=== design 1 ===
**Design 1: signal metal coverage by tile**

(4 px per µm) The die is cut into 21 by 21 equal tiles; white is low, dark blue is high, scaled to the fullest tile. Values are wire area over tile area, all layers added.
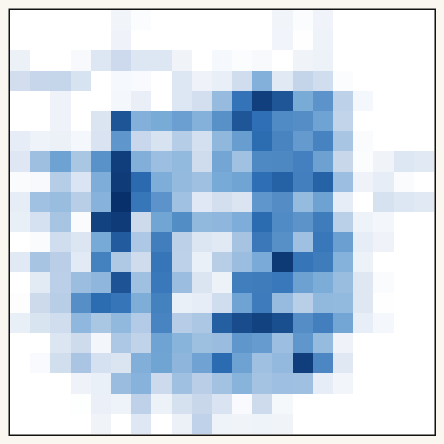

--- src/rtl/moving_average_param.sv ---
// Boxcar moving average over 2^LOG2_DEPTH strobed samples using a circular buffer and running sum.
// Optional build macro MOVING_AVERAGE_ROUND_EN selects round-half-up output instead of truncation.
module moving_average_param #(
  parameter int unsigned DATA_W     = 8,
  parameter int unsigned LOG2_DEPTH = 2
) (
  input  logic                  clk,
  input  logic                  rst_n,
  input  logic                  in_valid,
  input  logic [DATA_W-1:0]     in_data,
  input  logic                  flush,
  output logic                  out_valid,
  output logic [DATA_W-1:0]     out_data,
  output logic                  win_full,
  output logic [LOG2_DEPTH:0]   sample_cnt
);

  localparam int unsigned N     = 1 << LOG2_DEPTH;
  localparam int unsigned SUM_W = DATA_W + LOG2_DEPTH;
  localparam logic [LOG2_DEPTH:0] N_CNT = (LOG2_DEPTH+1)'(N);

  logic [DATA_W-1:0]     sample_buf [N];
  logic [SUM_W-1:0]      sum_q;
  logic [LOG2_DEPTH-1:0] wptr_q;

  logic [DATA_W-1:0]     old_sample;
  logic [SUM_W-1:0]      base_sum;
  logic [LOG2_DEPTH:0]   base_cnt;
  logic [LOG2_DEPTH-1:0] wsel;
  logic [SUM_W-1:0]      sum_d;
  logic [LOG2_DEPTH-1:0] wptr_d;
  logic [LOG2_DEPTH:0]   cnt_d;
  logic [DATA_W-1:0]     out_d;
  logic [SUM_W-1:0]      sum_acc;
`ifdef MOVING_AVERAGE_ROUND_EN
  localparam logic [SUM_W:0] HALF = (SUM_W+1)'(N / 2);
  logic [SUM_W:0]        sum_rnd;
`endif

  // Flush is folded in as a zeroed baseline so a coincident sample starts a fresh window.
  always_comb begin
    old_sample = flush ? '0 : sample_buf[wptr_q];
    base_sum   = flush ? '0 : sum_q;
    base_cnt   = flush ? '0 : sample_cnt;
    wsel       = flush ? '0 : wptr_q;
    sum_acc    = base_sum + SUM_W'(in_data) - SUM_W'(old_sample);
`ifdef MOVING_AVERAGE_ROUND_EN
    sum_rnd    = {1'b0, sum_acc} + HALF;
`endif
    sum_d  = base_sum;
    wptr_d = wsel;
    cnt_d  = base_cnt;
    out_d  = flush ? '0 : out_data;
    if (in_valid) begin
      sum_d  = sum_acc;
      wptr_d = wsel + 1'b1;
      cnt_d  = (base_cnt == N_CNT) ? base_cnt : base_cnt + 1'b1;
`ifdef MOVING_AVERAGE_ROUND_EN
      out_d  = DATA_W'(sum_rnd >> LOG2_DEPTH);
`else
      out_d  = DATA_W'(sum_acc >> LOG2_DEPTH);
`endif
    end
  end

  always_ff @(posedge clk or negedge rst_n) begin
    if (!rst_n) begin
      for (int unsigned i = 0; i < N; i++) sample_buf[i] <= '0;
      sum_q      <= '0;
      wptr_q     <= '0;
      sample_cnt <= '0;
      win_full   <= 1'b0;
      out_valid  <= 1'b0;
      out_data   <= '0;
    end else begin
      out_valid <= in_valid;
      if (flush) begin
        for (int unsigned i = 0; i < N; i++) sample_buf[i] <= '0;
      end
      if (in_valid) sample_buf[wsel] <= in_data;
      if (flush || in_valid) begin
        sum_q      <= sum_d;
        wptr_q     <= wptr_d;
        sample_cnt <= cnt_d;
        win_full   <= (cnt_d == N_CNT);
        out_data   <= out_d;
      end
    end
  end

endmodule

--- config.mk ---
export PLATFORM = sky130hd
export DESIGN_NAME = moving_average_param
export DESIGN_NICKNAME = d
export VERILOG_FILES = /design/src/rtl/moving_average_param.sv
export SDC_FILE = /design/constraint.sdc
export NUM_CORES = 1
export LEC_CHECK = 0
export ABC_AREA = 1
export CORE_MARGIN = 4
export CORE_UTILIZATION = 33
export CTS_CLUSTER_DIAMETER = 60
export DETAILED_ROUTE_END_ITERATION = 16
export PLACE_DENSITY = 0.55
export RECOVER_POWER = 50
export SKIP_CTS_REPAIR_TIMING = 1
export SYNTH_ARGS = -nofsm -noshare
export SYNTH_HDL_FRONTEND = slang
export SYNTH_SLANG_ARGS = --single-unit
--- constraint.sdc ---
create_clock -name clk -period 6.8 [get_ports clk]
set_clock_uncertainty 0.1 [all_clocks]
set_input_delay 1.02 -clock clk [delete_from_list [all_inputs] [get_ports clk]]
set_output_delay 1.02 -clock clk [all_outputs]
set_load 0.02 [all_outputs]
=== design 2 ===
File: src/rtl/imm_ext_pkg.sv
// Shared definitions for the registered immediate/data extension unit:
// mode encodings and the skid-buffer occupancy states.
package imm_ext_pkg;

    typedef logic [2:0] mode_t;

    localparam mode_t MODE_ZERO      = 3'd0;
    localparam mode_t MODE_SIGN      = 3'd1;
    localparam mode_t MODE_UPPER     = 3'd2;
    localparam mode_t MODE_BRANCH    = 3'd3;
    localparam mode_t MODE_BYTE_SIGN = 3'd4;
    localparam mode_t MODE_BYTE_ZERO = 3'd5;

    typedef enum logic [1:0] {
        ST_EMPTY = 2'd0,
        ST_ONE   = 2'd1,
        ST_FULL  = 2'd2
    } skid_state_e;

endpackage

File: src/rtl/imm_ext_skid.sv
// Generic 2-entry valid/ready skid buffer. The main entry drives the output;
// the skid entry catches one extra beat so in_ready can be a pure register.
module imm_ext_skid
    import imm_ext_pkg::*;
#(
    parameter int W = 33
) (
    input  logic         clk,
    input  logic         rst_n,
    input  logic         in_valid_i,
    output logic         in_ready_o,
    input  logic [W-1:0] in_data_i,
    output logic         out_valid_o,
    input  logic         out_ready_i,
    output logic [W-1:0] out_data_o
);

    skid_state_e  state_q, state_d;
    logic [W-1:0] m_q, m_d, s_q, s_d;
    logic         in_ready_q;
    logic         acc, rel;

    assign acc = in_valid_i && in_ready_q;
    assign rel = out_valid_o && out_ready_i;

    always_ff @(posedge clk or negedge rst_n) begin
        if (!rst_n) begin
            state_q    <= ST_EMPTY;
            m_q        <= '0;
            s_q        <= '0;
            in_ready_q <= 1'b1;
        end else begin
            state_q    <= state_d;
            m_q        <= m_d;
            s_q        <= s_d;
            // Looks ahead at the next state so ready never depends on out_ready combinationally
            in_ready_q <= (state_d != ST_FULL);
        end
    end

    always_comb begin
        state_d = state_q;
        m_d     = m_q;
        s_d     = s_q;
        case (state_q)
            ST_EMPTY: if (acc) begin
                m_d     = in_data_i;
                state_d = ST_ONE;
            end
            ST_ONE: begin
                if (acc && rel) begin
                    m_d = in_data_i;
                end else if (acc) begin
                    s_d     = in_data_i;
                    state_d = ST_FULL;
                end else if (rel) begin
                    state_d = ST_EMPTY;
                end
            end
            ST_FULL: if (rel) begin
                m_d     = s_q;
                state_d = ST_ONE;
            end
            default: state_d = ST_EMPTY;
        endcase
    end

    always_comb begin
        out_valid_o = (state_q != ST_EMPTY);
        out_data_o  = m_q;
        in_ready_o  = in_ready_q;
    end

endmodule

File: src/rtl/imm_ext_pipe.sv
// Registered immediate/data extender: computes the extension at accept time
// and queues {err, data} through a 2-entry skid buffer (one-cycle latency).
module imm_ext_pipe
    import imm_ext_pkg::*;
#(
    parameter int IN_W     = 16,
    parameter int OUT_W    = 32,
    parameter int BR_SHIFT = 2
) (
    input  logic             clk,
    input  logic             reset_n,
    input  logic             in_valid,
    output logic             in_ready,
    input  logic [IN_W-1:0]  in_data,
    input  logic [2:0]       in_mode,
    output logic             out_valid,
    input  logic             out_ready,
    output logic [OUT_W-1:0] out_data,
    output logic             out_err
);

    logic [OUT_W-1:0] zext, sext, bzext, bsext, ext;
    logic             err;
    logic [OUT_W:0]   pay_in, pay_out;

    always_comb begin
        zext             = '0;
        zext[IN_W-1:0]   = in_data;
        sext             = {OUT_W{in_data[IN_W-1]}};
        sext[IN_W-1:0]   = in_data;
        bzext            = '0;
        bzext[7:0]       = in_data[7:0];
        bsext            = {OUT_W{in_data[7]}};
        bsext[7:0]       = in_data[7:0];
        ext              = '0;
        err              = 1'b0;
        case (mode_t'(in_mode))
            MODE_ZERO:      ext = zext;
            MODE_SIGN:      ext = sext;
            MODE_UPPER:     ext = zext << (OUT_W - IN_W);
            MODE_BRANCH:    ext = sext << BR_SHIFT;
            MODE_BYTE_SIGN: ext = bsext;
            MODE_BYTE_ZERO: ext = bzext;
            default:        err = 1'b1;
        endcase
    end

    // Gate with in_valid so garbage on idle inputs never reaches the entries
    assign pay_in = in_valid ? {err, ext} : '0;

    imm_ext_skid #(.W(OUT_W + 1)) u_skid (
        .clk         (clk),
        .rst_n       (reset_n),
        .in_valid_i  (in_valid),
        .in_ready_o  (in_ready),
        .in_data_i   (pay_in),
        .out_valid_o (out_valid),
        .out_ready_i (out_ready),
        .out_data_o  (pay_out)
    );

    assign out_data = pay_out[OUT_W-1:0];
    assign out_err  = pay_out[OUT_W];

endmodule

File: config.mk
export PLATFORM = sky130hd
export DESIGN_NAME = imm_ext_pipe
export DESIGN_NICKNAME = d
export VERILOG_FILES = /design/src/rtl/imm_ext_pkg.sv /design/src/rtl/imm_ext_skid.sv /design/src/rtl/imm_ext_pipe.sv
export SDC_FILE = /design/constraint.sdc
export NUM_CORES = 1
export LEC_CHECK = 0
export CORE_MARGIN = 2
export CORE_UTILIZATION = 50
export CTS_CLUSTER_DIAMETER = 200
export DETAILED_ROUTE_END_ITERATION = 8
export GPL_TIMING_DRIVEN = 0
export PLACE_DENSITY = 0.76
export SLEW_MARGIN = 30
export SYNTH_ARGS = -nofsm -noshare
export SYNTH_HDL_FRONTEND = slang
export SYNTH_HIERARCHICAL = 1
export SYNTH_SLANG_ARGS = --single-unit
File: constraint.sdc
create_clock -name clk -period 2.1 [get_ports clk]
set_clock_uncertainty 0.1 [all_clocks]
set_input_delay 0.42 -clock clk [delete_from_list [all_inputs] [get_ports clk]]
set_output_delay 0.42 -clock clk [all_outputs]
set_load 0.005 [all_outputs]
=== design 3 ===
**src/rtl/noise_est_block_sequencer_if.sv**
```systemverilog
// Pixel stream handshake between a pixel source and noise_est_block_sequencer.
interface noise_est_block_sequencer_if #(
  parameter int unsigned DATA_WIDTH = 8
) ();
  logic                  pix_valid;
  logic [DATA_WIDTH-1:0] pix_data;
  logic                  pix_ready;

  modport master (output pix_valid, output pix_data, input pix_ready);
  modport slave  (input pix_valid, input pix_data, output pix_ready);
endinterface

```
**src/rtl/noise_est_block_sequencer.sv**
```systemverilog
// Buffers a pixel stream and replays it as gap-free TOTAL_SAMPLES bursts into noise_estimation.
// Optional WAIT_MEAN/WAIT_NOISE watchdog is enabled by defining NOISE_SEQ_WATCHDOG_EN.
module noise_est_block_sequencer #(
  parameter int unsigned DATA_WIDTH    = 8,
  parameter int unsigned TOTAL_SAMPLES = 8,
  parameter int unsigned FIFO_DEPTH    = 16,
  parameter int unsigned GAP_CYCLES    = 3,
  parameter int unsigned WDOG_CYCLES   = 1024
) (
  input  logic                      clk,
  input  logic                      rst_n,
  input  logic                      frame_start,
  input  logic [31:0]               blocks_per_frame,
  noise_est_block_sequencer_if.slave pix,
  output logic                      ne_start_of_frame,
  output logic                      ne_end_of_frame,
  output logic                      ne_start_data,
  output logic [DATA_WIDTH-1:0]     ne_data_in,
  input  logic                      ne_mean_ready,
  input  logic [2*DATA_WIDTH-1:0]   ne_noise,
  input  logic                      ne_noise_ready,
  output logic [2*DATA_WIDTH-1:0]   noise_out,
  output logic                      noise_valid,
  output logic                      busy,
  output logic [31:0]               block_idx,
  output logic                      proto_err
);

  localparam int unsigned AddrW = $clog2(FIFO_DEPTH);
  localparam int unsigned CntW  = AddrW + 1;
  localparam int unsigned BeatW = $clog2(TOTAL_SAMPLES + 1);
  localparam int unsigned GapW  = $clog2(GAP_CYCLES + 2);

  if (TOTAL_SAMPLES == 0 || FIFO_DEPTH < TOTAL_SAMPLES ||
      (FIFO_DEPTH & (FIFO_DEPTH - 1)) != 0) begin : g_bad_fifo
    $error("FIFO_DEPTH must be a power of two and >= TOTAL_SAMPLES >= 1");
  end
  if (WDOG_CYCLES == 0) begin : g_bad_wdog
    $error("WDOG_CYCLES must be non-zero");
  end

  typedef enum logic [2:0] {
    StIdle, StWaitFill, StBurst, StWaitMean, StGap, StWaitNoise
  } state_e;

  state_e                  state_q, state_d;
  logic [31:0]             bpf_q, bpf_d;
  logic [31:0]             blk_q, blk_d;
  logic [BeatW-1:0]        beat_q, beat_d;
  logic [GapW-1:0]         gap_q, gap_d;

  logic [DATA_WIDTH-1:0]   mem [FIFO_DEPTH];
  logic [AddrW-1:0]        wr_ptr_q, wr_ptr_d, rd_ptr_q, rd_ptr_d;
  logic [CntW-1:0]         cnt_q, cnt_d;
  logic                    push, pop, flush;

  logic                    pix_ready_q, busy_q, perr_q, perr_d, capture;
  logic                    sd_q, sd_d, sof_q, sof_d, eof_q, eof_d, noise_valid_q;
  logic [DATA_WIDTH-1:0]   data_q;
  logic [2*DATA_WIDTH-1:0] noise_q;

`ifdef NOISE_SEQ_WATCHDOG_EN
  localparam int unsigned WdogW = $clog2(WDOG_CYCLES + 1);
  logic [WdogW-1:0] wdog_q, wdog_d;
  logic             in_wait, wdog_hit;
  assign in_wait  = (state_q == StWaitMean) || (state_q == StWaitNoise);
  assign wdog_hit = in_wait && (wdog_q == WdogW'(WDOG_CYCLES - 1));
`endif

  assign push = pix.pix_valid && pix_ready_q;

  always_comb begin
    state_d = state_q;
    bpf_d   = bpf_q;
    blk_d   = blk_q;
    beat_d  = beat_q;
    gap_d   = gap_q;
    pop     = 1'b0;
    flush   = 1'b0;
    capture = 1'b0;
    perr_d  = 1'b0;
    sd_d    = 1'b0;
    sof_d   = 1'b0;
    eof_d   = 1'b0;
    unique case (state_q)
      StIdle: begin
        if (frame_start) begin
          if (blocks_per_frame != 32'd0) begin
            bpf_d   = blocks_per_frame;
            blk_d   = 32'd0;
            state_d = StWaitFill;
          end else begin
            perr_d = 1'b1;
          end
        end
      end
      StWaitFill: begin
        if (cnt_q >= CntW'(TOTAL_SAMPLES)) begin
          beat_d  = '0;
          state_d = StBurst;
        end
      end
      StBurst: begin
        pop   = 1'b1;
        sd_d  = (beat_q == '0);
        sof_d = (beat_q == '0) && (blk_q == 32'd0);
        eof_d = (beat_q == '0) && (blk_q == bpf_q - 32'd1);
        if (beat_q == BeatW'(TOTAL_SAMPLES - 1)) begin
          if (blk_q == bpf_q - 32'd1) begin
            state_d = StWaitNoise;
          end else begin
            blk_d   = blk_q + 32'd1;
            state_d = StWaitMean;
          end
        end else begin
          beat_d = beat_q + 1'b1;
        end
      end
      StWaitMean: begin
        if (ne_mean_ready) begin
          gap_d   = '0;
          state_d = (GAP_CYCLES == 0) ? StWaitFill : StGap;
        end
      end
      StGap: begin
        if (gap_q == GapW'(GAP_CYCLES - 1)) begin
          state_d = StWaitFill;
        end else begin
          gap_d = gap_q + 1'b1;
        end
      end
      StWaitNoise: begin
        if (ne_noise_ready) begin
          capture = 1'b1;
          flush   = 1'b1;
          state_d = StIdle;
        end
      end
      default: state_d = StIdle;
    endcase

    if (frame_start && (state_q != StIdle)) begin
      perr_d = 1'b1;
    end

`ifdef NOISE_SEQ_WATCHDOG_EN
    // A handshake arriving on the expiry cycle still wins over the timeout.
    if (wdog_hit && (state_d == state_q)) begin
      flush   = 1'b1;
      perr_d  = 1'b1;
      state_d = StIdle;
    end
`endif
  end

`ifdef NOISE_SEQ_WATCHDOG_EN
  always_comb begin
    wdog_d = '0;
    if (in_wait && (state_d == state_q)) begin
      wdog_d = wdog_q + 1'b1;
    end
  end

  always_ff @(posedge clk or negedge rst_n) begin
    if (!rst_n) begin
      wdog_q <= '0;
    end else begin
      wdog_q <= wdog_d;
    end
  end
`endif

  always_comb begin
    cnt_d    = cnt_q;
    wr_ptr_d = wr_ptr_q;
    rd_ptr_d = rd_ptr_q;
    if (flush) begin
      cnt_d    = '0;
      wr_ptr_d = '0;
      rd_ptr_d = '0;
    end else begin
      if (push) wr_ptr_d = wr_ptr_q + 1'b1;
      if (pop)  rd_ptr_d = rd_ptr_q + 1'b1;
      unique case ({push, pop})
        2'b10:   cnt_d = cnt_q + 1'b1;
        2'b01:   cnt_d = cnt_q - 1'b1;
        default: cnt_d = cnt_q;
      endcase
    end
  end

  always_ff @(posedge clk) begin
    if (push && !flush) begin
      mem[wr_ptr_q] <= pix.pix_data;
    end
  end

  always_ff @(posedge clk or negedge rst_n) begin
    if (!rst_n) begin
      state_q       <= StIdle;
      bpf_q         <= 32'd0;
      blk_q         <= 32'd0;
      beat_q        <= '0;
      gap_q         <= '0;
      wr_ptr_q      <= '0;
      rd_ptr_q      <= '0;
      cnt_q         <= '0;
      pix_ready_q   <= 1'b0;
      busy_q        <= 1'b0;
      perr_q        <= 1'b0;
      sd_q          <= 1'b0;
      sof_q         <= 1'b0;
      eof_q         <= 1'b0;
      data_q        <= '0;
      noise_q       <= '0;
      noise_valid_q <= 1'b0;
    end else begin
      state_q       <= state_d;
      bpf_q         <= bpf_d;
      blk_q         <= blk_d;
      beat_q        <= beat_d;
      gap_q         <= gap_d;
      wr_ptr_q      <= wr_ptr_d;
      rd_ptr_q      <= rd_ptr_d;
      cnt_q         <= cnt_d;
      // Registered from next-state so it equals (state != IDLE) && !full each cycle.
      pix_ready_q   <= (state_d != StIdle) && (cnt_d != CntW'(FIFO_DEPTH));
      busy_q        <= (state_d != StIdle);
      perr_q        <= perr_d;
      sd_q          <= sd_d;
      sof_q         <= sof_d;
      eof_q         <= eof_d;
      noise_valid_q <= capture;
      if (pop)     data_q  <= mem[rd_ptr_q];
      if (capture) noise_q <= ne_noise;
    end
  end

  assign pix.pix_ready       = pix_ready_q;
  assign busy                = busy_q;
  assign proto_err           = perr_q;
  assign block_idx           = blk_q;
  assign ne_start_data       = sd_q;
  assign ne_start_of_frame   = sof_q;
  assign ne_end_of_frame     = eof_q;
  assign ne_data_in          = data_q;
  assign noise_out           = noise_q;
  assign noise_valid         = noise_valid_q;

endmodule

```
**src/flat_wrapper.sv**
```systemverilog
// flat-port wrapper written by rule: the top's interface ports become plain ports
module noise_est_block_sequencer_flat 
#(
  parameter int unsigned DATA_WIDTH    = 8,
  parameter int unsigned TOTAL_SAMPLES = 8,
  parameter int unsigned FIFO_DEPTH    = 16,
  parameter int unsigned GAP_CYCLES    = 3,
  parameter int unsigned WDOG_CYCLES   = 1024
)
  (clk, rst_n, frame_start, blocks_per_frame, ne_start_of_frame, ne_end_of_frame, ne_start_data, ne_data_in, ne_mean_ready, ne_noise, ne_noise_ready, noise_out, noise_valid, busy, block_idx, proto_err, pix_pix_valid, pix_pix_data, pix_pix_ready);
  noise_est_block_sequencer_if #(.DATA_WIDTH(DATA_WIDTH)) pix_i ();
  input  logic clk;
  input  logic rst_n;
  input  logic frame_start;
  input  logic [31:0] blocks_per_frame;
  output logic ne_start_of_frame;
  output logic ne_end_of_frame;
  output logic ne_start_data;
  output logic [DATA_WIDTH-1:0] ne_data_in;
  input  logic ne_mean_ready;
  input  logic [2*DATA_WIDTH-1:0] ne_noise;
  input  logic ne_noise_ready;
  output logic [2*DATA_WIDTH-1:0] noise_out;
  output logic noise_valid;
  output logic busy;
  output logic [31:0] block_idx;
  output logic proto_err;
  input wire logic [$bits(pix_i.pix_valid)-1:0] pix_pix_valid;
  input wire logic [$bits(pix_i.pix_data)-1:0] pix_pix_data;
  output wire logic [$bits(pix_i.pix_ready)-1:0] pix_pix_ready;
  assign pix_i.pix_valid = pix_pix_valid;
  assign pix_i.pix_data = pix_pix_data;
  assign pix_pix_ready = pix_i.pix_ready;
  noise_est_block_sequencer #(.DATA_WIDTH(DATA_WIDTH), .TOTAL_SAMPLES(TOTAL_SAMPLES), .FIFO_DEPTH(FIFO_DEPTH), .GAP_CYCLES(GAP_CYCLES), .WDOG_CYCLES(WDOG_CYCLES)) u_core (.clk(clk), .rst_n(rst_n), .frame_start(frame_start), .blocks_per_frame(blocks_per_frame), .pix(pix_i), .ne_start_of_frame(ne_start_of_frame), .ne_end_of_frame(ne_end_of_frame), .ne_start_data(ne_start_data), .ne_data_in(ne_data_in), .ne_mean_ready(ne_mean_ready), .ne_noise(ne_noise), .ne_noise_ready(ne_noise_ready), .noise_out(noise_out), .noise_valid(noise_valid), .busy(busy), .block_idx(block_idx), .proto_err(proto_err));
endmodule
```
**config.mk**
```make
export PLATFORM = sky130hd
export DESIGN_NAME = noise_est_block_sequencer_flat
export DESIGN_NICKNAME = d
export VERILOG_FILES = /design/src/rtl/noise_est_block_sequencer_if.sv /design/src/rtl/noise_est_block_sequencer.sv /design/src/flat_wrapper.sv
export SDC_FILE = /design/constraint.sdc
export NUM_CORES = 1
export LEC_CHECK = 0
export CAP_MARGIN = 10
export CORE_MARGIN = 4
export CORE_UTILIZATION = 40
export DETAILED_ROUTE_END_ITERATION = 10
export PLACE_DENSITY = 0.67
export SLEW_MARGIN = 30
export SYNTH_ARGS = -nofsm -noshare
export SYNTH_HDL_FRONTEND = slang
export SYNTH_SLANG_ARGS = --single-unit
```
**constraint.sdc**
```tcl
create_clock -name clk -period 8.95 [get_ports clk]
set_input_delay 2.2375 -clock clk [delete_from_list [all_inputs] [get_ports clk]]
set_output_delay 2.2375 -clock clk [all_outputs]
set_load 0.01 [all_outputs]
```
**Design 1: metal 4**

(4 px per µm) Supply wires on this layer in gray.
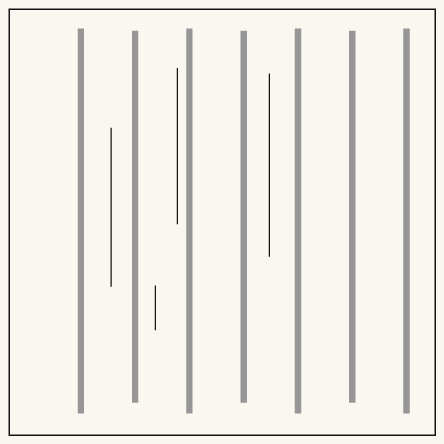
The layer carries 135 µm of wire. The longest straight run is 45.6 µm. 2 nets have wire on it. The wires run mostly vertical. The layer holds 1.9% of the routed length.

About 'signal metal coverage by tile' of design 1:
20% of the tiles are over half the peak. The densest ninth of the die: center. The mean over all tiles is 0.096.
DR WL/cell: 12.7 µm
total number of vias: 2,578
final WL: 6.94 mm
GRT Util Overall: 0.136

==> impl_metrics.py, design 1 <==
# Physical implementation metrics
metrics = {
    "setup_path": {
        "critPathTopFamily": "buffers and inverters",
        "r2r_end": "sum_q[4]",
        "setup.worst_path.start_class": "input port",
        "cp-endpoint": "sum_q[4]",
    },
    "timing": {
        "slew_viol_final": 58,
        "finalClockPeriodUsage": 0.581,
    },
    "place": {
        "place_inst": 528,
        "dpl_cell_area_um2": 3490,
        "hpwl_mm": 4.87,
        "globalplace.congestion": 0.809,
    },
    "yosys": {
        "ys_top_cells_by_count": "nand2_1, o21ai_0, dfrtp_1",
        "edf_count": 0,
        "yosys.cell_count.top_type": "nand2_1",
        "yosysWarnings": 0,
        "compound_area_frac": 0.126,
        "yosys.area_share.xor_xnor": 0.00552,
    },
    "final_layout": {
        "flops": 57,
        "area_delta_synth_final_pct": 16.0,
        "nFillCells": 996,
        "seq_area_um2": 1430,
        "fin_nets": 446,
    },
    "power_and_ir_drop": {
        "switching_share": 0.368,
        "cellPowerDensity_nw_per_um2": 320,
        "power_frac_seq": 0.368,
    },
    "floorplan": {
        "die-height_um": 106,
        "taps": 129,
    },
    "status": {
        "outcome": "complete, but fails checks",
        "violations": "max-capacitance violations, max-slew violations",
    },
    "grt": {
        "grt_start_max_net_pins": 58,
    },
    "job": {
        "maxCapViolations": 1,
        "warnings": 30,
    },
}
==> design 1: registers in the layout (all words and copies together), names as in the netlist <==
| name | flops |
|---|---|
| wptr_q | 2 |
| sample_buf | 32 |
| sum_q | 10 |
| out_valid | 1 |
| out_data | 8 |
| sample_cnt | 3 |
| win_full | 1 |
==> design 1: power groups by stage <==
stage / combinational, mW / sequential, mW / clock, mW
after global placement: 0.428 / 0.439 / 0
after floorplan: 0.279 / 0.461 / 0
after detailed placement: 0.430 / 0.439 / 0
after CTS: 0.435 / 0.434 / 0.328
final: 0.424 / 0.434 / 0.321
after global routing: 0.493 / 0.441 / 0.345
==> design 1: routing by layer <==
metal  routed length (µm)  global-route usage  vias up
li1                     -                   -     1314
met2                 3010               0.199       44
met1                 3550               0.190     1208
met4                  134              0.0657        0
met5                    0                   0        -
met3                  248              0.0310       12
==> design 1: logic make-up after synthesis <==
family,count (synthesis)
adders and majority gates,24
AOI/OAI and AO/OA,79
buffers and inverters,58
and+or+nand+nor,170
xor gates and xnor gates,2
DFF,57
==> design 1: worst min-delay path: cells and delay by family, from the launching register on <==
family	cells	cell delay (ns)
and+or+nand+nor	2	0.11
DFF	1	0.34
**Design 3: signal metal coverage by tile**

(2 px per µm) The die is cut into 36 by 36 equal tiles; white is low, dark blue is high, scaled to the fullest tile. Values are wire area over tile area, all layers added.
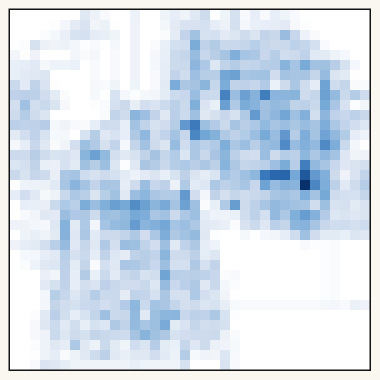
The mean over all tiles is 0.14. The emptiest ninth of the die: south-east. 3.3% of the tiles are over half the peak.

**Design 3: gate-type map**

(3 px per µm)
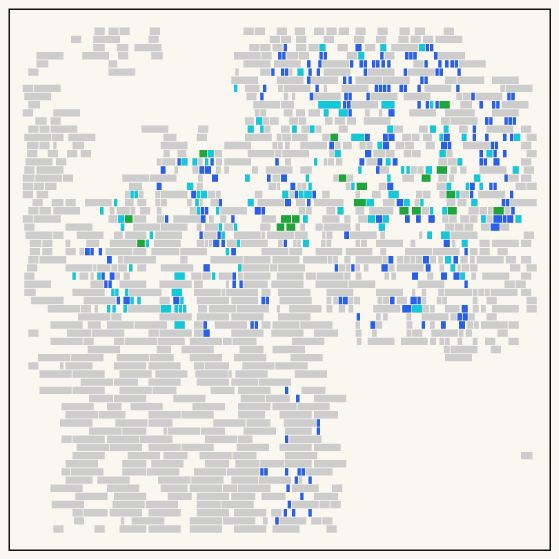
Key: green = non-inverting ao/oa cells [cells 19]; blue = nand cells [cells 218]; cyan = nor cells [cells 115]
Finished Layout Cells: 1,511
Comb area share: 0.332

==> impl_metrics.py, design 3 <==
# Physical implementation metrics
metrics = {
    "status": {
        "outcome": "completed",
    },
    "final_layout": {
        "area_delta_synth_final_pct": 21.2,
        "num-multi-input-gates": 677,
        "fin_nets": 1184,
        "seq_share": 0.475,
        "clock_area_frac": 0.0630,
    },
    "timing": {
        "whs_ns": 0.474,
        "relSlewSlack": 0.400,
        "worst-slew-pin-transition_ns": 0.888,
        "max_freq_ghz": 0.197,
    },
    "floorplan": {
        "io_pins": 125,
        "die_area_um2": 32300,
        "die_w_um": 180,
    },
    "yosys": {
        "postSynthCellCount": 990,
        "syn_nets": 1069,
        "top_cell_area_share": 0.326,
        "synth_area_um2": 11800,
        "ys_cells": 990,
        "flop_cell": "edfxtp_1",
        "avgSynthCellArea_um2": 11.9,
        "edf_count": 128,
        "yosysWarnings": 0,
    },
    "place": {
        "portBuffers": 124,
        "hpwl_mm": 19.8,
    },
    "clocking": {
        "cts_setup_buffers": 0,
        "cts.repair.resized": 0,
    },
    "power_and_ir_drop": {
        "cellPowerDensity_nw_per_um2": 292,
    },
    "route": {
        "drtPass1Iterations": 7,
    },
    "setup_path": {
        "crit-reg2reg-launch": "u_core.bpf_q[0]",
        "critPathMaxFanout": 48,
        "crit_path_frequent_cell": "o21ai_0",
        "critical_path_class": "input port to flop",
    },
    "grt": {
        "grt_start_max_net_pins": 73,
        "grt_pass1_vias": 8369,
    },
}
==> design 3: state kept, by name, indices dropped and copies added (netlist names), 3 cells and up <==
register	count
u_core.cnt_q	5
u_core.bpf_q	32
u_core.block_idx	32
u_core.noise_out	16
u_core.wr_ptr_q	4
u_core.mem	128
u_core.rd_ptr_q	4
u_core.ne_data_in	8
u_core.state_q	3
u_core.gap_q	3
u_core.beat_q	4
==> design 3: power breakdown <==
part	internal, mW	switching, mW	leakage (nW)
registers	1.41	0.253	2.69
logic	0.670	0.760	2.19
clock network	0.640	0.449	0.441
==> design 3: final timing paths <==
path	to	slack, ns	depth (start not counted)
max	u_core.block_idx[17]	3.88	10
min	u_core.ne_data_in[2]	0.47	2
max reg2reg	u_core.block_idx[17]	4.64	11
min reg2reg	u_core.ne_data_in[2]	0.47	2
max in group asynchronous	u_core.rd_ptr_q[0]	6.24	2
min in group asynchronous	u_core.ne_data_in[2]	1.61	1
==> design 3: metal layers <==
metal  GRT usage  vias to the layer above  share of wire  wire length, µm
met5           0                        -              0                0
li1            -                     3937              -                -
met4      0.0396                        0          0.019              550
met3      0.0315                       39          0.060             1720
met2       0.292                      269           0.49            13900
met1       0.236                     4153           0.43            12300
**Design 2: gate-type map**

(6 px per µm)
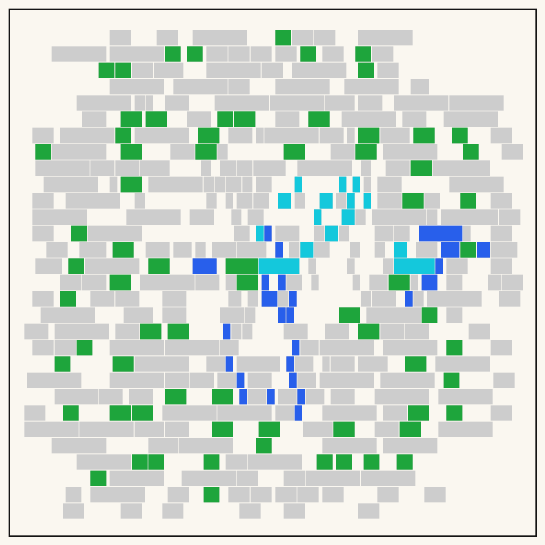
Key: blue = nand cells [cells 25, where center]; cyan = nor cells [cells 15, where center]; green = non-inverting ao/oa cells [cells 70, where widely spread]

==> impl_metrics.py, design 2 <==
# Physical implementation metrics
metrics = {
    "status": {
        "outcome": "completed",
    },
    "final_layout": {
        "clock_buffers": 13,
        "area_delta_synth_final_pct": 25.9,
    },
    "setup_path": {
        "worst-path-buf-inv": 1,
        "critical_path_depth": 2,
        "cp-end-kind": "output pin",
        "crit_chain": "or2_2 > clkdlybuf4s50_1",
        "cp-endpoint": "out_valid",
        "cp_data_arrival_time_ns": 1.51,
        "cp_slowest_cell": "dfrtp_1",
    },
    "yosys": {
        "postSynthCellCount": 288,
        "ys_seq_share": 0.495,
    },
    "clocking": {
        "cts-root-buf": "clkbuf_8",
        "cts.repair.resized": 0,
        "cts_tree": "yes",
    },
    "route": {
        "antenna_left": 0,
        "num_vias": 2654,
        "highest_layer": "met4",
        "viasPerCell": 5.76,
    },
    "power_and_ir_drop": {
        "finalPower_mw": 5.02,
    },
    "timing": {
        "setup_tns_ns": 0,
        "period_needed_ns": 2.03,
        "finalHoldViolCount": 0,
        "whs_ns": 0.386,
        "layout_setup_ws_ns": 0.0689,
    },
    "place": {
        "dpl_cell_area_um2": 4190,
    },
    "grt": {
        "grt_pass1_vias": 2655,
    },
}
-- design 2: placed cells by master, fill, tap and decap left out, types with 6 or more instances in the layout --
cell	n
dfrtp_1	67
clkdlybuf4s50_1	52
o32a_1	33
o21a_1	33
mux2_2	33
a21oi_1	20
nand2_1	19
a21oi_2	10
clkbuf_8	10
buf_6	9
clkbuf_1	9
a22oi_1	8
nor2_1	7
buf_2	6
nor2b_1	6
-- design 2: cells by family (layout without fill, tap and decap cells) --
family,count (synthesis),count (layout),synth area share
flip-flops,69,69,0.495
buffers and inverters,27,104,0.0584
AND/OR/NAND/NOR,47,47,0.0835
multiplexers,34,34,0.109
AND-OR/OR-AND,111,111,0.254
-- design 2: state kept, by name (all words and copies together) (netlist names) --
name               flops
u_skid/out_data_o     33
u_skid/s_q            33
u_skid/state_q         2
u_skid/in_ready_o      1
-- design 2: power by group through the flow --
stage          sequential (mW)  combinational, mW  clock [mW]
6_report                  2.13               1.99       0.903
5_1_grt                   2.19               2.16       0.987
4_1_cts                   2.13               1.99       0.937
3_5_place_dp              2.15               1.97           0
3_3_place_gp              2.13               1.94           0
2_1_floorplan             2.15              0.991           0

=== design 4 ===
**Design 4: routing congestion**

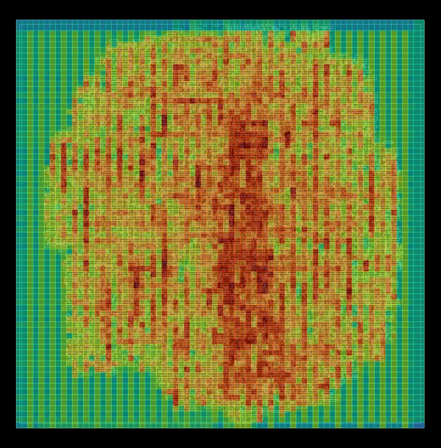

[config.mk]
export PLATFORM = sky130hd
export DESIGN_NAME = mmcm_drp_responder
export DESIGN_NICKNAME = d
export VERILOG_FILES = /design/src/rtl/mmcm_drp_responder.sv
export SDC_FILE = /design/constraint.sdc
export NUM_CORES = 2
export LEC_CHECK = 0
export ABC_AREA = 1
export CORE_MARGIN = 4
export CORE_UTILIZATION = 40
export CTS_CLUSTER_DIAMETER = 120
export DETAILED_ROUTE_END_ITERATION = 12
export SYNTH_ARGS = -nofsm -noshare
export SYNTH_HDL_FRONTEND = slang
export SYNTH_SLANG_ARGS = --single-unit
[constraint.sdc]
create_clock -name clk -period 3.05 [get_ports clk]
set_clock_uncertainty 0.1 [all_clocks]
set_input_delay 0.915 -clock clk [delete_from_list [all_inputs] [get_ports clk]]
set_output_delay 0.915 -clock clk [all_outputs]
set_load 0.01 [all_outputs]
[src/rtl/mmcm_drp_responder.sv]
// Behavioural DRP slave for a modelled MMCM: 128x16 register file, fixed-latency
// handshake and a lock timer. Define DRP_LOCK_CHECK_EN to flag writes to a running MMCM.
module mmcm_drp_responder #(
  parameter int READY_LATENCY = 4,
  parameter int LOCK_DELAY    = 64
) (
  input  logic        clk,
  input  logic        rst,
  input  logic        drp_sel,
  input  logic        drp_wr,
  input  logic [6:0]  drp_addr,
  input  logic [15:0] drp_wdata,
  output logic [15:0] drp_rdata,
  output logic        drp_ready,
  input  logic        mmcm_rst,
  output logic        drp_locked,
  output logic        drp_err
);

  typedef enum logic [1:0] {T_IDLE, T_BUSY, T_RESP} txn_state_t;
  typedef enum logic [1:0] {L_RESET, L_WAIT_LOCK, L_LOCKED} lock_state_t;

  localparam logic [3:0]  LAT_M1   = 4'(READY_LATENCY - 1);
  localparam logic [11:0] LOCK_TGT = 12'(LOCK_DELAY);

  txn_state_t  txn_state_q, txn_state_d;
  lock_state_t lock_state_q, lock_state_d;
  logic [3:0]  lat_cnt_q, lat_cnt_d;
  logic [11:0] lock_cnt_q, lock_cnt_d;
  logic [6:0]  addr_q, addr_d;
  logic        wr_q, wr_d;
  logic [15:0] wdata_q, wdata_d;
  logic [15:0] rdata_q, rdata_d;
  logic        err_q, err_d;
  logic [15:0] mem_q [128];

  logic complete;
  logic mem_we;
  logic lock_restart;

  // The transaction finishes on the edge that leaves BUSY; RESP is the cycle after it.
  assign complete = (txn_state_q == T_BUSY) && (lat_cnt_q == 4'd0);
  assign mem_we   = complete && wr_q;

`ifdef DRP_LOCK_CHECK_EN
  assign lock_restart = mem_we && !mmcm_rst;
`else
  assign lock_restart = 1'b0;
`endif

  always_comb begin
    txn_state_d = txn_state_q;
    lat_cnt_d   = lat_cnt_q;
    addr_d      = addr_q;
    wr_d        = wr_q;
    wdata_d     = wdata_q;
    rdata_d     = rdata_q;
    err_d       = err_q;
    case (txn_state_q)
      T_IDLE, T_RESP: begin
        if (drp_sel) begin
          txn_state_d = T_BUSY;
          lat_cnt_d   = LAT_M1;
          addr_d      = drp_addr;
          wr_d        = drp_wr;
          wdata_d     = drp_wdata;
        end else begin
          txn_state_d = T_IDLE;
        end
      end
      T_BUSY: begin
        if (drp_sel) begin
          err_d = 1'b1;
        end
        if (lat_cnt_q == 4'd0) begin
          txn_state_d = T_RESP;
          if (!wr_q) begin
            rdata_d = mem_q[addr_q];
          end
        end else begin
          lat_cnt_d = lat_cnt_q - 4'd1;
        end
      end
      default: txn_state_d = T_IDLE;
    endcase
    if (lock_restart) begin
      err_d = 1'b1;
    end
  end

  // mmcm_rst dominates everything, including a write-triggered restart.
  always_comb begin
    lock_state_d = lock_state_q;
    lock_cnt_d   = lock_cnt_q;
    if (mmcm_rst) begin
      lock_state_d = L_RESET;
      lock_cnt_d   = 12'd0;
    end else if (lock_restart) begin
      lock_state_d = L_WAIT_LOCK;
      lock_cnt_d   = 12'd0;
    end else begin
      case (lock_state_q)
        L_RESET: begin
          lock_state_d = L_WAIT_LOCK;
          lock_cnt_d   = 12'd0;
        end
        L_WAIT_LOCK: begin
          lock_cnt_d = lock_cnt_q + 12'd1;
          if (lock_cnt_q + 12'd1 == LOCK_TGT) begin
            lock_state_d = L_LOCKED;
          end
        end
        L_LOCKED: lock_state_d = L_LOCKED;
        default:  lock_state_d = L_RESET;
      endcase
    end
  end

  always_ff @(posedge clk) begin
    if (rst) begin
      txn_state_q  <= T_IDLE;
      lock_state_q <= L_RESET;
      lat_cnt_q    <= 4'd0;
      lock_cnt_q   <= 12'd0;
      addr_q       <= 7'd0;
      wr_q         <= 1'b0;
      wdata_q      <= 16'd0;
      rdata_q      <= 16'd0;
      err_q        <= 1'b0;
    end else begin
      txn_state_q  <= txn_state_d;
      lock_state_q <= lock_state_d;
      lat_cnt_q    <= lat_cnt_d;
      lock_cnt_q   <= lock_cnt_d;
      addr_q       <= addr_d;
      wr_q         <= wr_d;
      wdata_q      <= wdata_d;
      rdata_q      <= rdata_d;
      err_q        <= err_d;
    end
  end

  // Whole-array clear in a single reset cycle, so the array lives in flops.
  always_ff @(posedge clk) begin
    if (rst) begin
      for (int i = 0; i < 128; i++) begin
        mem_q[i] <= 16'd0;
      end
    end else if (mem_we) begin
      mem_q[addr_q] <= wdata_q;
    end
  end

  assign drp_rdata  = rdata_q;
  assign drp_ready  = (txn_state_q == T_RESP);
  assign drp_err    = err_q;
  assign drp_locked = (lock_state_q == L_LOCKED);

endmodule

=== design 5 ===
## config.mk

```make
export PLATFORM = sky130hd
export DESIGN_NAME = bcd_display_driver
export DESIGN_NICKNAME = d
export VERILOG_FILES = /design/src/rtl/bcd_display_driver.sv
export SDC_FILE = /design/constraint.sdc
export NUM_CORES = 1
export LEC_CHECK = 0
export CORE_UTILIZATION = 55
export DETAILED_ROUTE_END_ITERATION = 8
export GPL_TIMING_DRIVEN = 1
export PLACE_DENSITY = 0.8
export SLEW_MARGIN = 20
export SYNTH_ARGS = -nofsm -noshare
export SYNTH_HDL_FRONTEND = slang
export SYNTH_SLANG_ARGS = --single-unit
```

## constraint.sdc

```tcl
create_clock -name clk -period 6.09 [get_ports clk]
set_input_delay 1.218 -clock clk [delete_from_list [all_inputs] [get_ports clk]]
set_output_delay 1.218 -clock clk [all_outputs]
set_load 0.01 [all_outputs]
```

## src/rtl/bcd_display_driver.sv

```systemverilog
// rtl/bcd_display_driver.sv - latches BCD adder results and multiplexes them onto two 7-segment digits
// Optional feature macro: BLANK_LEADING_ZERO_EN (blanks a zero tens digit).
module bcd_display_driver #(
    parameter int REFRESH_DIV = 4,
    parameter int HOLD_CYCLES = 8
) (
    input  logic       clk,
    input  logic       rst,
    input  logic       in_valid,
    output logic       in_ready,
    input  logic [3:0] sum,
    input  logic       finalcarry,
    output logic [6:0] seg,
    output logic [1:0] an,
    output logic       err
);

    localparam int RW = (REFRESH_DIV > 1) ? $clog2(REFRESH_DIV) : 1;
    localparam int HW = (HOLD_CYCLES > 0) ? $clog2(HOLD_CYCLES + 1) : 1;
    localparam logic [RW-1:0] REFRESH_LAST = RW'(REFRESH_DIV - 1);
    localparam logic [HW-1:0] HOLD_LOAD    = HW'(HOLD_CYCLES);
    localparam logic [6:0]    SEG_E        = 7'h79;

    typedef enum logic {
        SHOW_ONES = 1'b0,
        SHOW_TENS = 1'b1
    } state_t;

    state_t          state_q, state_d;
    logic [RW-1:0]   refresh_cnt_q, refresh_cnt_d;
    logic [HW-1:0]   hold_cnt_q, hold_cnt_d;
    logic [3:0]      ones_q, ones_d;
    logic            tens_q, tens_d;
    logic            err_q, err_d;
    logic            accept;

    function automatic logic [6:0] seg_decode(input logic [3:0] d);
        case (d)
            4'd0:    seg_decode = 7'h3F;
            4'd1:    seg_decode = 7'h06;
            4'd2:    seg_decode = 7'h5B;
            4'd3:    seg_decode = 7'h4F;
            4'd4:    seg_decode = 7'h66;
            4'd5:    seg_decode = 7'h6D;
            4'd6:    seg_decode = 7'h7D;
            4'd7:    seg_decode = 7'h07;
            4'd8:    seg_decode = 7'h7F;
            4'd9:    seg_decode = 7'h6F;
            default: seg_decode = 7'h00;
        endcase
    endfunction

    always_ff @(posedge clk) begin
        if (rst) begin
            state_q       <= SHOW_ONES;
            refresh_cnt_q <= '0;
            hold_cnt_q    <= '0;
            ones_q        <= 4'd0;
            tens_q        <= 1'b0;
            err_q         <= 1'b0;
        end else begin
            state_q       <= state_d;
            refresh_cnt_q <= refresh_cnt_d;
            hold_cnt_q    <= hold_cnt_d;
            ones_q        <= ones_d;
            tens_q        <= tens_d;
            err_q         <= err_d;
        end
    end

    always_comb begin
        state_d       = state_q;
        refresh_cnt_d = refresh_cnt_q + 1'b1;
        hold_cnt_d    = hold_cnt_q;
        ones_d        = ones_q;
        tens_d        = tens_q;
        err_d         = err_q;
        accept        = in_valid && (hold_cnt_q == '0);

        // Slot timing runs freely; accepts never disturb it.
        if (refresh_cnt_q == REFRESH_LAST) begin
            refresh_cnt_d = '0;
            state_d       = (state_q == SHOW_ONES) ? SHOW_TENS : SHOW_ONES;
        end

        if (accept) begin
            ones_d     = sum;
            tens_d     = finalcarry;
            err_d      = (sum > 4'd9);
            hold_cnt_d = HOLD_LOAD;
        end else if (hold_cnt_q != '0) begin
            hold_cnt_d = hold_cnt_q - 1'b1;
        end

        in_ready = (hold_cnt_q == '0);
        err      = err_q;
        an       = (state_q == SHOW_ONES) ? 2'b01 : 2'b10;

        if (err_q) begin
            seg = SEG_E;
        end else if (state_q == SHOW_ONES) begin
            seg = seg_decode(ones_q);
        end else begin
`ifdef BLANK_LEADING_ZERO_EN
            seg = tens_q ? seg_decode(4'd1) : 7'h00;
`else
            seg = seg_decode({3'b000, tens_q});
`endif
        end
    end

endmodule

```

=== design 6 ===
===== src/rtl/hazard_sequencer_pkg.sv =====
// Shared definitions for the hazard sequencer.
//   - FWD_* : EX operand forward-select encodings
//   - shadow_entry_t : destination-register record tracked per EX/MEM/WB stage
//   - REG_ZERO : the hard-wired zero register, which never creates a hazard
//   - STG_* : indices into the shadow pipeline array
package hazard_sequencer_pkg;

    localparam int REG_W_PKG = 5;

    localparam logic [1:0] FWD_RF  = 2'd0;
    localparam logic [1:0] FWD_MEM = 2'd1;
    localparam logic [1:0] FWD_WB  = 2'd2;

    localparam logic [REG_W_PKG-1:0] REG_ZERO = '0;

    localparam int STG_EX  = 0;
    localparam int STG_MEM = 1;
    localparam int STG_WB  = 2;
    localparam int NUM_STG = 3;

    typedef struct packed {
        logic                 v;
        logic                 we;
        logic [REG_W_PKG-1:0] rd;
        logic                 ld;
    } shadow_entry_t;

endpackage


===== src/rtl/hazard_sequencer_if.sv =====
// Bundle between the ID stage and the hazard sequencer.
//   master : ID-side driver of decoded fields and redirect; receives controls
//   slave  : the sequencer; receives decoded fields, drives stall/bubble/flush,
//            forward selects, bypass selects and performance counters
interface hazard_sequencer_if #(
    parameter int REG_W = 5,
    parameter int CNT_W = 16
);
    logic             id_valid;
    logic [REG_W-1:0] id_rs;
    logic [REG_W-1:0] id_rt;
    logic             id_use_rs;
    logic             id_use_rt;
    logic             id_wr_en;
    logic [REG_W-1:0] id_wr_reg;
    logic             id_load;
    logic             redirect;

    logic             stall;
    logic             bubble;
    logic             flush_ifid;
    logic [1:0]       fwd_a;
    logic [1:0]       fwd_b;
    logic             byp_a;
    logic             byp_b;
    logic [CNT_W-1:0] stall_cnt;
    logic [CNT_W-1:0] flush_cnt;

    modport master (
        output id_valid, id_rs, id_rt, id_use_rs, id_use_rt,
               id_wr_en, id_wr_reg, id_load, redirect,
        input  stall, bubble, flush_ifid, fwd_a, fwd_b,
               byp_a, byp_b, stall_cnt, flush_cnt
    );

    modport slave (
        input  id_valid, id_rs, id_rt, id_use_rs, id_use_rt,
               id_wr_en, id_wr_reg, id_load, redirect,
        output stall, bubble, flush_ifid, fwd_a, fwd_b,
               byp_a, byp_b, stall_cnt, flush_cnt
    );
endinterface


===== src/rtl/hazard_sequencer_match.sv =====
// hazard_match: combinational compare of one source register against one
// shadow-pipeline entry.
//   src   : source register index read by the ID instruction
//   entry : shadow entry of one stage (EX, MEM or WB)
//   hit   : entry is a live writer of src (valid, writing, and not $0)
module hazard_match
    import hazard_sequencer_pkg::*;
#(
    parameter int REG_W = 5
) (
    input  logic [REG_W-1:0] src,
    input  shadow_entry_t    entry,
    output logic             hit
);

    // The load flag plays no part in a register match; load-use is decided
    // by the caller for the EX stage only.
    logic unused_ld;
    assign unused_ld = entry.ld;

    assign hit = entry.v && entry.we && (entry.rd != REG_ZERO) && (entry.rd == src);

endmodule


===== src/rtl/hazard_sequencer.sv =====
// hazard_sequencer: pipeline hazard control beside the ID stage.
// Keeps a shadow copy of the destination registers of the instructions in
// EX, MEM and WB and from it derives:
//   stall/bubble/flush_ifid : load-use stall and redirect squash (combinational)
//   fwd_a/fwd_b             : EX operand forward selects (registered with EX)
//   byp_a/byp_b             : register-file write-through for ID reads
//   stall_cnt/flush_cnt     : saturating performance counters
// Ports: clk, rst (async, active high), hs (hazard_sequencer_if.slave).
module hazard_sequencer
    import hazard_sequencer_pkg::*;
#(
    parameter int REG_W = 5,
    parameter int CNT_W = 16
) (
    input  logic               clk,
    input  logic               rst,
    hazard_sequencer_if.slave  hs
);

    shadow_entry_t    stage_reg [NUM_STG];
    shadow_entry_t    ex_next;
    logic [NUM_STG-1:0] hit_a;
    logic [NUM_STG-1:0] hit_b;

    logic             load_use;
    logic             stall;
    logic             bubble;
    logic [1:0]       fwd_a_reg, fwd_b_reg;
    logic [1:0]       fwd_a_next, fwd_b_next;
    logic [CNT_W-1:0] stall_cnt_reg, flush_cnt_reg;

    // One rs and one rt comparator per shadow stage.
    generate
        for (genvar gi = 0; gi < NUM_STG; gi++) begin : g_match
            hazard_match #(.REG_W(REG_W)) u_match_a (
                .src   (hs.id_rs),
                .entry (stage_reg[gi]),
                .hit   (hit_a[gi])
            );
            hazard_match #(.REG_W(REG_W)) u_match_b (
                .src   (hs.id_rt),
                .entry (stage_reg[gi]),
                .hit   (hit_b[gi])
            );
        end
    endgenerate

    // A load in EX has no data until MEM completes, so a consumer in ID must
    // wait one cycle; after that the WB forward path supplies the value.
    assign load_use = hs.id_valid && stage_reg[STG_EX].ld &&
                      ((hs.id_use_rs && hit_a[STG_EX]) ||
                       (hs.id_use_rt && hit_b[STG_EX]));

    // A redirect squashes the ID instruction anyway, so it overrides a stall.
    assign stall  = load_use && !hs.redirect;
    assign bubble = stall || hs.redirect;

    always_comb begin
        ex_next    = '0;
        fwd_a_next = FWD_RF;
        fwd_b_next = FWD_RF;
        if (!bubble) begin
            ex_next.v  = hs.id_valid;
            ex_next.we = hs.id_wr_en;
            ex_next.rd = hs.id_wr_reg;
            ex_next.ld = hs.id_load;

            // Youngest producer wins: the current EX entry will be in MEM
            // when this instruction reaches EX, the current MEM entry in WB.
            if (hit_a[STG_EX])
                fwd_a_next = FWD_MEM;
            else if (hit_a[STG_MEM])
                fwd_a_next = FWD_WB;

            if (hit_b[STG_EX])
                fwd_b_next = FWD_MEM;
            else if (hit_b[STG_MEM])
                fwd_b_next = FWD_WB;
        end
    end

    always_ff @(posedge clk or posedge rst) begin
        if (rst) begin
            for (int i = 0; i < NUM_STG; i++)
                stage_reg[i] <= '0;
            fwd_a_reg     <= FWD_RF;
            fwd_b_reg     <= FWD_RF;
            stall_cnt_reg <= '0;
            flush_cnt_reg <= '0;
        end else begin
            stage_reg[STG_WB]  <= stage_reg[STG_MEM];
            stage_reg[STG_MEM] <= stage_reg[STG_EX];
            stage_reg[STG_EX]  <= ex_next;
            fwd_a_reg          <= fwd_a_next;
            fwd_b_reg          <= fwd_b_next;
            // Counters stick at all-ones instead of wrapping.
            if (stall && (stall_cnt_reg != '1))
                stall_cnt_reg <= stall_cnt_reg + CNT_W'(1);
            if (hs.redirect && (flush_cnt_reg != '1))
                flush_cnt_reg <= flush_cnt_reg + CNT_W'(1);
        end
    end

    assign hs.stall      = stall;
    assign hs.bubble     = bubble;
    assign hs.flush_ifid = hs.redirect;
    assign hs.fwd_a      = fwd_a_reg;
    assign hs.fwd_b      = fwd_b_reg;
    assign hs.byp_a      = hs.id_use_rs && hit_a[STG_WB];
    assign hs.byp_b      = hs.id_use_rt && hit_b[STG_WB];
    assign hs.stall_cnt  = stall_cnt_reg;
    assign hs.flush_cnt  = flush_cnt_reg;

endmodule


===== src/flat_wrapper.sv =====
// flat-port wrapper written by rule: the top's interface ports become plain ports
module hazard_sequencer_flat import hazard_sequencer_pkg::*;
#(
    parameter int REG_W = 5,
    parameter int CNT_W = 16
)
  (clk, rst, hs_id_valid, hs_id_rs, hs_id_rt, hs_id_use_rs, hs_id_use_rt, hs_id_wr_en, hs_id_wr_reg, hs_id_load, hs_redirect, hs_stall, hs_bubble, hs_flush_ifid, hs_fwd_a, hs_fwd_b, hs_byp_a, hs_byp_b, hs_stall_cnt, hs_flush_cnt);
  hazard_sequencer_if #(.REG_W(REG_W), .CNT_W(CNT_W)) hs_i ();
  input  logic clk;
  input  logic rst;
  input wire logic [$bits(hs_i.id_valid)-1:0] hs_id_valid;
  input wire logic [$bits(hs_i.id_rs)-1:0] hs_id_rs;
  input wire logic [$bits(hs_i.id_rt)-1:0] hs_id_rt;
  input wire logic [$bits(hs_i.id_use_rs)-1:0] hs_id_use_rs;
  input wire logic [$bits(hs_i.id_use_rt)-1:0] hs_id_use_rt;
  input wire logic [$bits(hs_i.id_wr_en)-1:0] hs_id_wr_en;
  input wire logic [$bits(hs_i.id_wr_reg)-1:0] hs_id_wr_reg;
  input wire logic [$bits(hs_i.id_load)-1:0] hs_id_load;
  input wire logic [$bits(hs_i.redirect)-1:0] hs_redirect;
  output wire logic [$bits(hs_i.stall)-1:0] hs_stall;
  output wire logic [$bits(hs_i.bubble)-1:0] hs_bubble;
  output wire logic [$bits(hs_i.flush_ifid)-1:0] hs_flush_ifid;
  output wire logic [$bits(hs_i.fwd_a)-1:0] hs_fwd_a;
  output wire logic [$bits(hs_i.fwd_b)-1:0] hs_fwd_b;
  output wire logic [$bits(hs_i.byp_a)-1:0] hs_byp_a;
  output wire logic [$bits(hs_i.byp_b)-1:0] hs_byp_b;
  output wire logic [$bits(hs_i.stall_cnt)-1:0] hs_stall_cnt;
  output wire logic [$bits(hs_i.flush_cnt)-1:0] hs_flush_cnt;
  assign hs_i.id_valid = hs_id_valid;
  assign hs_i.id_rs = hs_id_rs;
  assign hs_i.id_rt = hs_id_rt;
  assign hs_i.id_use_rs = hs_id_use_rs;
  assign hs_i.id_use_rt = hs_id_use_rt;
  assign hs_i.id_wr_en = hs_id_wr_en;
  assign hs_i.id_wr_reg = hs_id_wr_reg;
  assign hs_i.id_load = hs_id_load;
  assign hs_i.redirect = hs_redirect;
  assign hs_stall = hs_i.stall;
  assign hs_bubble = hs_i.bubble;
  assign hs_flush_ifid = hs_i.flush_ifid;
  assign hs_fwd_a = hs_i.fwd_a;
  assign hs_fwd_b = hs_i.fwd_b;
  assign hs_byp_a = hs_i.byp_a;
  assign hs_byp_b = hs_i.byp_b;
  assign hs_stall_cnt = hs_i.stall_cnt;
  assign hs_flush_cnt = hs_i.flush_cnt;
  hazard_sequencer #(.REG_W(REG_W), .CNT_W(CNT_W)) u_core (.clk(clk), .rst(rst), .hs(hs_i));
endmodule

===== config.mk =====
export PLATFORM = sky130hd
export DESIGN_NAME = hazard_sequencer_flat
export DESIGN_NICKNAME = d
export VERILOG_FILES = /design/src/rtl/hazard_sequencer_pkg.sv /design/src/rtl/hazard_sequencer_if.sv /design/src/rtl/hazard_sequencer_match.sv /design/src/rtl/hazard_sequencer.sv /design/src/flat_wrapper.sv
export SDC_FILE = /design/constraint.sdc
export NUM_CORES = 1
export LEC_CHECK = 0
export CAP_MARGIN = 40
export CORE_MARGIN = 3
export CORE_UTILIZATION = 30
export CTS_CLUSTER_DIAMETER = 150
export DETAILED_ROUTE_END_ITERATION = 6
export PLACE_DENSITY = 0.61
export SLEW_MARGIN = 20
export SYNTH_ARGS = -nofsm -noshare
export SYNTH_HDL_FRONTEND = slang
export SYNTH_SLANG_ARGS = --single-unit

===== constraint.sdc =====
create_clock -name clk -period 3 [get_ports clk]
set_input_delay 0.9 -clock clk [delete_from_list [all_inputs] [get_ports clk]]
set_output_delay 0.9 -clock clk [all_outputs]
set_load 0.02 [all_outputs]

=== design 7 ===
$ cat config.mk
export PLATFORM = sky130hd
export DESIGN_NAME = fifo_wptr_full
export DESIGN_NICKNAME = d
export VERILOG_FILES = /design/src/rtl/fifo_wptr_full.sv
export SDC_FILE = /design/constraint.sdc
export NUM_CORES = 1
export LEC_CHECK = 0
export CORE_MARGIN = 10
export CORE_UTILIZATION = 41
export CTS_CLUSTER_SIZE = 25
export DETAILED_ROUTE_END_ITERATION = 10
export GPL_TIMING_DRIVEN = 0
export PLACE_DENSITY_LB_ADDON = 0.1
export SLEW_MARGIN = 20
export SYNTH_ARGS = -nofsm -noshare
export SYNTH_HDL_FRONTEND = slang
export SYNTH_SLANG_ARGS = --single-unit
$ cat constraint.sdc
create_clock -name clk -period 2.55 [get_ports clk]
set_clock_uncertainty 0.05 [all_clocks]
set_input_delay 0.765 -clock clk [delete_from_list [all_inputs] [get_ports clk]]
set_output_delay 0.765 -clock clk [all_outputs]
set_load 0.03 [all_outputs]
$ cat src/rtl/fifo_wptr_full.sv
// Write-side pointer/flag controller for an async FIFO: owns the binary write
// counter, publishes a registered Gray pointer and derives full/level status.
module fifo_wptr_full #(
  parameter int ADDR_WIDTH   = 4,
  parameter int AFULL_THRESH = 12
) (
  input  logic                  clk,
  input  logic                  rst,
  input  logic                  winc,
  input  logic [ADDR_WIDTH:0]   rptr_sync,
  output logic [ADDR_WIDTH-1:0] waddr,
  output logic                  wen,
  output logic [ADDR_WIDTH:0]   wptr,
  output logic                  wfull,
  output logic                  walmost_full,
  output logic [ADDR_WIDTH:0]   wlevel,
  output logic                  woverflow
);

  localparam int PW = ADDR_WIDTH + 1;
  localparam logic [PW-1:0] AFULL_L = PW'(AFULL_THRESH);

  logic [PW-1:0] wbin_q, wbin_d;
  logic [PW-1:0] wptr_q, wptr_d;
  logic [PW-1:0] wlevel_q, wlevel_d;
  logic          wfull_q, wfull_d;
  logic          wafull_q, wafull_d;
  logic          wovf_q, wovf_d;
  logic          accept;
  logic [PW-1:0] rbin;
  logic [PW-1:0] rptr_full_cmp;

  // Gray-to-binary: each binary bit is the XOR of all Gray bits at or above it.
  for (genvar gi = 0; gi < PW; gi++) begin : g_gray2bin
    assign rbin[gi] = ^rptr_sync[PW-1:gi];
  end

  // Full when the next write pointer is exactly one lap ahead of the read pointer.
  assign rptr_full_cmp = {~rptr_sync[PW-1:PW-2], rptr_sync[PW-3:0]};

  always_comb begin
    accept   = winc & ~wfull_q;
    wbin_d   = wbin_q + {{(PW-1){1'b0}}, accept};
    wptr_d   = wbin_d ^ (wbin_d >> 1);
    wlevel_d = wbin_d - rbin;
    wfull_d  = (wptr_d == rptr_full_cmp);
    wafull_d = (wlevel_d >= AFULL_L);
    wovf_d   = wovf_q | (winc & wfull_q);
  end

  always_ff @(posedge clk or negedge rst) begin
    if (!rst) begin
      wbin_q   <= '0;
      wptr_q   <= '0;
      wlevel_q <= '0;
      wfull_q  <= 1'b0;
      wafull_q <= 1'b0;
      wovf_q   <= 1'b0;
    end else begin
      wbin_q   <= wbin_d;
      wptr_q   <= wptr_d;
      wlevel_q <= wlevel_d;
      wfull_q  <= wfull_d;
      wafull_q <= wafull_d;
      wovf_q   <= wovf_d;
    end
  end

  assign waddr        = wbin_q[ADDR_WIDTH-1:0];
  assign wen          = accept;
  assign wptr         = wptr_q;
  assign wfull        = wfull_q;
  assign walmost_full = wafull_q;
  assign wlevel       = wlevel_q;
  assign woverflow    = wovf_q;

endmodule

=== design 8 ===
File: src/rtl/dispatch_steer.sv
// Dispatch stage: in-order packet FIFO that steers its head to the ALU/LSU/BRU issue ports,
// with branch-in-flight throttling and flush. Optional stall counter under DISPATCH_STATS_EN.
package dispatch_pkg;
  localparam logic [1:0] FU_ALU = 2'd0;
  localparam logic [1:0] FU_LSU = 2'd1;
  localparam logic [1:0] FU_BRU = 2'd2;

  typedef struct packed {
    logic [31:0] pc;
    logic [1:0]  fu_type;
    logic [4:0]  rd;
    logic [6:0]  opcode;
  } decode_pkt_t;
endpackage

module dispatch_steer
  import dispatch_pkg::*;
#(
  parameter int DEPTH  = 4,
  parameter int MAX_BR = 4
) (
  input  logic        clk,
  input  logic        rst,
  input  logic        valid_in,
  output logic        ready_out,
  input  decode_pkt_t pkt_in,
  output logic        alu_valid,
  input  logic        alu_ready,
  output logic        lsu_valid,
  input  logic        lsu_ready,
  output logic        bru_valid,
  input  logic        bru_ready,
  output decode_pkt_t pkt_out,
  input  logic        br_resolve,
  input  logic        flush,
  output logic [3:0]  br_inflight
`ifdef DISPATCH_STATS_EN
  ,
  output logic [31:0] stall_cycles
`endif
);

  localparam int AW = $clog2(DEPTH);

  decode_pkt_t     mem_r [DEPTH];
  logic [AW-1:0]   rd_ptr_r;
  logic [AW-1:0]   wr_ptr_r;
  logic [AW:0]     count_r;
  logic [3:0]      br_cnt_r;

  decode_pkt_t     head_s;
  logic            empty_s;
  logic            head_bru_s;
  logic            head_lsu_s;
  logic            eligible_s;
  logic            offer_s;
  logic            pop_s;
  logic            bru_pop_s;
  logic            push_s;
  logic            resolve_s;

  // Head decode, steering and handshake qualification; valids never look at the readies.
  always_comb begin
    head_s      = mem_r[rd_ptr_r];
    empty_s     = (count_r == '0);
    head_bru_s  = (head_s.fu_type == FU_BRU);
    head_lsu_s  = (head_s.fu_type == FU_LSU);
    eligible_s  = !(head_bru_s && (br_cnt_r == 4'(MAX_BR)));
    offer_s     = !empty_s && eligible_s && !flush && !rst;
    alu_valid   = offer_s && !head_bru_s && !head_lsu_s;
    lsu_valid   = offer_s && head_lsu_s;
    bru_valid   = offer_s && head_bru_s;
    bru_pop_s   = bru_valid && bru_ready;
    pop_s       = (alu_valid && alu_ready) || (lsu_valid && lsu_ready) || bru_pop_s;
    ready_out   = !rst && (count_r != (AW+1)'(DEPTH));
    push_s      = valid_in && ready_out && !flush;
    // A resolve with nothing in flight is spurious and must not underflow the counter.
    resolve_s   = br_resolve && (br_cnt_r != 4'd0);
    pkt_out     = rst ? decode_pkt_t'('0) : head_s;
    br_inflight = br_cnt_r;
  end

  // FIFO storage, pointers, occupancy and branch counter; flush wins over everything but rst.
  always_ff @(posedge clk) begin
    if (rst) begin
      for (int i = 0; i < DEPTH; i++) begin
        mem_r[i] <= '0;
      end
      rd_ptr_r <= '0;
      wr_ptr_r <= '0;
      count_r  <= '0;
      br_cnt_r <= 4'd0;
    end else if (flush) begin
      rd_ptr_r <= '0;
      wr_ptr_r <= '0;
      count_r  <= '0;
      br_cnt_r <= 4'd0;
    end else begin
      if (push_s) begin
        mem_r[wr_ptr_r] <= pkt_in;
        wr_ptr_r        <= wr_ptr_r + AW'(1);
      end
      if (pop_s) begin
        rd_ptr_r <= rd_ptr_r + AW'(1);
      end
      case ({push_s, pop_s})
        2'b10:   count_r <= count_r + (AW+1)'(1);
        2'b01:   count_r <= count_r - (AW+1)'(1);
        default: count_r <= count_r;
      endcase
      case ({bru_pop_s, resolve_s})
        2'b10:   br_cnt_r <= br_cnt_r + 4'd1;
        2'b01:   br_cnt_r <= br_cnt_r - 4'd1;
        default: br_cnt_r <= br_cnt_r;
      endcase
    end
  end

`ifdef DISPATCH_STATS_EN
  // Saturating count of occupied-but-not-popping cycles; survives flush.
  always_ff @(posedge clk) begin
    if (rst) begin
      stall_cycles <= 32'd0;
    end else if (!flush && !empty_s && !pop_s && (stall_cycles != 32'hFFFF_FFFF)) begin
      stall_cycles <= stall_cycles + 32'd1;
    end else begin
      stall_cycles <= stall_cycles;
    end
  end
`endif

endmodule

File: config.mk
export PLATFORM = sky130hd
export DESIGN_NAME = dispatch_steer
export DESIGN_NICKNAME = d
export VERILOG_FILES = /design/src/rtl/dispatch_steer.sv
export SDC_FILE = /design/constraint.sdc
export NUM_CORES = 1
export LEC_CHECK = 0
export CAP_MARGIN = 30
export CORE_MARGIN = 2
export CORE_UTILIZATION = 40
export CTS_CLUSTER_SIZE = 14
export DETAILED_ROUTE_END_ITERATION = 12
export GPL_ROUTABILITY_DRIVEN = 0
export HOLD_SLACK_MARGIN = 0.03
export PLACE_DENSITY_LB_ADDON = 0.05
export SETUP_SLACK_MARGIN = 0.4
export SYNTH_ARGS = -nofsm -noshare
export SYNTH_HDL_FRONTEND = slang
export SYNTH_SLANG_ARGS = --single-unit
File: constraint.sdc
create_clock -name clk -period 4.3 [get_ports clk]
set_input_delay 0.645 -clock clk [delete_from_list [all_inputs] [get_ports clk]]
set_output_delay 0.645 -clock clk [all_outputs]
set_load 0.02 [all_outputs]
**Design 8: metal 4**

(3 px per µm) Supply wires on this layer in gray.
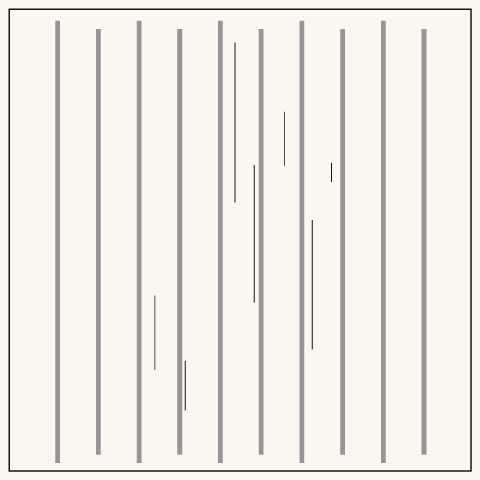
4 nets have wire on it. The longest straight run is 53.0 µm.

==> impl_metrics.py, design 8 <==
# Physical implementation metrics
metrics = {
    "status": {
        "outcome": "completed",
    },
    "setup_path": {
        "critical_path_depth": 4,
        "critPathTopFamily": "buffers and inverters",
        "r2r_end": "count_r[2]",
    },
    "yosys": {
        "yosysWarnings": 0,
        "avgSynthCellArea_um2": 15.2,
        "synthTopCellsByArea": "edfxtp_1, and2_1, mux4_2",
    },
    "floorplan": {
        "io_pins": 108,
        "die-height_um": 153,
    },
    "power_and_ir_drop": {
        "power.switching_mw": 0.905,
    },
    "clocking": {
        "postCtsHoldBufs": 0,
        "clkLatencyLatePin_ns": 0.43,
    },
    "grt": {
        "grt_start_max_net_pins": 53,
        "antenna_found_initial": 0,
    },
    "final_layout": {
        "inv_count": 9,
        "clock_area_frac": 0.0509,
    },
    "timing": {
        "clock_skew_ns": 0.00811,
    },
}
design 8: state kept, by name (all words and copies together) (netlist names), named ones only:
name	count
br_inflight	4
count_r	3
mem_r	184
rd_ptr_r	2
wr_ptr_r	2
design 8: routing by layer:
layer,track usage,routed length (µm),vias up
met5,0,0,-
met4,0.0463,206,0
met3,0.0388,787,17
met2,0.312,10300,102
met1,0.233,9090,2602
li1,-,-,2316
design 8: kinds of logic after synthesis:
family / synth area share
AOI/OAI and AO/OA: 0.0137
xor gates and xnor gates: 0.00784
adders and majority gates: 0.0101
buffers and inverters: 0.0207
DFF: 0.648
muxes: 0.117
and+or+nand+nor: 0.183
design 8: power groups by stage:
stage                     Sequential, mW  Combinational [mW]  Clock [mW]
final                               2.20               0.306        1.53
after global routing                2.21               0.330        1.64
after detailed placement            2.24               0.311           0
after global placement              2.24               0.309           0
after floorplan                     2.24               0.147           0
after CTS                           2.20               0.312        1.56
design 8: worst reg2reg max path, stage by stage, from the launching register on:
cell,delay [ns]
dfxtp_4,0.64
mux4_2,0.66
nand4b_1,0.29
a21oi_1,0.22
a21o_1,0.14
ha_1,0.18
inv_1,0.06
fa_1,0.37
xor2_1,0.15
or3_1,0.31
a21oi_1,0.16
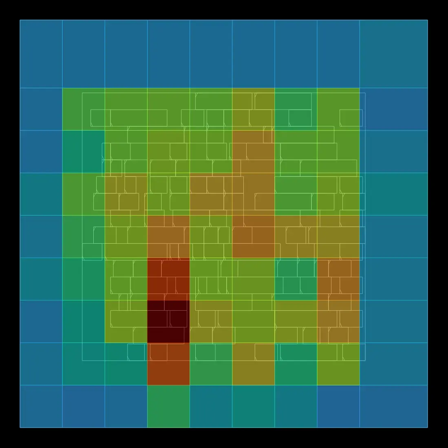
**Above:** design 7 (routing congestion).
GR Layer Usage met2: 0.156
DR WL/cell: 14.3 µm
grt met1 use: 0.103
GRT busiest layer: met2
GRT Util Overall: 0.0939

**Design 7: clock distribution**

(6 px per µm)
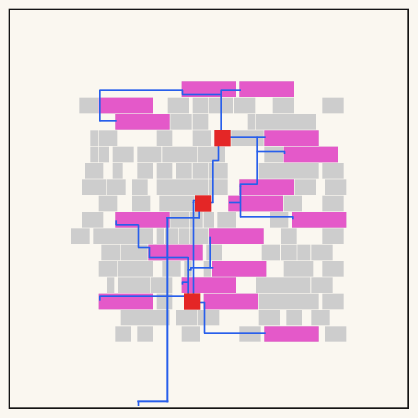
Key: magenta = flip-flops [count 17]; blue = clock wires [length 221 µm]; red = clock drivers [count 3]
There are 4 routed clock nets.

==> impl_metrics.py, design 7 <==
# Physical implementation metrics
metrics = {
    "status": {
        "outcome": "complete, but fails checks",
        "violations": "negative setup slack",
    },
    "timing": {
        "finalHoldViolCount": 0,
        "setup_viol": 2,
        "slew_viol_final": 0,
        "layout_setup_ws_ns": -0.433,
    },
    "yosys": {
        "syn_nets": 81,
        "ys_sh_adder": 0.0927,
    },
    "final_layout": {
        "diodes": 0,
    },
    "grt": {
        "grt_pass1_wl_mm": 3.19,
    },
    "setup_path": {
        "rrSetupSlack_ns": 0.08,
        "cp-endpoint": "walmost_full",
        "crit-reg2reg-launch": "wfull",
    },
    "route": {
        "viasPerCell": 4.62,
        "antenna_left": 0,
    },
}
==> design 7: timing repair <==
item	in CTS	in global routing
setup buffers	6	8
setup endpoints to repair	7	3
pin swaps	10	7
gates cloned	0	0
gates resized	23	8
==> design 7: power by group <==
group,total (mW),internal (mW),switching (mW)
logic,1.63,0.807,0.825
clock network,0.142,0.0607,0.0812
registers,0.522,0.421,0.101
==> design 7: synthesized netlist by cell type <==
cell      count  share of area
xor2_4        1          0.031
maj3_2        1          0.013
a21o_1        1         0.0086
and3b_1       1          0.010
nor2b_1       1         0.0071
a21oi_2       1          0.010
o21ai_1       1         0.0057
ha_1          4          0.057
nand4_1       1         0.0071
nand3_1       3          0.017
nor2_1        1         0.0043
a21oi_1       1         0.0057
dfrtp_1      17           0.49
or3_1         2          0.014
a221oi_1      1          0.010
xnor3_2       1          0.027
a311o_1       1          0.011
xnor2_2       1          0.019
nand2b_2      1          0.010
and2_1        1         0.0071
inv_1         4          0.017
o21ai_0       1         0.0057
fa_1          1          0.023
xor2_1       11           0.11
xnor2_1       8          0.080
nand2_1       1         0.0043
==> design 7: sequential cells by signal, summed over array words and instances (netlist names) <==
signal and cells:
wlevel 5, wptr 4, walmost_full 1, wbin_q 5, wfull 1, woverflow 1
**Design 5: signal metal coverage by tile**

(8 px per µm) The die is cut into 9 by 9 equal tiles; white is low, dark blue is high, scaled to the fullest tile. Values are wire area over tile area, all layers added.
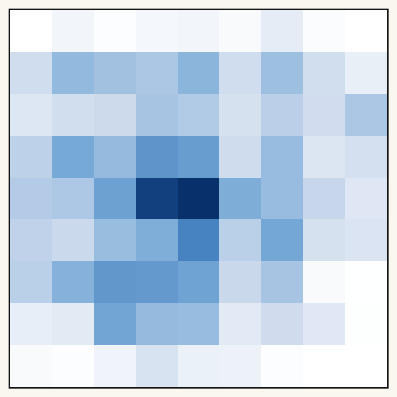
The densest ninth of the die: center. The emptiest ninth of the die: south-east. 11% of the tiles are nearly empty. The fullest tile reaches 0.55.

==> impl_metrics.py, design 5 <==
# Physical implementation metrics
metrics = {
    "status": {
        "outcome": "completed",
    },
    "yosys": {
        "yosysWarnings": 0,
        "synth_flop_count": 20,
        "ys_sh_adder": 0.100,
        "ys_cells": 130,
    },
    "setup_path": {
        "cp_data_arrival_time_ns": 2.20,
        "setup.worst_path.start_class": "flop",
        "max_stage_delay_ns": 0.66,
        "crit_path_start": "hold_cnt_q[0]",
    },
    "clocking": {
        "cts_tree": "yes",
        "cts.repair.resized": 0,
    },
    "power_and_ir_drop": {
        "finalPower_mw": 0.575,
        "cellPowerDensity_nw_per_um2": 432,
        "irDropWorstVdd_uv": 322,
        "switching_share": 0.368,
    },
    "timing": {
        "relSlewSlack": 0.547,
        "worst-slew-pin-transition_ns": 0.678,
        "rsz0062_at_grt": "no",
    },
    "route": {
        "detail_route.wl_per_cell_um": 12.0,
        "drtIter0Drc": 21,
    },
    "final_layout": {
        "diodes": 0,
    },
    "grt": {
        "grt_overflow": 0,
    },
}
design 5: layout make-up:
type	count	area (µm²)
clock buffer	4	36.3
fill	149	489
inverter	14	52.6
multi-input combinational	90	631
sequential	20	400
tap	25	31.3
timing repair buffer	18	180
design 5: routing by layer:
layer  GRT usage  vias to the layer above  share of wire
li1            -                      468              -
met1       0.288                      386           0.50
met2       0.325                       23           0.44
met3      0.0346                        4          0.040
met4       0.120                        0          0.024
met5           0                        -              0
design 5: power by group through the flow:
stage	sequential (mW)	combinational, mW	clock, mW
6_report	0.203	0.294	0.0787
5_1_grt	0.208	0.327	0.0853
4_1_cts	0.202	0.295	0.0802
3_5_place_dp	0.205	0.293	0
3_3_place_gp	0.204	0.284	0
2_1_floorplan	0.197	0.211	0
design 5: stage by stage:
step                std cells   util  area, µm²  hold slack [ns]
finish                    171  0.731       1330            0.428
global placement          167  0.711       1290            0.408
detailed placement        167  0.711       1290            0.412
CTS                       171  0.731       1330            0.431
global route              171  0.731       1330            0.456
floorplan                 130      -       1120            0.398
**Design 6: routing congestion**

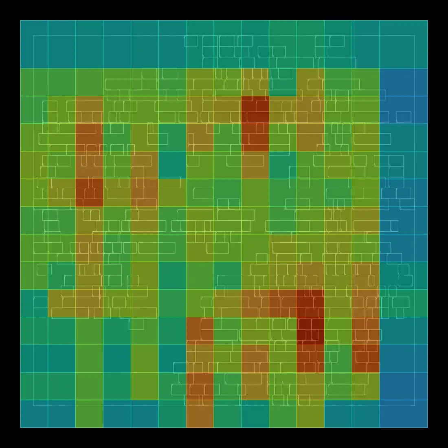
GRT Util Overall: 0.132
met3 usage: 0.0434

**Design 6: signal metal coverage by tile**

(4 px per µm) The die is cut into 20 by 20 equal tiles; white is low, dark blue is high, scaled to the fullest tile. Values are wire area over tile area, all layers added.
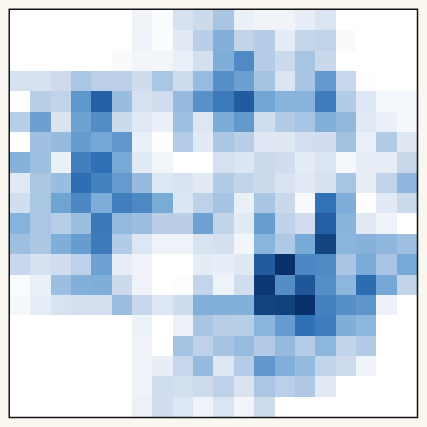
The densest ninth of the die: west. The emptiest ninth of the die: south-west. 24% of the tiles are nearly empty. 14% of the tiles are over half the peak. The mean over all tiles is 0.096.
DR WL/cell: 14.1 µm
final WL: 6.32 mm
total number of vias: 2,093

==> impl_metrics.py, design 6 <==
# Physical implementation metrics
metrics = {
    "final_layout": {
        "largest_class": "registers",
        "fin_nets": 360,
        "sh_comb_area": 0.343,
    },
    "setup_path": {
        "critPathMaxFanout": 2,
        "cp_data_arrival_time_ns": 2.04,
    },
    "hold_path": {
        "whs_endpoint": "u_core.stage_reg[6]",
    },
    "status": {
        "outcome": "completed",
    },
    "timing": {
        "slew_viol_final": 0,
    },
    "clocking": {
        "clockBufferDepth": 2,
    },
    "place": {
        "place_inst": 425,
        "portBuffers": 63,
    },
    "power_and_ir_drop": {
        "p_leak_nw": 1.72,
        "power_frac_seq": 0.455,
    },
    "yosys": {
        "syn_nets": 262,
        "yosysWarnings": 0,
        "ys_sh_adder": 0.00911,
        "synthArstFlopShare": 1.00,
    },
}
==> design 6: worst max-delay path, stage by stage <==
cell    delay (ns)
buf_4         0.13
xor2_4        0.16
nor4_4        0.32
a22o_4        0.20
buf_8         0.09
and2_4        0.13
buf_6         0.11
==> design 6: what timing repair did <==
action	CTS	global route
hold buffers	0	0
setup buffers	4	3
endpoints found under the setup margin	5	3
gates resized	53	19
pin swaps	6	7
==> design 6: power groups by stage <==
stage	clock [mW]	combinational, mW	sequential, mW
after detailed placement	0	0.377	0.949
final	0.734	0.386	0.936
after global placement	0	0.372	0.946
after CTS	0.758	0.385	0.936
after global routing	0.796	0.423	0.949
after floorplan	0	0.139	0.984
==> design 6: worst max path at each step <==
stage,from,to,slack (ns),cells past startpoint
after global placement,hs_id_rs[1],hs_bubble,-0.73,7
after CTS,hs_id_rt[2],hs_stall,0.001,7
final,hs_id_rs[1],hs_stall,0.06,7
after detailed placement,hs_id_rs[0],hs_bubble,-0.79,7
after floorplan,hs_id_rs[1],hs_stall,0.08,5
after global routing,hs_redirect,hs_stall,0.006,5
==> design 6: per-layer routing <==
layer	vias to the layer above	track usage
met1	1012	0.172
met5	-	0
met2	50	0.207
li1	1023	-
met3	8	0.0434
met4	0	0.0429
**Design 4: metal 4**

(1 px per µm) Supply wires on this layer in gray.
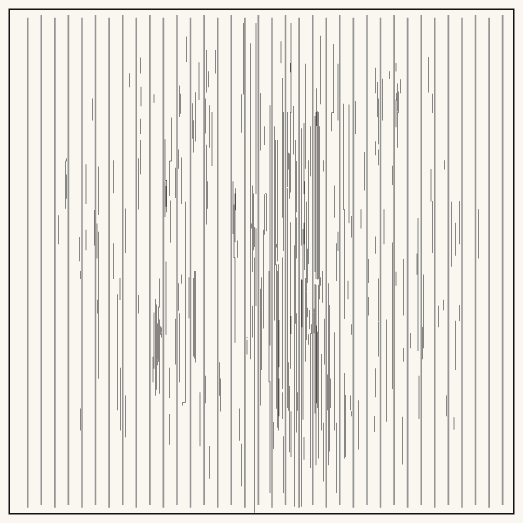
The longest straight run is 316 µm. 164 nets have wire on it. The layer holds 5.1% of the routed length. The wires run mostly vertical. The layer carries 15,400 µm of wire.
final WL: 304 mm
total number of vias: 74,200

## Picture notes: 'routing congestion' of design 4
DR WL/cell: 21.2 µm
GR Layer Usage met2: 0.372
Layout Utilization: 0.470
met3 usage: 0.0358

==> impl_metrics.py, design 4 <==
# Physical implementation metrics
metrics = {
    "route": {
        "wl_met3_mm": 25.9,
        "highest_layer": "met5",
        "drtIter0Drc": 8842,
    },
    "yosys": {
        "yosysWarnings": 0,
        "avgSynthCellArea_um2": 9.15,
        "ys_cells": 10700,
        "synth_cell_types": 33,
        "top_area_cell": "edfxtp_1",
    },
    "final_layout": {
        "logic_area_um2": 28100,
        "largest_class": "registers",
    },
    "timing": {
        "relSlewSlack": 0.134,
        "max_freq_ghz": 0.328,
        "setup_viol": 0,
        "finalClockPeriodUsage": 0.999,
    },
    "setup_path": {
        "cp.required_ns": 3.71,
    },
    "place": {
        "place_inst": 13900,
        "portBuffers": 46,
    },
    "floorplan": {
        "core_um2": 243000,
    },
    "clocking": {
        "cts.clk_slew.worst_paths_ns": 0.06,
    },
    "grt": {
        "grt_overflow": 0,
        "grt_start_max_net_pins": 95,
    },
    "status": {
        "outcome": "completed",
    },
}
-- design 4: worst paths after layout --
check / slack [ns] / cells after the start / end
min: 0.35 / 2 / drp_err
max: 0.004 / 14 / drp_rdata[0]
max reg2reg: 0.004 / 14 / drp_rdata[0]
min reg2reg: 0.35 / 2 / drp_err
-- design 4: through the flow --
stage	hold WS [ns]	power, mW	util	TNS (ns)
global route	0.381	69.6	0.470	-0.0278
CTS	0.354	67.7	0.469	0
detailed placement	0.344	41.8	0.441	-115.81
global placement	0.339	41.7	0.441	-87.26
finish	0.353	67.5	0.470	0
floorplan	0.345	37.6	-	0
-- design 4: sequential cells by signal, summed over array words and instances (netlist names) --
register      flops
drp_err           1
mem_q          2048
lock_cnt_q       12
txn_state_q       2
drp_rdata        16
wr_q              1
lat_cnt_q         4
wdata_q          16
addr_q            7
lock_state_q      2
-- design 4: per-layer routing --
metal | GRT usage | vias to the layer above
met4 | 0.110 | 2
li1 | - | 34500
met3 | 0.0358 | 593
met5 | 0 | -
met1 | 0.322 | 35800
met2 | 0.372 | 3278
-- design 4: repair_timing --
action | CTS | global route
pin swaps | 0 | 1
gates resized | 18 | 51
endpoints found under the setup margin | 12 | 16
setup buffers | 0 | 7
cloned | 1 | 4

==> gallery <==
Gate-type map.
image #1
(6 px per µm)
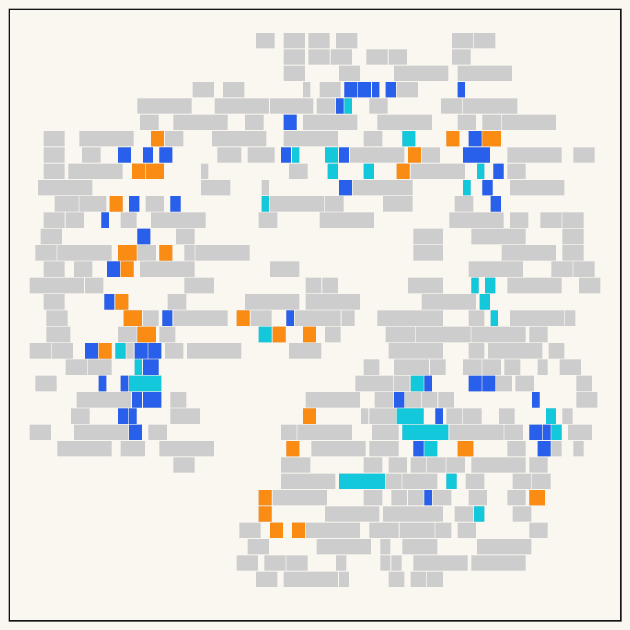
image #2
(12 px per µm)
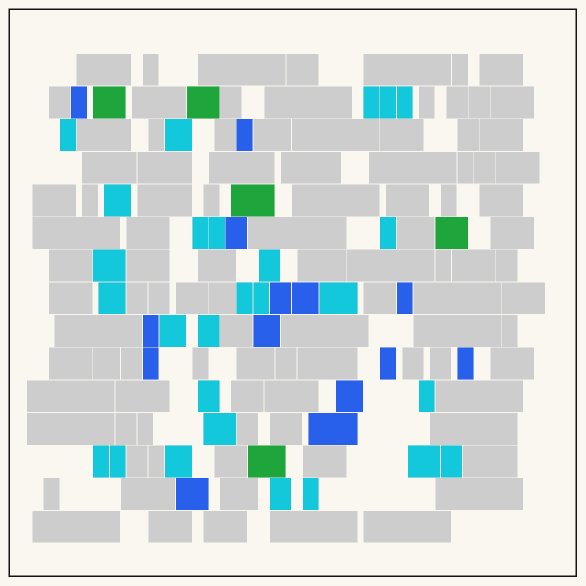
image #3
(8 px per µm)
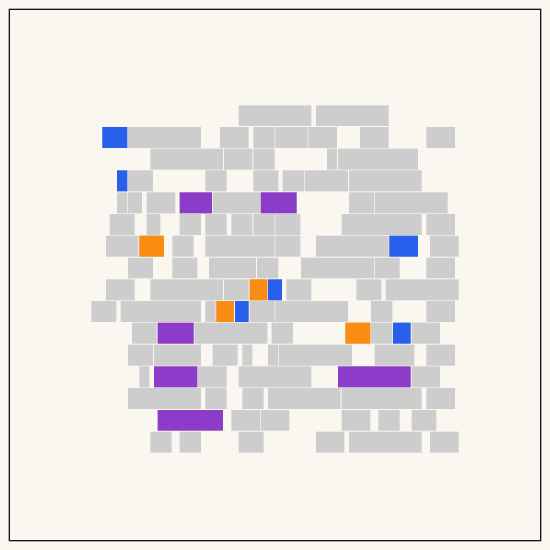
image #4
(4 px per µm)
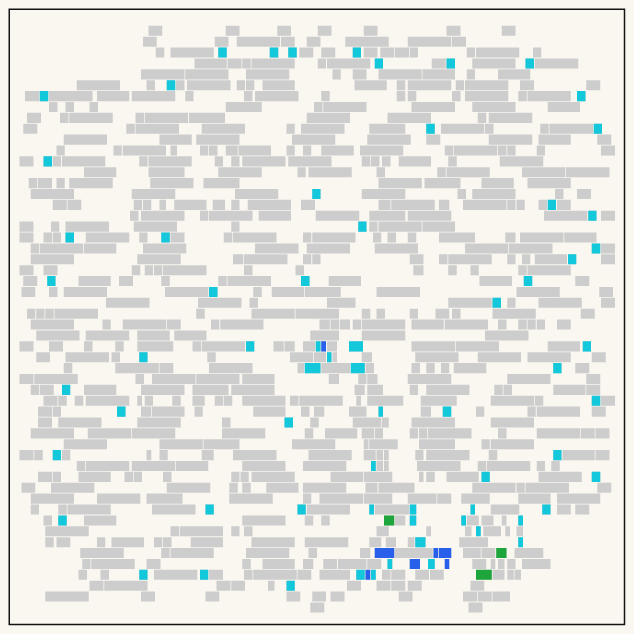
- largest die: image #4
- fewest cells: image #3
Image #3 is design 7.
Image #2 is design 5.
Image #4 is design 8.
Image #1 is design 6.

Key to image #1:
Key: blue = nand cells [cells 48]; cyan = nor cells [cells 26]; orange = and/or cells [cells 26]


=== design 9 ===
File: src/rtl/fetch_stage.sv
// Instruction fetch stage: PC, imem read, one/two-word instruction assembly into IF/ID.
// Optional interrupt entry is enabled by defining FETCH_INT_EN.
module fetch_stage #(
  parameter int                N          = 16,
  parameter int                ADDR_W     = 16,
  parameter logic [ADDR_W-1:0] RESET_PC   = '0,
  parameter logic [ADDR_W-1:0] IRQ_VECTOR = ADDR_W'(16'h0020)
) (
  input  logic              clk,
  input  logic              reset,
  input  logic              stall,
  input  logic              redirect,
  input  logic [ADDR_W-1:0] redirect_pc,
  output logic [ADDR_W-1:0] imem_addr,
  input  logic [N-1:0]      imem_data,
  output logic [N-1:0]      instr_out,
  output logic [N-1:0]      imm_out,
  output logic [ADDR_W-1:0] pc_out,
  output logic              valid_out
`ifdef FETCH_INT_EN
  ,
  input  logic              irq
`endif
);

  typedef enum logic {FETCH_OP, FETCH_IMM} state_t;

  state_t            state, state_n;
  logic [ADDR_W-1:0] pc, pc_n, pc_inc;
  logic [N-1:0]      op_hold, op_hold_n;
  logic [ADDR_W-1:0] op_pc, op_pc_n;
  logic [N-1:0]      instr_n, imm_n;
  logic [ADDR_W-1:0] pc_out_n;
  logic              valid_n;
  logic              int_take;

  assign imem_addr = pc;
  assign pc_inc    = pc + ADDR_W'(1);

`ifdef FETCH_INT_EN
  logic pend, pend_n;

  // Only interrupt on an instruction boundary, and never against a redirect or stall.
  assign int_take = pend && (state == FETCH_OP) && !stall && !redirect;
  assign pend_n   = int_take ? 1'b0 : (pend | irq);

  always_ff @(posedge clk or negedge reset) begin
    if (!reset) pend <= 1'b0;
    else        pend <= pend_n;
  end
`else
  assign int_take = 1'b0;
`endif

  always_comb begin
    state_n   = state;
    pc_n      = pc;
    op_hold_n = op_hold;
    op_pc_n   = op_pc;
    instr_n   = instr_out;
    imm_n     = imm_out;
    pc_out_n  = pc_out;
    valid_n   = valid_out;
    if (redirect) begin
      pc_n    = redirect_pc;
      state_n = FETCH_OP;
      valid_n = 1'b0;
    end else if (!stall) begin
      if (state == FETCH_IMM) begin
        instr_n  = op_hold;
        imm_n    = imem_data;
        pc_out_n = op_pc;
        valid_n  = 1'b1;
        pc_n     = pc_inc;
        state_n  = FETCH_OP;
      end else if (int_take) begin
        // INT pseudo-op carries the un-incremented PC as return address.
        instr_n  = '1;
        imm_n    = '0;
        pc_out_n = pc;
        valid_n  = 1'b1;
        pc_n     = IRQ_VECTOR;
      end else if (imem_data[N-1]) begin
        op_hold_n = imem_data;
        op_pc_n   = pc;
        valid_n   = 1'b0;
        pc_n      = pc_inc;
        state_n   = FETCH_IMM;
      end else begin
        instr_n  = imem_data;
        imm_n    = '0;
        pc_out_n = pc;
        valid_n  = 1'b1;
        pc_n     = pc_inc;
      end
    end
  end

  // IF/ID boundary: everything below is registered toward decode.
  always_ff @(posedge clk or negedge reset) begin
    if (!reset) begin
      state     <= FETCH_OP;
      pc        <= RESET_PC;
      op_hold   <= '0;
      op_pc     <= '0;
      instr_out <= '0;
      imm_out   <= '0;
      pc_out    <= '0;
      valid_out <= 1'b0;
    end else begin
      state     <= state_n;
      pc        <= pc_n;
      op_hold   <= op_hold_n;
      op_pc     <= op_pc_n;
      instr_out <= instr_n;
      imm_out   <= imm_n;
      pc_out    <= pc_out_n;
      valid_out <= valid_n;
    end
  end

endmodule
File: config.mk
export PLATFORM = sky130hd
export DESIGN_NAME = fetch_stage
export DESIGN_NICKNAME = d
export VERILOG_FILES = /design/src/rtl/fetch_stage.sv
export SDC_FILE = /design/constraint.sdc
export NUM_CORES = 1
export LEC_CHECK = 0
export CAP_MARGIN = 15
export CORE_UTILIZATION = 40
export DETAILED_ROUTE_END_ITERATION = 7
export PLACE_DENSITY = 0.66
export SLEW_MARGIN = 0
export SYNTH_ARGS = -nofsm -noshare
export SYNTH_HDL_FRONTEND = slang
export SYNTH_SLANG_ARGS = --single-unit
File: constraint.sdc
create_clock -name clk -period 1.9 [get_ports clk]
set_input_delay 0.38 -clock clk [delete_from_list [all_inputs] [get_ports clk]]
set_output_delay 0.38 -clock clk [all_outputs]
set_load 0.03 [all_outputs]
=== design 10 ===
==> src/rtl/axis_arb_pkg.sv <==
// rtl/axis_arb_pkg.sv - shared types, defaults and round-robin pick for the AXI-Stream arbiter
package axis_arb_pkg;

    localparam int AXIS_DATA_WIDTH_DEF = 24;
    localparam int NUM_SRC_DEF         = 2;
    localparam int MAX_SRC             = 4;
    localparam int MAX_ID_W            = 2;

    typedef enum logic {
        ARB_IDLE = 1'b0,
        ARB_BUSY = 1'b1
    } arb_state_e;

    // First requester strictly after last, wrapping at num_src; returns last when nobody requests.
    function automatic logic [MAX_ID_W-1:0] rr_pick(
        input logic [MAX_SRC-1:0]  req,
        input logic [MAX_ID_W-1:0] last,
        input int                  num_src
    );
        logic [MAX_ID_W-1:0] pick;
        logic [MAX_ID_W-1:0] idx;
        logic                found;
        int                  cand;
        pick  = last;
        found = 1'b0;
        for (int k = 1; k <= MAX_SRC; k++) begin
            cand = int'(last) + k;
            if (cand >= num_src) begin
                cand = cand - num_src;
            end
            idx = cand[MAX_ID_W-1:0];
            if (k <= num_src && !found && req[idx]) begin
                pick  = idx;
                found = 1'b1;
            end
        end
        return pick;
    endfunction

endpackage

==> src/rtl/axis_skid_buffer.sv <==
// rtl/axis_skid_buffer.sv - two-entry registered skid buffer for an AXI-Stream payload
module axis_skid_buffer #(
    parameter int WIDTH = 8
) (
    input  logic             clk,
    input  logic             rst_n,
    input  logic             s_tvalid,
    output logic             s_tready,
    input  logic [WIDTH-1:0] s_tdata,
    output logic             m_tvalid,
    input  logic             m_tready,
    output logic [WIDTH-1:0] m_tdata
);

    logic [WIDTH-1:0] head_q, head_d;
    logic [WIDTH-1:0] tail_q, tail_d;
    logic [1:0]       count_q, count_d;
    logic             push;
    logic             pop;

    // Ready depends only on registered occupancy, so no path runs from m_tready to s_tready.
    assign s_tready = (count_q != 2'd2);
    assign m_tvalid = (count_q != 2'd0);
    assign m_tdata  = head_q;
    assign push     = s_tvalid && s_tready;
    assign pop      = m_tvalid && m_tready;

    always_comb begin
        head_d  = head_q;
        tail_d  = tail_q;
        count_d = count_q;
        case (count_q)
            2'd0: begin
                if (push) begin
                    head_d  = s_tdata;
                    count_d = 2'd1;
                end
            end
            2'd1: begin
                if (push && pop) begin
                    head_d = s_tdata;
                end else if (push) begin
                    tail_d  = s_tdata;
                    count_d = 2'd2;
                end else if (pop) begin
                    count_d = 2'd0;
                end
            end
            default: begin
                if (pop) begin
                    head_d  = tail_q;
                    count_d = 2'd1;
                end
            end
        endcase
    end

    always_ff @(posedge clk or negedge rst_n) begin
        if (!rst_n) begin
            head_q  <= '0;
            tail_q  <= '0;
            count_q <= 2'd0;
        end else begin
            head_q  <= head_d;
            tail_q  <= tail_d;
            count_q <= count_d;
        end
    end

endmodule

==> src/rtl/axis_rr_arbiter.sv <==
// rtl/axis_rr_arbiter.sv - packet-granular round-robin arbiter onto one AXI-Stream output
module axis_rr_arbiter
    import axis_arb_pkg::*;
#(
    parameter int  AXIS_DATA_WIDTH = AXIS_DATA_WIDTH_DEF,
    parameter int  NUM_SRC         = NUM_SRC_DEF,
    localparam int STRB_W          = AXIS_DATA_WIDTH / 8,
    localparam int ID_W            = $clog2(NUM_SRC)
) (
    input  logic                          aclk,
    input  logic                          arstn,
    input  logic [NUM_SRC-1:0]            s_axis_tvalid,
    output logic [NUM_SRC-1:0]            s_axis_tready,
    input  logic [NUM_SRC*AXIS_DATA_WIDTH-1:0] s_axis_tdata,
    input  logic [NUM_SRC*STRB_W-1:0]     s_axis_tkeep,
    input  logic [NUM_SRC-1:0]            s_axis_tlast,
    input  logic [NUM_SRC-1:0]            s_axis_tuser,
    output logic                          m_axis_tvalid,
    input  logic                          m_axis_tready,
    output logic [AXIS_DATA_WIDTH-1:0]    m_axis_tdata,
    output logic [STRB_W-1:0]             m_axis_tkeep,
    output logic                          m_axis_tlast,
    output logic                          m_axis_tuser,
    output logic [ID_W-1:0]               m_axis_tid,
    output logic                          busy,
    output logic [ID_W-1:0]               grant_id
);

    localparam int PAYLOAD_W = ID_W + 2 + STRB_W + AXIS_DATA_WIDTH;

    arb_state_e           state_q, state_d;
    logic [ID_W-1:0]      grant_q, grant_d;
    logic [ID_W-1:0]      last_grant_q, last_grant_d;

    logic                       sel_tvalid;
    logic                       sel_tlast;
    logic                       sel_tuser;
    logic [AXIS_DATA_WIDTH-1:0] sel_tdata;
    logic [STRB_W-1:0]          sel_tkeep;
    logic                       beat_acc;
    logic                       skid_s_tready;
    logic [PAYLOAD_W-1:0]       skid_m_tdata;

    always_comb begin
        sel_tvalid = 1'b0;
        sel_tlast  = 1'b0;
        sel_tuser  = 1'b0;
        sel_tdata  = '0;
        sel_tkeep  = '0;
        for (int i = 0; i < NUM_SRC; i++) begin
            if (grant_q == ID_W'(i)) begin
                sel_tvalid = s_axis_tvalid[i];
                sel_tlast  = s_axis_tlast[i];
                sel_tuser  = s_axis_tuser[i];
                sel_tdata  = s_axis_tdata[i*AXIS_DATA_WIDTH +: AXIS_DATA_WIDTH];
                sel_tkeep  = s_axis_tkeep[i*STRB_W +: STRB_W];
            end
        end
    end

    assign beat_acc = busy && sel_tvalid && skid_s_tready;

    always_ff @(posedge aclk or negedge arstn) begin
        if (!arstn) begin
            state_q      <= ARB_IDLE;
            grant_q      <= '0;
            last_grant_q <= ID_W'(NUM_SRC - 1);
        end else begin
            state_q      <= state_d;
            grant_q      <= grant_d;
            last_grant_q <= last_grant_d;
        end
    end

    // The grant is only updated in IDLE; last_grant only moves when a packet ends.
    always_comb begin
        state_d      = state_q;
        grant_d      = grant_q;
        last_grant_d = last_grant_q;
        case (state_q)
            ARB_IDLE: begin
                if (|s_axis_tvalid) begin
                    grant_d = ID_W'(rr_pick(MAX_SRC'(s_axis_tvalid), MAX_ID_W'(last_grant_q), NUM_SRC));
                    state_d = ARB_BUSY;
                end
            end
            ARB_BUSY: begin
                if (beat_acc && sel_tlast) begin
                    last_grant_d = grant_q;
                    state_d      = ARB_IDLE;
                end
            end
            default: state_d = ARB_IDLE;
        endcase
    end

    always_comb begin
        busy          = (state_q == ARB_BUSY);
        s_axis_tready = '0;
        for (int i = 0; i < NUM_SRC; i++) begin
            s_axis_tready[i] = busy && (grant_q == ID_W'(i)) && skid_s_tready;
        end
    end

    assign grant_id = grant_q;

    axis_skid_buffer #(
        .WIDTH(PAYLOAD_W)
    ) u_skid (
        .clk      (aclk),
        .rst_n    (arstn),
        .s_tvalid (busy && sel_tvalid),
        .s_tready (skid_s_tready),
        .s_tdata  ({grant_q, sel_tuser, sel_tlast, sel_tkeep, sel_tdata}),
        .m_tvalid (m_axis_tvalid),
        .m_tready (m_axis_tready),
        .m_tdata  (skid_m_tdata)
    );

    assign {m_axis_tid, m_axis_tuser, m_axis_tlast, m_axis_tkeep, m_axis_tdata} = skid_m_tdata;

endmodule

==> config.mk <==
export PLATFORM = sky130hd
export DESIGN_NAME = axis_rr_arbiter
export DESIGN_NICKNAME = d
export VERILOG_FILES = /design/src/rtl/axis_arb_pkg.sv /design/src/rtl/axis_skid_buffer.sv /design/src/rtl/axis_rr_arbiter.sv
export SDC_FILE = /design/constraint.sdc
export NUM_CORES = 1
export LEC_CHECK = 0
export CAP_MARGIN = 20
export CORE_MARGIN = 2
export CORE_UTILIZATION = 48
export CTS_CLUSTER_DIAMETER = 150
export DETAILED_ROUTE_END_ITERATION = 7
export PLACE_DENSITY = 0.83
export SLEW_MARGIN = 20
export SYNTH_ARGS = -nofsm -noshare
export SYNTH_HDL_FRONTEND = slang
export SYNTH_HIERARCHICAL = 1
export SYNTH_SLANG_ARGS = --single-unit
==> constraint.sdc <==
create_clock -name aclk -period 2.41 [get_ports aclk]
set_clock_uncertainty 0.1 [all_clocks]
set_input_delay 0.482 -clock aclk [delete_from_list [all_inputs] [get_ports aclk]]
set_output_delay 0.482 -clock aclk [all_outputs]
set_load 0.05 [all_outputs]
=== design 11 ===
### src/rtl/lda_line_engine.sv
// Bresenham line engine for the LDA: snapshots the endpoints on i_start, then
// emits one pixel per accepted handshake and pulses o_done after the last one.
module lda_line_engine #(
  parameter int XW = 9,
  parameter int YW = 8,
  parameter int CW = 3
) (
  input  logic              i_clk,
  input  logic              i_reset,
  input  logic              i_start,
  input  logic [XW+YW-1:0]  i_sp,
  input  logic [XW+YW-1:0]  i_ep,
  input  logic [CW-1:0]     i_color,
  input  logic              i_pix_ready,
  output logic              o_plot,
  output logic [XW-1:0]     o_x,
  output logic [YW-1:0]     o_y,
  output logic [CW-1:0]     o_color,
  output logic              o_busy,
  output logic              o_done,
  output logic [2:0]        o_dbg_state
);

  localparam int W  = (XW > YW) ? XW : YW;
  localparam int EW = W + 2;

  localparam logic [2:0] S_IDLE   = 3'd0;
  localparam logic [2:0] S_SETUP1 = 3'd1;
  localparam logic [2:0] S_SETUP2 = 3'd2;
  localparam logic [2:0] S_RUN    = 3'd3;
  localparam logic [2:0] S_DONE   = 3'd4;

  logic [2:0]           state;
  logic [W-1:0]         x0, y0, x1, y1;
  logic [W-1:0]         cur_x, cur_y, dx;
  logic [W-1:0]         dy;
  logic signed [EW-1:0] err;
  logic                 steep, ystep_neg;
  logic [CW-1:0]        color;

  logic [W-1:0]         adx, ady;
  logic                 swap_pts;
  logic [W-1:0]         sx0, sy0, sx1, sy1, sdx;
  logic signed [EW-1:0] err_add;
  logic                 handshake;

  // Pixel handshake: o_plot is valid; a pixel transfers on a cycle where
  // o_plot and i_pix_ready are both 1. While o_plot=1 and ready=0 the pixel
  // (x, y, colour) is held and o_plot is never withdrawn.
  assign handshake = o_plot & i_pix_ready;

  always_comb begin
    adx      = (x1 >= x0) ? (x1 - x0) : (x0 - x1);
    ady      = (y1 >= y0) ? (y1 - y0) : (y0 - y1);
    swap_pts = (x0 > x1);
    sx0      = swap_pts ? x1 : x0;
    sy0      = swap_pts ? y1 : y0;
    sx1      = swap_pts ? x0 : x1;
    sy1      = swap_pts ? y0 : y1;
    sdx      = sx1 - sx0;
    err_add  = err + $signed({2'b00, dy});
  end

  always_ff @(posedge i_clk) begin
    if (i_reset) begin
      state     <= S_IDLE;
      x0        <= '0;
      y0        <= '0;
      x1        <= '0;
      y1        <= '0;
      cur_x     <= '0;
      cur_y     <= '0;
      dx        <= '0;
      dy        <= '0;
      err       <= '0;
      steep     <= 1'b0;
      ystep_neg <= 1'b0;
      color     <= '0;
    end else begin
      case (state)
        S_IDLE: begin
          if (i_start) begin
            x0    <= W'(i_sp[XW-1:0]);
            y0    <= W'(i_sp[XW+YW-1:XW]);
            x1    <= W'(i_ep[XW-1:0]);
            y1    <= W'(i_ep[XW+YW-1:XW]);
            color <= i_color;
            state <= S_SETUP1;
          end
        end
        S_SETUP1: begin
          steep <= (ady > adx);
          if (ady > adx) begin
            x0 <= y0;
            y0 <= x0;
            x1 <= y1;
            y1 <= x1;
          end
          state <= S_SETUP2;
        end
        S_SETUP2: begin
          // |dy| is unaffected by the endpoint swap, so ady is reused directly
          x0        <= sx0;
          y0        <= sy0;
          x1        <= sx1;
          y1        <= sy1;
          dx        <= sdx;
          dy        <= ady;
          err       <= -$signed({2'b00, sdx >> 1});
          ystep_neg <= !(sy0 < sy1);
          cur_x     <= sx0;
          cur_y     <= sy0;
          state     <= S_RUN;
        end
        S_RUN: begin
          if (handshake) begin
            if (cur_x == x1) begin
              state <= S_DONE;
            end else begin
              cur_x <= cur_x + 1'b1;
              if (!err_add[EW-1]) begin
                cur_y <= ystep_neg ? (cur_y - 1'b1) : (cur_y + 1'b1);
                err   <= err_add - $signed({2'b00, dx});
              end else begin
                err <= err_add;
              end
            end
          end
        end
        S_DONE:  state <= S_IDLE;
        default: state <= S_IDLE;
      endcase
    end
  end

  assign o_plot      = (state == S_RUN);
  assign o_busy      = (state != S_IDLE);
  assign o_done      = (state == S_DONE);
  assign o_color     = color;
  assign o_x         = steep ? cur_y[XW-1:0] : cur_x[XW-1:0];
  assign o_y         = steep ? cur_x[YW-1:0] : cur_y[YW-1:0];
  assign o_dbg_state = state;

endmodule
### config.mk
export PLATFORM = sky130hd
export DESIGN_NAME = lda_line_engine
export DESIGN_NICKNAME = d
export VERILOG_FILES = /design/src/rtl/lda_line_engine.sv
export SDC_FILE = /design/constraint.sdc
export NUM_CORES = 1
export LEC_CHECK = 0
export CORE_MARGIN = 5
export CORE_UTILIZATION = 64
export DETAILED_ROUTE_END_ITERATION = 8
export GPL_TIMING_DRIVEN = 0
export PLACE_DENSITY_LB_ADDON = 0.2
export SKIP_LAST_GASP = 1
export SYNTH_ARGS = -nofsm -noshare
export SYNTH_HDL_FRONTEND = slang
export SYNTH_SLANG_ARGS = --single-unit
### constraint.sdc
create_clock -name i_clk -period 12.9 [get_ports i_clk]
set_input_delay 2.58 -clock i_clk [delete_from_list [all_inputs] [get_ports i_clk]]
set_output_delay 2.58 -clock i_clk [all_outputs]
set_load 0.05 [all_outputs]
=== design 12 ===
===== src/rtl/reg_file.sv =====
// LC-3b general-purpose register file (R0..R7) with the N/Z/P condition-code latch.
// Two combinational read ports; one write port and a CC load, both taken from the datapath bus.
module reg_file #(
  parameter int WIDTH = 16,
  parameter int NREGS = 8
) (
  input  logic                     CLK,
  input  logic                     RST_N,
  input  logic [$clog2(NREGS)-1:0] SR1,
  input  logic [$clog2(NREGS)-1:0] SR2,
  input  logic [$clog2(NREGS)-1:0] DR,
  input  logic [WIDTH-1:0]         BUS,
  input  logic                     LD_REG,
  input  logic                     LD_CC,
  output logic [WIDTH-1:0]         SR1_OUT,
  output logic [WIDTH-1:0]         SR2_OUT,
  output logic                     N,
  output logic                     Z,
  output logic                     P
);

  // Handshake: none. LD_REG and LD_CC are single-cycle strobes, sampled at
  // each rising edge while RST_N is high; there is no ready/backpressure.

  logic [WIDTH-1:0] regs_q [NREGS];
  logic [WIDTH-1:0] regs_d [NREGS];
  logic [2:0]       cc_q;
  logic [2:0]       cc_d;
  logic             bus_neg;
  logic             bus_zero;

  assign bus_neg  = BUS[WIDTH-1];
  assign bus_zero = (BUS == '0);

  always_comb begin
    regs_d = regs_q;
    if (LD_REG) begin
      regs_d[DR] = BUS;
    end
  end

  // {N,Z,P} stays one-hot: zero wins over sign, which is clear for zero anyway.
  always_comb begin
    cc_d = cc_q;
    if (LD_CC) begin
      cc_d = {bus_neg, bus_zero, !bus_neg && !bus_zero};
    end
  end

  always_ff @(posedge CLK or negedge RST_N) begin
    if (!RST_N) begin
      for (int i = 0; i < NREGS; i++) begin
        regs_q[i] <= '0;
      end
      cc_q <= 3'b010;
    end else begin
      regs_q <= regs_d;
      cc_q   <= cc_d;
    end
  end

  // No write-through: BUS is derived from SR1_OUT, so a bypass would loop.
  assign SR1_OUT   = regs_q[SR1];
  assign SR2_OUT   = regs_q[SR2];
  assign {N, Z, P} = cc_q;

endmodule


===== config.mk =====
export PLATFORM = sky130hd
export DESIGN_NAME = reg_file
export DESIGN_NICKNAME = d
export VERILOG_FILES = /design/src/rtl/reg_file.sv
export SDC_FILE = /design/constraint.sdc
export NUM_CORES = 1
export LEC_CHECK = 0
export ABC_AREA = 1
export CORE_MARGIN = 5
export CORE_UTILIZATION = 45
export CTS_CLUSTER_SIZE = 10
export DETAILED_ROUTE_END_ITERATION = 10
export PLACE_DENSITY_LB_ADDON = 0.05
export SYNTH_ARGS = -nofsm -noshare
export SYNTH_HDL_FRONTEND = slang
export SYNTH_SLANG_ARGS = --single-unit

===== constraint.sdc =====
create_clock -name CLK -period 1.2 [get_ports CLK]
set_input_delay 0.18 -clock CLK [delete_from_list [all_inputs] [get_ports CLK]]
set_output_delay 0.18 -clock CLK [all_outputs]
set_load 0.02 [all_outputs]

=== design 13 ===
$ cat src/rtl/kernel_pipe_buffer.sv
// Elastic operand buffer between operand fetch and the adder/abs-diff array.
// DEPTH-entry FIFO with valid/ready handshake plus a weight-stationary holding register.
module kernel_pipe_buffer #(
    parameter int unsigned NBIT  = 8,
    parameter int unsigned NDATA = 9,
    parameter int unsigned DEPTH = 4
) (
    input  logic                         CLK,
    input  logic                         RST,
    input  logic                         i_valid,
    output logic                         o_ready,
    input  logic [NBIT*NDATA-1:0]        i_if,
    input  logic [NBIT*NDATA-1:0]        i_w,
    input  logic                         i_wload,
    input  logic                         i_wstat,
    output logic                         o_valid,
    input  logic                         i_ready,
    output logic [NBIT*NDATA-1:0]        o_if,
    output logic [NBIT*NDATA-1:0]        o_w,
    output logic [$clog2(DEPTH+1)-1:0]   o_count,
    output logic                         o_mode
);

    localparam int unsigned DW = NBIT * NDATA;
    localparam int unsigned PW = $clog2(DEPTH);
    localparam int unsigned CW = $clog2(DEPTH + 1);

    logic [PW-1:0] wr_ptr_q, wr_ptr_d;
    logic [PW-1:0] rd_ptr_q, rd_ptr_d;
    logic [CW-1:0] count_q, count_d;
    logic          mode_q, mode_d;
    logic [DW-1:0] wreg_q, wreg_d;
    logic [DW-1:0] if_mem_q [DEPTH];
    logic [DW-1:0] if_mem_d [DEPTH];
    logic [DW-1:0] w_mem_q  [DEPTH];
    logic [DW-1:0] w_mem_d  [DEPTH];

    logic empty;
    logic full;
    logic push;
    logic pop;

    // Reload and mode change wait for an empty buffer so no queued beat sees them.
    always_comb begin
        empty   = (count_q == '0);
        full    = (count_q == CW'(DEPTH));
        o_ready = !full
                  && !(i_wstat && i_wload && !empty)
                  && !((i_wstat != mode_q) && !empty);
        push    = i_valid && o_ready;
        pop     = !empty && i_ready;
    end

    always_comb begin
        wr_ptr_d = wr_ptr_q;
        rd_ptr_d = rd_ptr_q;
        count_d  = count_q;
        mode_d   = mode_q;
        wreg_d   = wreg_q;
        if_mem_d = if_mem_q;
        w_mem_d  = w_mem_q;

        if (push) begin
            if_mem_d[wr_ptr_q] = i_if;
            if (!i_wstat) begin
                w_mem_d[wr_ptr_q] = i_w;
            end
            if (i_wstat && i_wload) begin
                wreg_d = i_w;
            end
            wr_ptr_d = wr_ptr_q + PW'(1);
        end
        if (pop) begin
            rd_ptr_d = rd_ptr_q + PW'(1);
        end
        if (push && !pop) begin
            count_d = count_q + CW'(1);
        end else if (pop && !push) begin
            count_d = count_q - CW'(1);
        end
        // Mode follows the request whenever the buffer is idle or a beat is accepted.
        if (push || empty) begin
            mode_d = i_wstat;
        end
    end

    always_ff @(posedge CLK) begin
        if (RST) begin
            wr_ptr_q <= '0;
            rd_ptr_q <= '0;
            count_q  <= '0;
            mode_q   <= 1'b0;
            wreg_q   <= '0;
        end else begin
            wr_ptr_q <= wr_ptr_d;
            rd_ptr_q <= rd_ptr_d;
            count_q  <= count_d;
            mode_q   <= mode_d;
            wreg_q   <= wreg_d;
        end
    end

    // Storage needs no reset: outputs are masked while the buffer is empty.
    always_ff @(posedge CLK) begin
        if_mem_q <= if_mem_d;
        w_mem_q  <= w_mem_d;
    end

    always_comb begin
        o_valid = !empty;
        o_count = count_q;
        o_mode  = mode_q;
        o_if    = empty ? '0 : if_mem_q[rd_ptr_q];
        o_w     = mode_q ? wreg_q : (empty ? '0 : w_mem_q[rd_ptr_q]);
    end

endmodule

$ cat config.mk
export PLATFORM = sky130hd
export DESIGN_NAME = kernel_pipe_buffer
export DESIGN_NICKNAME = d
export VERILOG_FILES = /design/src/rtl/kernel_pipe_buffer.sv
export SDC_FILE = /design/constraint.sdc
export NUM_CORES = 1
export LEC_CHECK = 0
export CORE_UTILIZATION = 27
export CTS_CLUSTER_SIZE = 16
export DETAILED_ROUTE_END_ITERATION = 10
export PLACE_DENSITY = 0.42
export SYNTH_ARGS = -nofsm -noshare
export SYNTH_HDL_FRONTEND = slang
export SYNTH_SLANG_ARGS = --single-unit
$ cat constraint.sdc
create_clock -name CLK -period 3.5 [get_ports CLK]
set_input_delay 0.7 -clock CLK [delete_from_list [all_inputs] [get_ports CLK]]
set_output_delay 0.7 -clock CLK [all_outputs]
set_load 0.01 [all_outputs]
**Design 9: a small window of the routed layout**

Region (37, 16) to (67, 46) µm. Cells in gray, sequential cells in the stronger gray; small squares are vias.
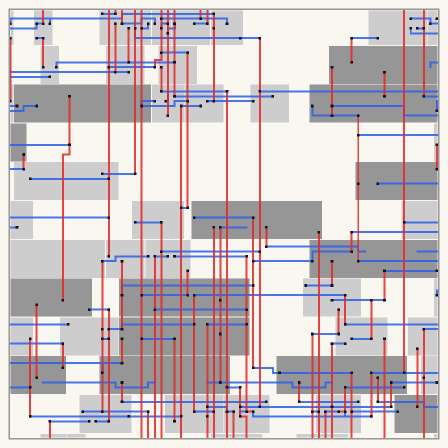
Key: red = metal 2; blue = metal 1
Sequential cells in the window: 11. 37 logic cells have their middle in the window. Most frequent: dfrtp_1 (10), buf_4 (6), mux2_2 (4). Netlist names of flops here include op_hold (6), imm_out (3).

**Design 9: routing congestion**

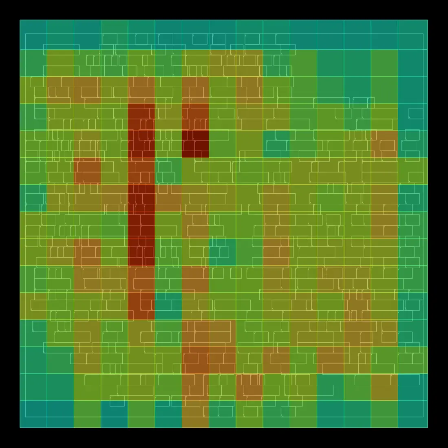
GRT busiest layer: met2
grt met1 use: 0.240

==> impl_metrics.py, design 9 <==
# Physical implementation metrics
metrics = {
    "status": {
        "outcome": "completed",
    },
    "final_layout": {
        "num-multi-input-gates": 228,
        "final_cell_mix": "dfrtp_1, clkdlybuf4s50_1, nand2_1",
        "logic_area_um2": 1610,
    },
    "job": {
        "warnings": 26,
    },
    "route": {
        "num_vias": 2989,
    },
    "timing": {
        "slew_viol_final": 0,
        "worst-slew-pin-transition_ns": 0.640,
    },
    "clocking": {
        "clockBufferDepth": 2,
    },
    "setup_path": {
        "worst-path-buf-inv": 1,
    },
    "yosys": {
        "ys_sh_adder": 0.00300,
        "yosys.area_share.xor_xnor": 0.0252,
        "synthMuxAreaShare": 0.163,
        "synthArstFlopShare": 1.00,
    },
    "place": {
        "globalplace.congestion": 0.744,
    },
}
## design 9: stage by stage
stage	utilization	setup TNS, ns	setup WS [ns]	std cells
CTS	0.570	0	0.00282	598
global placement	0.547	-3.18	-0.106	582
detailed placement	0.547	-3.66	-0.120	582
global route	0.571	0	0.0523	598
floorplan	-	0	0.0347	353
finish	0.571	0	0.0856	598
## design 9: metal layers
layer,GRT usage,wire length (µm),vias up
met4,0.0633,128,0
met3,0.0320,395,11
met2,0.260,3960,83
met5,0,0,-
li1,-,-,1451
met1,0.240,4410,1444
## design 9: path summary, 6_finish.rpt
kind	end	from	slack, ns	cells past startpoint
min reg2reg	op_hold[15]	op_hold[15]	0.48	1
max in group asynchronous	imem_addr[10]	reset	1.44	2
max	pc_out[15]	pc_out[15]	0.09	1
min	imm_out[10]	reset	0.03	2
max reg2reg	imem_addr[13]	imem_addr[6]	0.14	4
min in group clk	op_hold[15]	op_hold[15]	0.48	1
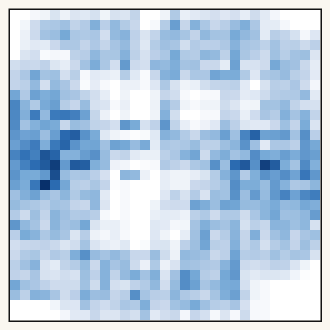
**Above:** design 13 (signal metal coverage by tile).
(1 px per µm) The die is cut into 31 by 31 equal tiles; white is low, dark blue is high, scaled to the fullest tile. Values are wire area over tile area, all layers added.
The mean over all tiles is 0.11. The fullest tile reaches 0.38. 8.8% of the tiles are nearly empty. The emptiest ninth of the die: center.

**Design 13: routing congestion**

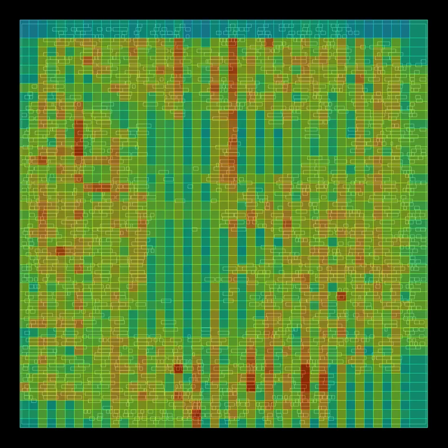
GRT busiest layer: met2
DR WL/cell: 22.2 µm
grt met1 use: 0.171
met3 usage: 0.0418

==> impl_metrics.py, design 13 <==
# Physical implementation metrics
metrics = {
    "yosys": {
        "yosys.cell_count.top_type": "edfxtp_1",
        "synth_flop_count": 656,
        "top_area_cell": "edfxtp_1",
        "synth_cell_types": 32,
        "top_cell_area_share": 0.674,
        "synthTopCellsByArea": "edfxtp_1, mux4_2, dfxtp_1",
        "synthArstFlopShare": 0,
        "flop_cell": "edfxtp_1",
    },
    "setup_path": {
        "cp-endpoint": "o_w[60]",
        "crit_path_frequent_cell": "buf_12",
        "crit_path_start": "rd_ptr_q[0]",
    },
    "final_layout": {
        "nFillCells": 8775,
        "final_core_util": 0.357,
        "logic_area_um2": 6340,
    },
    "place": {
        "globalplace.congestion": 0.701,
        "dpl_cell_area_um2": 30600,
        "dp_slack_ns": 0.422,
    },
    "route": {
        "antenna_left": 0,
        "drc": 0,
    },
    "grt": {
        "antenna_found_initial": 16,
        "grt_pass1_vias": 14200,
    },
    "floorplan": {
        "die-height_um": 310,
        "fp-utilization": 0.274,
        "io_pins": 300,
    },
    "hold_path": {
        "hold_depth": 2,
    },
    "timing": {
        "setup_tns_ns": 0,
        "whs_ns": 0.472,
        "rsz0062_at_grt": "yes",
    },
    "status": {
        "outcome": "completed",
    },
    "clocking": {
        "cts_tree": "yes",
        "postCtsHoldBufs": 0,
    },
}
design 13: worst min-delay path, delay by kind of cell (launching register included):
| kind | cells | cell delay (ns) |
|---|---|---|
| flip-flops | 1 | 0.31 |
| multiplexers | 1 | 0.05 |
| AND/OR/NAND/NOR | 1 | 0.06 |
design 13: cells by family (layout without fill, tap and decap cells):
kind of cell / Yosys count / after routing
buffers and inverters: 85 / 522
AND-OR/OR-AND: 80 / 80
XOR/XNOR: 4 / 4
adder cells (fa/ha/maj): 6 / 6
multiplexers: 219 / 219
flip-flops: 656 / 656
AND/OR/NAND/NOR: 242 / 242
design 13: final cells by class:
class / count / share of cell area
sequential: 656 / 0.565
multi-input combinational: 551 / 0.190
timing repair buffer: 376 / 0.124
clock buffer: 99 / 0.0606
tap: 1254 / 0.0469
clock inverter: 42 / 0.0130
inverter: 5 / 0.000636
design 13: metal layers:
| metal | up-vias | global-route usage | share of wire |
|---|---|---|---|
| met5 | - | 0 | 0.0037 |
| met4 | 32 | 0.0379 | 0.021 |
| met3 | 118 | 0.0418 | 0.065 |
| met2 | 306 | 0.225 | 0.48 |
| met1 | 6906 | 0.171 | 0.43 |
| li1 | 5900 | - | - |
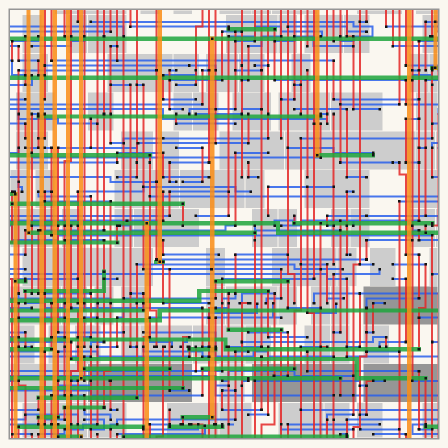
**Above:** design 11 (a small window of the routed layout).
Region (47, 22) to (77, 52) µm. Cells in gray, sequential cells in the stronger gray; small squares are vias.
Key: blue = metal 1; red = metal 2; green = metal 3; orange = metal 4
Sequential cells in the window: 4. Most frequent: nor2_1 (14), a21oi_1 (12). 85 logic cells have their middle in the window. Netlist names of flops here include x1 (3), y1 (1).

==> impl_metrics.py, design 11 <==
# Physical implementation metrics
metrics = {
    "yosys": {
        "top_area_cell": "dfxtp_1",
        "top_cell_area_share": 0.220,
        "logic_family": "AND-OR/OR-AND gates",
        "synth_area_um2": 8280,
        "synthTopCellsByArea": "dfxtp_1, ha_1, a21oi_1",
        "yosys.area_share.xor_xnor": 0.0549,
    },
    "route": {
        "drtPass1Iterations": 6,
        "num_vias": 8983,
        "drc": 0,
    },
    "final_layout": {
        "diodes": 0,
        "num-multi-input-gates": 869,
    },
    "setup_path": {
        "worst-path-buf-inv": 5,
    },
    "grt": {
        "grt_pass1_wl_mm": 44.9,
        "top_usage_layer": "met2",
    },
    "status": {
        "outcome": "completed",
    },
    "timing": {
        "setup_tns_ns": 0,
    },
}
## design 11: metrics by stage
step	area, µm²	hold WS, ns
detailed placement	9150	0.446
floorplan	8280	0.436
CTS	9470	0.456
global placement	9150	0.444
finish	9470	0.458
global route	9470	0.471
## design 11: placed cells by master (no fill, tap or decap), types with 4 or more instances in the layout
cell type        count
nor2_1             147
a21oi_1            111
dfxtp_1             91
inv_1               73
ha_1                72
nand2_1             71
clkdlybuf4s50_1     65
clkbuf_1            54
o21ai_0             48
a211oi_1            42
nor3_1              38
xnor2_1             32
a221oi_1            26
nand3_1             23
mux2i_1             23
mux2_2              19
a21o_1              18
xor2_1              18
nand2b_1            13
nor2b_1             11
a31oi_1             10
o21a_1               9
buf_1                9
nand4_1              9
clkbuf_16            9
and3_1               8
o211ai_1             8
o22ai_1              7
a222oi_1             7
fa_1                 7
and2_1               6
buf_4                5
o21bai_1             5
or2_2                5
a22oi_1              5
a41o_1               4
nand3b_1             4
a311oi_1             4
## design 11: registers in the layout, summed over array words and instances (netlist names)
name and count:
ystep_neg 1, y0 9, o_color 3, dx 9, y1 9, x0 9
cur_x 9, x1 9, steep 1, o_dbg_state 3, cur_y 9, dy 9
err 11
**Design 12: a small window of the routed layout**

Region (55, 27) to (85, 57) µm. Cells in gray, sequential cells in the stronger gray; small squares are vias.
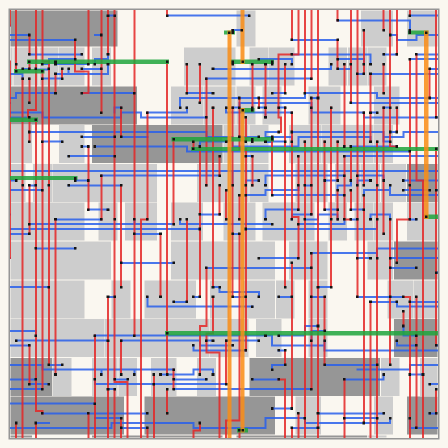
Key: green = metal 3; red = metal 2; orange = metal 4; blue = metal 1
Netlist names of flops here include regs_q (6). 76 logic cells have their middle in the window. Most frequent: nand2_1 (23), nand2_2 (11). Sequential cells in the window: 6.

==> impl_metrics.py, design 12 <==
# Physical implementation metrics
metrics = {
    "final_layout": {
        "largest_class": "logic gates",
        "buffers": 201,
        "fin_nets": 1372,
    },
    "timing": {
        "setup_viol": 33,
        "layout_setup_ws_ns": -0.347,
        "max_freq_ghz": 0.646,
    },
    "grt": {
        "grt_overflow": 0,
    },
    "status": {
        "violations": "negative setup slack",
        "outcome": "complete, but fails checks",
    },
    "yosys": {
        "avgSynthCellArea_um2": 6.45,
        "synth_area_um2": 7690,
        "ys_seq_share": 0.426,
        "synthTopCellsByArea": "dfrtp_1, nand2_1, nand3_1",
    },
    "floorplan": {
        "die_area_um2": 19800,
        "die_w_um": 141,
    },
}
[design 12: sequential cells by signal, summed over array words and instances, names as in the netlist]
signal and flops:
regs_q 128, cc_q 3
[design 12: kinds of logic after synthesis]
| kind of cell | after synthesis | synth area share |
|---|---|---|
| AOI/OAI and AO/OA | 128 | 0.0862 |
| and+or+nand+nor | 709 | 0.370 |
| buffers and inverters | 225 | 0.118 |
| DFF | 131 | 0.426 |
[design 12: routing by layer]
metal  up-vias  GRT usage  share of wire  wire (µm)
met2       292      0.411           0.46      11900
met1      3783      0.350           0.44      11300
met4         0     0.0979          0.027        684
met3        48     0.0620          0.070       1790
met5         -          0              0          0
li1       3954          -              -          -
[design 12: worst paths after layout]
path / start / end / slack, ns / cells after the start
setup / recovery: regs_q[26] / SR1_OUT[10] / -0.35 / 7
hold / removal: RST_N / regs_q[118] / 0.30 / 3
setup reg to reg: regs_q[10] / regs_q[10] / 0.30 / 4
hold reg to reg: cc_q[1] / cc_q[1] / 0.48 / 2
max in group asynchronous: RST_N / regs_q[62] / 0.61 / 3
min in group CLK: LD_CC / cc_q[1] / 0.33 / 3
**Design 10: clock distribution**

(4 px per µm)
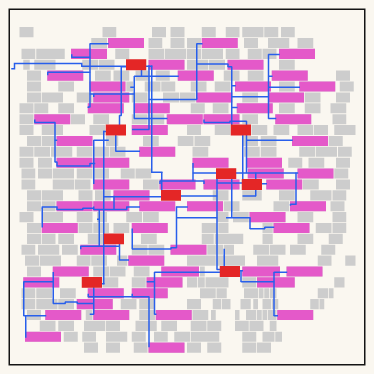
Key: red = clock drivers [count 9]; blue = clock wires [length 850 µm]; magenta = flip-flops [count 65]
Position of the flops: widely spread.

==> impl_metrics.py, design 10 <==
# Physical implementation metrics
metrics = {
    "floorplan": {
        "die_w_um": 88.5,
    },
    "final_layout": {
        "fin_nets": 395,
        "seq_area_um2": 1630,
        "num-multi-input-gates": 146,
        "drive_gt1_frac": 0.463,
        "buf_share": 0.234,
    },
    "route": {
        "drc": 0,
        "drtPass1Iterations": 4,
    },
    "timing": {
        "finalClockPeriodUsage": 0.926,
        "finalHoldViolCount": 0,
    },
    "status": {
        "outcome": "completed",
    },
    "clocking": {
        "clockBufferDepth": 2,
        "clkLatencyLatePin_ns": 0.33,
        "cts_tree": "yes",
        "cts_setup_buffers": 0,
    },
    "grt": {
        "grt_overflow": 0,
    },
    "setup_path": {
        "critical_path_depth": 1,
        "max_stage_delay_ns": 0.85,
        "critical_path_class": "flop to output pin",
    },
    "place": {
        "dp_slack_ns": 0.121,
    },
}
==> design 10: per-stage QoR <==
stage | hold slack [ns] | cells | area [µm²]
after floorplan | 0.0864 | 227 | 3430
after global placement | 0.364 | 417 | 4470
after detailed placement | 0.370 | 417 | 4470
after CTS | 0.0512 | 433 | 4650
after global routing | 0.0636 | 433 | 4650
final | 0.0519 | 433 | 4650
==> design 10: cells by family after synthesis <==
group,after synthesis
simple gates,16
mux,122
flops,65
compound gates,8
buf+inv,16
==> design 10: cells in the final DEF (no fill, tap or decap), types with 2 or more instances in the layout <==
cell	synthesis	layout
clkinv_2	0	2
dfrtp_2	0	2
nand2_1	4	4
mux2_4	23	23
clkdlybuf4s50_1	0	92
a21oi_1	2	2
mux2_1	4	4
clkinvlp_4	0	2
nor2_1	4	4
clkbuf_8	0	10
dfrtp_1	64	62
inv_1	2	2
mux2_2	94	94
buf_12	2	4
buf_4	0	11
==> design 10: metal layers <==
layer / wire length [µm] / track usage / up-vias
li1: - / - / 1034
met1: 2880 / 0.226 / 1083
met2: 3300 / 0.310 / 68
met3: 384 / 0.0569 / 6
met4: 64 / 0.0579 / 0
met5: 0 / 0 / -

==> layout pictures side by side <==
Metal 4.
Plate I
(1.5 px per µm) Supply wires on this layer in gray.
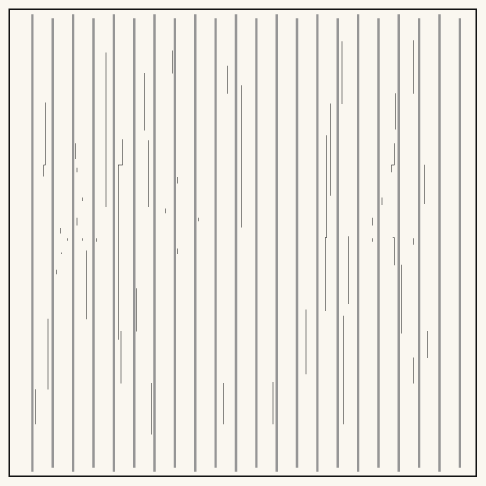
Plate II
(3 px per µm) Supply wires on this layer in gray.
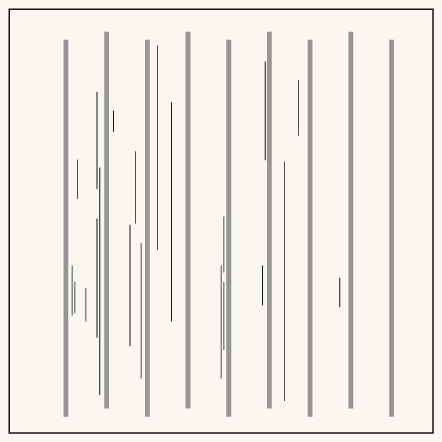
Plate III
(4 px per µm) Supply wires on this layer in gray.
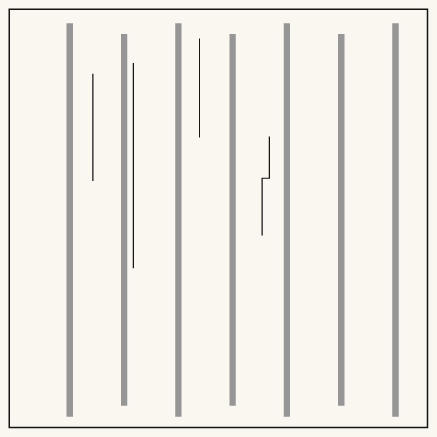
Plate IV
(4 px per µm) Supply wires on this layer in gray.
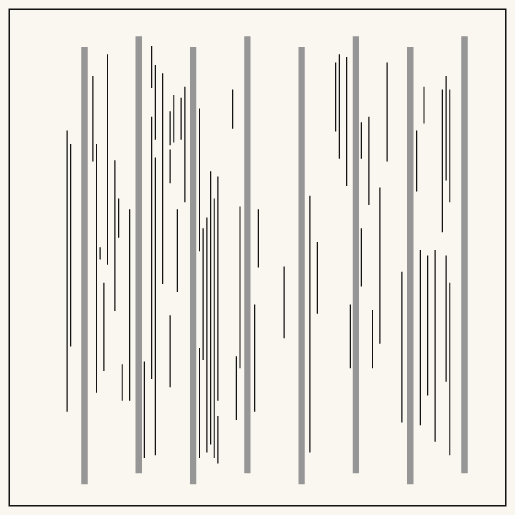
The one with the smallest die is Plate III.
The one with the largest die is Plate I.
Plate IV -> design 11
Plate II -> design 12
Plate III -> design 9
Plate I -> design 13


=== design 14 ===
<file path="config.mk">
export PLATFORM = sky130hd
export DESIGN_NAME = fpu_thread_issue_mux_flat
export DESIGN_NICKNAME = d
export VERILOG_FILES = /design/src/rtl/fpu_thread_issue_mux_pkg.sv /design/src/rtl/fpu_thread_issue_mux_if.sv /design/src/rtl/fpu_thread_issue_mux_arb.sv /design/src/rtl/fpu_thread_issue_mux.sv /design/src/flat_wrapper.sv
export SDC_FILE = /design/constraint.sdc
export NUM_CORES = 1
export LEC_CHECK = 0
export ABC_CLOCK_PERIOD_IN_PS = 900
export CORE_AREA = 2 2 39 41
export DETAILED_ROUTE_END_ITERATION = 8
export DIE_AREA = 0 0 41 43
export DONT_BUFFER_PORTS = 1
export PLACE_DENSITY = 0.52
export SYNTH_ARGS = -nofsm -noshare
export SYNTH_HDL_FRONTEND = slang
export SYNTH_SLANG_ARGS = --single-unit
</file>
<file path="constraint.sdc">
create_clock -name clk -period 0.9 [get_ports clk]
set_input_delay 0.135 -clock clk [delete_from_list [all_inputs] [get_ports clk]]
set_output_delay 0.135 -clock clk [all_outputs]
set_load 0.01 [all_outputs]
</file>
<file path="src/rtl/fpu_thread_issue_mux_pkg.sv">
// Shared types and constants for the two-thread FP issue mux.
package fpu_thread_pkg;
  typedef logic tid_t;
  typedef enum logic {DS_IDLE = 1'b0, DS_BUSY = 1'b1} ds_state_t;
  localparam int E1         = 0;
  localparam int E2         = 1;
  localparam int E3         = 2;
  localparam int W          = 3;
  localparam int FPU_NSTAGE = 4;
endpackage

</file>
<file path="src/rtl/fpu_thread_issue_mux_if.sv">
// ID-side request/flush bundle and FPU-side stage status for the issue mux.
interface fpu_thread_issue_mux_if;
  logic req0, req1, hold0, hold1, ds0, ds1, flush0, flush1, ds_done;
  logic grant0, grant1, issue_v;
  logic e1v, e2v, e3v, wv;
  logic e1t, e2t, e3t, wt;
  logic dt, ds_busy;

  modport master (
    output req0, req1, hold0, hold1, ds0, ds1, flush0, flush1, ds_done,
    input  grant0, grant1, issue_v, e1v, e2v, e3v, wv, e1t, e2t, e3t, wt, dt, ds_busy
  );
  modport slave (
    input  req0, req1, hold0, hold1, ds0, ds1, flush0, flush1, ds_done,
    output grant0, grant1, issue_v, e1v, e2v, e3v, wv, e1t, e2t, e3t, wt, dt, ds_busy
  );
endinterface

</file>
<file path="src/rtl/fpu_thread_issue_mux_arb.sv">
// Two-requester round-robin arbiter; the thread just granted loses priority.
module fpu_rr_arb2
  import fpu_thread_pkg::*;
#(
  parameter bit RR_INIT = 1'b0
) (
  input  logic clk,
  input  logic clrn,
  input  logic elig0,
  input  logic elig1,
  output logic grant0,
  output logic grant1
);
  tid_t prio;

  always_comb begin
    grant0 = elig0 & (~elig1 | (prio == 1'b0));
    grant1 = elig1 & ~grant0;
  end

  always_ff @(posedge clk) begin
    if (!clrn)       prio <= RR_INIT;
    else if (grant0) prio <= 1'b1;
    else if (grant1) prio <= 1'b0;
  end
endmodule

</file>
<file path="src/rtl/fpu_thread_issue_mux.sv">
// Two-thread FP issue mux: arbitration, per-stage thread tags/valids, flush masking, div/sqrt ownership.
module fpu_thread_issue_mux
  import fpu_thread_pkg::*;
#(
  parameter bit RR_INIT = 1'b0
) (
  input logic                   clk,
  input logic                   clrn,
  fpu_thread_issue_mux_if.slave bus
);
  logic                  elig0, elig1, g0, g1, issue, ds_busy;
  logic                  ds_grant;
  logic [1:0]            flush;
  logic [FPU_NSTAGE-1:0] sv, st;
  ds_state_t             ds_state;
  tid_t                  dt_q;

  assign ds_busy = (ds_state == DS_BUSY);
  assign flush   = {bus.flush1, bus.flush0};

  // Grants are suppressed while in reset so nothing is handed to the FPU then.
  assign elig0 = clrn & bus.req0 & ~bus.hold0 & ~bus.flush0 & ~(bus.ds0 & ds_busy);
  assign elig1 = clrn & bus.req1 & ~bus.hold1 & ~bus.flush1 & ~(bus.ds1 & ds_busy);

  fpu_rr_arb2 #(.RR_INIT(RR_INIT)) u_arb (
    .clk    (clk),
    .clrn   (clrn),
    .elig0  (elig0),
    .elig1  (elig1),
    .grant0 (g0),
    .grant1 (g1)
  );

  assign issue    = g0 | g1;
  assign ds_grant = (g0 & bus.ds0) | (g1 & bus.ds1);

  always_ff @(posedge clk) begin
    if (!clrn) begin
      sv       <= '0;
      st       <= '0;
      ds_state <= DS_IDLE;
      dt_q     <= 1'b0;
    end else begin
      sv[E1] <= issue;
      st[E1] <= g1;
      // Flush kills only the ops leaving E1 and E2; tags ride along unchanged.
      sv[E2] <= sv[E1] & ~flush[st[E1]];
      st[E2] <= st[E1];
      sv[E3] <= sv[E2] & ~flush[st[E2]];
      st[E3] <= st[E2];
      sv[W]  <= sv[E3];
      st[W]  <= st[E3];
      case (ds_state)
        DS_IDLE: if (ds_grant) begin
          ds_state <= DS_BUSY;
          dt_q     <= g1;
        end
        DS_BUSY: if (bus.ds_done) ds_state <= DS_IDLE;
        default: ds_state <= DS_IDLE;
      endcase
    end
  end

  assign bus.grant0  = g0;
  assign bus.grant1  = g1;
  assign bus.issue_v = issue;
  assign bus.e1v     = sv[E1];
  assign bus.e2v     = sv[E2];
  assign bus.e3v     = sv[E3];
  assign bus.wv      = sv[W];
  assign bus.e1t     = st[E1];
  assign bus.e2t     = st[E2];
  assign bus.e3t     = st[E3];
  assign bus.wt      = st[W];
  assign bus.dt      = dt_q;
  assign bus.ds_busy = ds_busy;
endmodule

</file>
<file path="src/flat_wrapper.sv">
// flat-port wrapper written by rule: the top's interface ports become plain ports
module fpu_thread_issue_mux_flat import fpu_thread_pkg::*;
#(
  parameter bit RR_INIT = 1'b0
)
  (clk, clrn, bus_req0, bus_req1, bus_hold0, bus_hold1, bus_ds0, bus_ds1, bus_flush0, bus_flush1, bus_ds_done, bus_grant0, bus_grant1, bus_issue_v, bus_e1v, bus_e2v, bus_e3v, bus_wv, bus_e1t, bus_e2t, bus_e3t, bus_wt, bus_dt, bus_ds_busy);
  fpu_thread_issue_mux_if bus_i ();
  input logic clk;
  input logic clrn;
  input wire logic [$bits(bus_i.req0)-1:0] bus_req0;
  input wire logic [$bits(bus_i.req1)-1:0] bus_req1;
  input wire logic [$bits(bus_i.hold0)-1:0] bus_hold0;
  input wire logic [$bits(bus_i.hold1)-1:0] bus_hold1;
  input wire logic [$bits(bus_i.ds0)-1:0] bus_ds0;
  input wire logic [$bits(bus_i.ds1)-1:0] bus_ds1;
  input wire logic [$bits(bus_i.flush0)-1:0] bus_flush0;
  input wire logic [$bits(bus_i.flush1)-1:0] bus_flush1;
  input wire logic [$bits(bus_i.ds_done)-1:0] bus_ds_done;
  output wire logic [$bits(bus_i.grant0)-1:0] bus_grant0;
  output wire logic [$bits(bus_i.grant1)-1:0] bus_grant1;
  output wire logic [$bits(bus_i.issue_v)-1:0] bus_issue_v;
  output wire logic [$bits(bus_i.e1v)-1:0] bus_e1v;
  output wire logic [$bits(bus_i.e2v)-1:0] bus_e2v;
  output wire logic [$bits(bus_i.e3v)-1:0] bus_e3v;
  output wire logic [$bits(bus_i.wv)-1:0] bus_wv;
  output wire logic [$bits(bus_i.e1t)-1:0] bus_e1t;
  output wire logic [$bits(bus_i.e2t)-1:0] bus_e2t;
  output wire logic [$bits(bus_i.e3t)-1:0] bus_e3t;
  output wire logic [$bits(bus_i.wt)-1:0] bus_wt;
  output wire logic [$bits(bus_i.dt)-1:0] bus_dt;
  output wire logic [$bits(bus_i.ds_busy)-1:0] bus_ds_busy;
  assign bus_i.req0 = bus_req0;
  assign bus_i.req1 = bus_req1;
  assign bus_i.hold0 = bus_hold0;
  assign bus_i.hold1 = bus_hold1;
  assign bus_i.ds0 = bus_ds0;
  assign bus_i.ds1 = bus_ds1;
  assign bus_i.flush0 = bus_flush0;
  assign bus_i.flush1 = bus_flush1;
  assign bus_i.ds_done = bus_ds_done;
  assign bus_grant0 = bus_i.grant0;
  assign bus_grant1 = bus_i.grant1;
  assign bus_issue_v = bus_i.issue_v;
  assign bus_e1v = bus_i.e1v;
  assign bus_e2v = bus_i.e2v;
  assign bus_e3v = bus_i.e3v;
  assign bus_wv = bus_i.wv;
  assign bus_e1t = bus_i.e1t;
  assign bus_e2t = bus_i.e2t;
  assign bus_e3t = bus_i.e3t;
  assign bus_wt = bus_i.wt;
  assign bus_dt = bus_i.dt;
  assign bus_ds_busy = bus_i.ds_busy;
  fpu_thread_issue_mux #(.RR_INIT(RR_INIT)) u_core (.clk(clk), .clrn(clrn), .bus(bus_i));
endmodule
</file>
=== design 15 ===
File: config.mk
export PLATFORM = sky130hd
export DESIGN_NAME = carregador_programa
export DESIGN_NICKNAME = d
export VERILOG_FILES = /design/src/rtl/carregador_programa.sv
export SDC_FILE = /design/constraint.sdc
export NUM_CORES = 1
export LEC_CHECK = 0
export CORE_MARGIN = 2
export CORE_UTILIZATION = 45
export CTS_BUF_LIST = sky130_fd_sc_hd__clkbuf_2
export DETAILED_ROUTE_END_ITERATION = 8
export PLACE_DENSITY = 0.69
export SYNTH_ARGS = -nofsm -noshare
export SYNTH_HDL_FRONTEND = slang
export SYNTH_SLANG_ARGS = --single-unit
export TNS_END_PERCENT = 50
File: constraint.sdc
create_clock -name Clock -period 2.67 [get_ports Clock]
set_input_delay 0.267 -clock Clock [delete_from_list [all_inputs] [get_ports Clock]]
set_output_delay 0.267 -clock Clock [all_outputs]
set_load 0.02 [all_outputs]
File: src/rtl/carregador_programa.sv
// Program loader for the nRisc instruction memory.
// Accepts a byte stream (length N, N instruction bytes, checksum C), writes the
// instructions to addresses 0..N-1, verifies (N + sum + C) mod 256 == 0, and
// on success zero-fills addresses N..255 before releasing the core.
// Ports:
//   Clock, Reset (sync, active-high), Iniciar (start request)
//   ByteEntrada/ByteValido/ByteAceito : stream handshake
//   EndInstr/InstrEscrita/EscInstr    : instruction-memory write port
//   SegurarCPU, Ocupado, Concluido, ErroCarga : status (all registered)
module carregador_programa (
  input  logic       Clock,
  input  logic       Reset,
  input  logic       Iniciar,
  input  logic [7:0] ByteEntrada,
  input  logic       ByteValido,
  output logic       ByteAceito,
  output logic [7:0] EndInstr,
  output logic [7:0] InstrEscrita,
  output logic       EscInstr,
  output logic       SegurarCPU,
  output logic       Ocupado,
  output logic       Concluido,
  output logic       ErroCarga
);

  typedef enum logic [2:0] {
    OCIOSO, TAMANHO, DADOS, CHECKSUM, LIMPA, FIM_OK, FIM_ERRO
  } estado_t;

  estado_t    state_q, state_d;
  logic [7:0] len_q, len_d;
  logic [7:0] sum_q, sum_d;
  logic [7:0] cnt_q, cnt_d;
  logic       byte_aceito_q, byte_aceito_d;
  logic [7:0] end_instr_q, end_instr_d;
  logic [7:0] instr_escrita_q, instr_escrita_d;
  logic       esc_instr_q, esc_instr_d;
  logic       segurar_cpu_q, segurar_cpu_d;
  logic       ocupado_q, ocupado_d;
  logic       concluido_q, concluido_d;
  logic       erro_carga_q, erro_carga_d;

  logic       transfer;
  logic [7:0] soma_final;

  // Handshake uses the registered ByteAceito so the transfer condition is
  // exactly what the source observes.
  assign transfer = ByteValido & byte_aceito_q;

  always_comb begin
    state_d         = state_q;
    len_d           = len_q;
    sum_d           = sum_q;
    cnt_d           = cnt_q;
    esc_instr_d     = 1'b0;
    end_instr_d     = end_instr_q;
    instr_escrita_d = instr_escrita_q;
    soma_final      = sum_q + ByteEntrada;

    case (state_q)
      OCIOSO, FIM_OK, FIM_ERRO: begin
        if (Iniciar) begin
          state_d = TAMANHO;
          sum_d   = '0;
          cnt_d   = '0;
        end
      end
      TAMANHO: begin
        if (transfer) begin
          if (ByteEntrada == '0) begin
            state_d = FIM_ERRO;
          end else begin
            len_d   = ByteEntrada;
            sum_d   = ByteEntrada;
            cnt_d   = '0;
            state_d = DADOS;
          end
        end
      end
      DADOS: begin
        if (transfer) begin
          esc_instr_d     = 1'b1;
          end_instr_d     = cnt_q;
          instr_escrita_d = ByteEntrada;
          sum_d           = soma_final;
          cnt_d           = cnt_q + 8'd1;
          if (cnt_d == len_q) state_d = CHECKSUM;
        end
      end
      CHECKSUM: begin
        if (transfer) state_d = (soma_final == '0) ? LIMPA : FIM_ERRO;
      end
      LIMPA: begin
        // Counter starts at N; it stops at 255 instead of wrapping.
        esc_instr_d     = 1'b1;
        end_instr_d     = cnt_q;
        instr_escrita_d = '0;
        if (cnt_q == '1) state_d = FIM_OK;
        else             cnt_d   = cnt_q + 8'd1;
      end
      default: state_d = OCIOSO;
    endcase

    // Status outputs are derived from the next state so the registered copy
    // always matches the state register.
    byte_aceito_d = (state_d == TAMANHO) || (state_d == DADOS) || (state_d == CHECKSUM);
    ocupado_d     = byte_aceito_d || (state_d == LIMPA);
    concluido_d   = (state_d == FIM_OK);
    erro_carga_d  = (state_d == FIM_ERRO);
    segurar_cpu_d = (state_d != FIM_OK);
  end

  always_ff @(posedge Clock) begin
    if (Reset) begin
      state_q         <= OCIOSO;
      len_q           <= '0;
      sum_q           <= '0;
      cnt_q           <= '0;
      byte_aceito_q   <= 1'b0;
      end_instr_q     <= '0;
      instr_escrita_q <= '0;
      esc_instr_q     <= 1'b0;
      segurar_cpu_q   <= 1'b1;
      ocupado_q       <= 1'b0;
      concluido_q     <= 1'b0;
      erro_carga_q    <= 1'b0;
    end else begin
      state_q         <= state_d;
      len_q           <= len_d;
      sum_q           <= sum_d;
      cnt_q           <= cnt_d;
      byte_aceito_q   <= byte_aceito_d;
      end_instr_q     <= end_instr_d;
      instr_escrita_q <= instr_escrita_d;
      esc_instr_q     <= esc_instr_d;
      segurar_cpu_q   <= segurar_cpu_d;
      ocupado_q       <= ocupado_d;
      concluido_q     <= concluido_d;
      erro_carga_q    <= erro_carga_d;
    end
  end

  assign ByteAceito   = byte_aceito_q;
  assign EndInstr     = end_instr_q;
  assign InstrEscrita = instr_escrita_q;
  assign EscInstr     = esc_instr_q;
  assign SegurarCPU   = segurar_cpu_q;
  assign Ocupado      = ocupado_q;
  assign Concluido    = concluido_q;
  assign ErroCarga    = erro_carga_q;

endmodule

=== design 16 ===
<file path="src/rtl/demux32_des.sv">
// 1:32 serial-to-parallel deserializer with bitslip alignment.
// The slot counter is exported on S0..S4 so a transmit-side 32:1 mux can run in lockstep.
module demux32_des #(
    parameter bit LSB_FIRST = 1'b1
) (
    input  logic        CLK,
    input  logic        RESET,
    input  logic        CE,
    input  logic        D,
    input  logic        CALIB,
    output logic [31:0] Q,
    output logic        VALID,
    output logic        S0,
    output logic        S1,
    output logic        S2,
    output logic        S3,
    output logic        S4
);

    logic [4:0]  cnt_q, cnt_d;
    logic [30:0] stg_q, stg_d;
    logic        cal_q, cal_d;
    logic [31:0] q_q, q_d;
    logic        valid_q, valid_d;

    logic        slip;
    logic        last_slot;
    logic [31:0] word_arrival;
    logic [31:0] word_out;

    assign slip      = CE & CALIB & ~cal_q;
    assign last_slot = (cnt_q == 5'd31);

    // Staging holds bits in arrival order; the final bit goes straight into the output word.
    assign word_arrival = {D, stg_q};

    generate
        for (genvar gi = 0; gi < 31; gi++) begin : g_stage
            assign stg_d[gi] = (CE && cnt_q == 5'(gi)) ? D : stg_q[gi];
        end
        for (genvar gi = 0; gi < 32; gi++) begin : g_order
            if (LSB_FIRST) begin : g_lsb
                assign word_out[gi] = word_arrival[gi];
            end else begin : g_msb
                assign word_out[gi] = word_arrival[31 - gi];
            end
        end
    endgenerate

    // A slip freezes the counter so the next accepted bit reuses the slot, and suppresses completion.
    always_comb begin
        cnt_d   = cnt_q;
        q_d     = q_q;
        valid_d = 1'b0;
        cal_d   = cal_q;
        if (CE) begin
            cal_d = CALIB;
            if (!slip) begin
                cnt_d = cnt_q + 5'd1;
                if (last_slot) begin
                    q_d     = word_out;
                    valid_d = 1'b1;
                end
            end
        end
    end

    always_ff @(posedge CLK or posedge RESET) begin
        if (RESET) begin
            cnt_q   <= 5'd0;
            stg_q   <= 31'd0;
            cal_q   <= 1'b0;
            q_q     <= 32'd0;
            valid_q <= 1'b0;
        end else begin
            cnt_q   <= cnt_d;
            stg_q   <= stg_d;
            cal_q   <= cal_d;
            q_q     <= q_d;
            valid_q <= valid_d;
        end
    end

    assign Q     = q_q;
    assign VALID = valid_q;
    assign S0    = cnt_q[0];
    assign S1    = cnt_q[1];
    assign S2    = cnt_q[2];
    assign S3    = cnt_q[3];
    assign S4    = cnt_q[4];

endmodule
</file>
<file path="config.mk">
export PLATFORM = sky130hd
export DESIGN_NAME = demux32_des
export DESIGN_NICKNAME = d
export VERILOG_FILES = /design/src/rtl/demux32_des.sv
export SDC_FILE = /design/constraint.sdc
export NUM_CORES = 1
export LEC_CHECK = 0
export ABC_AREA = 1
export CAP_MARGIN = 20
export CORE_UTILIZATION = 31
export DETAILED_ROUTE_END_ITERATION = 10
export PLACE_DENSITY = 0.55
export SLEW_MARGIN = 5
export SYNTH_ARGS = -nofsm -noshare
export SYNTH_HDL_FRONTEND = slang
export SYNTH_SLANG_ARGS = --single-unit
</file>
<file path="constraint.sdc">
create_clock -name CLK -period 2.4 [get_ports CLK]
set_input_delay 0.48 -clock CLK [delete_from_list [all_inputs] [get_ports CLK]]
set_output_delay 0.48 -clock CLK [all_outputs]
set_load 0.005 [all_outputs]
</file>
=== design 17 ===
$ cat src/rtl/seq_multiplier_pkg.sv
// Shared definitions for the sequential shift-add multiplier: FSM encodings and counter sizing.
package seq_multiplier_pkg;

  localparam logic [1:0] ST_IDLE = 2'd0;
  localparam logic [1:0] ST_RUN  = 2'd1;
  localparam logic [1:0] ST_DONE = 2'd2;

  // Iteration counter width: enough to hold WB-1, never narrower than one bit.
  function automatic int unsigned cnt_w(input int unsigned n);
    return (n > 1) ? $clog2(n) : 1;
  endfunction

endpackage

$ cat src/rtl/seq_multiplier_if.sv
// Start/done handshake and operand/result bundle for seq_multiplier.
interface seq_multiplier_if #(
  parameter int unsigned WA = 4,
  parameter int unsigned WB = 4
);
  logic                 start;
  logic [WA-1:0]        a;
  logic [WB-1:0]        b;
  logic                 busy;
  logic                 done;
  logic [WA+WB-1:0]     out;

  modport master (output start, a, b, input busy, done, out);
  modport slave  (input start, a, b, output busy, done, out);
endinterface

$ cat src/rtl/seq_multiplier_addsub_n.sv
// W-bit ripple-carry adder/subtractor; sub inverts y and injects the carry-in.
module addsub_n #(
  parameter int unsigned W = 5
) (
  input  logic [W-1:0] x,
  input  logic [W-1:0] y,
  input  logic         sub,
  output logic [W-1:0] s,
  output logic         cout
);

  logic [W-1:0] y_eff;
  logic         carry;

  // One full-adder cell per bit, carry rippling LSB to MSB.
  always_comb begin
    y_eff = y ^ {W{sub}};
    carry = sub;
    s     = '0;
    for (int i = 0; i < int'(W); i++) begin
      s[i]  = x[i] ^ y_eff[i] ^ carry;
      carry = (x[i] & y_eff[i]) | (carry & (x[i] ^ y_eff[i]));
    end
    cout = carry;
  end

endmodule

$ cat src/rtl/seq_multiplier.sv
// Sequential WA x WB shift-add multiplier, one partial product per clock.
// Define SIGNED_MULT_EN for a two's-complement build; ports are identical either way.
module seq_multiplier
  import seq_multiplier_pkg::*;
#(
  parameter int unsigned WA = 4,
  parameter int unsigned WB = 4
) (
  input  logic              clk,
  input  logic              rst,
  seq_multiplier_if.slave   bus
);

  localparam int unsigned PW = WA + WB;
  localparam int unsigned AW = WA + WB + 1;
  localparam int unsigned CW = cnt_w(WB);

  logic [1:0]    state_q, state_d;
  logic [CW-1:0] cnt_q,   cnt_d;
  logic [AW-1:0] acc_q,   acc_d;
  logic [WA-1:0] ar_q,    ar_d;
  logic [PW-1:0] out_q,   out_d;
  logic          busy_q,  busy_d;
  logic          done_q,  done_d;

  logic          last;
  logic [WA:0]   upper;
  logic [WA:0]   addend;
  logic [WA:0]   sum;
  logic [WA:0]   add_res;
  logic          sub;
  logic          cout;
  logic          ext;
  logic [AW:0]   pre;
  logic [AW-1:0] step;

  assign last  = (cnt_q == CW'(WB - 1));
  assign upper = acc_q[AW-1:WB];

`ifdef SIGNED_MULT_EN
  // The multiplier's MSB carries negative weight, so the final add becomes a subtract.
  assign addend = {ar_q[WA-1], ar_q};
  assign sub    = last & acc_q[0];
  // Shift-in is the true sign of the (WA+2)-bit sum on add steps, else plain sign extension.
  assign ext    = acc_q[0] ? (upper[WA] ^ addend[WA] ^ sub ^ cout) : acc_q[AW-1];
`else
  assign addend = {1'b0, ar_q};
  assign sub    = 1'b0;
  assign ext    = acc_q[0] & cout;
`endif

  addsub_n #(.W(WA + 1)) u_addsub (
    .x    (upper),
    .y    (addend),
    .sub  (sub),
    .s    (sum),
    .cout (cout)
  );

  // One iteration: conditional add into the upper half, then shift the whole accumulator right.
  assign add_res = acc_q[0] ? sum : upper;
  assign pre     = {ext, add_res, acc_q[WB-1:0]};
  assign step    = AW'(pre >> 1);

  always_comb begin
    state_d = state_q;
    cnt_d   = cnt_q;
    acc_d   = acc_q;
    ar_d    = ar_q;
    out_d   = out_q;
    case (state_q)
      ST_IDLE, ST_DONE: begin
        if (bus.start) begin
          state_d = ST_RUN;
          acc_d   = {{(WA + 1){1'b0}}, bus.b};
          ar_d    = bus.a;
          cnt_d   = '0;
        end else begin
          state_d = ST_IDLE;
        end
      end
      ST_RUN: begin
        acc_d = step;
        if (last) begin
          state_d = ST_DONE;
          out_d   = step[PW-1:0];
        end else begin
          cnt_d = cnt_q + CW'(1);
        end
      end
      default: state_d = ST_IDLE;
    endcase
    busy_d = (state_d == ST_RUN);
    done_d = (state_d == ST_DONE);
  end

  always_ff @(posedge clk or posedge rst) begin
    if (rst) begin
      state_q <= ST_IDLE;
      cnt_q   <= '0;
      acc_q   <= '0;
      ar_q    <= '0;
      out_q   <= '0;
      busy_q  <= 1'b0;
      done_q  <= 1'b0;
    end else begin
      state_q <= state_d;
      cnt_q   <= cnt_d;
      acc_q   <= acc_d;
      ar_q    <= ar_d;
      out_q   <= out_d;
      busy_q  <= busy_d;
      done_q  <= done_d;
    end
  end

  assign bus.busy = busy_q;
  assign bus.done = done_q;
  assign bus.out  = out_q;

endmodule
$ cat src/flat_wrapper.sv
// flat-port wrapper written by rule: the top's interface ports become plain ports
module seq_multiplier_flat import seq_multiplier_pkg::*;
#(
  parameter int unsigned WA = 4,
  parameter int unsigned WB = 4
)
  (clk, rst, bus_start, bus_a, bus_b, bus_busy, bus_done, bus_out);
  seq_multiplier_if #(.WA(WA), .WB(WB)) bus_i ();
  input  logic clk;
  input  logic rst;
  input wire logic [$bits(bus_i.start)-1:0] bus_start;
  input wire logic [$bits(bus_i.a)-1:0] bus_a;
  input wire logic [$bits(bus_i.b)-1:0] bus_b;
  output wire logic [$bits(bus_i.busy)-1:0] bus_busy;
  output wire logic [$bits(bus_i.done)-1:0] bus_done;
  output wire logic [$bits(bus_i.out)-1:0] bus_out;
  assign bus_i.start = bus_start;
  assign bus_i.a = bus_a;
  assign bus_i.b = bus_b;
  assign bus_busy = bus_i.busy;
  assign bus_done = bus_i.done;
  assign bus_out = bus_i.out;
  seq_multiplier #(.WA(WA), .WB(WB)) u_core (.clk(clk), .rst(rst), .bus(bus_i));
endmodule
$ cat config.mk
export PLATFORM = sky130hd
export DESIGN_NAME = seq_multiplier_flat
export DESIGN_NICKNAME = d
export VERILOG_FILES = /design/src/rtl/seq_multiplier_pkg.sv /design/src/rtl/seq_multiplier_if.sv /design/src/rtl/seq_multiplier_addsub_n.sv /design/src/rtl/seq_multiplier.sv /design/src/flat_wrapper.sv
export SDC_FILE = /design/constraint.sdc
export NUM_CORES = 1
export LEC_CHECK = 0
export ABC_AREA = 1
export CAP_MARGIN = 20
export CORE_AREA = 2 2 49 60
export CTS_CLUSTER_DIAMETER = 60
export DETAILED_ROUTE_END_ITERATION = 8
export DIE_AREA = 0 0 51 62
export PLACE_DENSITY = 0.8
export SLEW_MARGIN = 20
export SYNTH_ARGS = -nofsm -noshare
export SYNTH_HDL_FRONTEND = slang
export SYNTH_SLANG_ARGS = --single-unit
$ cat constraint.sdc
create_clock -name clk -period 2.65 [get_ports clk]
set_input_delay 0.3975 -clock clk [delete_from_list [all_inputs] [get_ports clk]]
set_output_delay 0.3975 -clock clk [all_outputs]
set_load 0.02 [all_outputs]
=== design 18 ===
**src/rtl/serial_receiver.sv**
```systemverilog
// One-bit-per-clock serial link receiver: start bit (0), DATA_BITS data bits LSB first,
// one parity bit, no stop bit; delivers a parallel word with a one-cycle valid strobe.
module serial_receiver #(
  parameter int unsigned DATA_BITS  = 7,
  parameter int unsigned ODD_PARITY = 0
) (
  input  logic                 clk,
  input  logic                 rst,
  input  logic                 serial_in,
  output logic [DATA_BITS-1:0] data_out,
  output logic                 valid,
  output logic                 parity_err,
  output logic                 busy
);

  localparam int unsigned CNT_W = (DATA_BITS > 1) ? $clog2(DATA_BITS) : 1;
  localparam logic [CNT_W-1:0] LAST_CNT = CNT_W'(DATA_BITS - 1);
  localparam logic PARITY_INV = (ODD_PARITY != 0);

  typedef enum logic [1:0] {
    IDLE   = 2'd0,
    DATA   = 2'd1,
    PARITY = 2'd2
  } state_t;

  state_t               state_q, state_d;
  logic [CNT_W-1:0]     cnt_q, cnt_d;
  logic [DATA_BITS-1:0] shift_q, shift_d;
  logic [DATA_BITS-1:0] data_q, data_d;
  logic                 err_q, err_d;
  logic                 valid_q, valid_d;

  // Each shift bit loads only on the DATA edge whose counter selects it.
  for (genvar gi = 0; gi < DATA_BITS; gi++) begin : g_shift
    assign shift_d[gi] = ((state_q == DATA) && (cnt_q == CNT_W'(gi))) ? serial_in
                                                                      : shift_q[gi];
  end

  always_comb begin
    state_d = state_q;
    cnt_d   = cnt_q;
    data_d  = data_q;
    err_d   = err_q;
    valid_d = 1'b0;
    case (state_q)
      IDLE: begin
        if (!serial_in) begin
          state_d = DATA;
          cnt_d   = '0;
        end
      end
      DATA: begin
        if (cnt_q == LAST_CNT) begin
          state_d = PARITY;
          cnt_d   = '0;
        end else begin
          cnt_d = cnt_q + CNT_W'(1);
        end
      end
      PARITY: begin
        // shift_q already holds the bit written on the final DATA edge.
        data_d  = shift_q;
        err_d   = (^shift_q) ^ serial_in ^ PARITY_INV;
        valid_d = 1'b1;
        state_d = IDLE;
      end
      default: begin
        state_d = IDLE;
        cnt_d   = '0;
      end
    endcase
  end

  always_ff @(posedge clk) begin
    if (rst) begin
      state_q <= IDLE;
      cnt_q   <= '0;
      shift_q <= '0;
      data_q  <= '0;
      err_q   <= 1'b0;
      valid_q <= 1'b0;
    end else begin
      state_q <= state_d;
      cnt_q   <= cnt_d;
      shift_q <= shift_d;
      data_q  <= data_d;
      err_q   <= err_d;
      valid_q <= valid_d;
    end
  end

  assign data_out   = data_q;
  assign valid      = valid_q;
  assign parity_err = err_q;
  assign busy       = (state_q != IDLE);

  a_valid_single : assert property (@(posedge clk) disable iff (rst) valid |=> !valid);
  a_cnt_range    : assert property (@(posedge clk) disable iff (rst) cnt_q <= LAST_CNT);

endmodule
```
**config.mk**
```make
export PLATFORM = sky130hd
export DESIGN_NAME = serial_receiver
export DESIGN_NICKNAME = d
export VERILOG_FILES = /design/src/rtl/serial_receiver.sv
export SDC_FILE = /design/constraint.sdc
export NUM_CORES = 1
export LEC_CHECK = 0
export ABC_AREA = 1
export CORE_MARGIN = 3
export CORE_UTILIZATION = 52
export CTS_CLUSTER_SIZE = 24
export DETAILED_ROUTE_END_ITERATION = 6
export GPL_TIMING_DRIVEN = 0
export PLACE_DENSITY_LB_ADDON = 0.15
export SYNTH_ARGS = -nofsm -noshare
export SYNTH_HDL_FRONTEND = slang
export SYNTH_SLANG_ARGS = --single-unit
export TNS_END_PERCENT = 20
```
**constraint.sdc**
```tcl
create_clock -name clk -period 1.4 [get_ports clk]
set_input_delay 0.28 -clock clk [delete_from_list [all_inputs] [get_ports clk]]
set_output_delay 0.28 -clock clk [all_outputs]
set_load 0.01 [all_outputs]
```
**Design 18: clock distribution**

(8 px per µm)
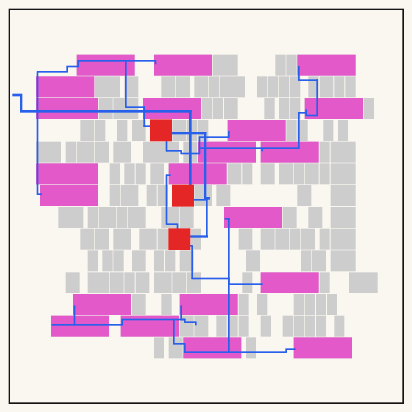
Key: blue = clock wires [length 232 µm]; magenta = flip-flops [count 21]; red = clock drivers [count 3]
There are 4 routed clock nets.

**Design 18: a small window of the routed layout**

Region (10, 0) to (40, 30) µm. Cells in gray, sequential cells in the stronger gray; small squares are vias.
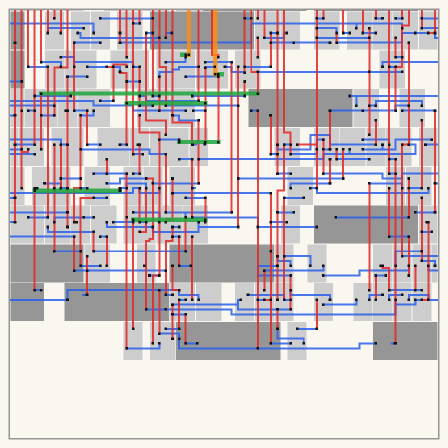
Key: orange = metal 4; red = metal 2; green = metal 3; blue = metal 1
Most frequent: nand2_1 (19), inv_1 (12), a21oi_1 (10). Netlist names of flops here include shift_q (5), data_out (2). 86 logic cells have their middle in the window. Sequential cells in the window: 8.

==> impl_metrics.py, design 18 <==
# Physical implementation metrics
metrics = {
    "route": {
        "highest_layer": "met4",
        "detail_route.wl_per_cell_um": 11.4,
        "wl_mm": 2.07,
    },
    "hold_path": {
        "min_from": "serial_in",
    },
    "timing": {
        "period_needed_ns": 1.36,
    },
    "floorplan": {
        "fp-utilization": 0.591,
    },
    "clocking": {
        "postCtsHoldBufs": 0,
        "cts-root-buf": "clkbuf_4",
    },
    "setup_path": {
        "critPathMaxFanout": 2,
        "cp.required_ns": 1.12,
        "crit_chain": "nor2_2 > inv_1 > dlygate4sd2_1",
    },
    "status": {
        "outcome": "completed",
    },
    "final_layout": {
        "nFillCells": 154,
    },
    "yosys": {
        "synthMuxAreaShare": 0,
        "postSynthCellCount": 142,
    },
}
==> design 18: final cells by class <==
cell class                 instances  area share
multi-input combinational         93       0.389
sequential                        21       0.373
timing repair buffer              12      0.0927
inverter                          24      0.0795
tap                               24      0.0265
clock buffer                       3      0.0199
buffer                             4      0.0155
clock inverter                     1     0.00442
==> design 18: cell usage in the layout, fill, tap and decap left out <==
master and instances:
inv_2 4, nor2_2 5, a31oi_1 1, inv_1 19, clkbuf_1 2, a21oi_2 1
a21oi_1 17, buf_2 2, nand2_2 1, buf_4 1, dlygate4sd2_1 10, nand2_1 34
nor3_1 3, dfxtp_1 19, xnor2_1 1, clkbuf_4 3, o21ai_0 11, ha_1 1
clkinv_1 1, nand3_1 4, nor4_1 2, dfxtp_2 2, or2_1 1, o21ai_1 3
nor2_1 8, clkinv_2 1, clkdlybuf4s50_1 1
==> design 18: power groups by stage <==
stage          sequential [mW]  clock, mW  combinational, mW
2_1_floorplan            0.630          0             0.0741
3_3_place_gp             0.631          0             0.0964
3_5_place_dp             0.632          0             0.0988
4_1_cts                  0.617      0.290              0.104
5_1_grt                  0.620      0.325              0.120
6_report                 0.618      0.289              0.105
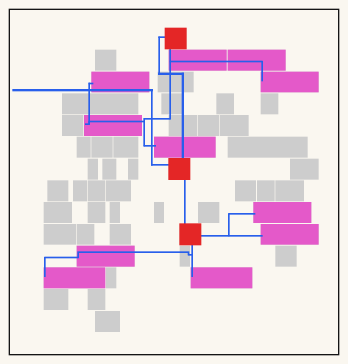
**Above:** design 14 (clock distribution).
(8 px per µm)
Key: blue = clock wires [length 144 µm]; red = clock drivers [count 3]; magenta = flip-flops [count 11]
There are 4 routed clock nets.

**Design 14: gate-type map**

(12 px per µm)
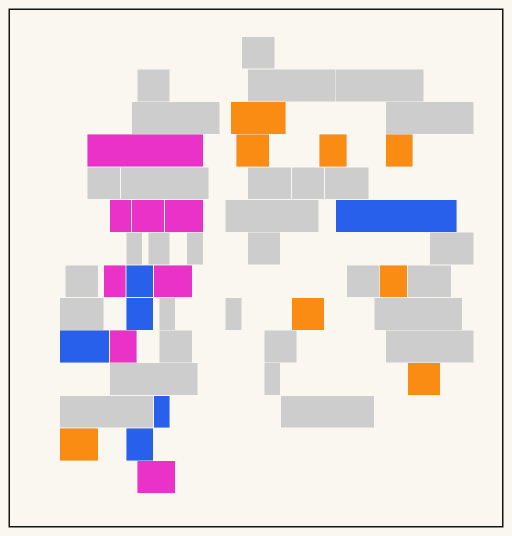
Key: orange = and/or cells [cells 8]; blue = nand cells [cells 6]; magenta = aoi and oai cells [cells 8, where west]

==> impl_metrics.py, design 14 <==
# Physical implementation metrics
metrics = {
    "status": {
        "outcome": "complete, but fails checks",
        "violations": "negative setup slack",
    },
    "final_layout": {
        "final_core_util": 0.423,
        "num-multi-input-gates": 26,
        "seq_area_um2": 224,
        "drive_gt1_frac": 0.434,
        "diodes": 0,
    },
    "route": {
        "drc": 0,
        "num_vias": 349,
        "highest_layer": "met4",
        "wl_met1_um": 339,
        "wl_um": 973,
        "detail_route.wl_per_cell_um": 14.1,
    },
    "job": {
        "maxCapViolations": 0,
    },
    "hold_path": {
        "min_from": "clrn",
        "min_path_type": "input port to flop",
    },
    "yosys": {
        "top_cell_area_share": 0.512,
        "synth_chip_area_um2": 430,
        "logic_family": "simple AND/OR/NAND/NOR gates",
        "synth_area_um2": 430,
        "synth_flop_count": 11,
        "flop_cell": "dfxtp_1",
        "ys_seq_share": 0.512,
        "top_area_cell": "dfxtp_1",
    },
    "power_and_ir_drop": {
        "seq_power_mw": 0.506,
        "finalPower_mw": 0.904,
        "p_leak_nw": 0.231,
        "p_int_mw": 0.709,
        "switching_share": 0.216,
        "irDropWorstVdd_uv": 567,
    },
    "timing": {
        "layout_setup_ws_ns": -0.380,
        "setup_viol": 5,
        "slew_viol_final": 0,
    },
    "place": {
        "place_inst": 61,
    },
    "grt": {
        "grt_pass1_wl_mm": 1.41,
        "globalRouteTotalUtil": 0.121,
        "top_usage_layer": "met2",
    },
    "setup_path": {
        "worst-path-buf-inv": 1,
        "cp.required_ns": 0.76,
        "cp_data_arrival_time_ns": 1.15,
        "critical_path_class": "flop to output pin",
    },
    "clocking": {
        "cts_buffers": 3,
        "clkLatencyLatePin_ns": 0.26,
    },
}
[design 14: cells by family (layout without fill, tap and decap cells)]
family | count (synthesis) | in the layout
AND/OR/NAND/NOR | 16 | 16
flip-flops | 11 | 11
buffers and inverters | 3 | 16
multiplexers | 2 | 2
AND-OR/OR-AND | 8 | 8
[design 14: how the worst max path moves through the flow]
stage                        from                 end
6_report       u_core.bus.ds_busy          bus_grant1
3_3_place_gp            bus_hold1  u_core.bus.ds_busy
4_1_cts        u_core.bus.ds_busy          bus_grant1
3_5_place_dp            bus_hold1  u_core.bus.ds_busy
5_1_grt        u_core.bus.ds_busy          bus_grant1
2_1_floorplan  u_core.bus.ds_busy  u_core.bus.ds_busy
[design 14: sequential cells by signal, summed over array words and instances (netlist names)]
| name | count |
|---|---|
| u_core.st | 4 |
| u_core.sv | 4 |
| u_core.bus.ds_busy | 1 |
| u_core.bus.dt | 1 |
| u_core.u_arb.prio | 1 |
[design 14: repair_timing]
item / in CTS / in global routing
hold endpoints to repair: 4 / 1
pin swaps: 1 / 3
endpoints found under the setup margin: 6 / 8
setup buffers: 1 / 1
resized: 4 / 3
hold buffers: 2 / 1
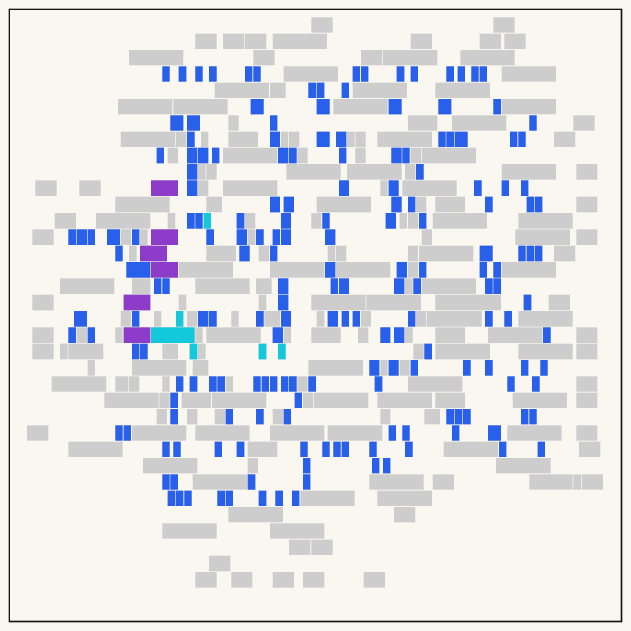
**Above:** design 16 (gate-type map).
(6 px per µm)
Key: blue = nand cells [cells 186]; cyan = nor cells [cells 6]; purple = fa/ha/maj cells [cells 6, where west]
Finished Layout Cells: 531
Comb area share: 0.290
most instantiated logic cell after routing: nand2_1

==> impl_metrics.py, design 16 <==
# Physical implementation metrics
metrics = {
    "status": {
        "outcome": "completed",
    },
    "timing": {
        "max_freq_ghz": 0.484,
        "worst-slew-pin-transition_ns": 0.479,
        "period_needed_ns": 2.06,
    },
    "final_layout": {
        "num-multi-input-gates": 236,
        "clock_area_frac": 0.0499,
        "clock_buffers": 9,
        "final_core_util": 0.389,
        "flops": 70,
    },
    "place": {
        "hpwl_mm": 4.44,
        "dpl_cell_area_um2": 3600,
        "portBuffers": 42,
        "dp_slack_ns": 0.328,
    },
    "yosys": {
        "postSynthCellCount": 350,
        "ys_seq_share": 0.567,
        "synthTopCellsByArea": "dfrtp_1, nand2_1, nand3_1",
        "synth_flop_count": 70,
    },
    "setup_path": {
        "critPathMaxFanout": 33,
        "cp-end-kind": "flop",
        "rrSetupSlack_ns": 0.34,
        "critical_path_class": "flop to flop",
        "worst-path-buf-inv": 2,
    },
    "power_and_ir_drop": {
        "p_leak_nw": 2.01,
    },
    "route": {
        "detail_route.wl_per_cell_um": 12.6,
        "wl_mm": 6.71,
        "wl_met1_mm": 3.21,
        "wl_met3_um": 316,
    },
    "floorplan": {
        "die-height_um": 102,
        "core_um2": 9730,
    },
    "grt": {
        "antenna_found_initial": 0,
        "use_met3": 0.0324,
        "top_usage_layer": "met2",
    },
    "clocking": {
        "cts-root-buf": "clkbuf_8",
        "cts_setup_buffers": 0,
        "cts.clk_slew.worst_paths_ns": 0.08,
        "clockBufferDepth": 2,
    },
}
## design 16: worst min-delay path by stage
stage              start     to  slack [ns]  cells after the start
2_1_floorplan  stg_q[10]  Q[10]        0.44                      2
3_3_place_gp        Q[8]   Q[8]        0.46                      2
3_5_place_dp       Q[22]  Q[22]        0.46                      2
4_1_cts            Q[28]  Q[28]        0.48                      2
5_1_grt        stg_q[25]  Q[25]        0.50                      2
6_report           Q[22]  Q[22]        0.47                      2
## design 16: cells in the final DEF, fill, tap and decap left out, types with 2 or more instances in the layout
cell type and count:
ha_1 6, dfrtp_1 70, clkdlybuf4s50_1 42, nand2_1 139, clkinv_2 4, clkinvlp_4 2, nand2_2 11, clkbuf_8 9
inv_2 4, nand3_1 34, buf_4 5, o21ai_0 34, inv_1 24, nor2_1 5
## design 16: where the power goes
part | internal (mW) | switching (mW)
clock | 0.472 | 0.464
sequential | 1.44 | 0.182
combinational | 0.312 | 0.503
total | 2.22 | 1.15
## design 16: cells by family after synthesis
group,synth area share
simple gates,0.265
compound gates,0.0640
flops,0.567
buf+inv,0.0766
xor+xnor,0.00284
fa+ha+maj,0.0243
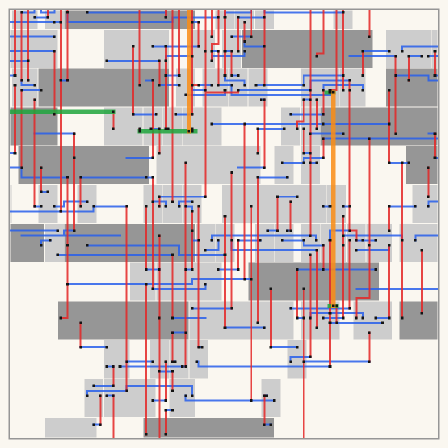
**Above:** design 17 (a small window of the routed layout).
Region (10, 4) to (40, 34) µm. Cells in gray, sequential cells in the stronger gray; small squares are vias.
Key: blue = metal 1; orange = metal 4; green = metal 3; red = metal 2
Netlist names of flops here include u_core.acc_q (4), u_core.ar_q (3). Most frequent: nand2_1 (17), inv_1 (10), dfrtp_1 (8). Sequential cells in the window: 8. 62 logic cells have their middle in the window.

**Design 17: clock distribution**

(6 px per µm)
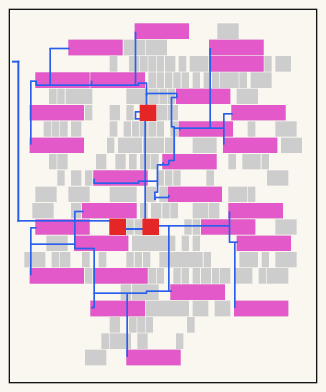
Key: red = clock drivers [count 3]; magenta = flip-flops [count 27]; blue = clock wires [length 299 µm]
Position of the flops: widely spread.

==> impl_metrics.py, design 17 <==
# Physical implementation metrics
metrics = {
    "yosys": {
        "ys_cells": 146,
        "ys_seq_share": 0.521,
        "postSynthCellCount": 146,
        "compound_area_frac": 0.0888,
    },
    "final_layout": {
        "fin_nets": 186,
        "final_common_cell": "nand2_1",
        "sh_comb_area": 0.328,
        "clock_area_frac": 0.0178,
        "seq_area_um2": 676,
        "largest_class": "registers",
    },
    "setup_path": {
        "setup.worst_path.start_class": "flop",
        "cp_slowest_cell": "fa_1",
    },
    "status": {
        "outcome": "completed",
    },
    "floorplan": {
        "io_pins": 21,
    },
    "route": {
        "drc": 0,
    },
    "grt": {
        "globalRouteTotalUtil": 0.174,
    },
}
design 17: power breakdown:
group / internal, mW / total (mW) / switching [mW]
sequential: 0.596 / 0.726 / 0.130
clock: 0.0566 / 0.175 / 0.119
combinational: 0.384 / 0.959 / 0.575
total: 1.04 / 1.86 / 0.823
design 17: sequential cells by signal (all words and copies together), names as in the netlist:
register and flops:
u_core.acc_q 9, u_core.bus.out 8, u_core.ar_q 4, u_core.bus.busy 1, u_core.bus.done 1, u_core.state_q 2, u_core.cnt_q 2
design 17: worst min-delay path, cell delays in order:
cell and delay, ns:
clkdlybuf4s50_1 0.40, inv_1 0.05, buf_4 0.32
design 17: per-stage QoR:
step	power [mW]	setup WS [ns]
2_1_floorplan	1.42	0.405
3_3_place_gp	1.65	0.335
3_5_place_dp	1.70	0.266
4_1_cts	1.88	0.245
5_1_grt	2.06	0.112
6_report	1.86	0.264
design 17: metal layers:
metal / GRT usage / share of wire / up-vias / routed length, µm
met3: 0.0215 / 0.025 / 6 / 58
li1: - / - / 495 / -
met2: 0.306 / 0.52 / 17 / 1210
met1: 0.202 / 0.42 / 474 / 978
met5: 0 / 0 / - / 0
met4: 0.112 / 0.026 / 0 / 59
**Design 15: signal metal coverage by tile**

(4 px per µm) The die is cut into 17 by 17 equal tiles; white is low, dark blue is high, scaled to the fullest tile. Values are wire area over tile area, all layers added.
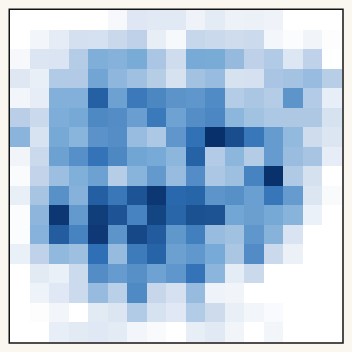
The emptiest ninth of the die: south-east. The densest ninth of the die: center. 30% of the tiles are over half the peak. The fullest tile reaches 0.47. The mean over all tiles is 0.16. 14% of the tiles are nearly empty.

**Design 15: clock distribution**

(4 px per µm)
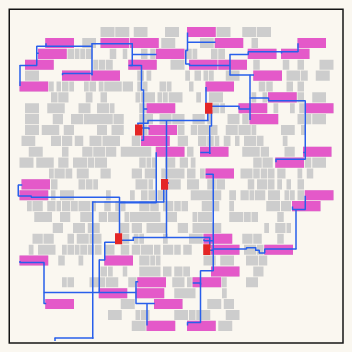
Key: red = clock drivers [count 5]; blue = clock wires [length 602 µm]; magenta = flip-flops [count 49]
Position of the flops: widely spread.
Fin Clk Skew: 0.0237 ns
Clk power: 0.322 mW

==> impl_metrics.py, design 15 <==
# Physical implementation metrics
metrics = {
    "status": {
        "outcome": "completed",
    },
    "route": {
        "drc": 0,
        "highest_layer": "met4",
        "viasPerCell": 5.67,
        "num_vias": 2570,
        "met2_length_mm": 3.52,
    },
    "clocking": {
        "cts_tree": "yes",
        "cts_buffers": 5,
        "postCtsHoldBufs": 0,
        "clockBufferDepth": 2,
        "clock_sinks": 49,
    },
    "floorplan": {
        "die_w_um": 83.0,
        "die_area_um2": 6900,
        "fp-utilization": 0.469,
    },
    "setup_path": {
        "critPathMaxFanout": 2,
        "cp-endpoint": "ErroCarga",
        "crit_chain": "ha_1 > fa_1 > or4_1 > a211o_1 > and3b_1 > nand3_1 > and3_1",
        "setup.worst_path.start_class": "flop",
        "cp.required_ns": 3.06,
        "critPathTopFamily": "simple AND/OR/NAND/NOR gates",
        "cp-end-kind": "flop",
        "crit_path_start": "sum_q[0]",
    },
    "power_and_ir_drop": {
        "top_power_group": "sequential cells",
        "p_leak_nw": 1.24,
        "finalPower_mw": 1.38,
        "clockPowerShare": 0.233,
        "p_int_mw": 0.938,
    },
    "place": {
        "dp_slack_ns": -0.161,
        "portBuffers": 33,
    },
    "timing": {
        "finalClockPeriodUsage": 0.899,
        "whs_ns": 0.473,
        "rsz0062_at_grt": "no",
        "worst-slew-pin-transition_ns": 0.594,
        "relSlewSlack": 0.604,
    },
    "hold_path": {
        "min_path_type": "flop to flop",
        "whs_endpoint": "InstrEscrita[6]",
    },
    "yosys": {
        "edf_count": 0,
        "postSynthCellCount": 339,
        "ys_seq_share": 0.349,
    },
    "grt": {
        "use_met3": 0.0358,
        "grt_pass1_vias": 2428,
    },
    "final_layout": {
        "nFillCells": 571,
        "final_area_um2": 3300,
        "final_core_util": 0.551,
    },
}
-- design 15: placed cells by master, fill, tap and decap left out, types with 7 or more instances in the layout --
| cell type | instances |
|---|---|
| dfxtp_1 | 49 |
| nand2_1 | 49 |
| a21oi_1 | 40 |
| clkdlybuf4s50_1 | 33 |
| nor2_1 | 23 |
| nand3_1 | 22 |
| buf_4 | 14 |
| o21ai_0 | 13 |
| xor2_1 | 10 |
| mux2i_1 | 8 |
| ha_1 | 8 |
| inv_1 | 7 |
-- design 15: Yosys cell counts, types with 3 or more instances --
master	instances	area [µm²]
nand2b_1	4	25.0
a211o_1	3	26.3
a22o_1	5	43.8
buf_2	5	25.0
nor4_4	3	63.8
clkbuf_1	6	22.5
a21oi_1	40	200
mux2i_1	8	80.1
and3_1	3	18.8
nor3_1	5	25.0
nand2_1	49	184
dfxtp_1	49	981
a21o_1	5	37.5
o21ai_0	13	65.1
nand3_1	22	110
xor2_1	10	87.6
nor2_1	23	86.3
inv_1	7	26.3
nor2b_1	3	18.8
a211oi_1	3	22.5
ha_1	8	100
xnor2_1	5	43.8
nor3b_1	4	30.0
a31oi_1	3	18.8

=== design 19 ===
`config.mk`:
```
export PLATFORM = sky130hd
export DESIGN_NAME = fir_xifu_wb
export DESIGN_NICKNAME = d
export VERILOG_FILES = /design/src/rtl/fir_xifu_wb.sv
export SDC_FILE = /design/constraint.sdc
export NUM_CORES = 1
export LEC_CHECK = 0
export ABC_AREA = 1
export CELL_PAD_IN_SITES_DETAIL_PLACEMENT = 1
export CELL_PAD_IN_SITES_GLOBAL_PLACEMENT = 2
export CORE_MARGIN = 1
export CORE_UTILIZATION = 21
export DETAILED_ROUTE_END_ITERATION = 6
export PLACE_DENSITY_LB_ADDON = 0.1
export SYNTH_ARGS = -nofsm -noshare
export SYNTH_HDL_FRONTEND = slang
export SYNTH_SLANG_ARGS = --single-unit
```
`constraint.sdc`:
```
create_clock -name clk_i -period 1.8 [get_ports clk_i]
set_clock_uncertainty 0.05 [all_clocks]
set_input_delay 0.36 -clock clk_i [delete_from_list [all_inputs] [get_ports clk_i]]
set_output_delay 0.36 -clock clk_i [all_outputs]
set_load 0.02 [all_outputs]
```
`src/rtl/fir_xifu_wb.sv`:
```
// FIR XIFU writeback stage.
// Takes one instruction at a time from the EX/WB register and waits for the
// LSU load result when the instruction needs one. It writes XIFU register-file
// destinations and returns the post-incremented base address on the
// X-interface result channel. It also drives the base-address forwarding bus
// used by the execute stage.
module fir_xifu_wb #(
  parameter int ID_WIDTH       = 4,
  parameter int RESULT_TIMEOUT = 255
) (
  input  logic                clk_i,
  input  logic                rst_i,
  input  logic                clear_i,
  input  logic                ex_valid_i,
  input  logic [1:0]          ex_instr_i,
  input  logic [ID_WIDTH-1:0] ex_id_i,
  input  logic [4:0]          ex_rs1_i,
  input  logic [4:0]          ex_rd_i,
  input  logic [31:0]         ex_result_i,
  output logic                ready_o,
  input  logic                mem_result_valid_i,
  input  logic [ID_WIDTH-1:0] mem_result_id_i,
  input  logic [31:0]         mem_result_rdata_i,
  output logic                result_valid_o,
  input  logic                result_ready_i,
  output logic [ID_WIDTH-1:0] result_id_o,
  output logic                result_we_o,
  output logic [4:0]          result_rd_o,
  output logic [31:0]         result_data_o,
  output logic                rf_we_o,
  output logic [4:0]          rf_waddr_o,
  output logic [31:0]         rf_wdata_o,
  output logic                fwd_we_o,
  output logic [4:0]          fwd_rd_o,
  output logic [31:0]         fwd_result_o,
  output logic                protocol_err_o
);

  localparam logic [1:0] I_INVALID = 2'd0;
  localparam logic [1:0] I_LW      = 2'd1;
  localparam logic [1:0] I_SW      = 2'd2;
  localparam logic [1:0] I_DOTP    = 2'd3;
  localparam logic [7:0] TMO       = 8'(RESULT_TIMEOUT);

  typedef enum logic [1:0] {IDLE, WAIT_MEM, RESULT} state_e;

  // Instruction held by the stage while it waits for memory or for the core.
  typedef struct packed {
    logic [1:0]          instr;
    logic [ID_WIDTH-1:0] id;
    logic [4:0]          rs1;
    logic [4:0]          rd;
    logic [31:0]         res;
  } entry_t;

  state_e      state_q;
  entry_t      ent_q;
  logic        rf_we_q;
  logic [4:0]  rf_waddr_q;
  logic [31:0] rf_wdata_q;
  logic [7:0]  cnt_q;
  logic        err_q;

  logic accept, ex_mem_hit, wait_hit, in_result, res_we;

  // Handshake and decode. ready_o depends only on the state and result_ready_i.
  always_comb begin
    ready_o    = (state_q == IDLE) | ((state_q == RESULT) & result_ready_i);
    accept     = ex_valid_i & (ex_instr_i != I_INVALID) & ready_o & ~clear_i;
    ex_mem_hit = mem_result_valid_i & (mem_result_id_i == ex_id_i);
    wait_hit   = mem_result_valid_i & (mem_result_id_i == ent_q.id);
    in_result  = (state_q == RESULT);
    res_we     = in_result & (ent_q.instr != I_DOTP);
  end

  // Result, forwarding and regfile outputs come only from registered state.
  // Result fields and forwarding outputs are zero outside RESULT.
  assign result_valid_o = in_result;
  assign result_id_o    = in_result ? ent_q.id : '0;
  assign result_we_o    = res_we;
  assign result_rd_o    = res_we ? ent_q.rs1 : 5'd0;
  assign result_data_o  = res_we ? ent_q.res : 32'd0;
  assign fwd_we_o       = res_we;
  assign fwd_rd_o       = res_we ? ent_q.rs1 : 5'd0;
  assign fwd_result_o   = res_we ? ent_q.res : 32'd0;
  assign rf_we_o        = rf_we_q;
  assign rf_waddr_o     = rf_waddr_q;
  assign rf_wdata_o     = rf_wdata_q;
  assign protocol_err_o = err_q;

  // Writeback FSM: capture, memory wait, result hold, error tracking.
  always_ff @(posedge clk_i) begin
    if (rst_i) begin
      state_q    <= IDLE;
      ent_q      <= '0;
      rf_we_q    <= 1'b0;
      rf_waddr_q <= 5'd0;
      rf_wdata_q <= 32'd0;
      cnt_q      <= 8'd0;
      err_q      <= 1'b0;
    end else begin
      // The regfile strobe lasts a single cycle unless it is set again below.
      rf_we_q    <= 1'b0;
      rf_waddr_q <= 5'd0;
      rf_wdata_q <= 32'd0;
      if (clear_i) begin
        // A flush drops the pending instruction. The sticky error flag survives it.
        state_q <= IDLE;
        ent_q   <= '0;
        cnt_q   <= 8'd0;
      end else begin
        case (state_q)
          IDLE, RESULT: begin
            // A load result is legal here only when it hits an LW accepted in this same cycle.
            if (mem_result_valid_i && !(accept && ex_instr_i == I_LW && ex_mem_hit))
              err_q <= 1'b1;
            if (accept) begin
              ent_q <= '{ex_instr_i, ex_id_i, ex_rs1_i, ex_rd_i, ex_result_i};
              cnt_q <= 8'd0;
              case (ex_instr_i)
                I_DOTP: begin
                  state_q    <= RESULT;
                  rf_we_q    <= 1'b1;
                  rf_waddr_q <= ex_rd_i;
                  rf_wdata_q <= ex_result_i;
                end
                I_SW: state_q <= RESULT;
                default: begin
                  if (ex_mem_hit) begin
                    state_q    <= RESULT;
                    rf_we_q    <= 1'b1;
                    rf_waddr_q <= ex_rd_i;
                    rf_wdata_q <= mem_result_rdata_i;
                  end else begin
                    state_q <= WAIT_MEM;
                  end
                end
              endcase
            end else if (in_result && result_ready_i) begin
              state_q <= IDLE;
              ent_q   <= '0;
            end
          end
          WAIT_MEM: begin
            if (wait_hit) begin
              state_q    <= RESULT;
              rf_we_q    <= 1'b1;
              rf_waddr_q <= ent_q.rd;
              rf_wdata_q <= mem_result_rdata_i;
            end else begin
              // A result with the wrong id is ignored but flagged. The timeout flags the error and keeps waiting.
              if (mem_result_valid_i) err_q <= 1'b1;
              if (cnt_q == TMO) err_q <= 1'b1;
              else              cnt_q <= cnt_q + 8'd1;
            end
          end
          default: state_q <= IDLE;
        endcase
      end
    end
  end

endmodule

```
=== design 20 ===
## src/rtl/risc_v_mem_bus_arbiter.sv

```systemverilog
// Two-port arbiter for the shared memory bus: port 0 has priority, and a
// starvation counter forces a port-1 grant after MAX_HOLD consecutive port-0 wins.
module risc_v_mem_bus_arbiter #(
    parameter int DATA_32_W = 32,
    parameter int MAX_HOLD  = 4
) (
    input  logic                 clk,
    input  logic                 rst,
    input  logic                 req0_valid,
    input  logic                 req0_write,
    input  logic [DATA_32_W-1:0] req0_addr,
    input  logic [DATA_32_W-1:0] req0_wr_data,
    output logic                 req0_ready,
    output logic                 rsp0_valid,
    output logic [DATA_32_W-1:0] rsp0_rd_data,
    output logic                 rsp0_error,
    input  logic                 req1_valid,
    input  logic                 req1_write,
    input  logic [DATA_32_W-1:0] req1_addr,
    input  logic [DATA_32_W-1:0] req1_wr_data,
    output logic                 req1_ready,
    output logic                 rsp1_valid,
    output logic [DATA_32_W-1:0] rsp1_rd_data,
    output logic                 rsp1_error,
    output logic [DATA_32_W-1:0] mem_bus_rd_addr,
    output logic [DATA_32_W-1:0] mem_bus_wr_addr,
    output logic                 mem_bus_read,
    output logic                 mem_bus_write,
    output logic [DATA_32_W-1:0] mem_bus_wr_data,
    input  logic [DATA_32_W-1:0] mem_bus_rd_data,
    input  logic                 mem_bus_rd_addr_error,
    input  logic                 mem_bus_wr_addr_error
);
    localparam logic [3:0] HOLD_MAX = 4'(MAX_HOLD);

    logic                 gnt0_s, gnt1_s, any_gnt_s, sel_write_s, sel_err_s;
    logic [DATA_32_W-1:0] sel_addr_s, sel_data_s, sel_rd_data_s;
    logic [3:0]           starve_cnt_q, starve_cnt_d;
    logic                 rsp0_valid_q, rsp0_valid_d, rsp0_error_q, rsp0_error_d;
    logic                 rsp1_valid_q, rsp1_valid_d, rsp1_error_q, rsp1_error_d;
    logic [DATA_32_W-1:0] rsp0_rd_data_q, rsp0_rd_data_d, rsp1_rd_data_q, rsp1_rd_data_d;

    // Grant selection; nothing is granted while reset is held low.
    always_comb begin
        gnt0_s = 1'b0;
        gnt1_s = 1'b0;
        if (!rst) begin
            gnt0_s = 1'b0;
        end else if (req0_valid && req1_valid) begin
            if (starve_cnt_q >= HOLD_MAX) begin
                gnt1_s = 1'b1;
            end else begin
                gnt0_s = 1'b1;
            end
        end else if (req0_valid) begin
            gnt0_s = 1'b1;
        end else if (req1_valid) begin
            gnt1_s = 1'b1;
        end else begin
            gnt0_s = 1'b0;
        end
    end

    // Request mux for whichever port holds the grant.
    always_comb begin
        any_gnt_s = gnt0_s | gnt1_s;
        if (gnt1_s) begin
            sel_write_s = req1_write;
            sel_addr_s  = req1_addr;
            sel_data_s  = req1_wr_data;
        end else begin
            sel_write_s = req0_write;
            sel_addr_s  = req0_addr;
            sel_data_s  = req0_wr_data;
        end
    end

    // Bus drive; every unused bus field is forced to zero.
    always_comb begin
        mem_bus_read    = 1'b0;
        mem_bus_write   = 1'b0;
        mem_bus_rd_addr = {DATA_32_W{1'b0}};
        mem_bus_wr_addr = {DATA_32_W{1'b0}};
        mem_bus_wr_data = {DATA_32_W{1'b0}};
        if (any_gnt_s && sel_write_s) begin
            mem_bus_write   = 1'b1;
            mem_bus_wr_addr = sel_addr_s;
            mem_bus_wr_data = sel_data_s;
        end else if (any_gnt_s) begin
            mem_bus_read    = 1'b1;
            mem_bus_rd_addr = sel_addr_s;
        end else begin
            mem_bus_read    = 1'b0;
        end
    end

    // Starvation counter: counts port-0 wins only while port 1 keeps waiting.
    always_comb begin
        starve_cnt_d = starve_cnt_q;
        if (!req1_valid || gnt1_s) begin
            starve_cnt_d = 4'd0;
        end else if (gnt0_s && (starve_cnt_q < HOLD_MAX)) begin
            starve_cnt_d = starve_cnt_q + 4'd1;
        end else begin
            starve_cnt_d = starve_cnt_q;
        end
    end

    // Next response: only the granted port sees data/error, the other returns to zero.
    always_comb begin
        sel_rd_data_s  = sel_write_s ? {DATA_32_W{1'b0}} : mem_bus_rd_data;
        sel_err_s      = sel_write_s ? mem_bus_wr_addr_error : mem_bus_rd_addr_error;
        rsp0_valid_d   = gnt0_s;
        rsp0_rd_data_d = gnt0_s ? sel_rd_data_s : {DATA_32_W{1'b0}};
        rsp0_error_d   = gnt0_s ? sel_err_s : 1'b0;
        rsp1_valid_d   = gnt1_s;
        rsp1_rd_data_d = gnt1_s ? sel_rd_data_s : {DATA_32_W{1'b0}};
        rsp1_error_d   = gnt1_s ? sel_err_s : 1'b0;
    end

    // State registers; reset discards any pending response.
    always_ff @(posedge clk) begin
        if (!rst) begin
            starve_cnt_q   <= 4'd0;
            rsp0_valid_q   <= 1'b0;
            rsp0_rd_data_q <= {DATA_32_W{1'b0}};
            rsp0_error_q   <= 1'b0;
            rsp1_valid_q   <= 1'b0;
            rsp1_rd_data_q <= {DATA_32_W{1'b0}};
            rsp1_error_q   <= 1'b0;
        end else begin
            starve_cnt_q   <= starve_cnt_d;
            rsp0_valid_q   <= rsp0_valid_d;
            rsp0_rd_data_q <= rsp0_rd_data_d;
            rsp0_error_q   <= rsp0_error_d;
            rsp1_valid_q   <= rsp1_valid_d;
            rsp1_rd_data_q <= rsp1_rd_data_d;
            rsp1_error_q   <= rsp1_error_d;
        end
    end

    assign req0_ready   = gnt0_s;
    assign req1_ready   = gnt1_s;
    assign rsp0_valid   = rsp0_valid_q;
    assign rsp0_rd_data = rsp0_rd_data_q;
    assign rsp0_error   = rsp0_error_q;
    assign rsp1_valid   = rsp1_valid_q;
    assign rsp1_rd_data = rsp1_rd_data_q;
    assign rsp1_error   = rsp1_error_q;

endmodule
```

## config.mk

```make
export PLATFORM = sky130hd
export DESIGN_NAME = risc_v_mem_bus_arbiter
export DESIGN_NICKNAME = d
export VERILOG_FILES = /design/src/rtl/risc_v_mem_bus_arbiter.sv
export SDC_FILE = /design/constraint.sdc
export NUM_CORES = 1
export LEC_CHECK = 0
export ABC_AREA = 1
export CELL_PAD_IN_SITES_DETAIL_PLACEMENT = 0
export CELL_PAD_IN_SITES_GLOBAL_PLACEMENT = 1
export CORE_ASPECT_RATIO = 1.2
export CORE_MARGIN = 3
export CORE_UTILIZATION = 20
export DETAILED_ROUTE_END_ITERATION = 7
export GPL_ROUTABILITY_DRIVEN = 1
export PLACE_DENSITY_LB_ADDON = 0.1
export SYNTH_ARGS = -nofsm -noshare
export SYNTH_HDL_FRONTEND = slang
export SYNTH_SLANG_ARGS = --single-unit
```

## constraint.sdc

```tcl
create_clock -name clk -period 3.9 [get_ports clk]
set_input_delay 0.39 -clock clk [delete_from_list [all_inputs] [get_ports clk]]
set_output_delay 0.39 -clock clk [all_outputs]
set_load 0.02 [all_outputs]
```

=== design 21 ===
**src/rtl/alu_cmd_parser_pkg.sv**
```systemverilog
// alu_cmd_parser shared definitions.
// Opcodes, header constants and parser state.
package alu_cmd_pkg;

  localparam logic [7:0] OP_ECHO = 8'hEC;
  localparam logic [7:0] OP_ADD  = 8'hA0;
  localparam logic [7:0] OP_MUL  = 8'hA1;
  localparam logic [7:0] OP_DIV  = 8'hA2;

  localparam int unsigned HDR_BYTES   = 4;
  localparam int unsigned MIN_ALU_LEN = 12;

  typedef enum logic [2:0] {
    S_OPCODE,
    S_RSVD,
    S_LEN_LO,
    S_LEN_HI,
    S_PAYLOAD,
    S_DRAIN
  } state_t;

  function automatic logic is_valid_opcode(
    input logic [7:0] op
  );
    return op inside {OP_ECHO, OP_ADD, OP_MUL, OP_DIV};
  endfunction

endpackage

```
**src/rtl/alu_cmd_parser_if.sv**
```systemverilog
// alu_cmd_parser byte-in / word-out streams.
// master drives bytes and word ready; slave is the parser.
interface alu_cmd_parser_if;

  logic [7:0]  in_tdata_i;
  logic        in_tvalid_i;
  logic        in_tready_o;
  logic [31:0] out_tdata_o;
  logic        out_tvalid_o;
  logic        out_tready_i;
  logic        out_tlast_o;
  logic [2:0]  out_bytes_o;
  logic [7:0]  opcode_o;
  logic        err_o;

  modport master (
    output in_tdata_i, in_tvalid_i, out_tready_i,
    input  in_tready_o, out_tdata_o, out_tvalid_o,
    input  out_tlast_o, out_bytes_o, opcode_o, err_o
  );

  modport slave (
    input  in_tdata_i, in_tvalid_i, out_tready_i,
    output in_tready_o, out_tdata_o, out_tvalid_o,
    output out_tlast_o, out_bytes_o, opcode_o, err_o
  );

endinterface

```
**src/rtl/alu_cmd_parser_packer.sv**
```systemverilog
// byte_word_packer: gathers payload bytes into
// little-endian words and holds each until accepted.
module byte_word_packer #(
  parameter int DW = 8,
  parameter int WW = 32
) (
  input  logic          clk,
  input  logic          rst,
  input  logic [DW-1:0] din,
  input  logic          push,
  input  logic          last,
  input  logic          out_ready,
  output logic          in_ready,
  output logic [WW-1:0] word,
  output logic          word_vld,
  output logic          word_last,
  output logic [2:0]    word_bytes
);

  localparam int LANES = WW / DW;

  logic [2:0]    idx_q;
  logic [WW-1:0] acc_q;
  logic [WW-1:0] acc_ins;
  logic          full;

  assign in_ready = !word_vld | out_ready;
  assign acc_ins  = acc_q | (WW'(din) << (idx_q * DW));
  assign full     = last | (idx_q == 3'(LANES - 1));

  // Insert lanes; publish the word on the completing byte.
  always_ff @(posedge clk) begin
    if (rst) begin
      idx_q      <= '0;
      acc_q      <= '0;
      word       <= '0;
      word_vld   <= 1'b0;
      word_last  <= 1'b0;
      word_bytes <= '0;
    end else begin
      if (word_vld && out_ready)
        word_vld <= 1'b0;
      if (push) begin
        if (full) begin
          word       <= acc_ins;
          word_vld   <= 1'b1;
          word_last  <= last;
          word_bytes <= idx_q + 3'd1;
          idx_q      <= '0;
          acc_q      <= '0;
        end else begin
          acc_q <= acc_ins;
          idx_q <= idx_q + 3'd1;
        end
      end
    end
  end

endmodule

```
**src/rtl/alu_cmd_parser.sv**
```systemverilog
// alu_cmd_parser: frames UART bytes into command
// packets and streams operand words to the ALU.
module alu_cmd_parser
  import alu_cmd_pkg::*;
#(
  parameter int DATA_WIDTH = 8,
  parameter int WORD_WIDTH = 32
) (
  input logic             clk,
  input logic             rst,
  alu_cmd_parser_if.slave bus
);

  state_t      state_q, state_d;
  logic [7:0]  op_q;
  logic [7:0]  len_lo_q;
  logic [7:0]  opcode_q;
  logic [15:0] rem_q, rem_d;
  logic        err_q, err_d;

  logic        in_ready;
  logic        in_fire;
  logic [15:0] len;
  logic [15:0] len_m4;
  logic        bad_pkt;
  logic        push;
  logic        last;

  assign in_fire = bus.in_tvalid_i & in_ready;
  assign len     = {bus.in_tdata_i, len_lo_q};
  assign len_m4  = len - 16'(HDR_BYTES);
  assign bad_pkt = !is_valid_opcode(op_q)
                 | ((op_q != OP_ECHO)
                   & ((len < 16'(MIN_ALU_LEN))
                     | (len[1:0] != 2'b00)));
  assign push    = in_fire & (state_q == S_PAYLOAD);
  assign last    = (rem_q == 16'd1);

  // Next state, length countdown and error pulse.
  always_comb begin
    state_d = state_q;
    rem_d   = rem_q;
    err_d   = 1'b0;
    if (in_fire) begin
      unique case (state_q)
        S_OPCODE: state_d = S_RSVD;
        S_RSVD:   state_d = S_LEN_LO;
        S_LEN_LO: state_d = S_LEN_HI;
        S_LEN_HI: begin
          rem_d = len_m4;
          if (len < 16'(HDR_BYTES)) begin
            err_d   = 1'b1;
            state_d = S_OPCODE;
          end else if (bad_pkt) begin
            err_d   = 1'b1;
            state_d = (len_m4 != 16'd0)
                    ? S_DRAIN : S_OPCODE;
          end else if (len_m4 == 16'd0) begin
            state_d = S_OPCODE;
          end else begin
            state_d = S_PAYLOAD;
          end
        end
        S_PAYLOAD, S_DRAIN: begin
          rem_d = rem_q - 16'd1;
          if (last)
            state_d = S_OPCODE;
        end
        default: state_d = S_OPCODE;
      endcase
    end
  end

  // State, countdown and error registers.
  always_ff @(posedge clk) begin
    if (rst) begin
      state_q <= S_OPCODE;
      rem_q   <= '0;
      err_q   <= 1'b0;
    end else begin
      state_q <= state_d;
      rem_q   <= rem_d;
      err_q   <= err_d;
    end
  end

  // Header field latches; opcode_o moves only at LEN_HI.
  always_ff @(posedge clk) begin
    if (rst) begin
      op_q     <= '0;
      len_lo_q <= '0;
      opcode_q <= '0;
    end else if (in_fire) begin
      if (state_q == S_OPCODE)
        op_q <= bus.in_tdata_i;
      if (state_q == S_LEN_LO)
        len_lo_q <= bus.in_tdata_i;
      if (state_q == S_LEN_HI)
        opcode_q <= op_q;
    end
  end

  logic [WORD_WIDTH-1:0] word;
  logic                  word_vld;
  logic                  word_last;
  logic [2:0]            word_bytes;

  byte_word_packer #(
    .DW(DATA_WIDTH),
    .WW(WORD_WIDTH)
  ) u_packer (
    .clk       (clk),
    .rst       (rst),
    .din       (bus.in_tdata_i),
    .push      (push),
    .last      (last),
    .out_ready (bus.out_tready_i),
    .in_ready  (in_ready),
    .word      (word),
    .word_vld  (word_vld),
    .word_last (word_last),
    .word_bytes(word_bytes)
  );

  assign bus.in_tready_o  = in_ready;
  assign bus.out_tdata_o  = word;
  assign bus.out_tvalid_o = word_vld;
  assign bus.out_tlast_o  = word_last;
  assign bus.out_bytes_o  = word_bytes;
  assign bus.opcode_o     = opcode_q;
  assign bus.err_o        = err_q;

endmodule

```
**src/flat_wrapper.sv**
```systemverilog
// flat-port wrapper written by rule: the top's interface ports become plain ports
module alu_cmd_parser_flat import alu_cmd_pkg::*;
#(
  parameter int DATA_WIDTH = 8,
  parameter int WORD_WIDTH = 32
)
  (clk, rst, bus_in_tdata_i, bus_in_tvalid_i, bus_out_tready_i, bus_in_tready_o, bus_out_tdata_o, bus_out_tvalid_o, bus_out_tlast_o, bus_out_bytes_o, bus_opcode_o, bus_err_o);
  alu_cmd_parser_if bus_i ();
  input logic clk;
  input logic rst;
  input wire logic [$bits(bus_i.in_tdata_i)-1:0] bus_in_tdata_i;
  input wire logic [$bits(bus_i.in_tvalid_i)-1:0] bus_in_tvalid_i;
  input wire logic [$bits(bus_i.out_tready_i)-1:0] bus_out_tready_i;
  output wire logic [$bits(bus_i.in_tready_o)-1:0] bus_in_tready_o;
  output wire logic [$bits(bus_i.out_tdata_o)-1:0] bus_out_tdata_o;
  output wire logic [$bits(bus_i.out_tvalid_o)-1:0] bus_out_tvalid_o;
  output wire logic [$bits(bus_i.out_tlast_o)-1:0] bus_out_tlast_o;
  output wire logic [$bits(bus_i.out_bytes_o)-1:0] bus_out_bytes_o;
  output wire logic [$bits(bus_i.opcode_o)-1:0] bus_opcode_o;
  output wire logic [$bits(bus_i.err_o)-1:0] bus_err_o;
  assign bus_i.in_tdata_i = bus_in_tdata_i;
  assign bus_i.in_tvalid_i = bus_in_tvalid_i;
  assign bus_i.out_tready_i = bus_out_tready_i;
  assign bus_in_tready_o = bus_i.in_tready_o;
  assign bus_out_tdata_o = bus_i.out_tdata_o;
  assign bus_out_tvalid_o = bus_i.out_tvalid_o;
  assign bus_out_tlast_o = bus_i.out_tlast_o;
  assign bus_out_bytes_o = bus_i.out_bytes_o;
  assign bus_opcode_o = bus_i.opcode_o;
  assign bus_err_o = bus_i.err_o;
  alu_cmd_parser #(.DATA_WIDTH(DATA_WIDTH), .WORD_WIDTH(WORD_WIDTH)) u_core (.clk(clk), .rst(rst), .bus(bus_i));
endmodule
```
**config.mk**
```make
export PLATFORM = sky130hd
export DESIGN_NAME = alu_cmd_parser_flat
export DESIGN_NICKNAME = d
export VERILOG_FILES = /design/src/rtl/alu_cmd_parser_pkg.sv /design/src/rtl/alu_cmd_parser_if.sv /design/src/rtl/alu_cmd_parser_packer.sv /design/src/rtl/alu_cmd_parser.sv /design/src/flat_wrapper.sv
export SDC_FILE = /design/constraint.sdc
export NUM_CORES = 1
export LEC_CHECK = 0
export ABC_CLOCK_PERIOD_IN_PS = 2800
export CORE_MARGIN = 1.5
export CORE_UTILIZATION = 25
export CTS_CLUSTER_SIZE = 10
export DETAILED_ROUTE_END_ITERATION = 8
export GPL_TIMING_DRIVEN = 0
export HOLD_SLACK_MARGIN = 0.08
export PLACE_DENSITY = 0.41
export SLEW_MARGIN = 10
export SYNTH_ARGS = -nofsm -noshare
export SYNTH_HDL_FRONTEND = slang
export SYNTH_SLANG_ARGS = --single-unit
```
**constraint.sdc**
```tcl
create_clock -name clk -period 2.8 [get_ports clk]
set_clock_uncertainty 0.2 [all_clocks]
set_input_delay 0.7 -clock clk [delete_from_list [all_inputs] [get_ports clk]]
set_output_delay 0.7 -clock clk [all_outputs]
set_load 0.05 [all_outputs]
```
=== design 22 ===
--- src/rtl/pg_bus_pkg.sv ---
// pg_bus_pkg: shared encodings for the 68030-style bus initiator.
// SIZ codes, DSACK port-width decode, response codes and FSM states.
package pg_bus_pkg;

    localparam logic [1:0] SIZ_LONG = 2'b00;
    localparam logic [1:0] SIZ_BYTE = 2'b01;
    localparam logic [1:0] SIZ_WORD = 2'b10;
    localparam logic [1:0] SIZ_3B   = 2'b11;

    localparam logic [1:0] ERR_OK      = 2'd0;
    localparam logic [1:0] ERR_BUS     = 2'd1;
    localparam logic [1:0] ERR_TIMEOUT = 2'd2;
    localparam logic [1:0] ERR_ALIGN   = 2'd3;

    localparam logic [2:0] ST_IDLE    = 3'd0;
    localparam logic [2:0] ST_ADDR    = 3'd1;
    localparam logic [2:0] ST_STROBE  = 3'd2;
    localparam logic [2:0] ST_WAIT    = 3'd3;
    localparam logic [2:0] ST_RELEASE = 3'd4;
    localparam logic [2:0] ST_DONE    = 3'd5;

    // {nDSACK1, nDSACK0} -> port width in bytes, 0 = not terminated
    function automatic logic [2:0] dsack_width(input logic [1:0] ack);
        logic [2:0] w;
        case (ack)
            2'b00:   w = 3'd4;
            2'b01:   w = 3'd2;
            2'b10:   w = 3'd1;
            default: w = 3'd0;
        endcase
        return w;
    endfunction

    function automatic logic [2:0] siz_bytes(input logic [1:0] siz);
        logic [2:0] b;
        case (siz)
            SIZ_BYTE: b = 3'd1;
            SIZ_WORD: b = 3'd2;
            SIZ_3B:   b = 3'd3;
            default:  b = 3'd4;
        endcase
        return b;
    endfunction

    function automatic logic misaligned(input logic [1:0] siz,
                                        input logic [1:0] a);
        return (siz == SIZ_WORD && a[0]) ||
               (siz == SIZ_LONG && a != 2'b00);
    endfunction

endpackage

--- src/rtl/bus_lane_mux.sv ---
// bus_lane_mux: write-lane replication and read-byte extraction
// for one bus cycle, given offset a, remaining bytes and port width.
module bus_lane_mux
    import pg_bus_pkg::*;
(
    input  logic [1:0]  a,
    input  logic [2:0]  rem,
    input  logic [2:0]  pw,
    input  logic [31:0] r,
    input  logic [31:0] d_in,
    output logic [31:0] wdata,
    output logic [2:0]  n,
    output logic [31:0] rchunk
);

    logic [31:0] sh;
    logic [3:0]  lim;
    logic [1:0]  off;
    logic [2:0]  room;
    logic [31:0] aligned;

    always_comb begin
        sh    = r >> {a, 3'b000};
        lim   = {2'b00, a} + {1'b0, rem};
        wdata = '0;
        for (int l = 0; l < 4; l++) begin
            if (4'(l) >= {2'b00, a} && 4'(l) < lim)
                wdata[31 - 8*l -: 8] = sh[31 - 8*l -: 8];
        end
        // lanes below the offset repeat the leading operand bytes
        case (a)
            2'd1:    wdata[31:24] = r[31:24];
            2'd2:    wdata[31:16] = r[31:16];
            2'd3:    wdata[31:8]  = {3{r[31:24]}};
            default: ;
        endcase
    end

    always_comb begin
        unique case (1'b1)
            pw == 3'd4: off = a;
            pw == 3'd2: off = {1'b0, a[0]};
            default:    off = 2'd0;
        endcase
        room    = pw - {1'b0, off};
        n       = (pw == 3'd0) ? 3'd0 : ((rem < room) ? rem : room);
        aligned = d_in << {off, 3'b000};
        rchunk  = aligned >> {3'd4 - n, 3'b000};
    end

endmodule

--- src/rtl/busmaster.sv ---
// busmaster: 68030-style /AS-/DS-/DSACK bus cycle initiator with
// dynamic bus sizing; one command becomes one or more bus cycles.
module busmaster
    import pg_bus_pkg::*;
#(
    parameter int SYNC_STAGES = 2,
    parameter int TIMEOUT     = 255
) (
    input  logic        CLK,
    input  logic        nRST,
    input  logic        cmd_req,
    input  logic [31:0] cmd_addr,
    input  logic [1:0]  cmd_size,
    input  logic        cmd_rnw,
    input  logic [31:0] cmd_wdata,
    output logic        busy,
    output logic        rsp_done,
    output logic [1:0]  rsp_err,
    output logic [31:0] rsp_rdata,
    output logic [31:0] A,
    output logic [1:0]  SIZ,
    output logic        RnW,
    output logic        nAS,
    output logic        nDS,
    output logic [31:0] D_out,
    output logic        D_oe,
    input  logic [31:0] D_in,
    input  logic        nDSACK0,
    input  logic        nDSACK1,
    input  logic        nBERR
);

    localparam logic [15:0] TMO_LAST = 16'(TIMEOUT - 1);

    logic [SYNC_STAGES-1:0][2:0] sync_q;
    logic [1:0]  ack_s;
    logic        berr_s;
    logic [2:0]  pw;

    logic [2:0]  st;
    logic [31:0] cur;
    logic [31:0] rbuf;
    logic [31:0] acc;
    logic [2:0]  rem;
    logic        rnw_q;
    logic [1:0]  err;
    logic [15:0] tmo;

    logic [31:0] wdata;
    logic [31:0] rchunk;
    logic [2:0]  n;

    assign ack_s  = sync_q[SYNC_STAGES-1][2:1];
    assign berr_s = sync_q[SYNC_STAGES-1][0];
    assign pw     = dsack_width(ack_s);

    always_ff @(posedge CLK or negedge nRST) begin
        if (!nRST) begin
            sync_q <= '1;
        end else begin
            sync_q[0] <= {nDSACK1, nDSACK0, nBERR};
            for (int i = 1; i < SYNC_STAGES; i++)
                sync_q[i] <= sync_q[i-1];
        end
    end

    bus_lane_mux u_mux (
        .a      (cur[1:0]),
        .rem    (rem),
        .pw     (pw),
        .r      (rbuf),
        .d_in   (D_in),
        .wdata  (wdata),
        .n      (n),
        .rchunk (rchunk)
    );

    always_ff @(posedge CLK or negedge nRST) begin
        if (!nRST) begin
            st        <= ST_IDLE;
            cur       <= '0;
            rbuf      <= '0;
            acc       <= '0;
            rem       <= '0;
            rnw_q     <= 1'b1;
            err       <= ERR_OK;
            tmo       <= '0;
            busy      <= 1'b0;
            rsp_done  <= 1'b0;
            rsp_err   <= ERR_OK;
            rsp_rdata <= '0;
            A         <= '0;
            SIZ       <= SIZ_LONG;
            RnW       <= 1'b1;
            nAS       <= 1'b1;
            nDS       <= 1'b1;
            D_out     <= '0;
            D_oe      <= 1'b0;
        end else begin
            rsp_done <= 1'b0;
            case (st)
                ST_IDLE: begin
                    if (cmd_req) begin
                        busy  <= 1'b1;
                        cur   <= cmd_addr;
                        rnw_q <= cmd_rnw;
                        acc   <= '0;
                        rem   <= siz_bytes(cmd_size);
                        rbuf  <= cmd_wdata
                                 << {3'd4 - siz_bytes(cmd_size), 3'b000};
                        if (misaligned(cmd_size, cmd_addr[1:0])) begin
                            err <= ERR_ALIGN;
                            st  <= ST_DONE;
                        end else begin
                            err <= ERR_OK;
                            st  <= ST_ADDR;
                        end
                    end
                end
                ST_ADDR: begin
                    A   <= cur;
                    SIZ <= rem[1:0];
                    RnW <= rnw_q;
                    if (!rnw_q) begin
                        D_out <= wdata;
                        D_oe  <= 1'b1;
                    end
                    st <= ST_STROBE;
                end
                ST_STROBE: begin
                    nAS <= 1'b0;
                    if (rnw_q)
                        nDS <= 1'b0;
                    tmo <= '0;
                    st  <= ST_WAIT;
                end
                ST_WAIT: begin
                    if (!berr_s) begin
                        err <= ERR_BUS;
                        nAS <= 1'b1;
                        nDS <= 1'b1;
                        st  <= ST_RELEASE;
                    end else if (pw != 3'd0) begin
                        rbuf <= rbuf << {n, 3'b000};
                        cur  <= cur + 32'(n);
                        rem  <= rem - n;
                        if (rnw_q)
                            acc <= (acc << {n, 3'b000}) | rchunk;
                        nAS <= 1'b1;
                        nDS <= 1'b1;
                        st  <= ST_RELEASE;
                    end else if (tmo == TMO_LAST) begin
                        err <= ERR_TIMEOUT;
                        nAS <= 1'b1;
                        nDS <= 1'b1;
                        st  <= ST_DONE;
                    end else begin
                        tmo <= tmo + 16'd1;
                        nDS <= 1'b0;
                    end
                end
                ST_RELEASE: begin
                    // responder must let go before the next cycle starts
                    if (ack_s == 2'b11 && berr_s) begin
                        if (rem != 3'd0 && err == ERR_OK)
                            st <= ST_ADDR;
                        else
                            st <= ST_DONE;
                    end
                end
                ST_DONE: begin
                    D_oe      <= 1'b0;
                    RnW       <= 1'b1;
                    rsp_done  <= 1'b1;
                    rsp_err   <= err;
                    rsp_rdata <= acc;
                    busy      <= 1'b0;
                    st        <= ST_IDLE;
                end
                default: st <= ST_IDLE;
            endcase
        end
    end

endmodule

--- config.mk ---
export PLATFORM = sky130hd
export DESIGN_NAME = busmaster
export DESIGN_NICKNAME = d
export VERILOG_FILES = /design/src/rtl/pg_bus_pkg.sv /design/src/rtl/bus_lane_mux.sv /design/src/rtl/busmaster.sv
export SDC_FILE = /design/constraint.sdc
export NUM_CORES = 1
export LEC_CHECK = 0
export ABC_AREA = 1
export ABC_CLOCK_PERIOD_IN_PS = 6500
export CORE_ASPECT_RATIO = 0.75
export CORE_UTILIZATION = 60
export DETAILED_ROUTE_END_ITERATION = 6
export GPL_ROUTABILITY_DRIVEN = 1
export GPL_TIMING_DRIVEN = 0
export PLACE_DENSITY = 0.9
export REMOVE_ABC_BUFFERS = 1
export SLEW_MARGIN = 20
export SYNTH_ARGS = -nofsm -noshare
export SYNTH_HDL_FRONTEND = slang
export SYNTH_SLANG_ARGS = --single-unit
--- constraint.sdc ---
create_clock -name CLK -period 6.5 [get_ports CLK]
set_input_delay 0.65 -clock CLK [delete_from_list [all_inputs] [get_ports CLK]]
set_output_delay 0.65 -clock CLK [all_outputs]
set_load 0.005 [all_outputs]
**Design 19: routing congestion**

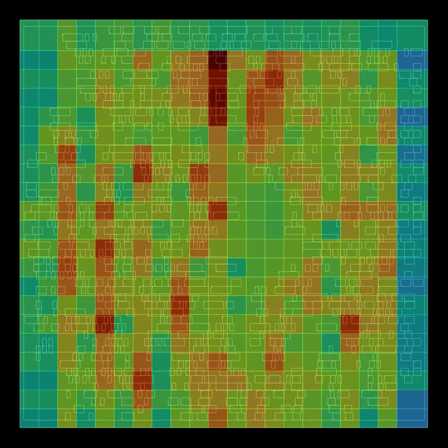
Layout Utilization: 0.369
GRT busiest layer: met2

**Design 19: metal 4**

(3 px per µm) Supply wires on this layer in gray.
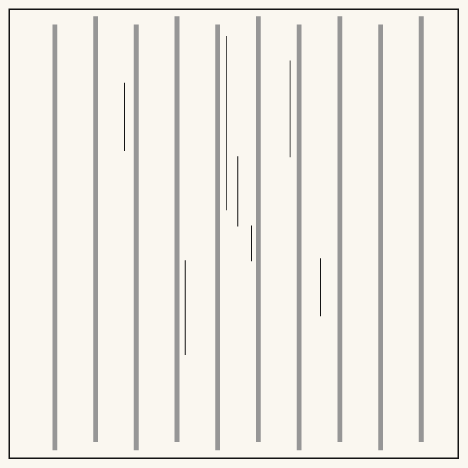
2 nets have wire on it. The longest straight run is 57.8 µm. The wires run mostly vertical. The layer carries 197 µm of wire.

==> impl_metrics.py, design 19 <==
# Physical implementation metrics
metrics = {
    "status": {
        "outcome": "complete, but fails checks",
        "violations": "negative setup slack",
    },
    "timing": {
        "max_freq_ghz": 0.492,
        "rsz0062_at_grt": "yes",
        "finalClockPeriodUsage": 1.13,
        "layout_setup_ws_ns": -0.232,
        "worst-slew-pin-transition_ns": 0.318,
        "slew_viol_final": 0,
        "setup_viol": 74,
    },
    "yosys": {
        "top_area_cell": "dfxtp_1",
        "yosys.cell_count.top_type": "nand2_1",
        "edf_count": 0,
        "yosysWarnings": 0,
        "synth_area_um2": 4550,
        "yosys.area_share.simple": 0.285,
        "logic_family": "simple AND/OR/NAND/NOR gates",
        "ys_seq_share": 0.427,
        "postSynthCellCount": 677,
        "synthMuxAreaShare": 0,
    },
    "floorplan": {
        "die_area_um2": 22300,
        "io_pins": 211,
        "rows": 53,
    },
    "place": {
        "dpl_cell_area_um2": 7260,
    },
    "setup_path": {
        "critPathTopFamily": "buffers and inverters",
        "cp-endpoint": "fwd_result_o[17]",
        "r2r_cells": 9,
        "critPathMaxFanout": 14,
        "worst-path-buf-inv": 5,
    },
    "hold_path": {
        "min_from": "ex_id_i[3]",
        "min_path_type": "input port to flop",
    },
    "final_layout": {
        "top_register": "ent_q",
        "largest_class": "buffers",
        "drive_gt1_frac": 0.254,
        "clock_area_frac": 0.0431,
        "final_area_um2": 7810,
        "diodes": 0,
        "final_cell_mix": "nand2_1, clkdlybuf4s50_1, a21oi_1",
        "buffers": 267,
    },
    "route": {
        "antenna_left": 0,
        "highest_layer": "met4",
        "wl_met3_um": 867,
        "num_vias": 4936,
        "detail_route.wl_per_cell_um": 15.5,
    },
    "clocking": {
        "clkLatencyLatePin_ns": 0.35,
        "cts_buffers": 9,
    },
    "grt": {
        "use_met3": 0.0291,
        "globalRouteTotalUtil": 0.160,
    },
}
design 19: stage by stage:
stage / hold WS, ns / utilization / TNS [ns] / instances
2_1_floorplan: 0.379 / - / -5.59 / 677
3_3_place_gp: 0.395 / 0.343 / -41.93 / 1137
3_5_place_dp: 0.399 / 0.343 / -45.29 / 1137
4_1_cts: 0.414 / 0.353 / -16.09 / 1156
5_1_grt: 0.308 / 0.369 / -19.01 / 1165
6_report: 0.295 / 0.369 / -14.70 / 1165
design 19: where the power goes:
part	leakage [nW]	internal (mW)	total (mW)	switching, mW
clock	0.164	1.36	2.26	0.893
combinational	1.98	0.308	0.604	0.296
sequential	0.785	2.17	2.19	0.0146
total	2.93	3.84	5.05	1.20
design 19: worst min-delay path by stage:
| stage | endpoint | slack (ns) | cells past startpoint |
|---|---|---|---|
| 6_report | ent_q[45] | 0.29 | 3 |
| 5_1_grt | ent_q[45] | 0.31 | 3 |
| 4_1_cts | ent_q[29] | 0.41 | 2 |
| 3_5_place_dp | protocol_err_o | 0.40 | 2 |
| 3_3_place_gp | protocol_err_o | 0.40 | 2 |
| 2_1_floorplan | protocol_err_o | 0.38 | 1 |
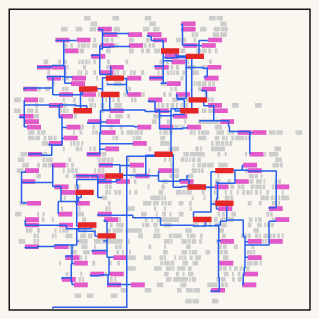
**Above:** design 21 (clock distribution).
(2 px per µm)
Key: blue = clock wires [length 1,800 µm]; magenta = flip-flops [count 116]; red = clock drivers [count 17]
Position of the flops: widely spread. There are 18 routed clock nets.

==> impl_metrics.py, design 21 <==
# Physical implementation metrics
metrics = {
    "yosys": {
        "avgSynthCellArea_um2": 8.38,
        "ys_cells": 642,
        "ys_top_cells_by_count": "a21oi_1, dfxtp_1, nor2_1",
        "edf_count": 0,
        "synth_area_um2": 5380,
    },
    "floorplan": {
        "io_pins": 59,
        "die_area_um2": 22400,
    },
    "power_and_ir_drop": {
        "clockPowerShare": 0.433,
    },
    "clocking": {
        "clockBufferDepth": 2,
    },
    "final_layout": {
        "final_cells": 1007,
        "drive_gt1_frac": 0.111,
        "area_delta_synth_final_pct": 29.5,
        "diodes": 0,
    },
    "grt": {
        "grt_start_max_net_pins": 17,
        "gr-usage-met2": 0.247,
    },
    "route": {
        "antenna_left": 0,
        "highest_layer": "met4",
    },
    "setup_path": {
        "cp.required_ns": 2.87,
    },
    "hold_path": {
        "min_from": "u_core.bus.opcode_o[6]",
    },
    "status": {
        "outcome": "completed",
    },
}
[design 21: cell usage in the layout, fill, tap and decap left out, drive strengths merged, types with 5 or more instances in the layout]
| cell | count |
|---|---|
| or4 | 5 |
| clkdlybuf4s50 | 54 |
| inv | 13 |
| a211oi | 37 |
| clkbuf | 59 |
| o31ai | 5 |
| a21oi | 141 |
| mux2i | 8 |
| buf | 24 |
| nand2 | 48 |
| o22ai | 6 |
| nor4 | 11 |
| or3 | 6 |
| nor3b | 5 |
| nor2 | 65 |
| nor3 | 13 |
| dfxtp | 116 |
| ha | 7 |
| o21ai | 14 |
| nand3 | 13 |
| xor2 | 6 |
[design 21: cell type report]
cell class	count	area [µm²]	area share
multi-input combinational	455	2720	0.390
sequential	116	2320	0.333
timing repair buffer	59	591	0.0848
clock buffer	21	460	0.0661
buffer	59	364	0.0523
tap	275	344	0.0494
clock inverter	11	126	0.0181
inverter	11	41.3	0.00593
[design 21: worst max-delay path: stages]
cell,delay [ns]
clkdlybuf4s50_1,0.51
nor2b_4,0.07
inv_1,0.16
nand2_1,0.16
or3_1,0.49
nor2_4,0.24
buf_2,0.28
a211oi_1,0.12
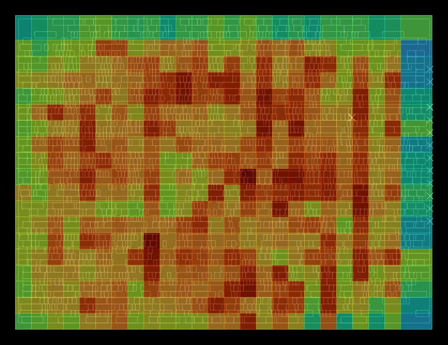
**Above:** design 22 (routing congestion).
met3 usage: 0.0512
GRT busiest layer: met2

**Design 22: signal metal coverage by tile**

(2 px per µm) The die is cut into 36 by 27 equal tiles; white is low, dark blue is high, scaled to the fullest tile. Values are wire area over tile area, all layers added.
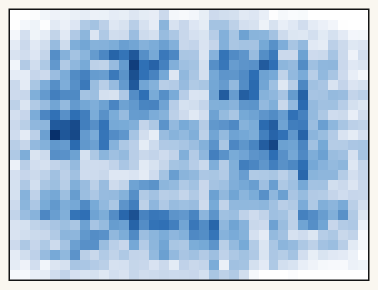
The mean over all tiles is 0.30. 2.8% of the tiles are nearly empty. 26% of the tiles are over half the peak. The fullest tile reaches 0.81.
GRT Util Overall: 0.354
DR WL/cell: 17.1 µm
final WL: 42.7 mm
total number of vias: 14,900

==> impl_metrics.py, design 22 <==
# Physical implementation metrics
metrics = {
    "power_and_ir_drop": {
        "p_leak_nw": 8.11,
    },
    "place": {
        "globalplace.congestion": 0.935,
        "portBuffers": 210,
        "place_inst": 2452,
    },
    "status": {
        "outcome": "complete, but fails checks",
        "violations": "design-rule violations",
    },
    "yosys": {
        "ys_sh_adder": 0.0190,
        "compound_area_frac": 0.137,
        "top_cell_area_share": 0.396,
    },
    "final_layout": {
        "final_cells": 2496,
        "fin_nets": 2304,
    },
    "grt": {
        "antenna_found_initial": 0,
    },
    "timing": {
        "layout_setup_ws_ns": 0.382,
        "rsz0062_at_grt": "no",
    },
    "route": {
        "drc": 35,
    },
    "clocking": {
        "clock_sinks": 233,
    },
    "setup_path": {
        "critical_path_depth": 24,
    },
    "floorplan": {
        "die_area_um2": 24100,
    },
}
## design 22: worst register-to-register path, delay by kind of cell (launching register included)
kind | cells | cell delay [ns]
and+or+nand+nor | 14 | 2.74
adders and majority gates | 4 | 1.31
buffers and inverters | 4 | 0.76
DFF | 1 | 0.70
AOI/OAI and AO/OA | 2 | 0.54
## design 22: repair_timing
action	CTS	global route
resized	5	3
hold buffers	0	0
cloned	1	1
pin swaps	1	0
endpoints found under the setup margin	52	13
## design 22: sequential cells by signal (all words and copies together), names as in the netlist, 3 cells and up
register	count
A	32
D_out	32
acc	32
cur	32
rbuf	32
rsp_rdata	32
tmo	16
rem	3
st	3
sync_q	3
## design 22: final cells by class
class | instances | area (µm²)
fillers | 1821 | 5760
clock buffers | 29 | 671
repair buffers | 222 | 2390
multi-input cells | 1512 | 7170
well taps | 300 | 375
inverters | 187 | 711
flip-flops and latches | 233 | 5850
clock inverters | 13 | 143
## design 22: report_power, final
part	internal [mW]	total, mW	switching, mW	leakage [nW]
clock	0.851	1.45	0.602	0.409
combinational	1.66	4.58	2.93	4.70
sequential	2.01	2.50	0.491	3.01
**Design 20: routing congestion**

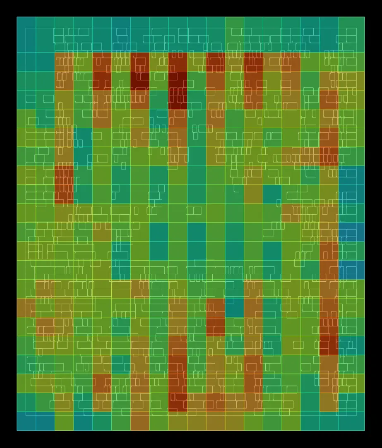
grt met1 use: 0.173
Layout Utilization: 0.428
GRT busiest layer: met2
met3 usage: 0.0550
GRT Util Overall: 0.161

==> impl_metrics.py, design 20 <==
# Physical implementation metrics
metrics = {
    "route": {
        "viasPerCell": 3.99,
        "drc": 0,
        "antenna_left": 0,
    },
    "grt": {
        "antenna_found_initial": 0,
    },
    "setup_path": {
        "worst-path-buf-inv": 5,
        "cp_slowest_cell": "clkdlybuf4s50_1",
        "critical_path_class": "input port to output pin",
        "crit_path_frequent_cell": "nand2_1",
        "crit_chain": "clkdlybuf4s50_1 > nand2_1 > inv_2 > nand2_4 > inv_2 > nand2_1 > nand2_1 > inv_1 > nor2_1 > clkdlybuf4s50_1",
    },
    "power_and_ir_drop": {
        "seq_power_mw": 0.761,
    },
    "status": {
        "outcome": "completed",
    },
    "final_layout": {
        "buffers": 343,
        "seq_area_um2": 1440,
        "seq_share": 0.198,
    },
    "place": {
        "dpl_cell_area_um2": 6960,
    },
    "timing": {
        "worst-slew-pin-transition_ns": 1.17,
    },
    "floorplan": {
        "io_pins": 336,
    },
    "yosys": {
        "yosysWarnings": 0,
    },
    "clocking": {
        "clock_sinks": 72,
    },
}
-- design 20: cells by family (layout without fill, tap and decap cells) --
kind of cell | count (synthesis) | after routing | synth area share
AND-OR/OR-AND | 34 | 34 | 0.0508
adder cells (fa/ha/maj) | 1 | 1 | 0.00357
buffers and inverters | 141 | 467 | 0.178
flip-flops | 72 | 72 | 0.412
other | 1 | 1 | 0.00107
AND/OR/NAND/NOR | 311 | 311 | 0.354
-- design 20: metal layers --
| layer | wire, µm | share of wire | global-route usage | up-vias |
|---|---|---|---|---|
| li1 | - | - | - | 2263 |
| met1 | 5980 | 0.36 | 0.173 | 1927 |
| met2 | 8750 | 0.53 | 0.305 | 198 |
| met3 | 1510 | 0.091 | 0.0550 | 14 |
| met4 | 275 | 0.017 | 0.0317 | 0 |
| met5 | 0 | 0 | 0 | - |
-- design 20: worst paths after layout --
| kind | from | endpoint | slack [ns] | cells after the start |
|---|---|---|---|---|
| max | req1_valid | mem_bus_wr_data[4] | 0.74 | 10 |
| min reg2reg | starve_cnt_q[0] | starve_cnt_q[0] | 0.44 | 1 |
| max reg2reg | starve_cnt_q[3] | rsp0_error | 2.16 | 7 |
| min | starve_cnt_q[0] | starve_cnt_q[0] | 0.44 | 1 |

=== design 23 ===
**Design 23: signal metal coverage by tile**

(4 px per µm) The die is cut into 20 by 20 equal tiles; white is low, dark blue is high, scaled to the fullest tile. Values are wire area over tile area, all layers added.
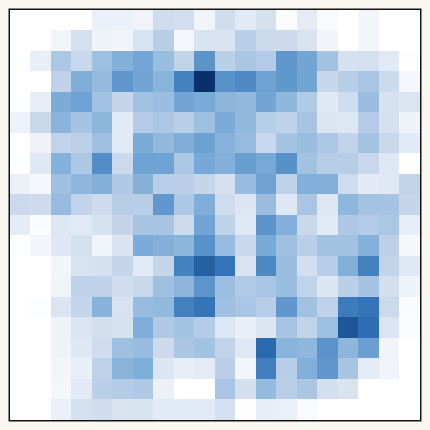
### src/rtl/debug_frame_rx.sv
// Host-side 8N1 UART receiver that reassembles DATA_WIDTH-bit words (first byte = MSB).
// Optional even-parity frame support is enabled by defining DEBUG_RX_PARITY_EN.
module debug_frame_rx #(
    parameter int DIVIDER_TICKS_WIDTH = 10,
    parameter int DIVIDER_TICKS       = 1023,
    parameter int DATA_WIDTH          = 24,
    parameter int TIMEOUT_BITS        = 32
) (
    input  logic                  clk_in,
    input  logic                  reset,
    input  logic                  rx_in,
    output logic [7:0]            byte_out,
    output logic                  byte_valid,
    output logic [DATA_WIDTH-1:0] data_out,
    output logic                  data_valid,
    output logic                  frame_error,
    output logic                  timeout
);

    localparam int BYTES_PER_WORD = DATA_WIDTH / 8;
    localparam int COUNT_W        = (BYTES_PER_WORD > 1) ? $clog2(BYTES_PER_WORD) : 1;
    localparam int TIMEOUT_CYCLES = TIMEOUT_BITS * DIVIDER_TICKS;
    localparam int IDLE_W         = $clog2(TIMEOUT_CYCLES + 1);

    localparam logic [DIVIDER_TICKS_WIDTH-1:0] TICK_HALF = DIVIDER_TICKS_WIDTH'(DIVIDER_TICKS / 2);
    localparam logic [DIVIDER_TICKS_WIDTH-1:0] TICK_LAST = DIVIDER_TICKS_WIDTH'(DIVIDER_TICKS - 1);
    localparam logic [COUNT_W-1:0]             COUNT_LAST = COUNT_W'(BYTES_PER_WORD - 1);
    localparam logic [IDLE_W-1:0]              IDLE_LAST  = IDLE_W'(TIMEOUT_CYCLES - 1);

    typedef enum logic [2:0] {
        IDLE,
        START,
        DATA,
        STOP,
        WAIT_HIGH
`ifdef DEBUG_RX_PARITY_EN
        , PARITY
`endif
    } state_t;

    state_t state, state_next;

    logic [1:0]                     sync_q;
    logic                           rx_s;
    logic                           rx_prev;
    logic                           fall;
    logic [DIVIDER_TICKS_WIDTH-1:0] tick;
    logic [2:0]                     bit_cnt;
    logic [7:0]                     shift_reg;
    logic [COUNT_W-1:0]             byte_count;
    logic [IDLE_W-1:0]              idle_cnt;
    logic [DATA_WIDTH-1:0]          full_word;

    logic timing_active;
    logic mid_bit;
    logic data_sample;
    logic byte_good;
    logic frame_bad;
    logic timeout_hit;

    // Sync flops preset to 1 so reset looks like an idle line and never fakes a start edge.
    always_ff @(posedge clk_in or negedge reset) begin
        if (!reset) begin
            sync_q  <= 2'b11;
            rx_prev <= 1'b1;
        end else begin
            // NOTE: non-blocking assignments make every flop sample pre-edge values, so the chain shifts by one stage per clock.
            sync_q  <= {sync_q[0], rx_in};
            rx_prev <= sync_q[1];
        end
    end

    assign rx_s = sync_q[1];
    assign fall = rx_prev & ~rx_s;

    always_ff @(posedge clk_in or negedge reset) begin
        if (!reset) state <= IDLE;
        else        state <= state_next;
    end

    always_comb begin
        // NOTE: defaulting to the current state first means no path leaves state_next unassigned, so no latch.
        state_next = state;
        unique case (state)
            IDLE:      if (fall) state_next = START;
            START:     if (tick == TICK_HALF) state_next = rx_s ? IDLE : DATA;
`ifdef DEBUG_RX_PARITY_EN
            DATA:      if (mid_bit && bit_cnt == 3'd7) state_next = PARITY;
            PARITY:    if (mid_bit) state_next = (rx_s == ^shift_reg) ? STOP : WAIT_HIGH;
`else
            DATA:      if (mid_bit && bit_cnt == 3'd7) state_next = STOP;
`endif
            STOP:      if (mid_bit) state_next = rx_s ? IDLE : WAIT_HIGH;
            WAIT_HIGH: if (rx_s) state_next = IDLE;
            default:   state_next = IDLE;
        endcase
    end

    always_comb begin
        timing_active = (state == START) || (state == DATA) || (state == STOP);
        frame_bad     = (state == STOP) && mid_bit && !rx_s;
`ifdef DEBUG_RX_PARITY_EN
        timing_active = timing_active || (state == PARITY);
        frame_bad     = frame_bad || ((state == PARITY) && mid_bit && (rx_s != ^shift_reg));
`endif
        data_sample   = (state == DATA) && mid_bit;
        byte_good     = (state == STOP) && mid_bit && rx_s;
        timeout_hit   = (state == IDLE) && (byte_count != '0) && (idle_cnt == IDLE_LAST);
    end

    assign mid_bit = (tick == TICK_LAST);

    // Bit timer restarts on every state change and on each mid-bit sample.
    always_ff @(posedge clk_in or negedge reset) begin
        if (!reset) begin
            tick      <= '0;
            bit_cnt   <= '0;
            shift_reg <= '0;
        end else begin
            if (!timing_active || state_next != state || mid_bit) tick <= '0;
            else                                                  tick <= tick + 1'b1;

            if (state != DATA)    bit_cnt <= '0;
            else if (data_sample) bit_cnt <= bit_cnt + 1'b1;

            if (data_sample) shift_reg <= {rx_s, shift_reg[7:1]};
        end
    end

    generate
        if (DATA_WIDTH > 8) begin : g_multi_byte
            logic [DATA_WIDTH-9:0] partial;

            assign full_word = {partial, shift_reg};

            always_ff @(posedge clk_in or negedge reset) begin
                if (!reset)         partial <= '0;
                else if (byte_good) partial <= full_word[DATA_WIDTH-9:0];
            end
        end else begin : g_single_byte
            assign full_word = shift_reg;
        end
    endgenerate

    always_ff @(posedge clk_in or negedge reset) begin
        if (!reset) begin
            byte_out    <= '0;
            byte_valid  <= 1'b0;
            data_out    <= '0;
            data_valid  <= 1'b0;
            frame_error <= 1'b0;
            timeout     <= 1'b0;
            byte_count  <= '0;
        end else begin
            byte_valid  <= 1'b0;
            data_valid  <= 1'b0;
            frame_error <= 1'b0;
            timeout     <= 1'b0;
            if (byte_good) begin
                byte_out   <= shift_reg;
                byte_valid <= 1'b1;
                if (byte_count == COUNT_LAST) begin
                    data_out   <= full_word;
                    data_valid <= 1'b1;
                    byte_count <= '0;
                end else begin
                    byte_count <= byte_count + 1'b1;
                end
            end else if (frame_bad) begin
                frame_error <= 1'b1;
                byte_count  <= '0;
            end else if (timeout_hit) begin
                timeout    <= 1'b1;
                byte_count <= '0;
            end
        end
    end

    // Idle timer only runs while a partial word is pending in IDLE.
    always_ff @(posedge clk_in or negedge reset) begin
        if (!reset)                                               idle_cnt <= '0;
        else if (state != IDLE || byte_count == '0 || timeout_hit) idle_cnt <= '0;
        else                                                      idle_cnt <= idle_cnt + 1'b1;
    end

endmodule

### config.mk
export PLATFORM = sky130hd
export DESIGN_NAME = debug_frame_rx
export DESIGN_NICKNAME = d
export VERILOG_FILES = /design/src/rtl/debug_frame_rx.sv
export SDC_FILE = /design/constraint.sdc
export NUM_CORES = 1
export LEC_CHECK = 0
export ABC_AREA = 1
export CELL_PAD_IN_SITES_DETAIL_PLACEMENT = 1
export CELL_PAD_IN_SITES_GLOBAL_PLACEMENT = 1
export CORE_MARGIN = 2
export CORE_UTILIZATION = 40
export DETAILED_ROUTE_END_ITERATION = 10
export PLACE_DENSITY = 0.77
export SETUP_SLACK_MARGIN = 0.1
export SLEW_MARGIN = 20
export SYNTH_ARGS = -nofsm -noshare
export SYNTH_HDL_FRONTEND = slang
export SYNTH_SLANG_ARGS = --single-unit
### constraint.sdc
create_clock -name clk_in -period 2.1 [get_ports clk_in]
set_input_delay 0.525 -clock clk_in [delete_from_list [all_inputs] [get_ports clk_in]]
set_output_delay 0.525 -clock clk_in [all_outputs]
set_load 0.005 [all_outputs]
==> impl_metrics.py <==
# Physical implementation metrics
metrics = {
    "status": {
        "outcome": "completed",
    },
    "timing": {
        "period_needed_ns": 1.92,
        "setup_viol": 0,
        "finalClockPeriodUsage": 0.917,
        "clock_skew_ns": 0.0147,
        "whs_ns": 0.144,
        "slew_viol_final": 0,
    },
    "yosys": {
        "syn_nets": 441,
        "postSynthCellCount": 433,
        "yosysWarnings": 0,
        "synth_area_um2": 3880,
        "flop_cell": "dfrtp_1",
        "top_area_cell": "dfrtp_1",
        "yosys.cell_count.top_type": "nand2_1",
    },
    "power_and_ir_drop": {
        "p_leak_nw": 2.23,
        "irDropWorstVdd_uv": 368,
    },
    "setup_path": {
        "crit-reg2reg-launch": "tick[0]",
        "critPathMaxFanout": 4,
        "r2r_cells": 8,
        "cp-end-kind": "output pin",
        "r2r_end": "tick[2]",
        "setup.worst_path.start_class": "flop",
    },
    "final_layout": {
        "fin_nets": 482,
        "final_area_um2": 4610,
        "top_register": "data_out",
        "drive_gt1_frac": 0.106,
        "final_cell_mix": "nand2_1, dfrtp_1, nor2_1",
    },
    "place": {
        "place_inst": 592,
        "globalplace.congestion": 0.848,
    },
    "route": {
        "drtPass1Iterations": 4,
        "viasPerCell": 4.86,
    },
    "clocking": {
        "clockBufferDepth": 2,
        "postCtsHoldBufs": 0,
        "clkLatencyLatePin_ns": 0.36,
        "cts_buffers": 9,
    },
    "floorplan": {
        "rows": 35,
        "io_pins": 39,
        "die-height_um": 102,
    },
    "grt": {
        "grt_start_max_net_pins": 43,
    },
    "job": {
        "warnings": 27,
        "maxCapViolations": 0,
    },
}
About 'signal metal coverage by tile' of design 23:
The emptiest ninth of the die: south-west. 12% of the tiles are over half the peak. The mean over all tiles is 0.12. 13% of the tiles are nearly empty. The densest ninth of the die: center. The fullest tile reaches 0.45.
DR WL/cell: 13.8 µm
total number of vias: 2,957

-- cells by family after synthesis --
family                     count (synthesis)  synth area share
DFF                                       88             0.569
AOI/OAI and AO/OA                         56            0.0816
and+or+nand+nor                          218             0.238
buffers and inverters                     57            0.0755
adders and majority gates                  5            0.0161
xor gates and xnor gates                   9            0.0203
-- power breakdown --
part           internal (mW)  leakage [nW]  switching, mW
registers               1.74          1.21         0.0366
clock network          0.575         0.107          0.652
logic                 0.0577         0.910          0.103
-- through the flow --
step	worst slack, ns	power, mW
after CTS	0.162	3.22
after global routing	0.107	3.31
final	0.175	3.16
after detailed placement	0.215	1.97
after global placement	0.296	1.97
after floorplan	0.421	1.89
-- metal layers --
metal	global-route usage	wire (µm)	up-vias
li1	-	-	1447
met1	0.224	3850	1465
met2	0.289	4250	37
met3	0.0349	183	8
met4	0.0605	111	0
met5	0	0	-
-- area by class of cell --
class                           instances  share of cell area
Tap cell                              129              0.0350
Inverter                               38              0.0326
Clock buffer                            9              0.0269
Clock inverter                          7              0.0185
Sequential cell                        88               0.479
Timing Repair Buffer                   49               0.108
Multi-Input combinational cell        288               0.300


## Gallery

A small window of the routed layout.
picture 1
Region (36, 16) to (66, 46) µm. Cells in gray, sequential cells in the stronger gray; small squares are vias.
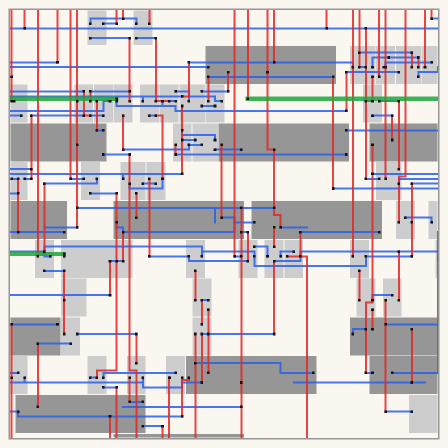
picture 2
Region (60, 30) to (90, 60) µm. Cells in gray, sequential cells in the stronger gray; small squares are vias.
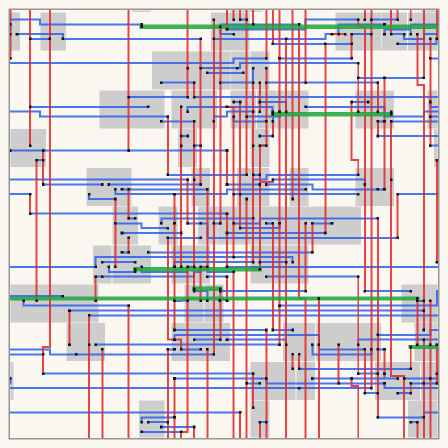
picture 3
Region (9, 0) to (39, 30) µm. Cells in gray, sequential cells in the stronger gray; small squares are vias.
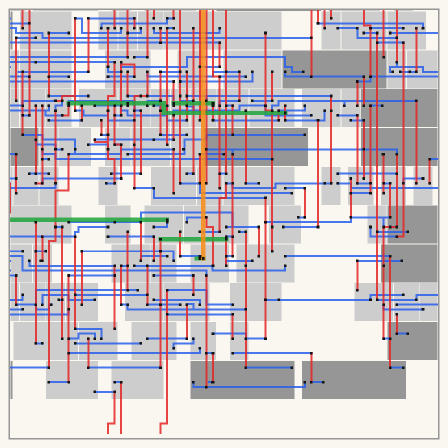
picture 4
Region (27, 10) to (57, 40) µm. Cells in gray, sequential cells in the stronger gray; small squares are vias.
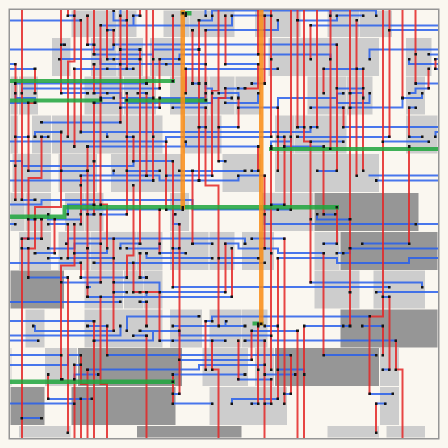
picture 5
Region (29, 12) to (59, 42) µm. Cells in gray, sequential cells in the stronger gray; small squares are vias.
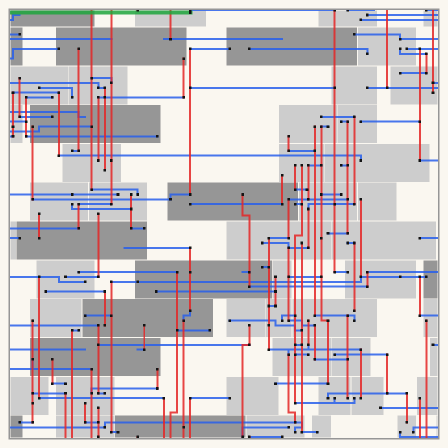
picture 6
Region (29, 11) to (59, 41) µm. Cells in gray, sequential cells in the stronger gray; small squares are vias.
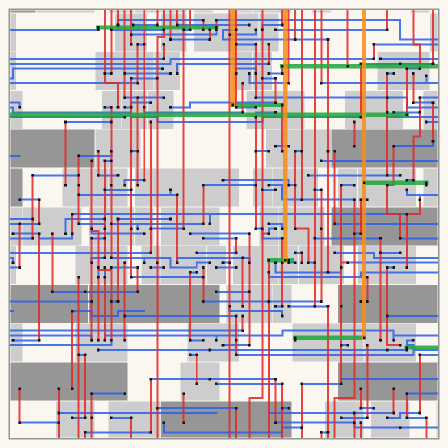
picture 3 -> design 5
picture 4 -> design 15
picture 5 -> design 10
picture 6 -> design 2
picture 1 -> design 16
picture 2 -> design 21


## Gallery

Metal 4.
(a)
(3 px per µm) Supply wires on this layer in gray.
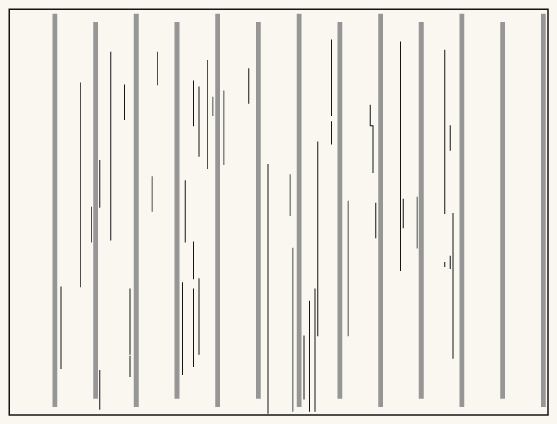
(b)
(6 px per µm) Supply wires on this layer in gray.
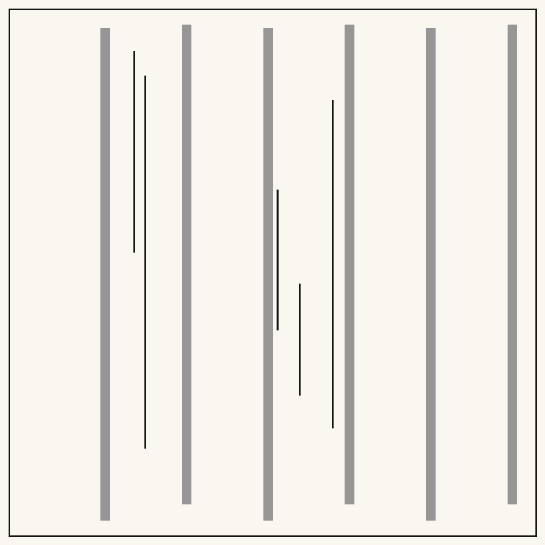
(c)
(3 px per µm) Supply wires on this layer in gray.
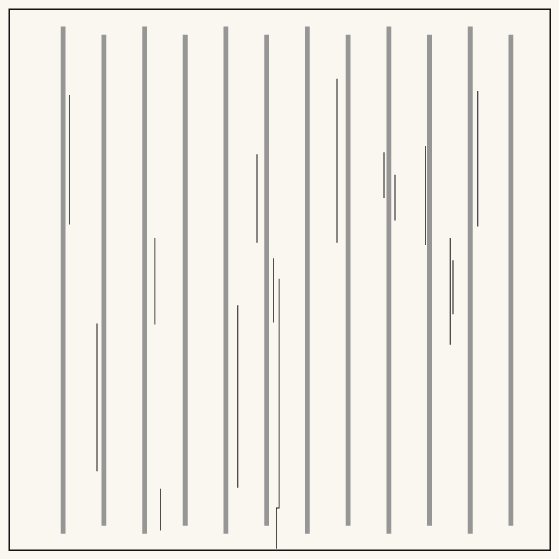
| from | picture |
|---|---|
| design 3 | (c) |
| design 22 | (a) |
| design 2 | (b) |
- smallest die: (b)

Power is estimated from default activity; no workload was simulated.
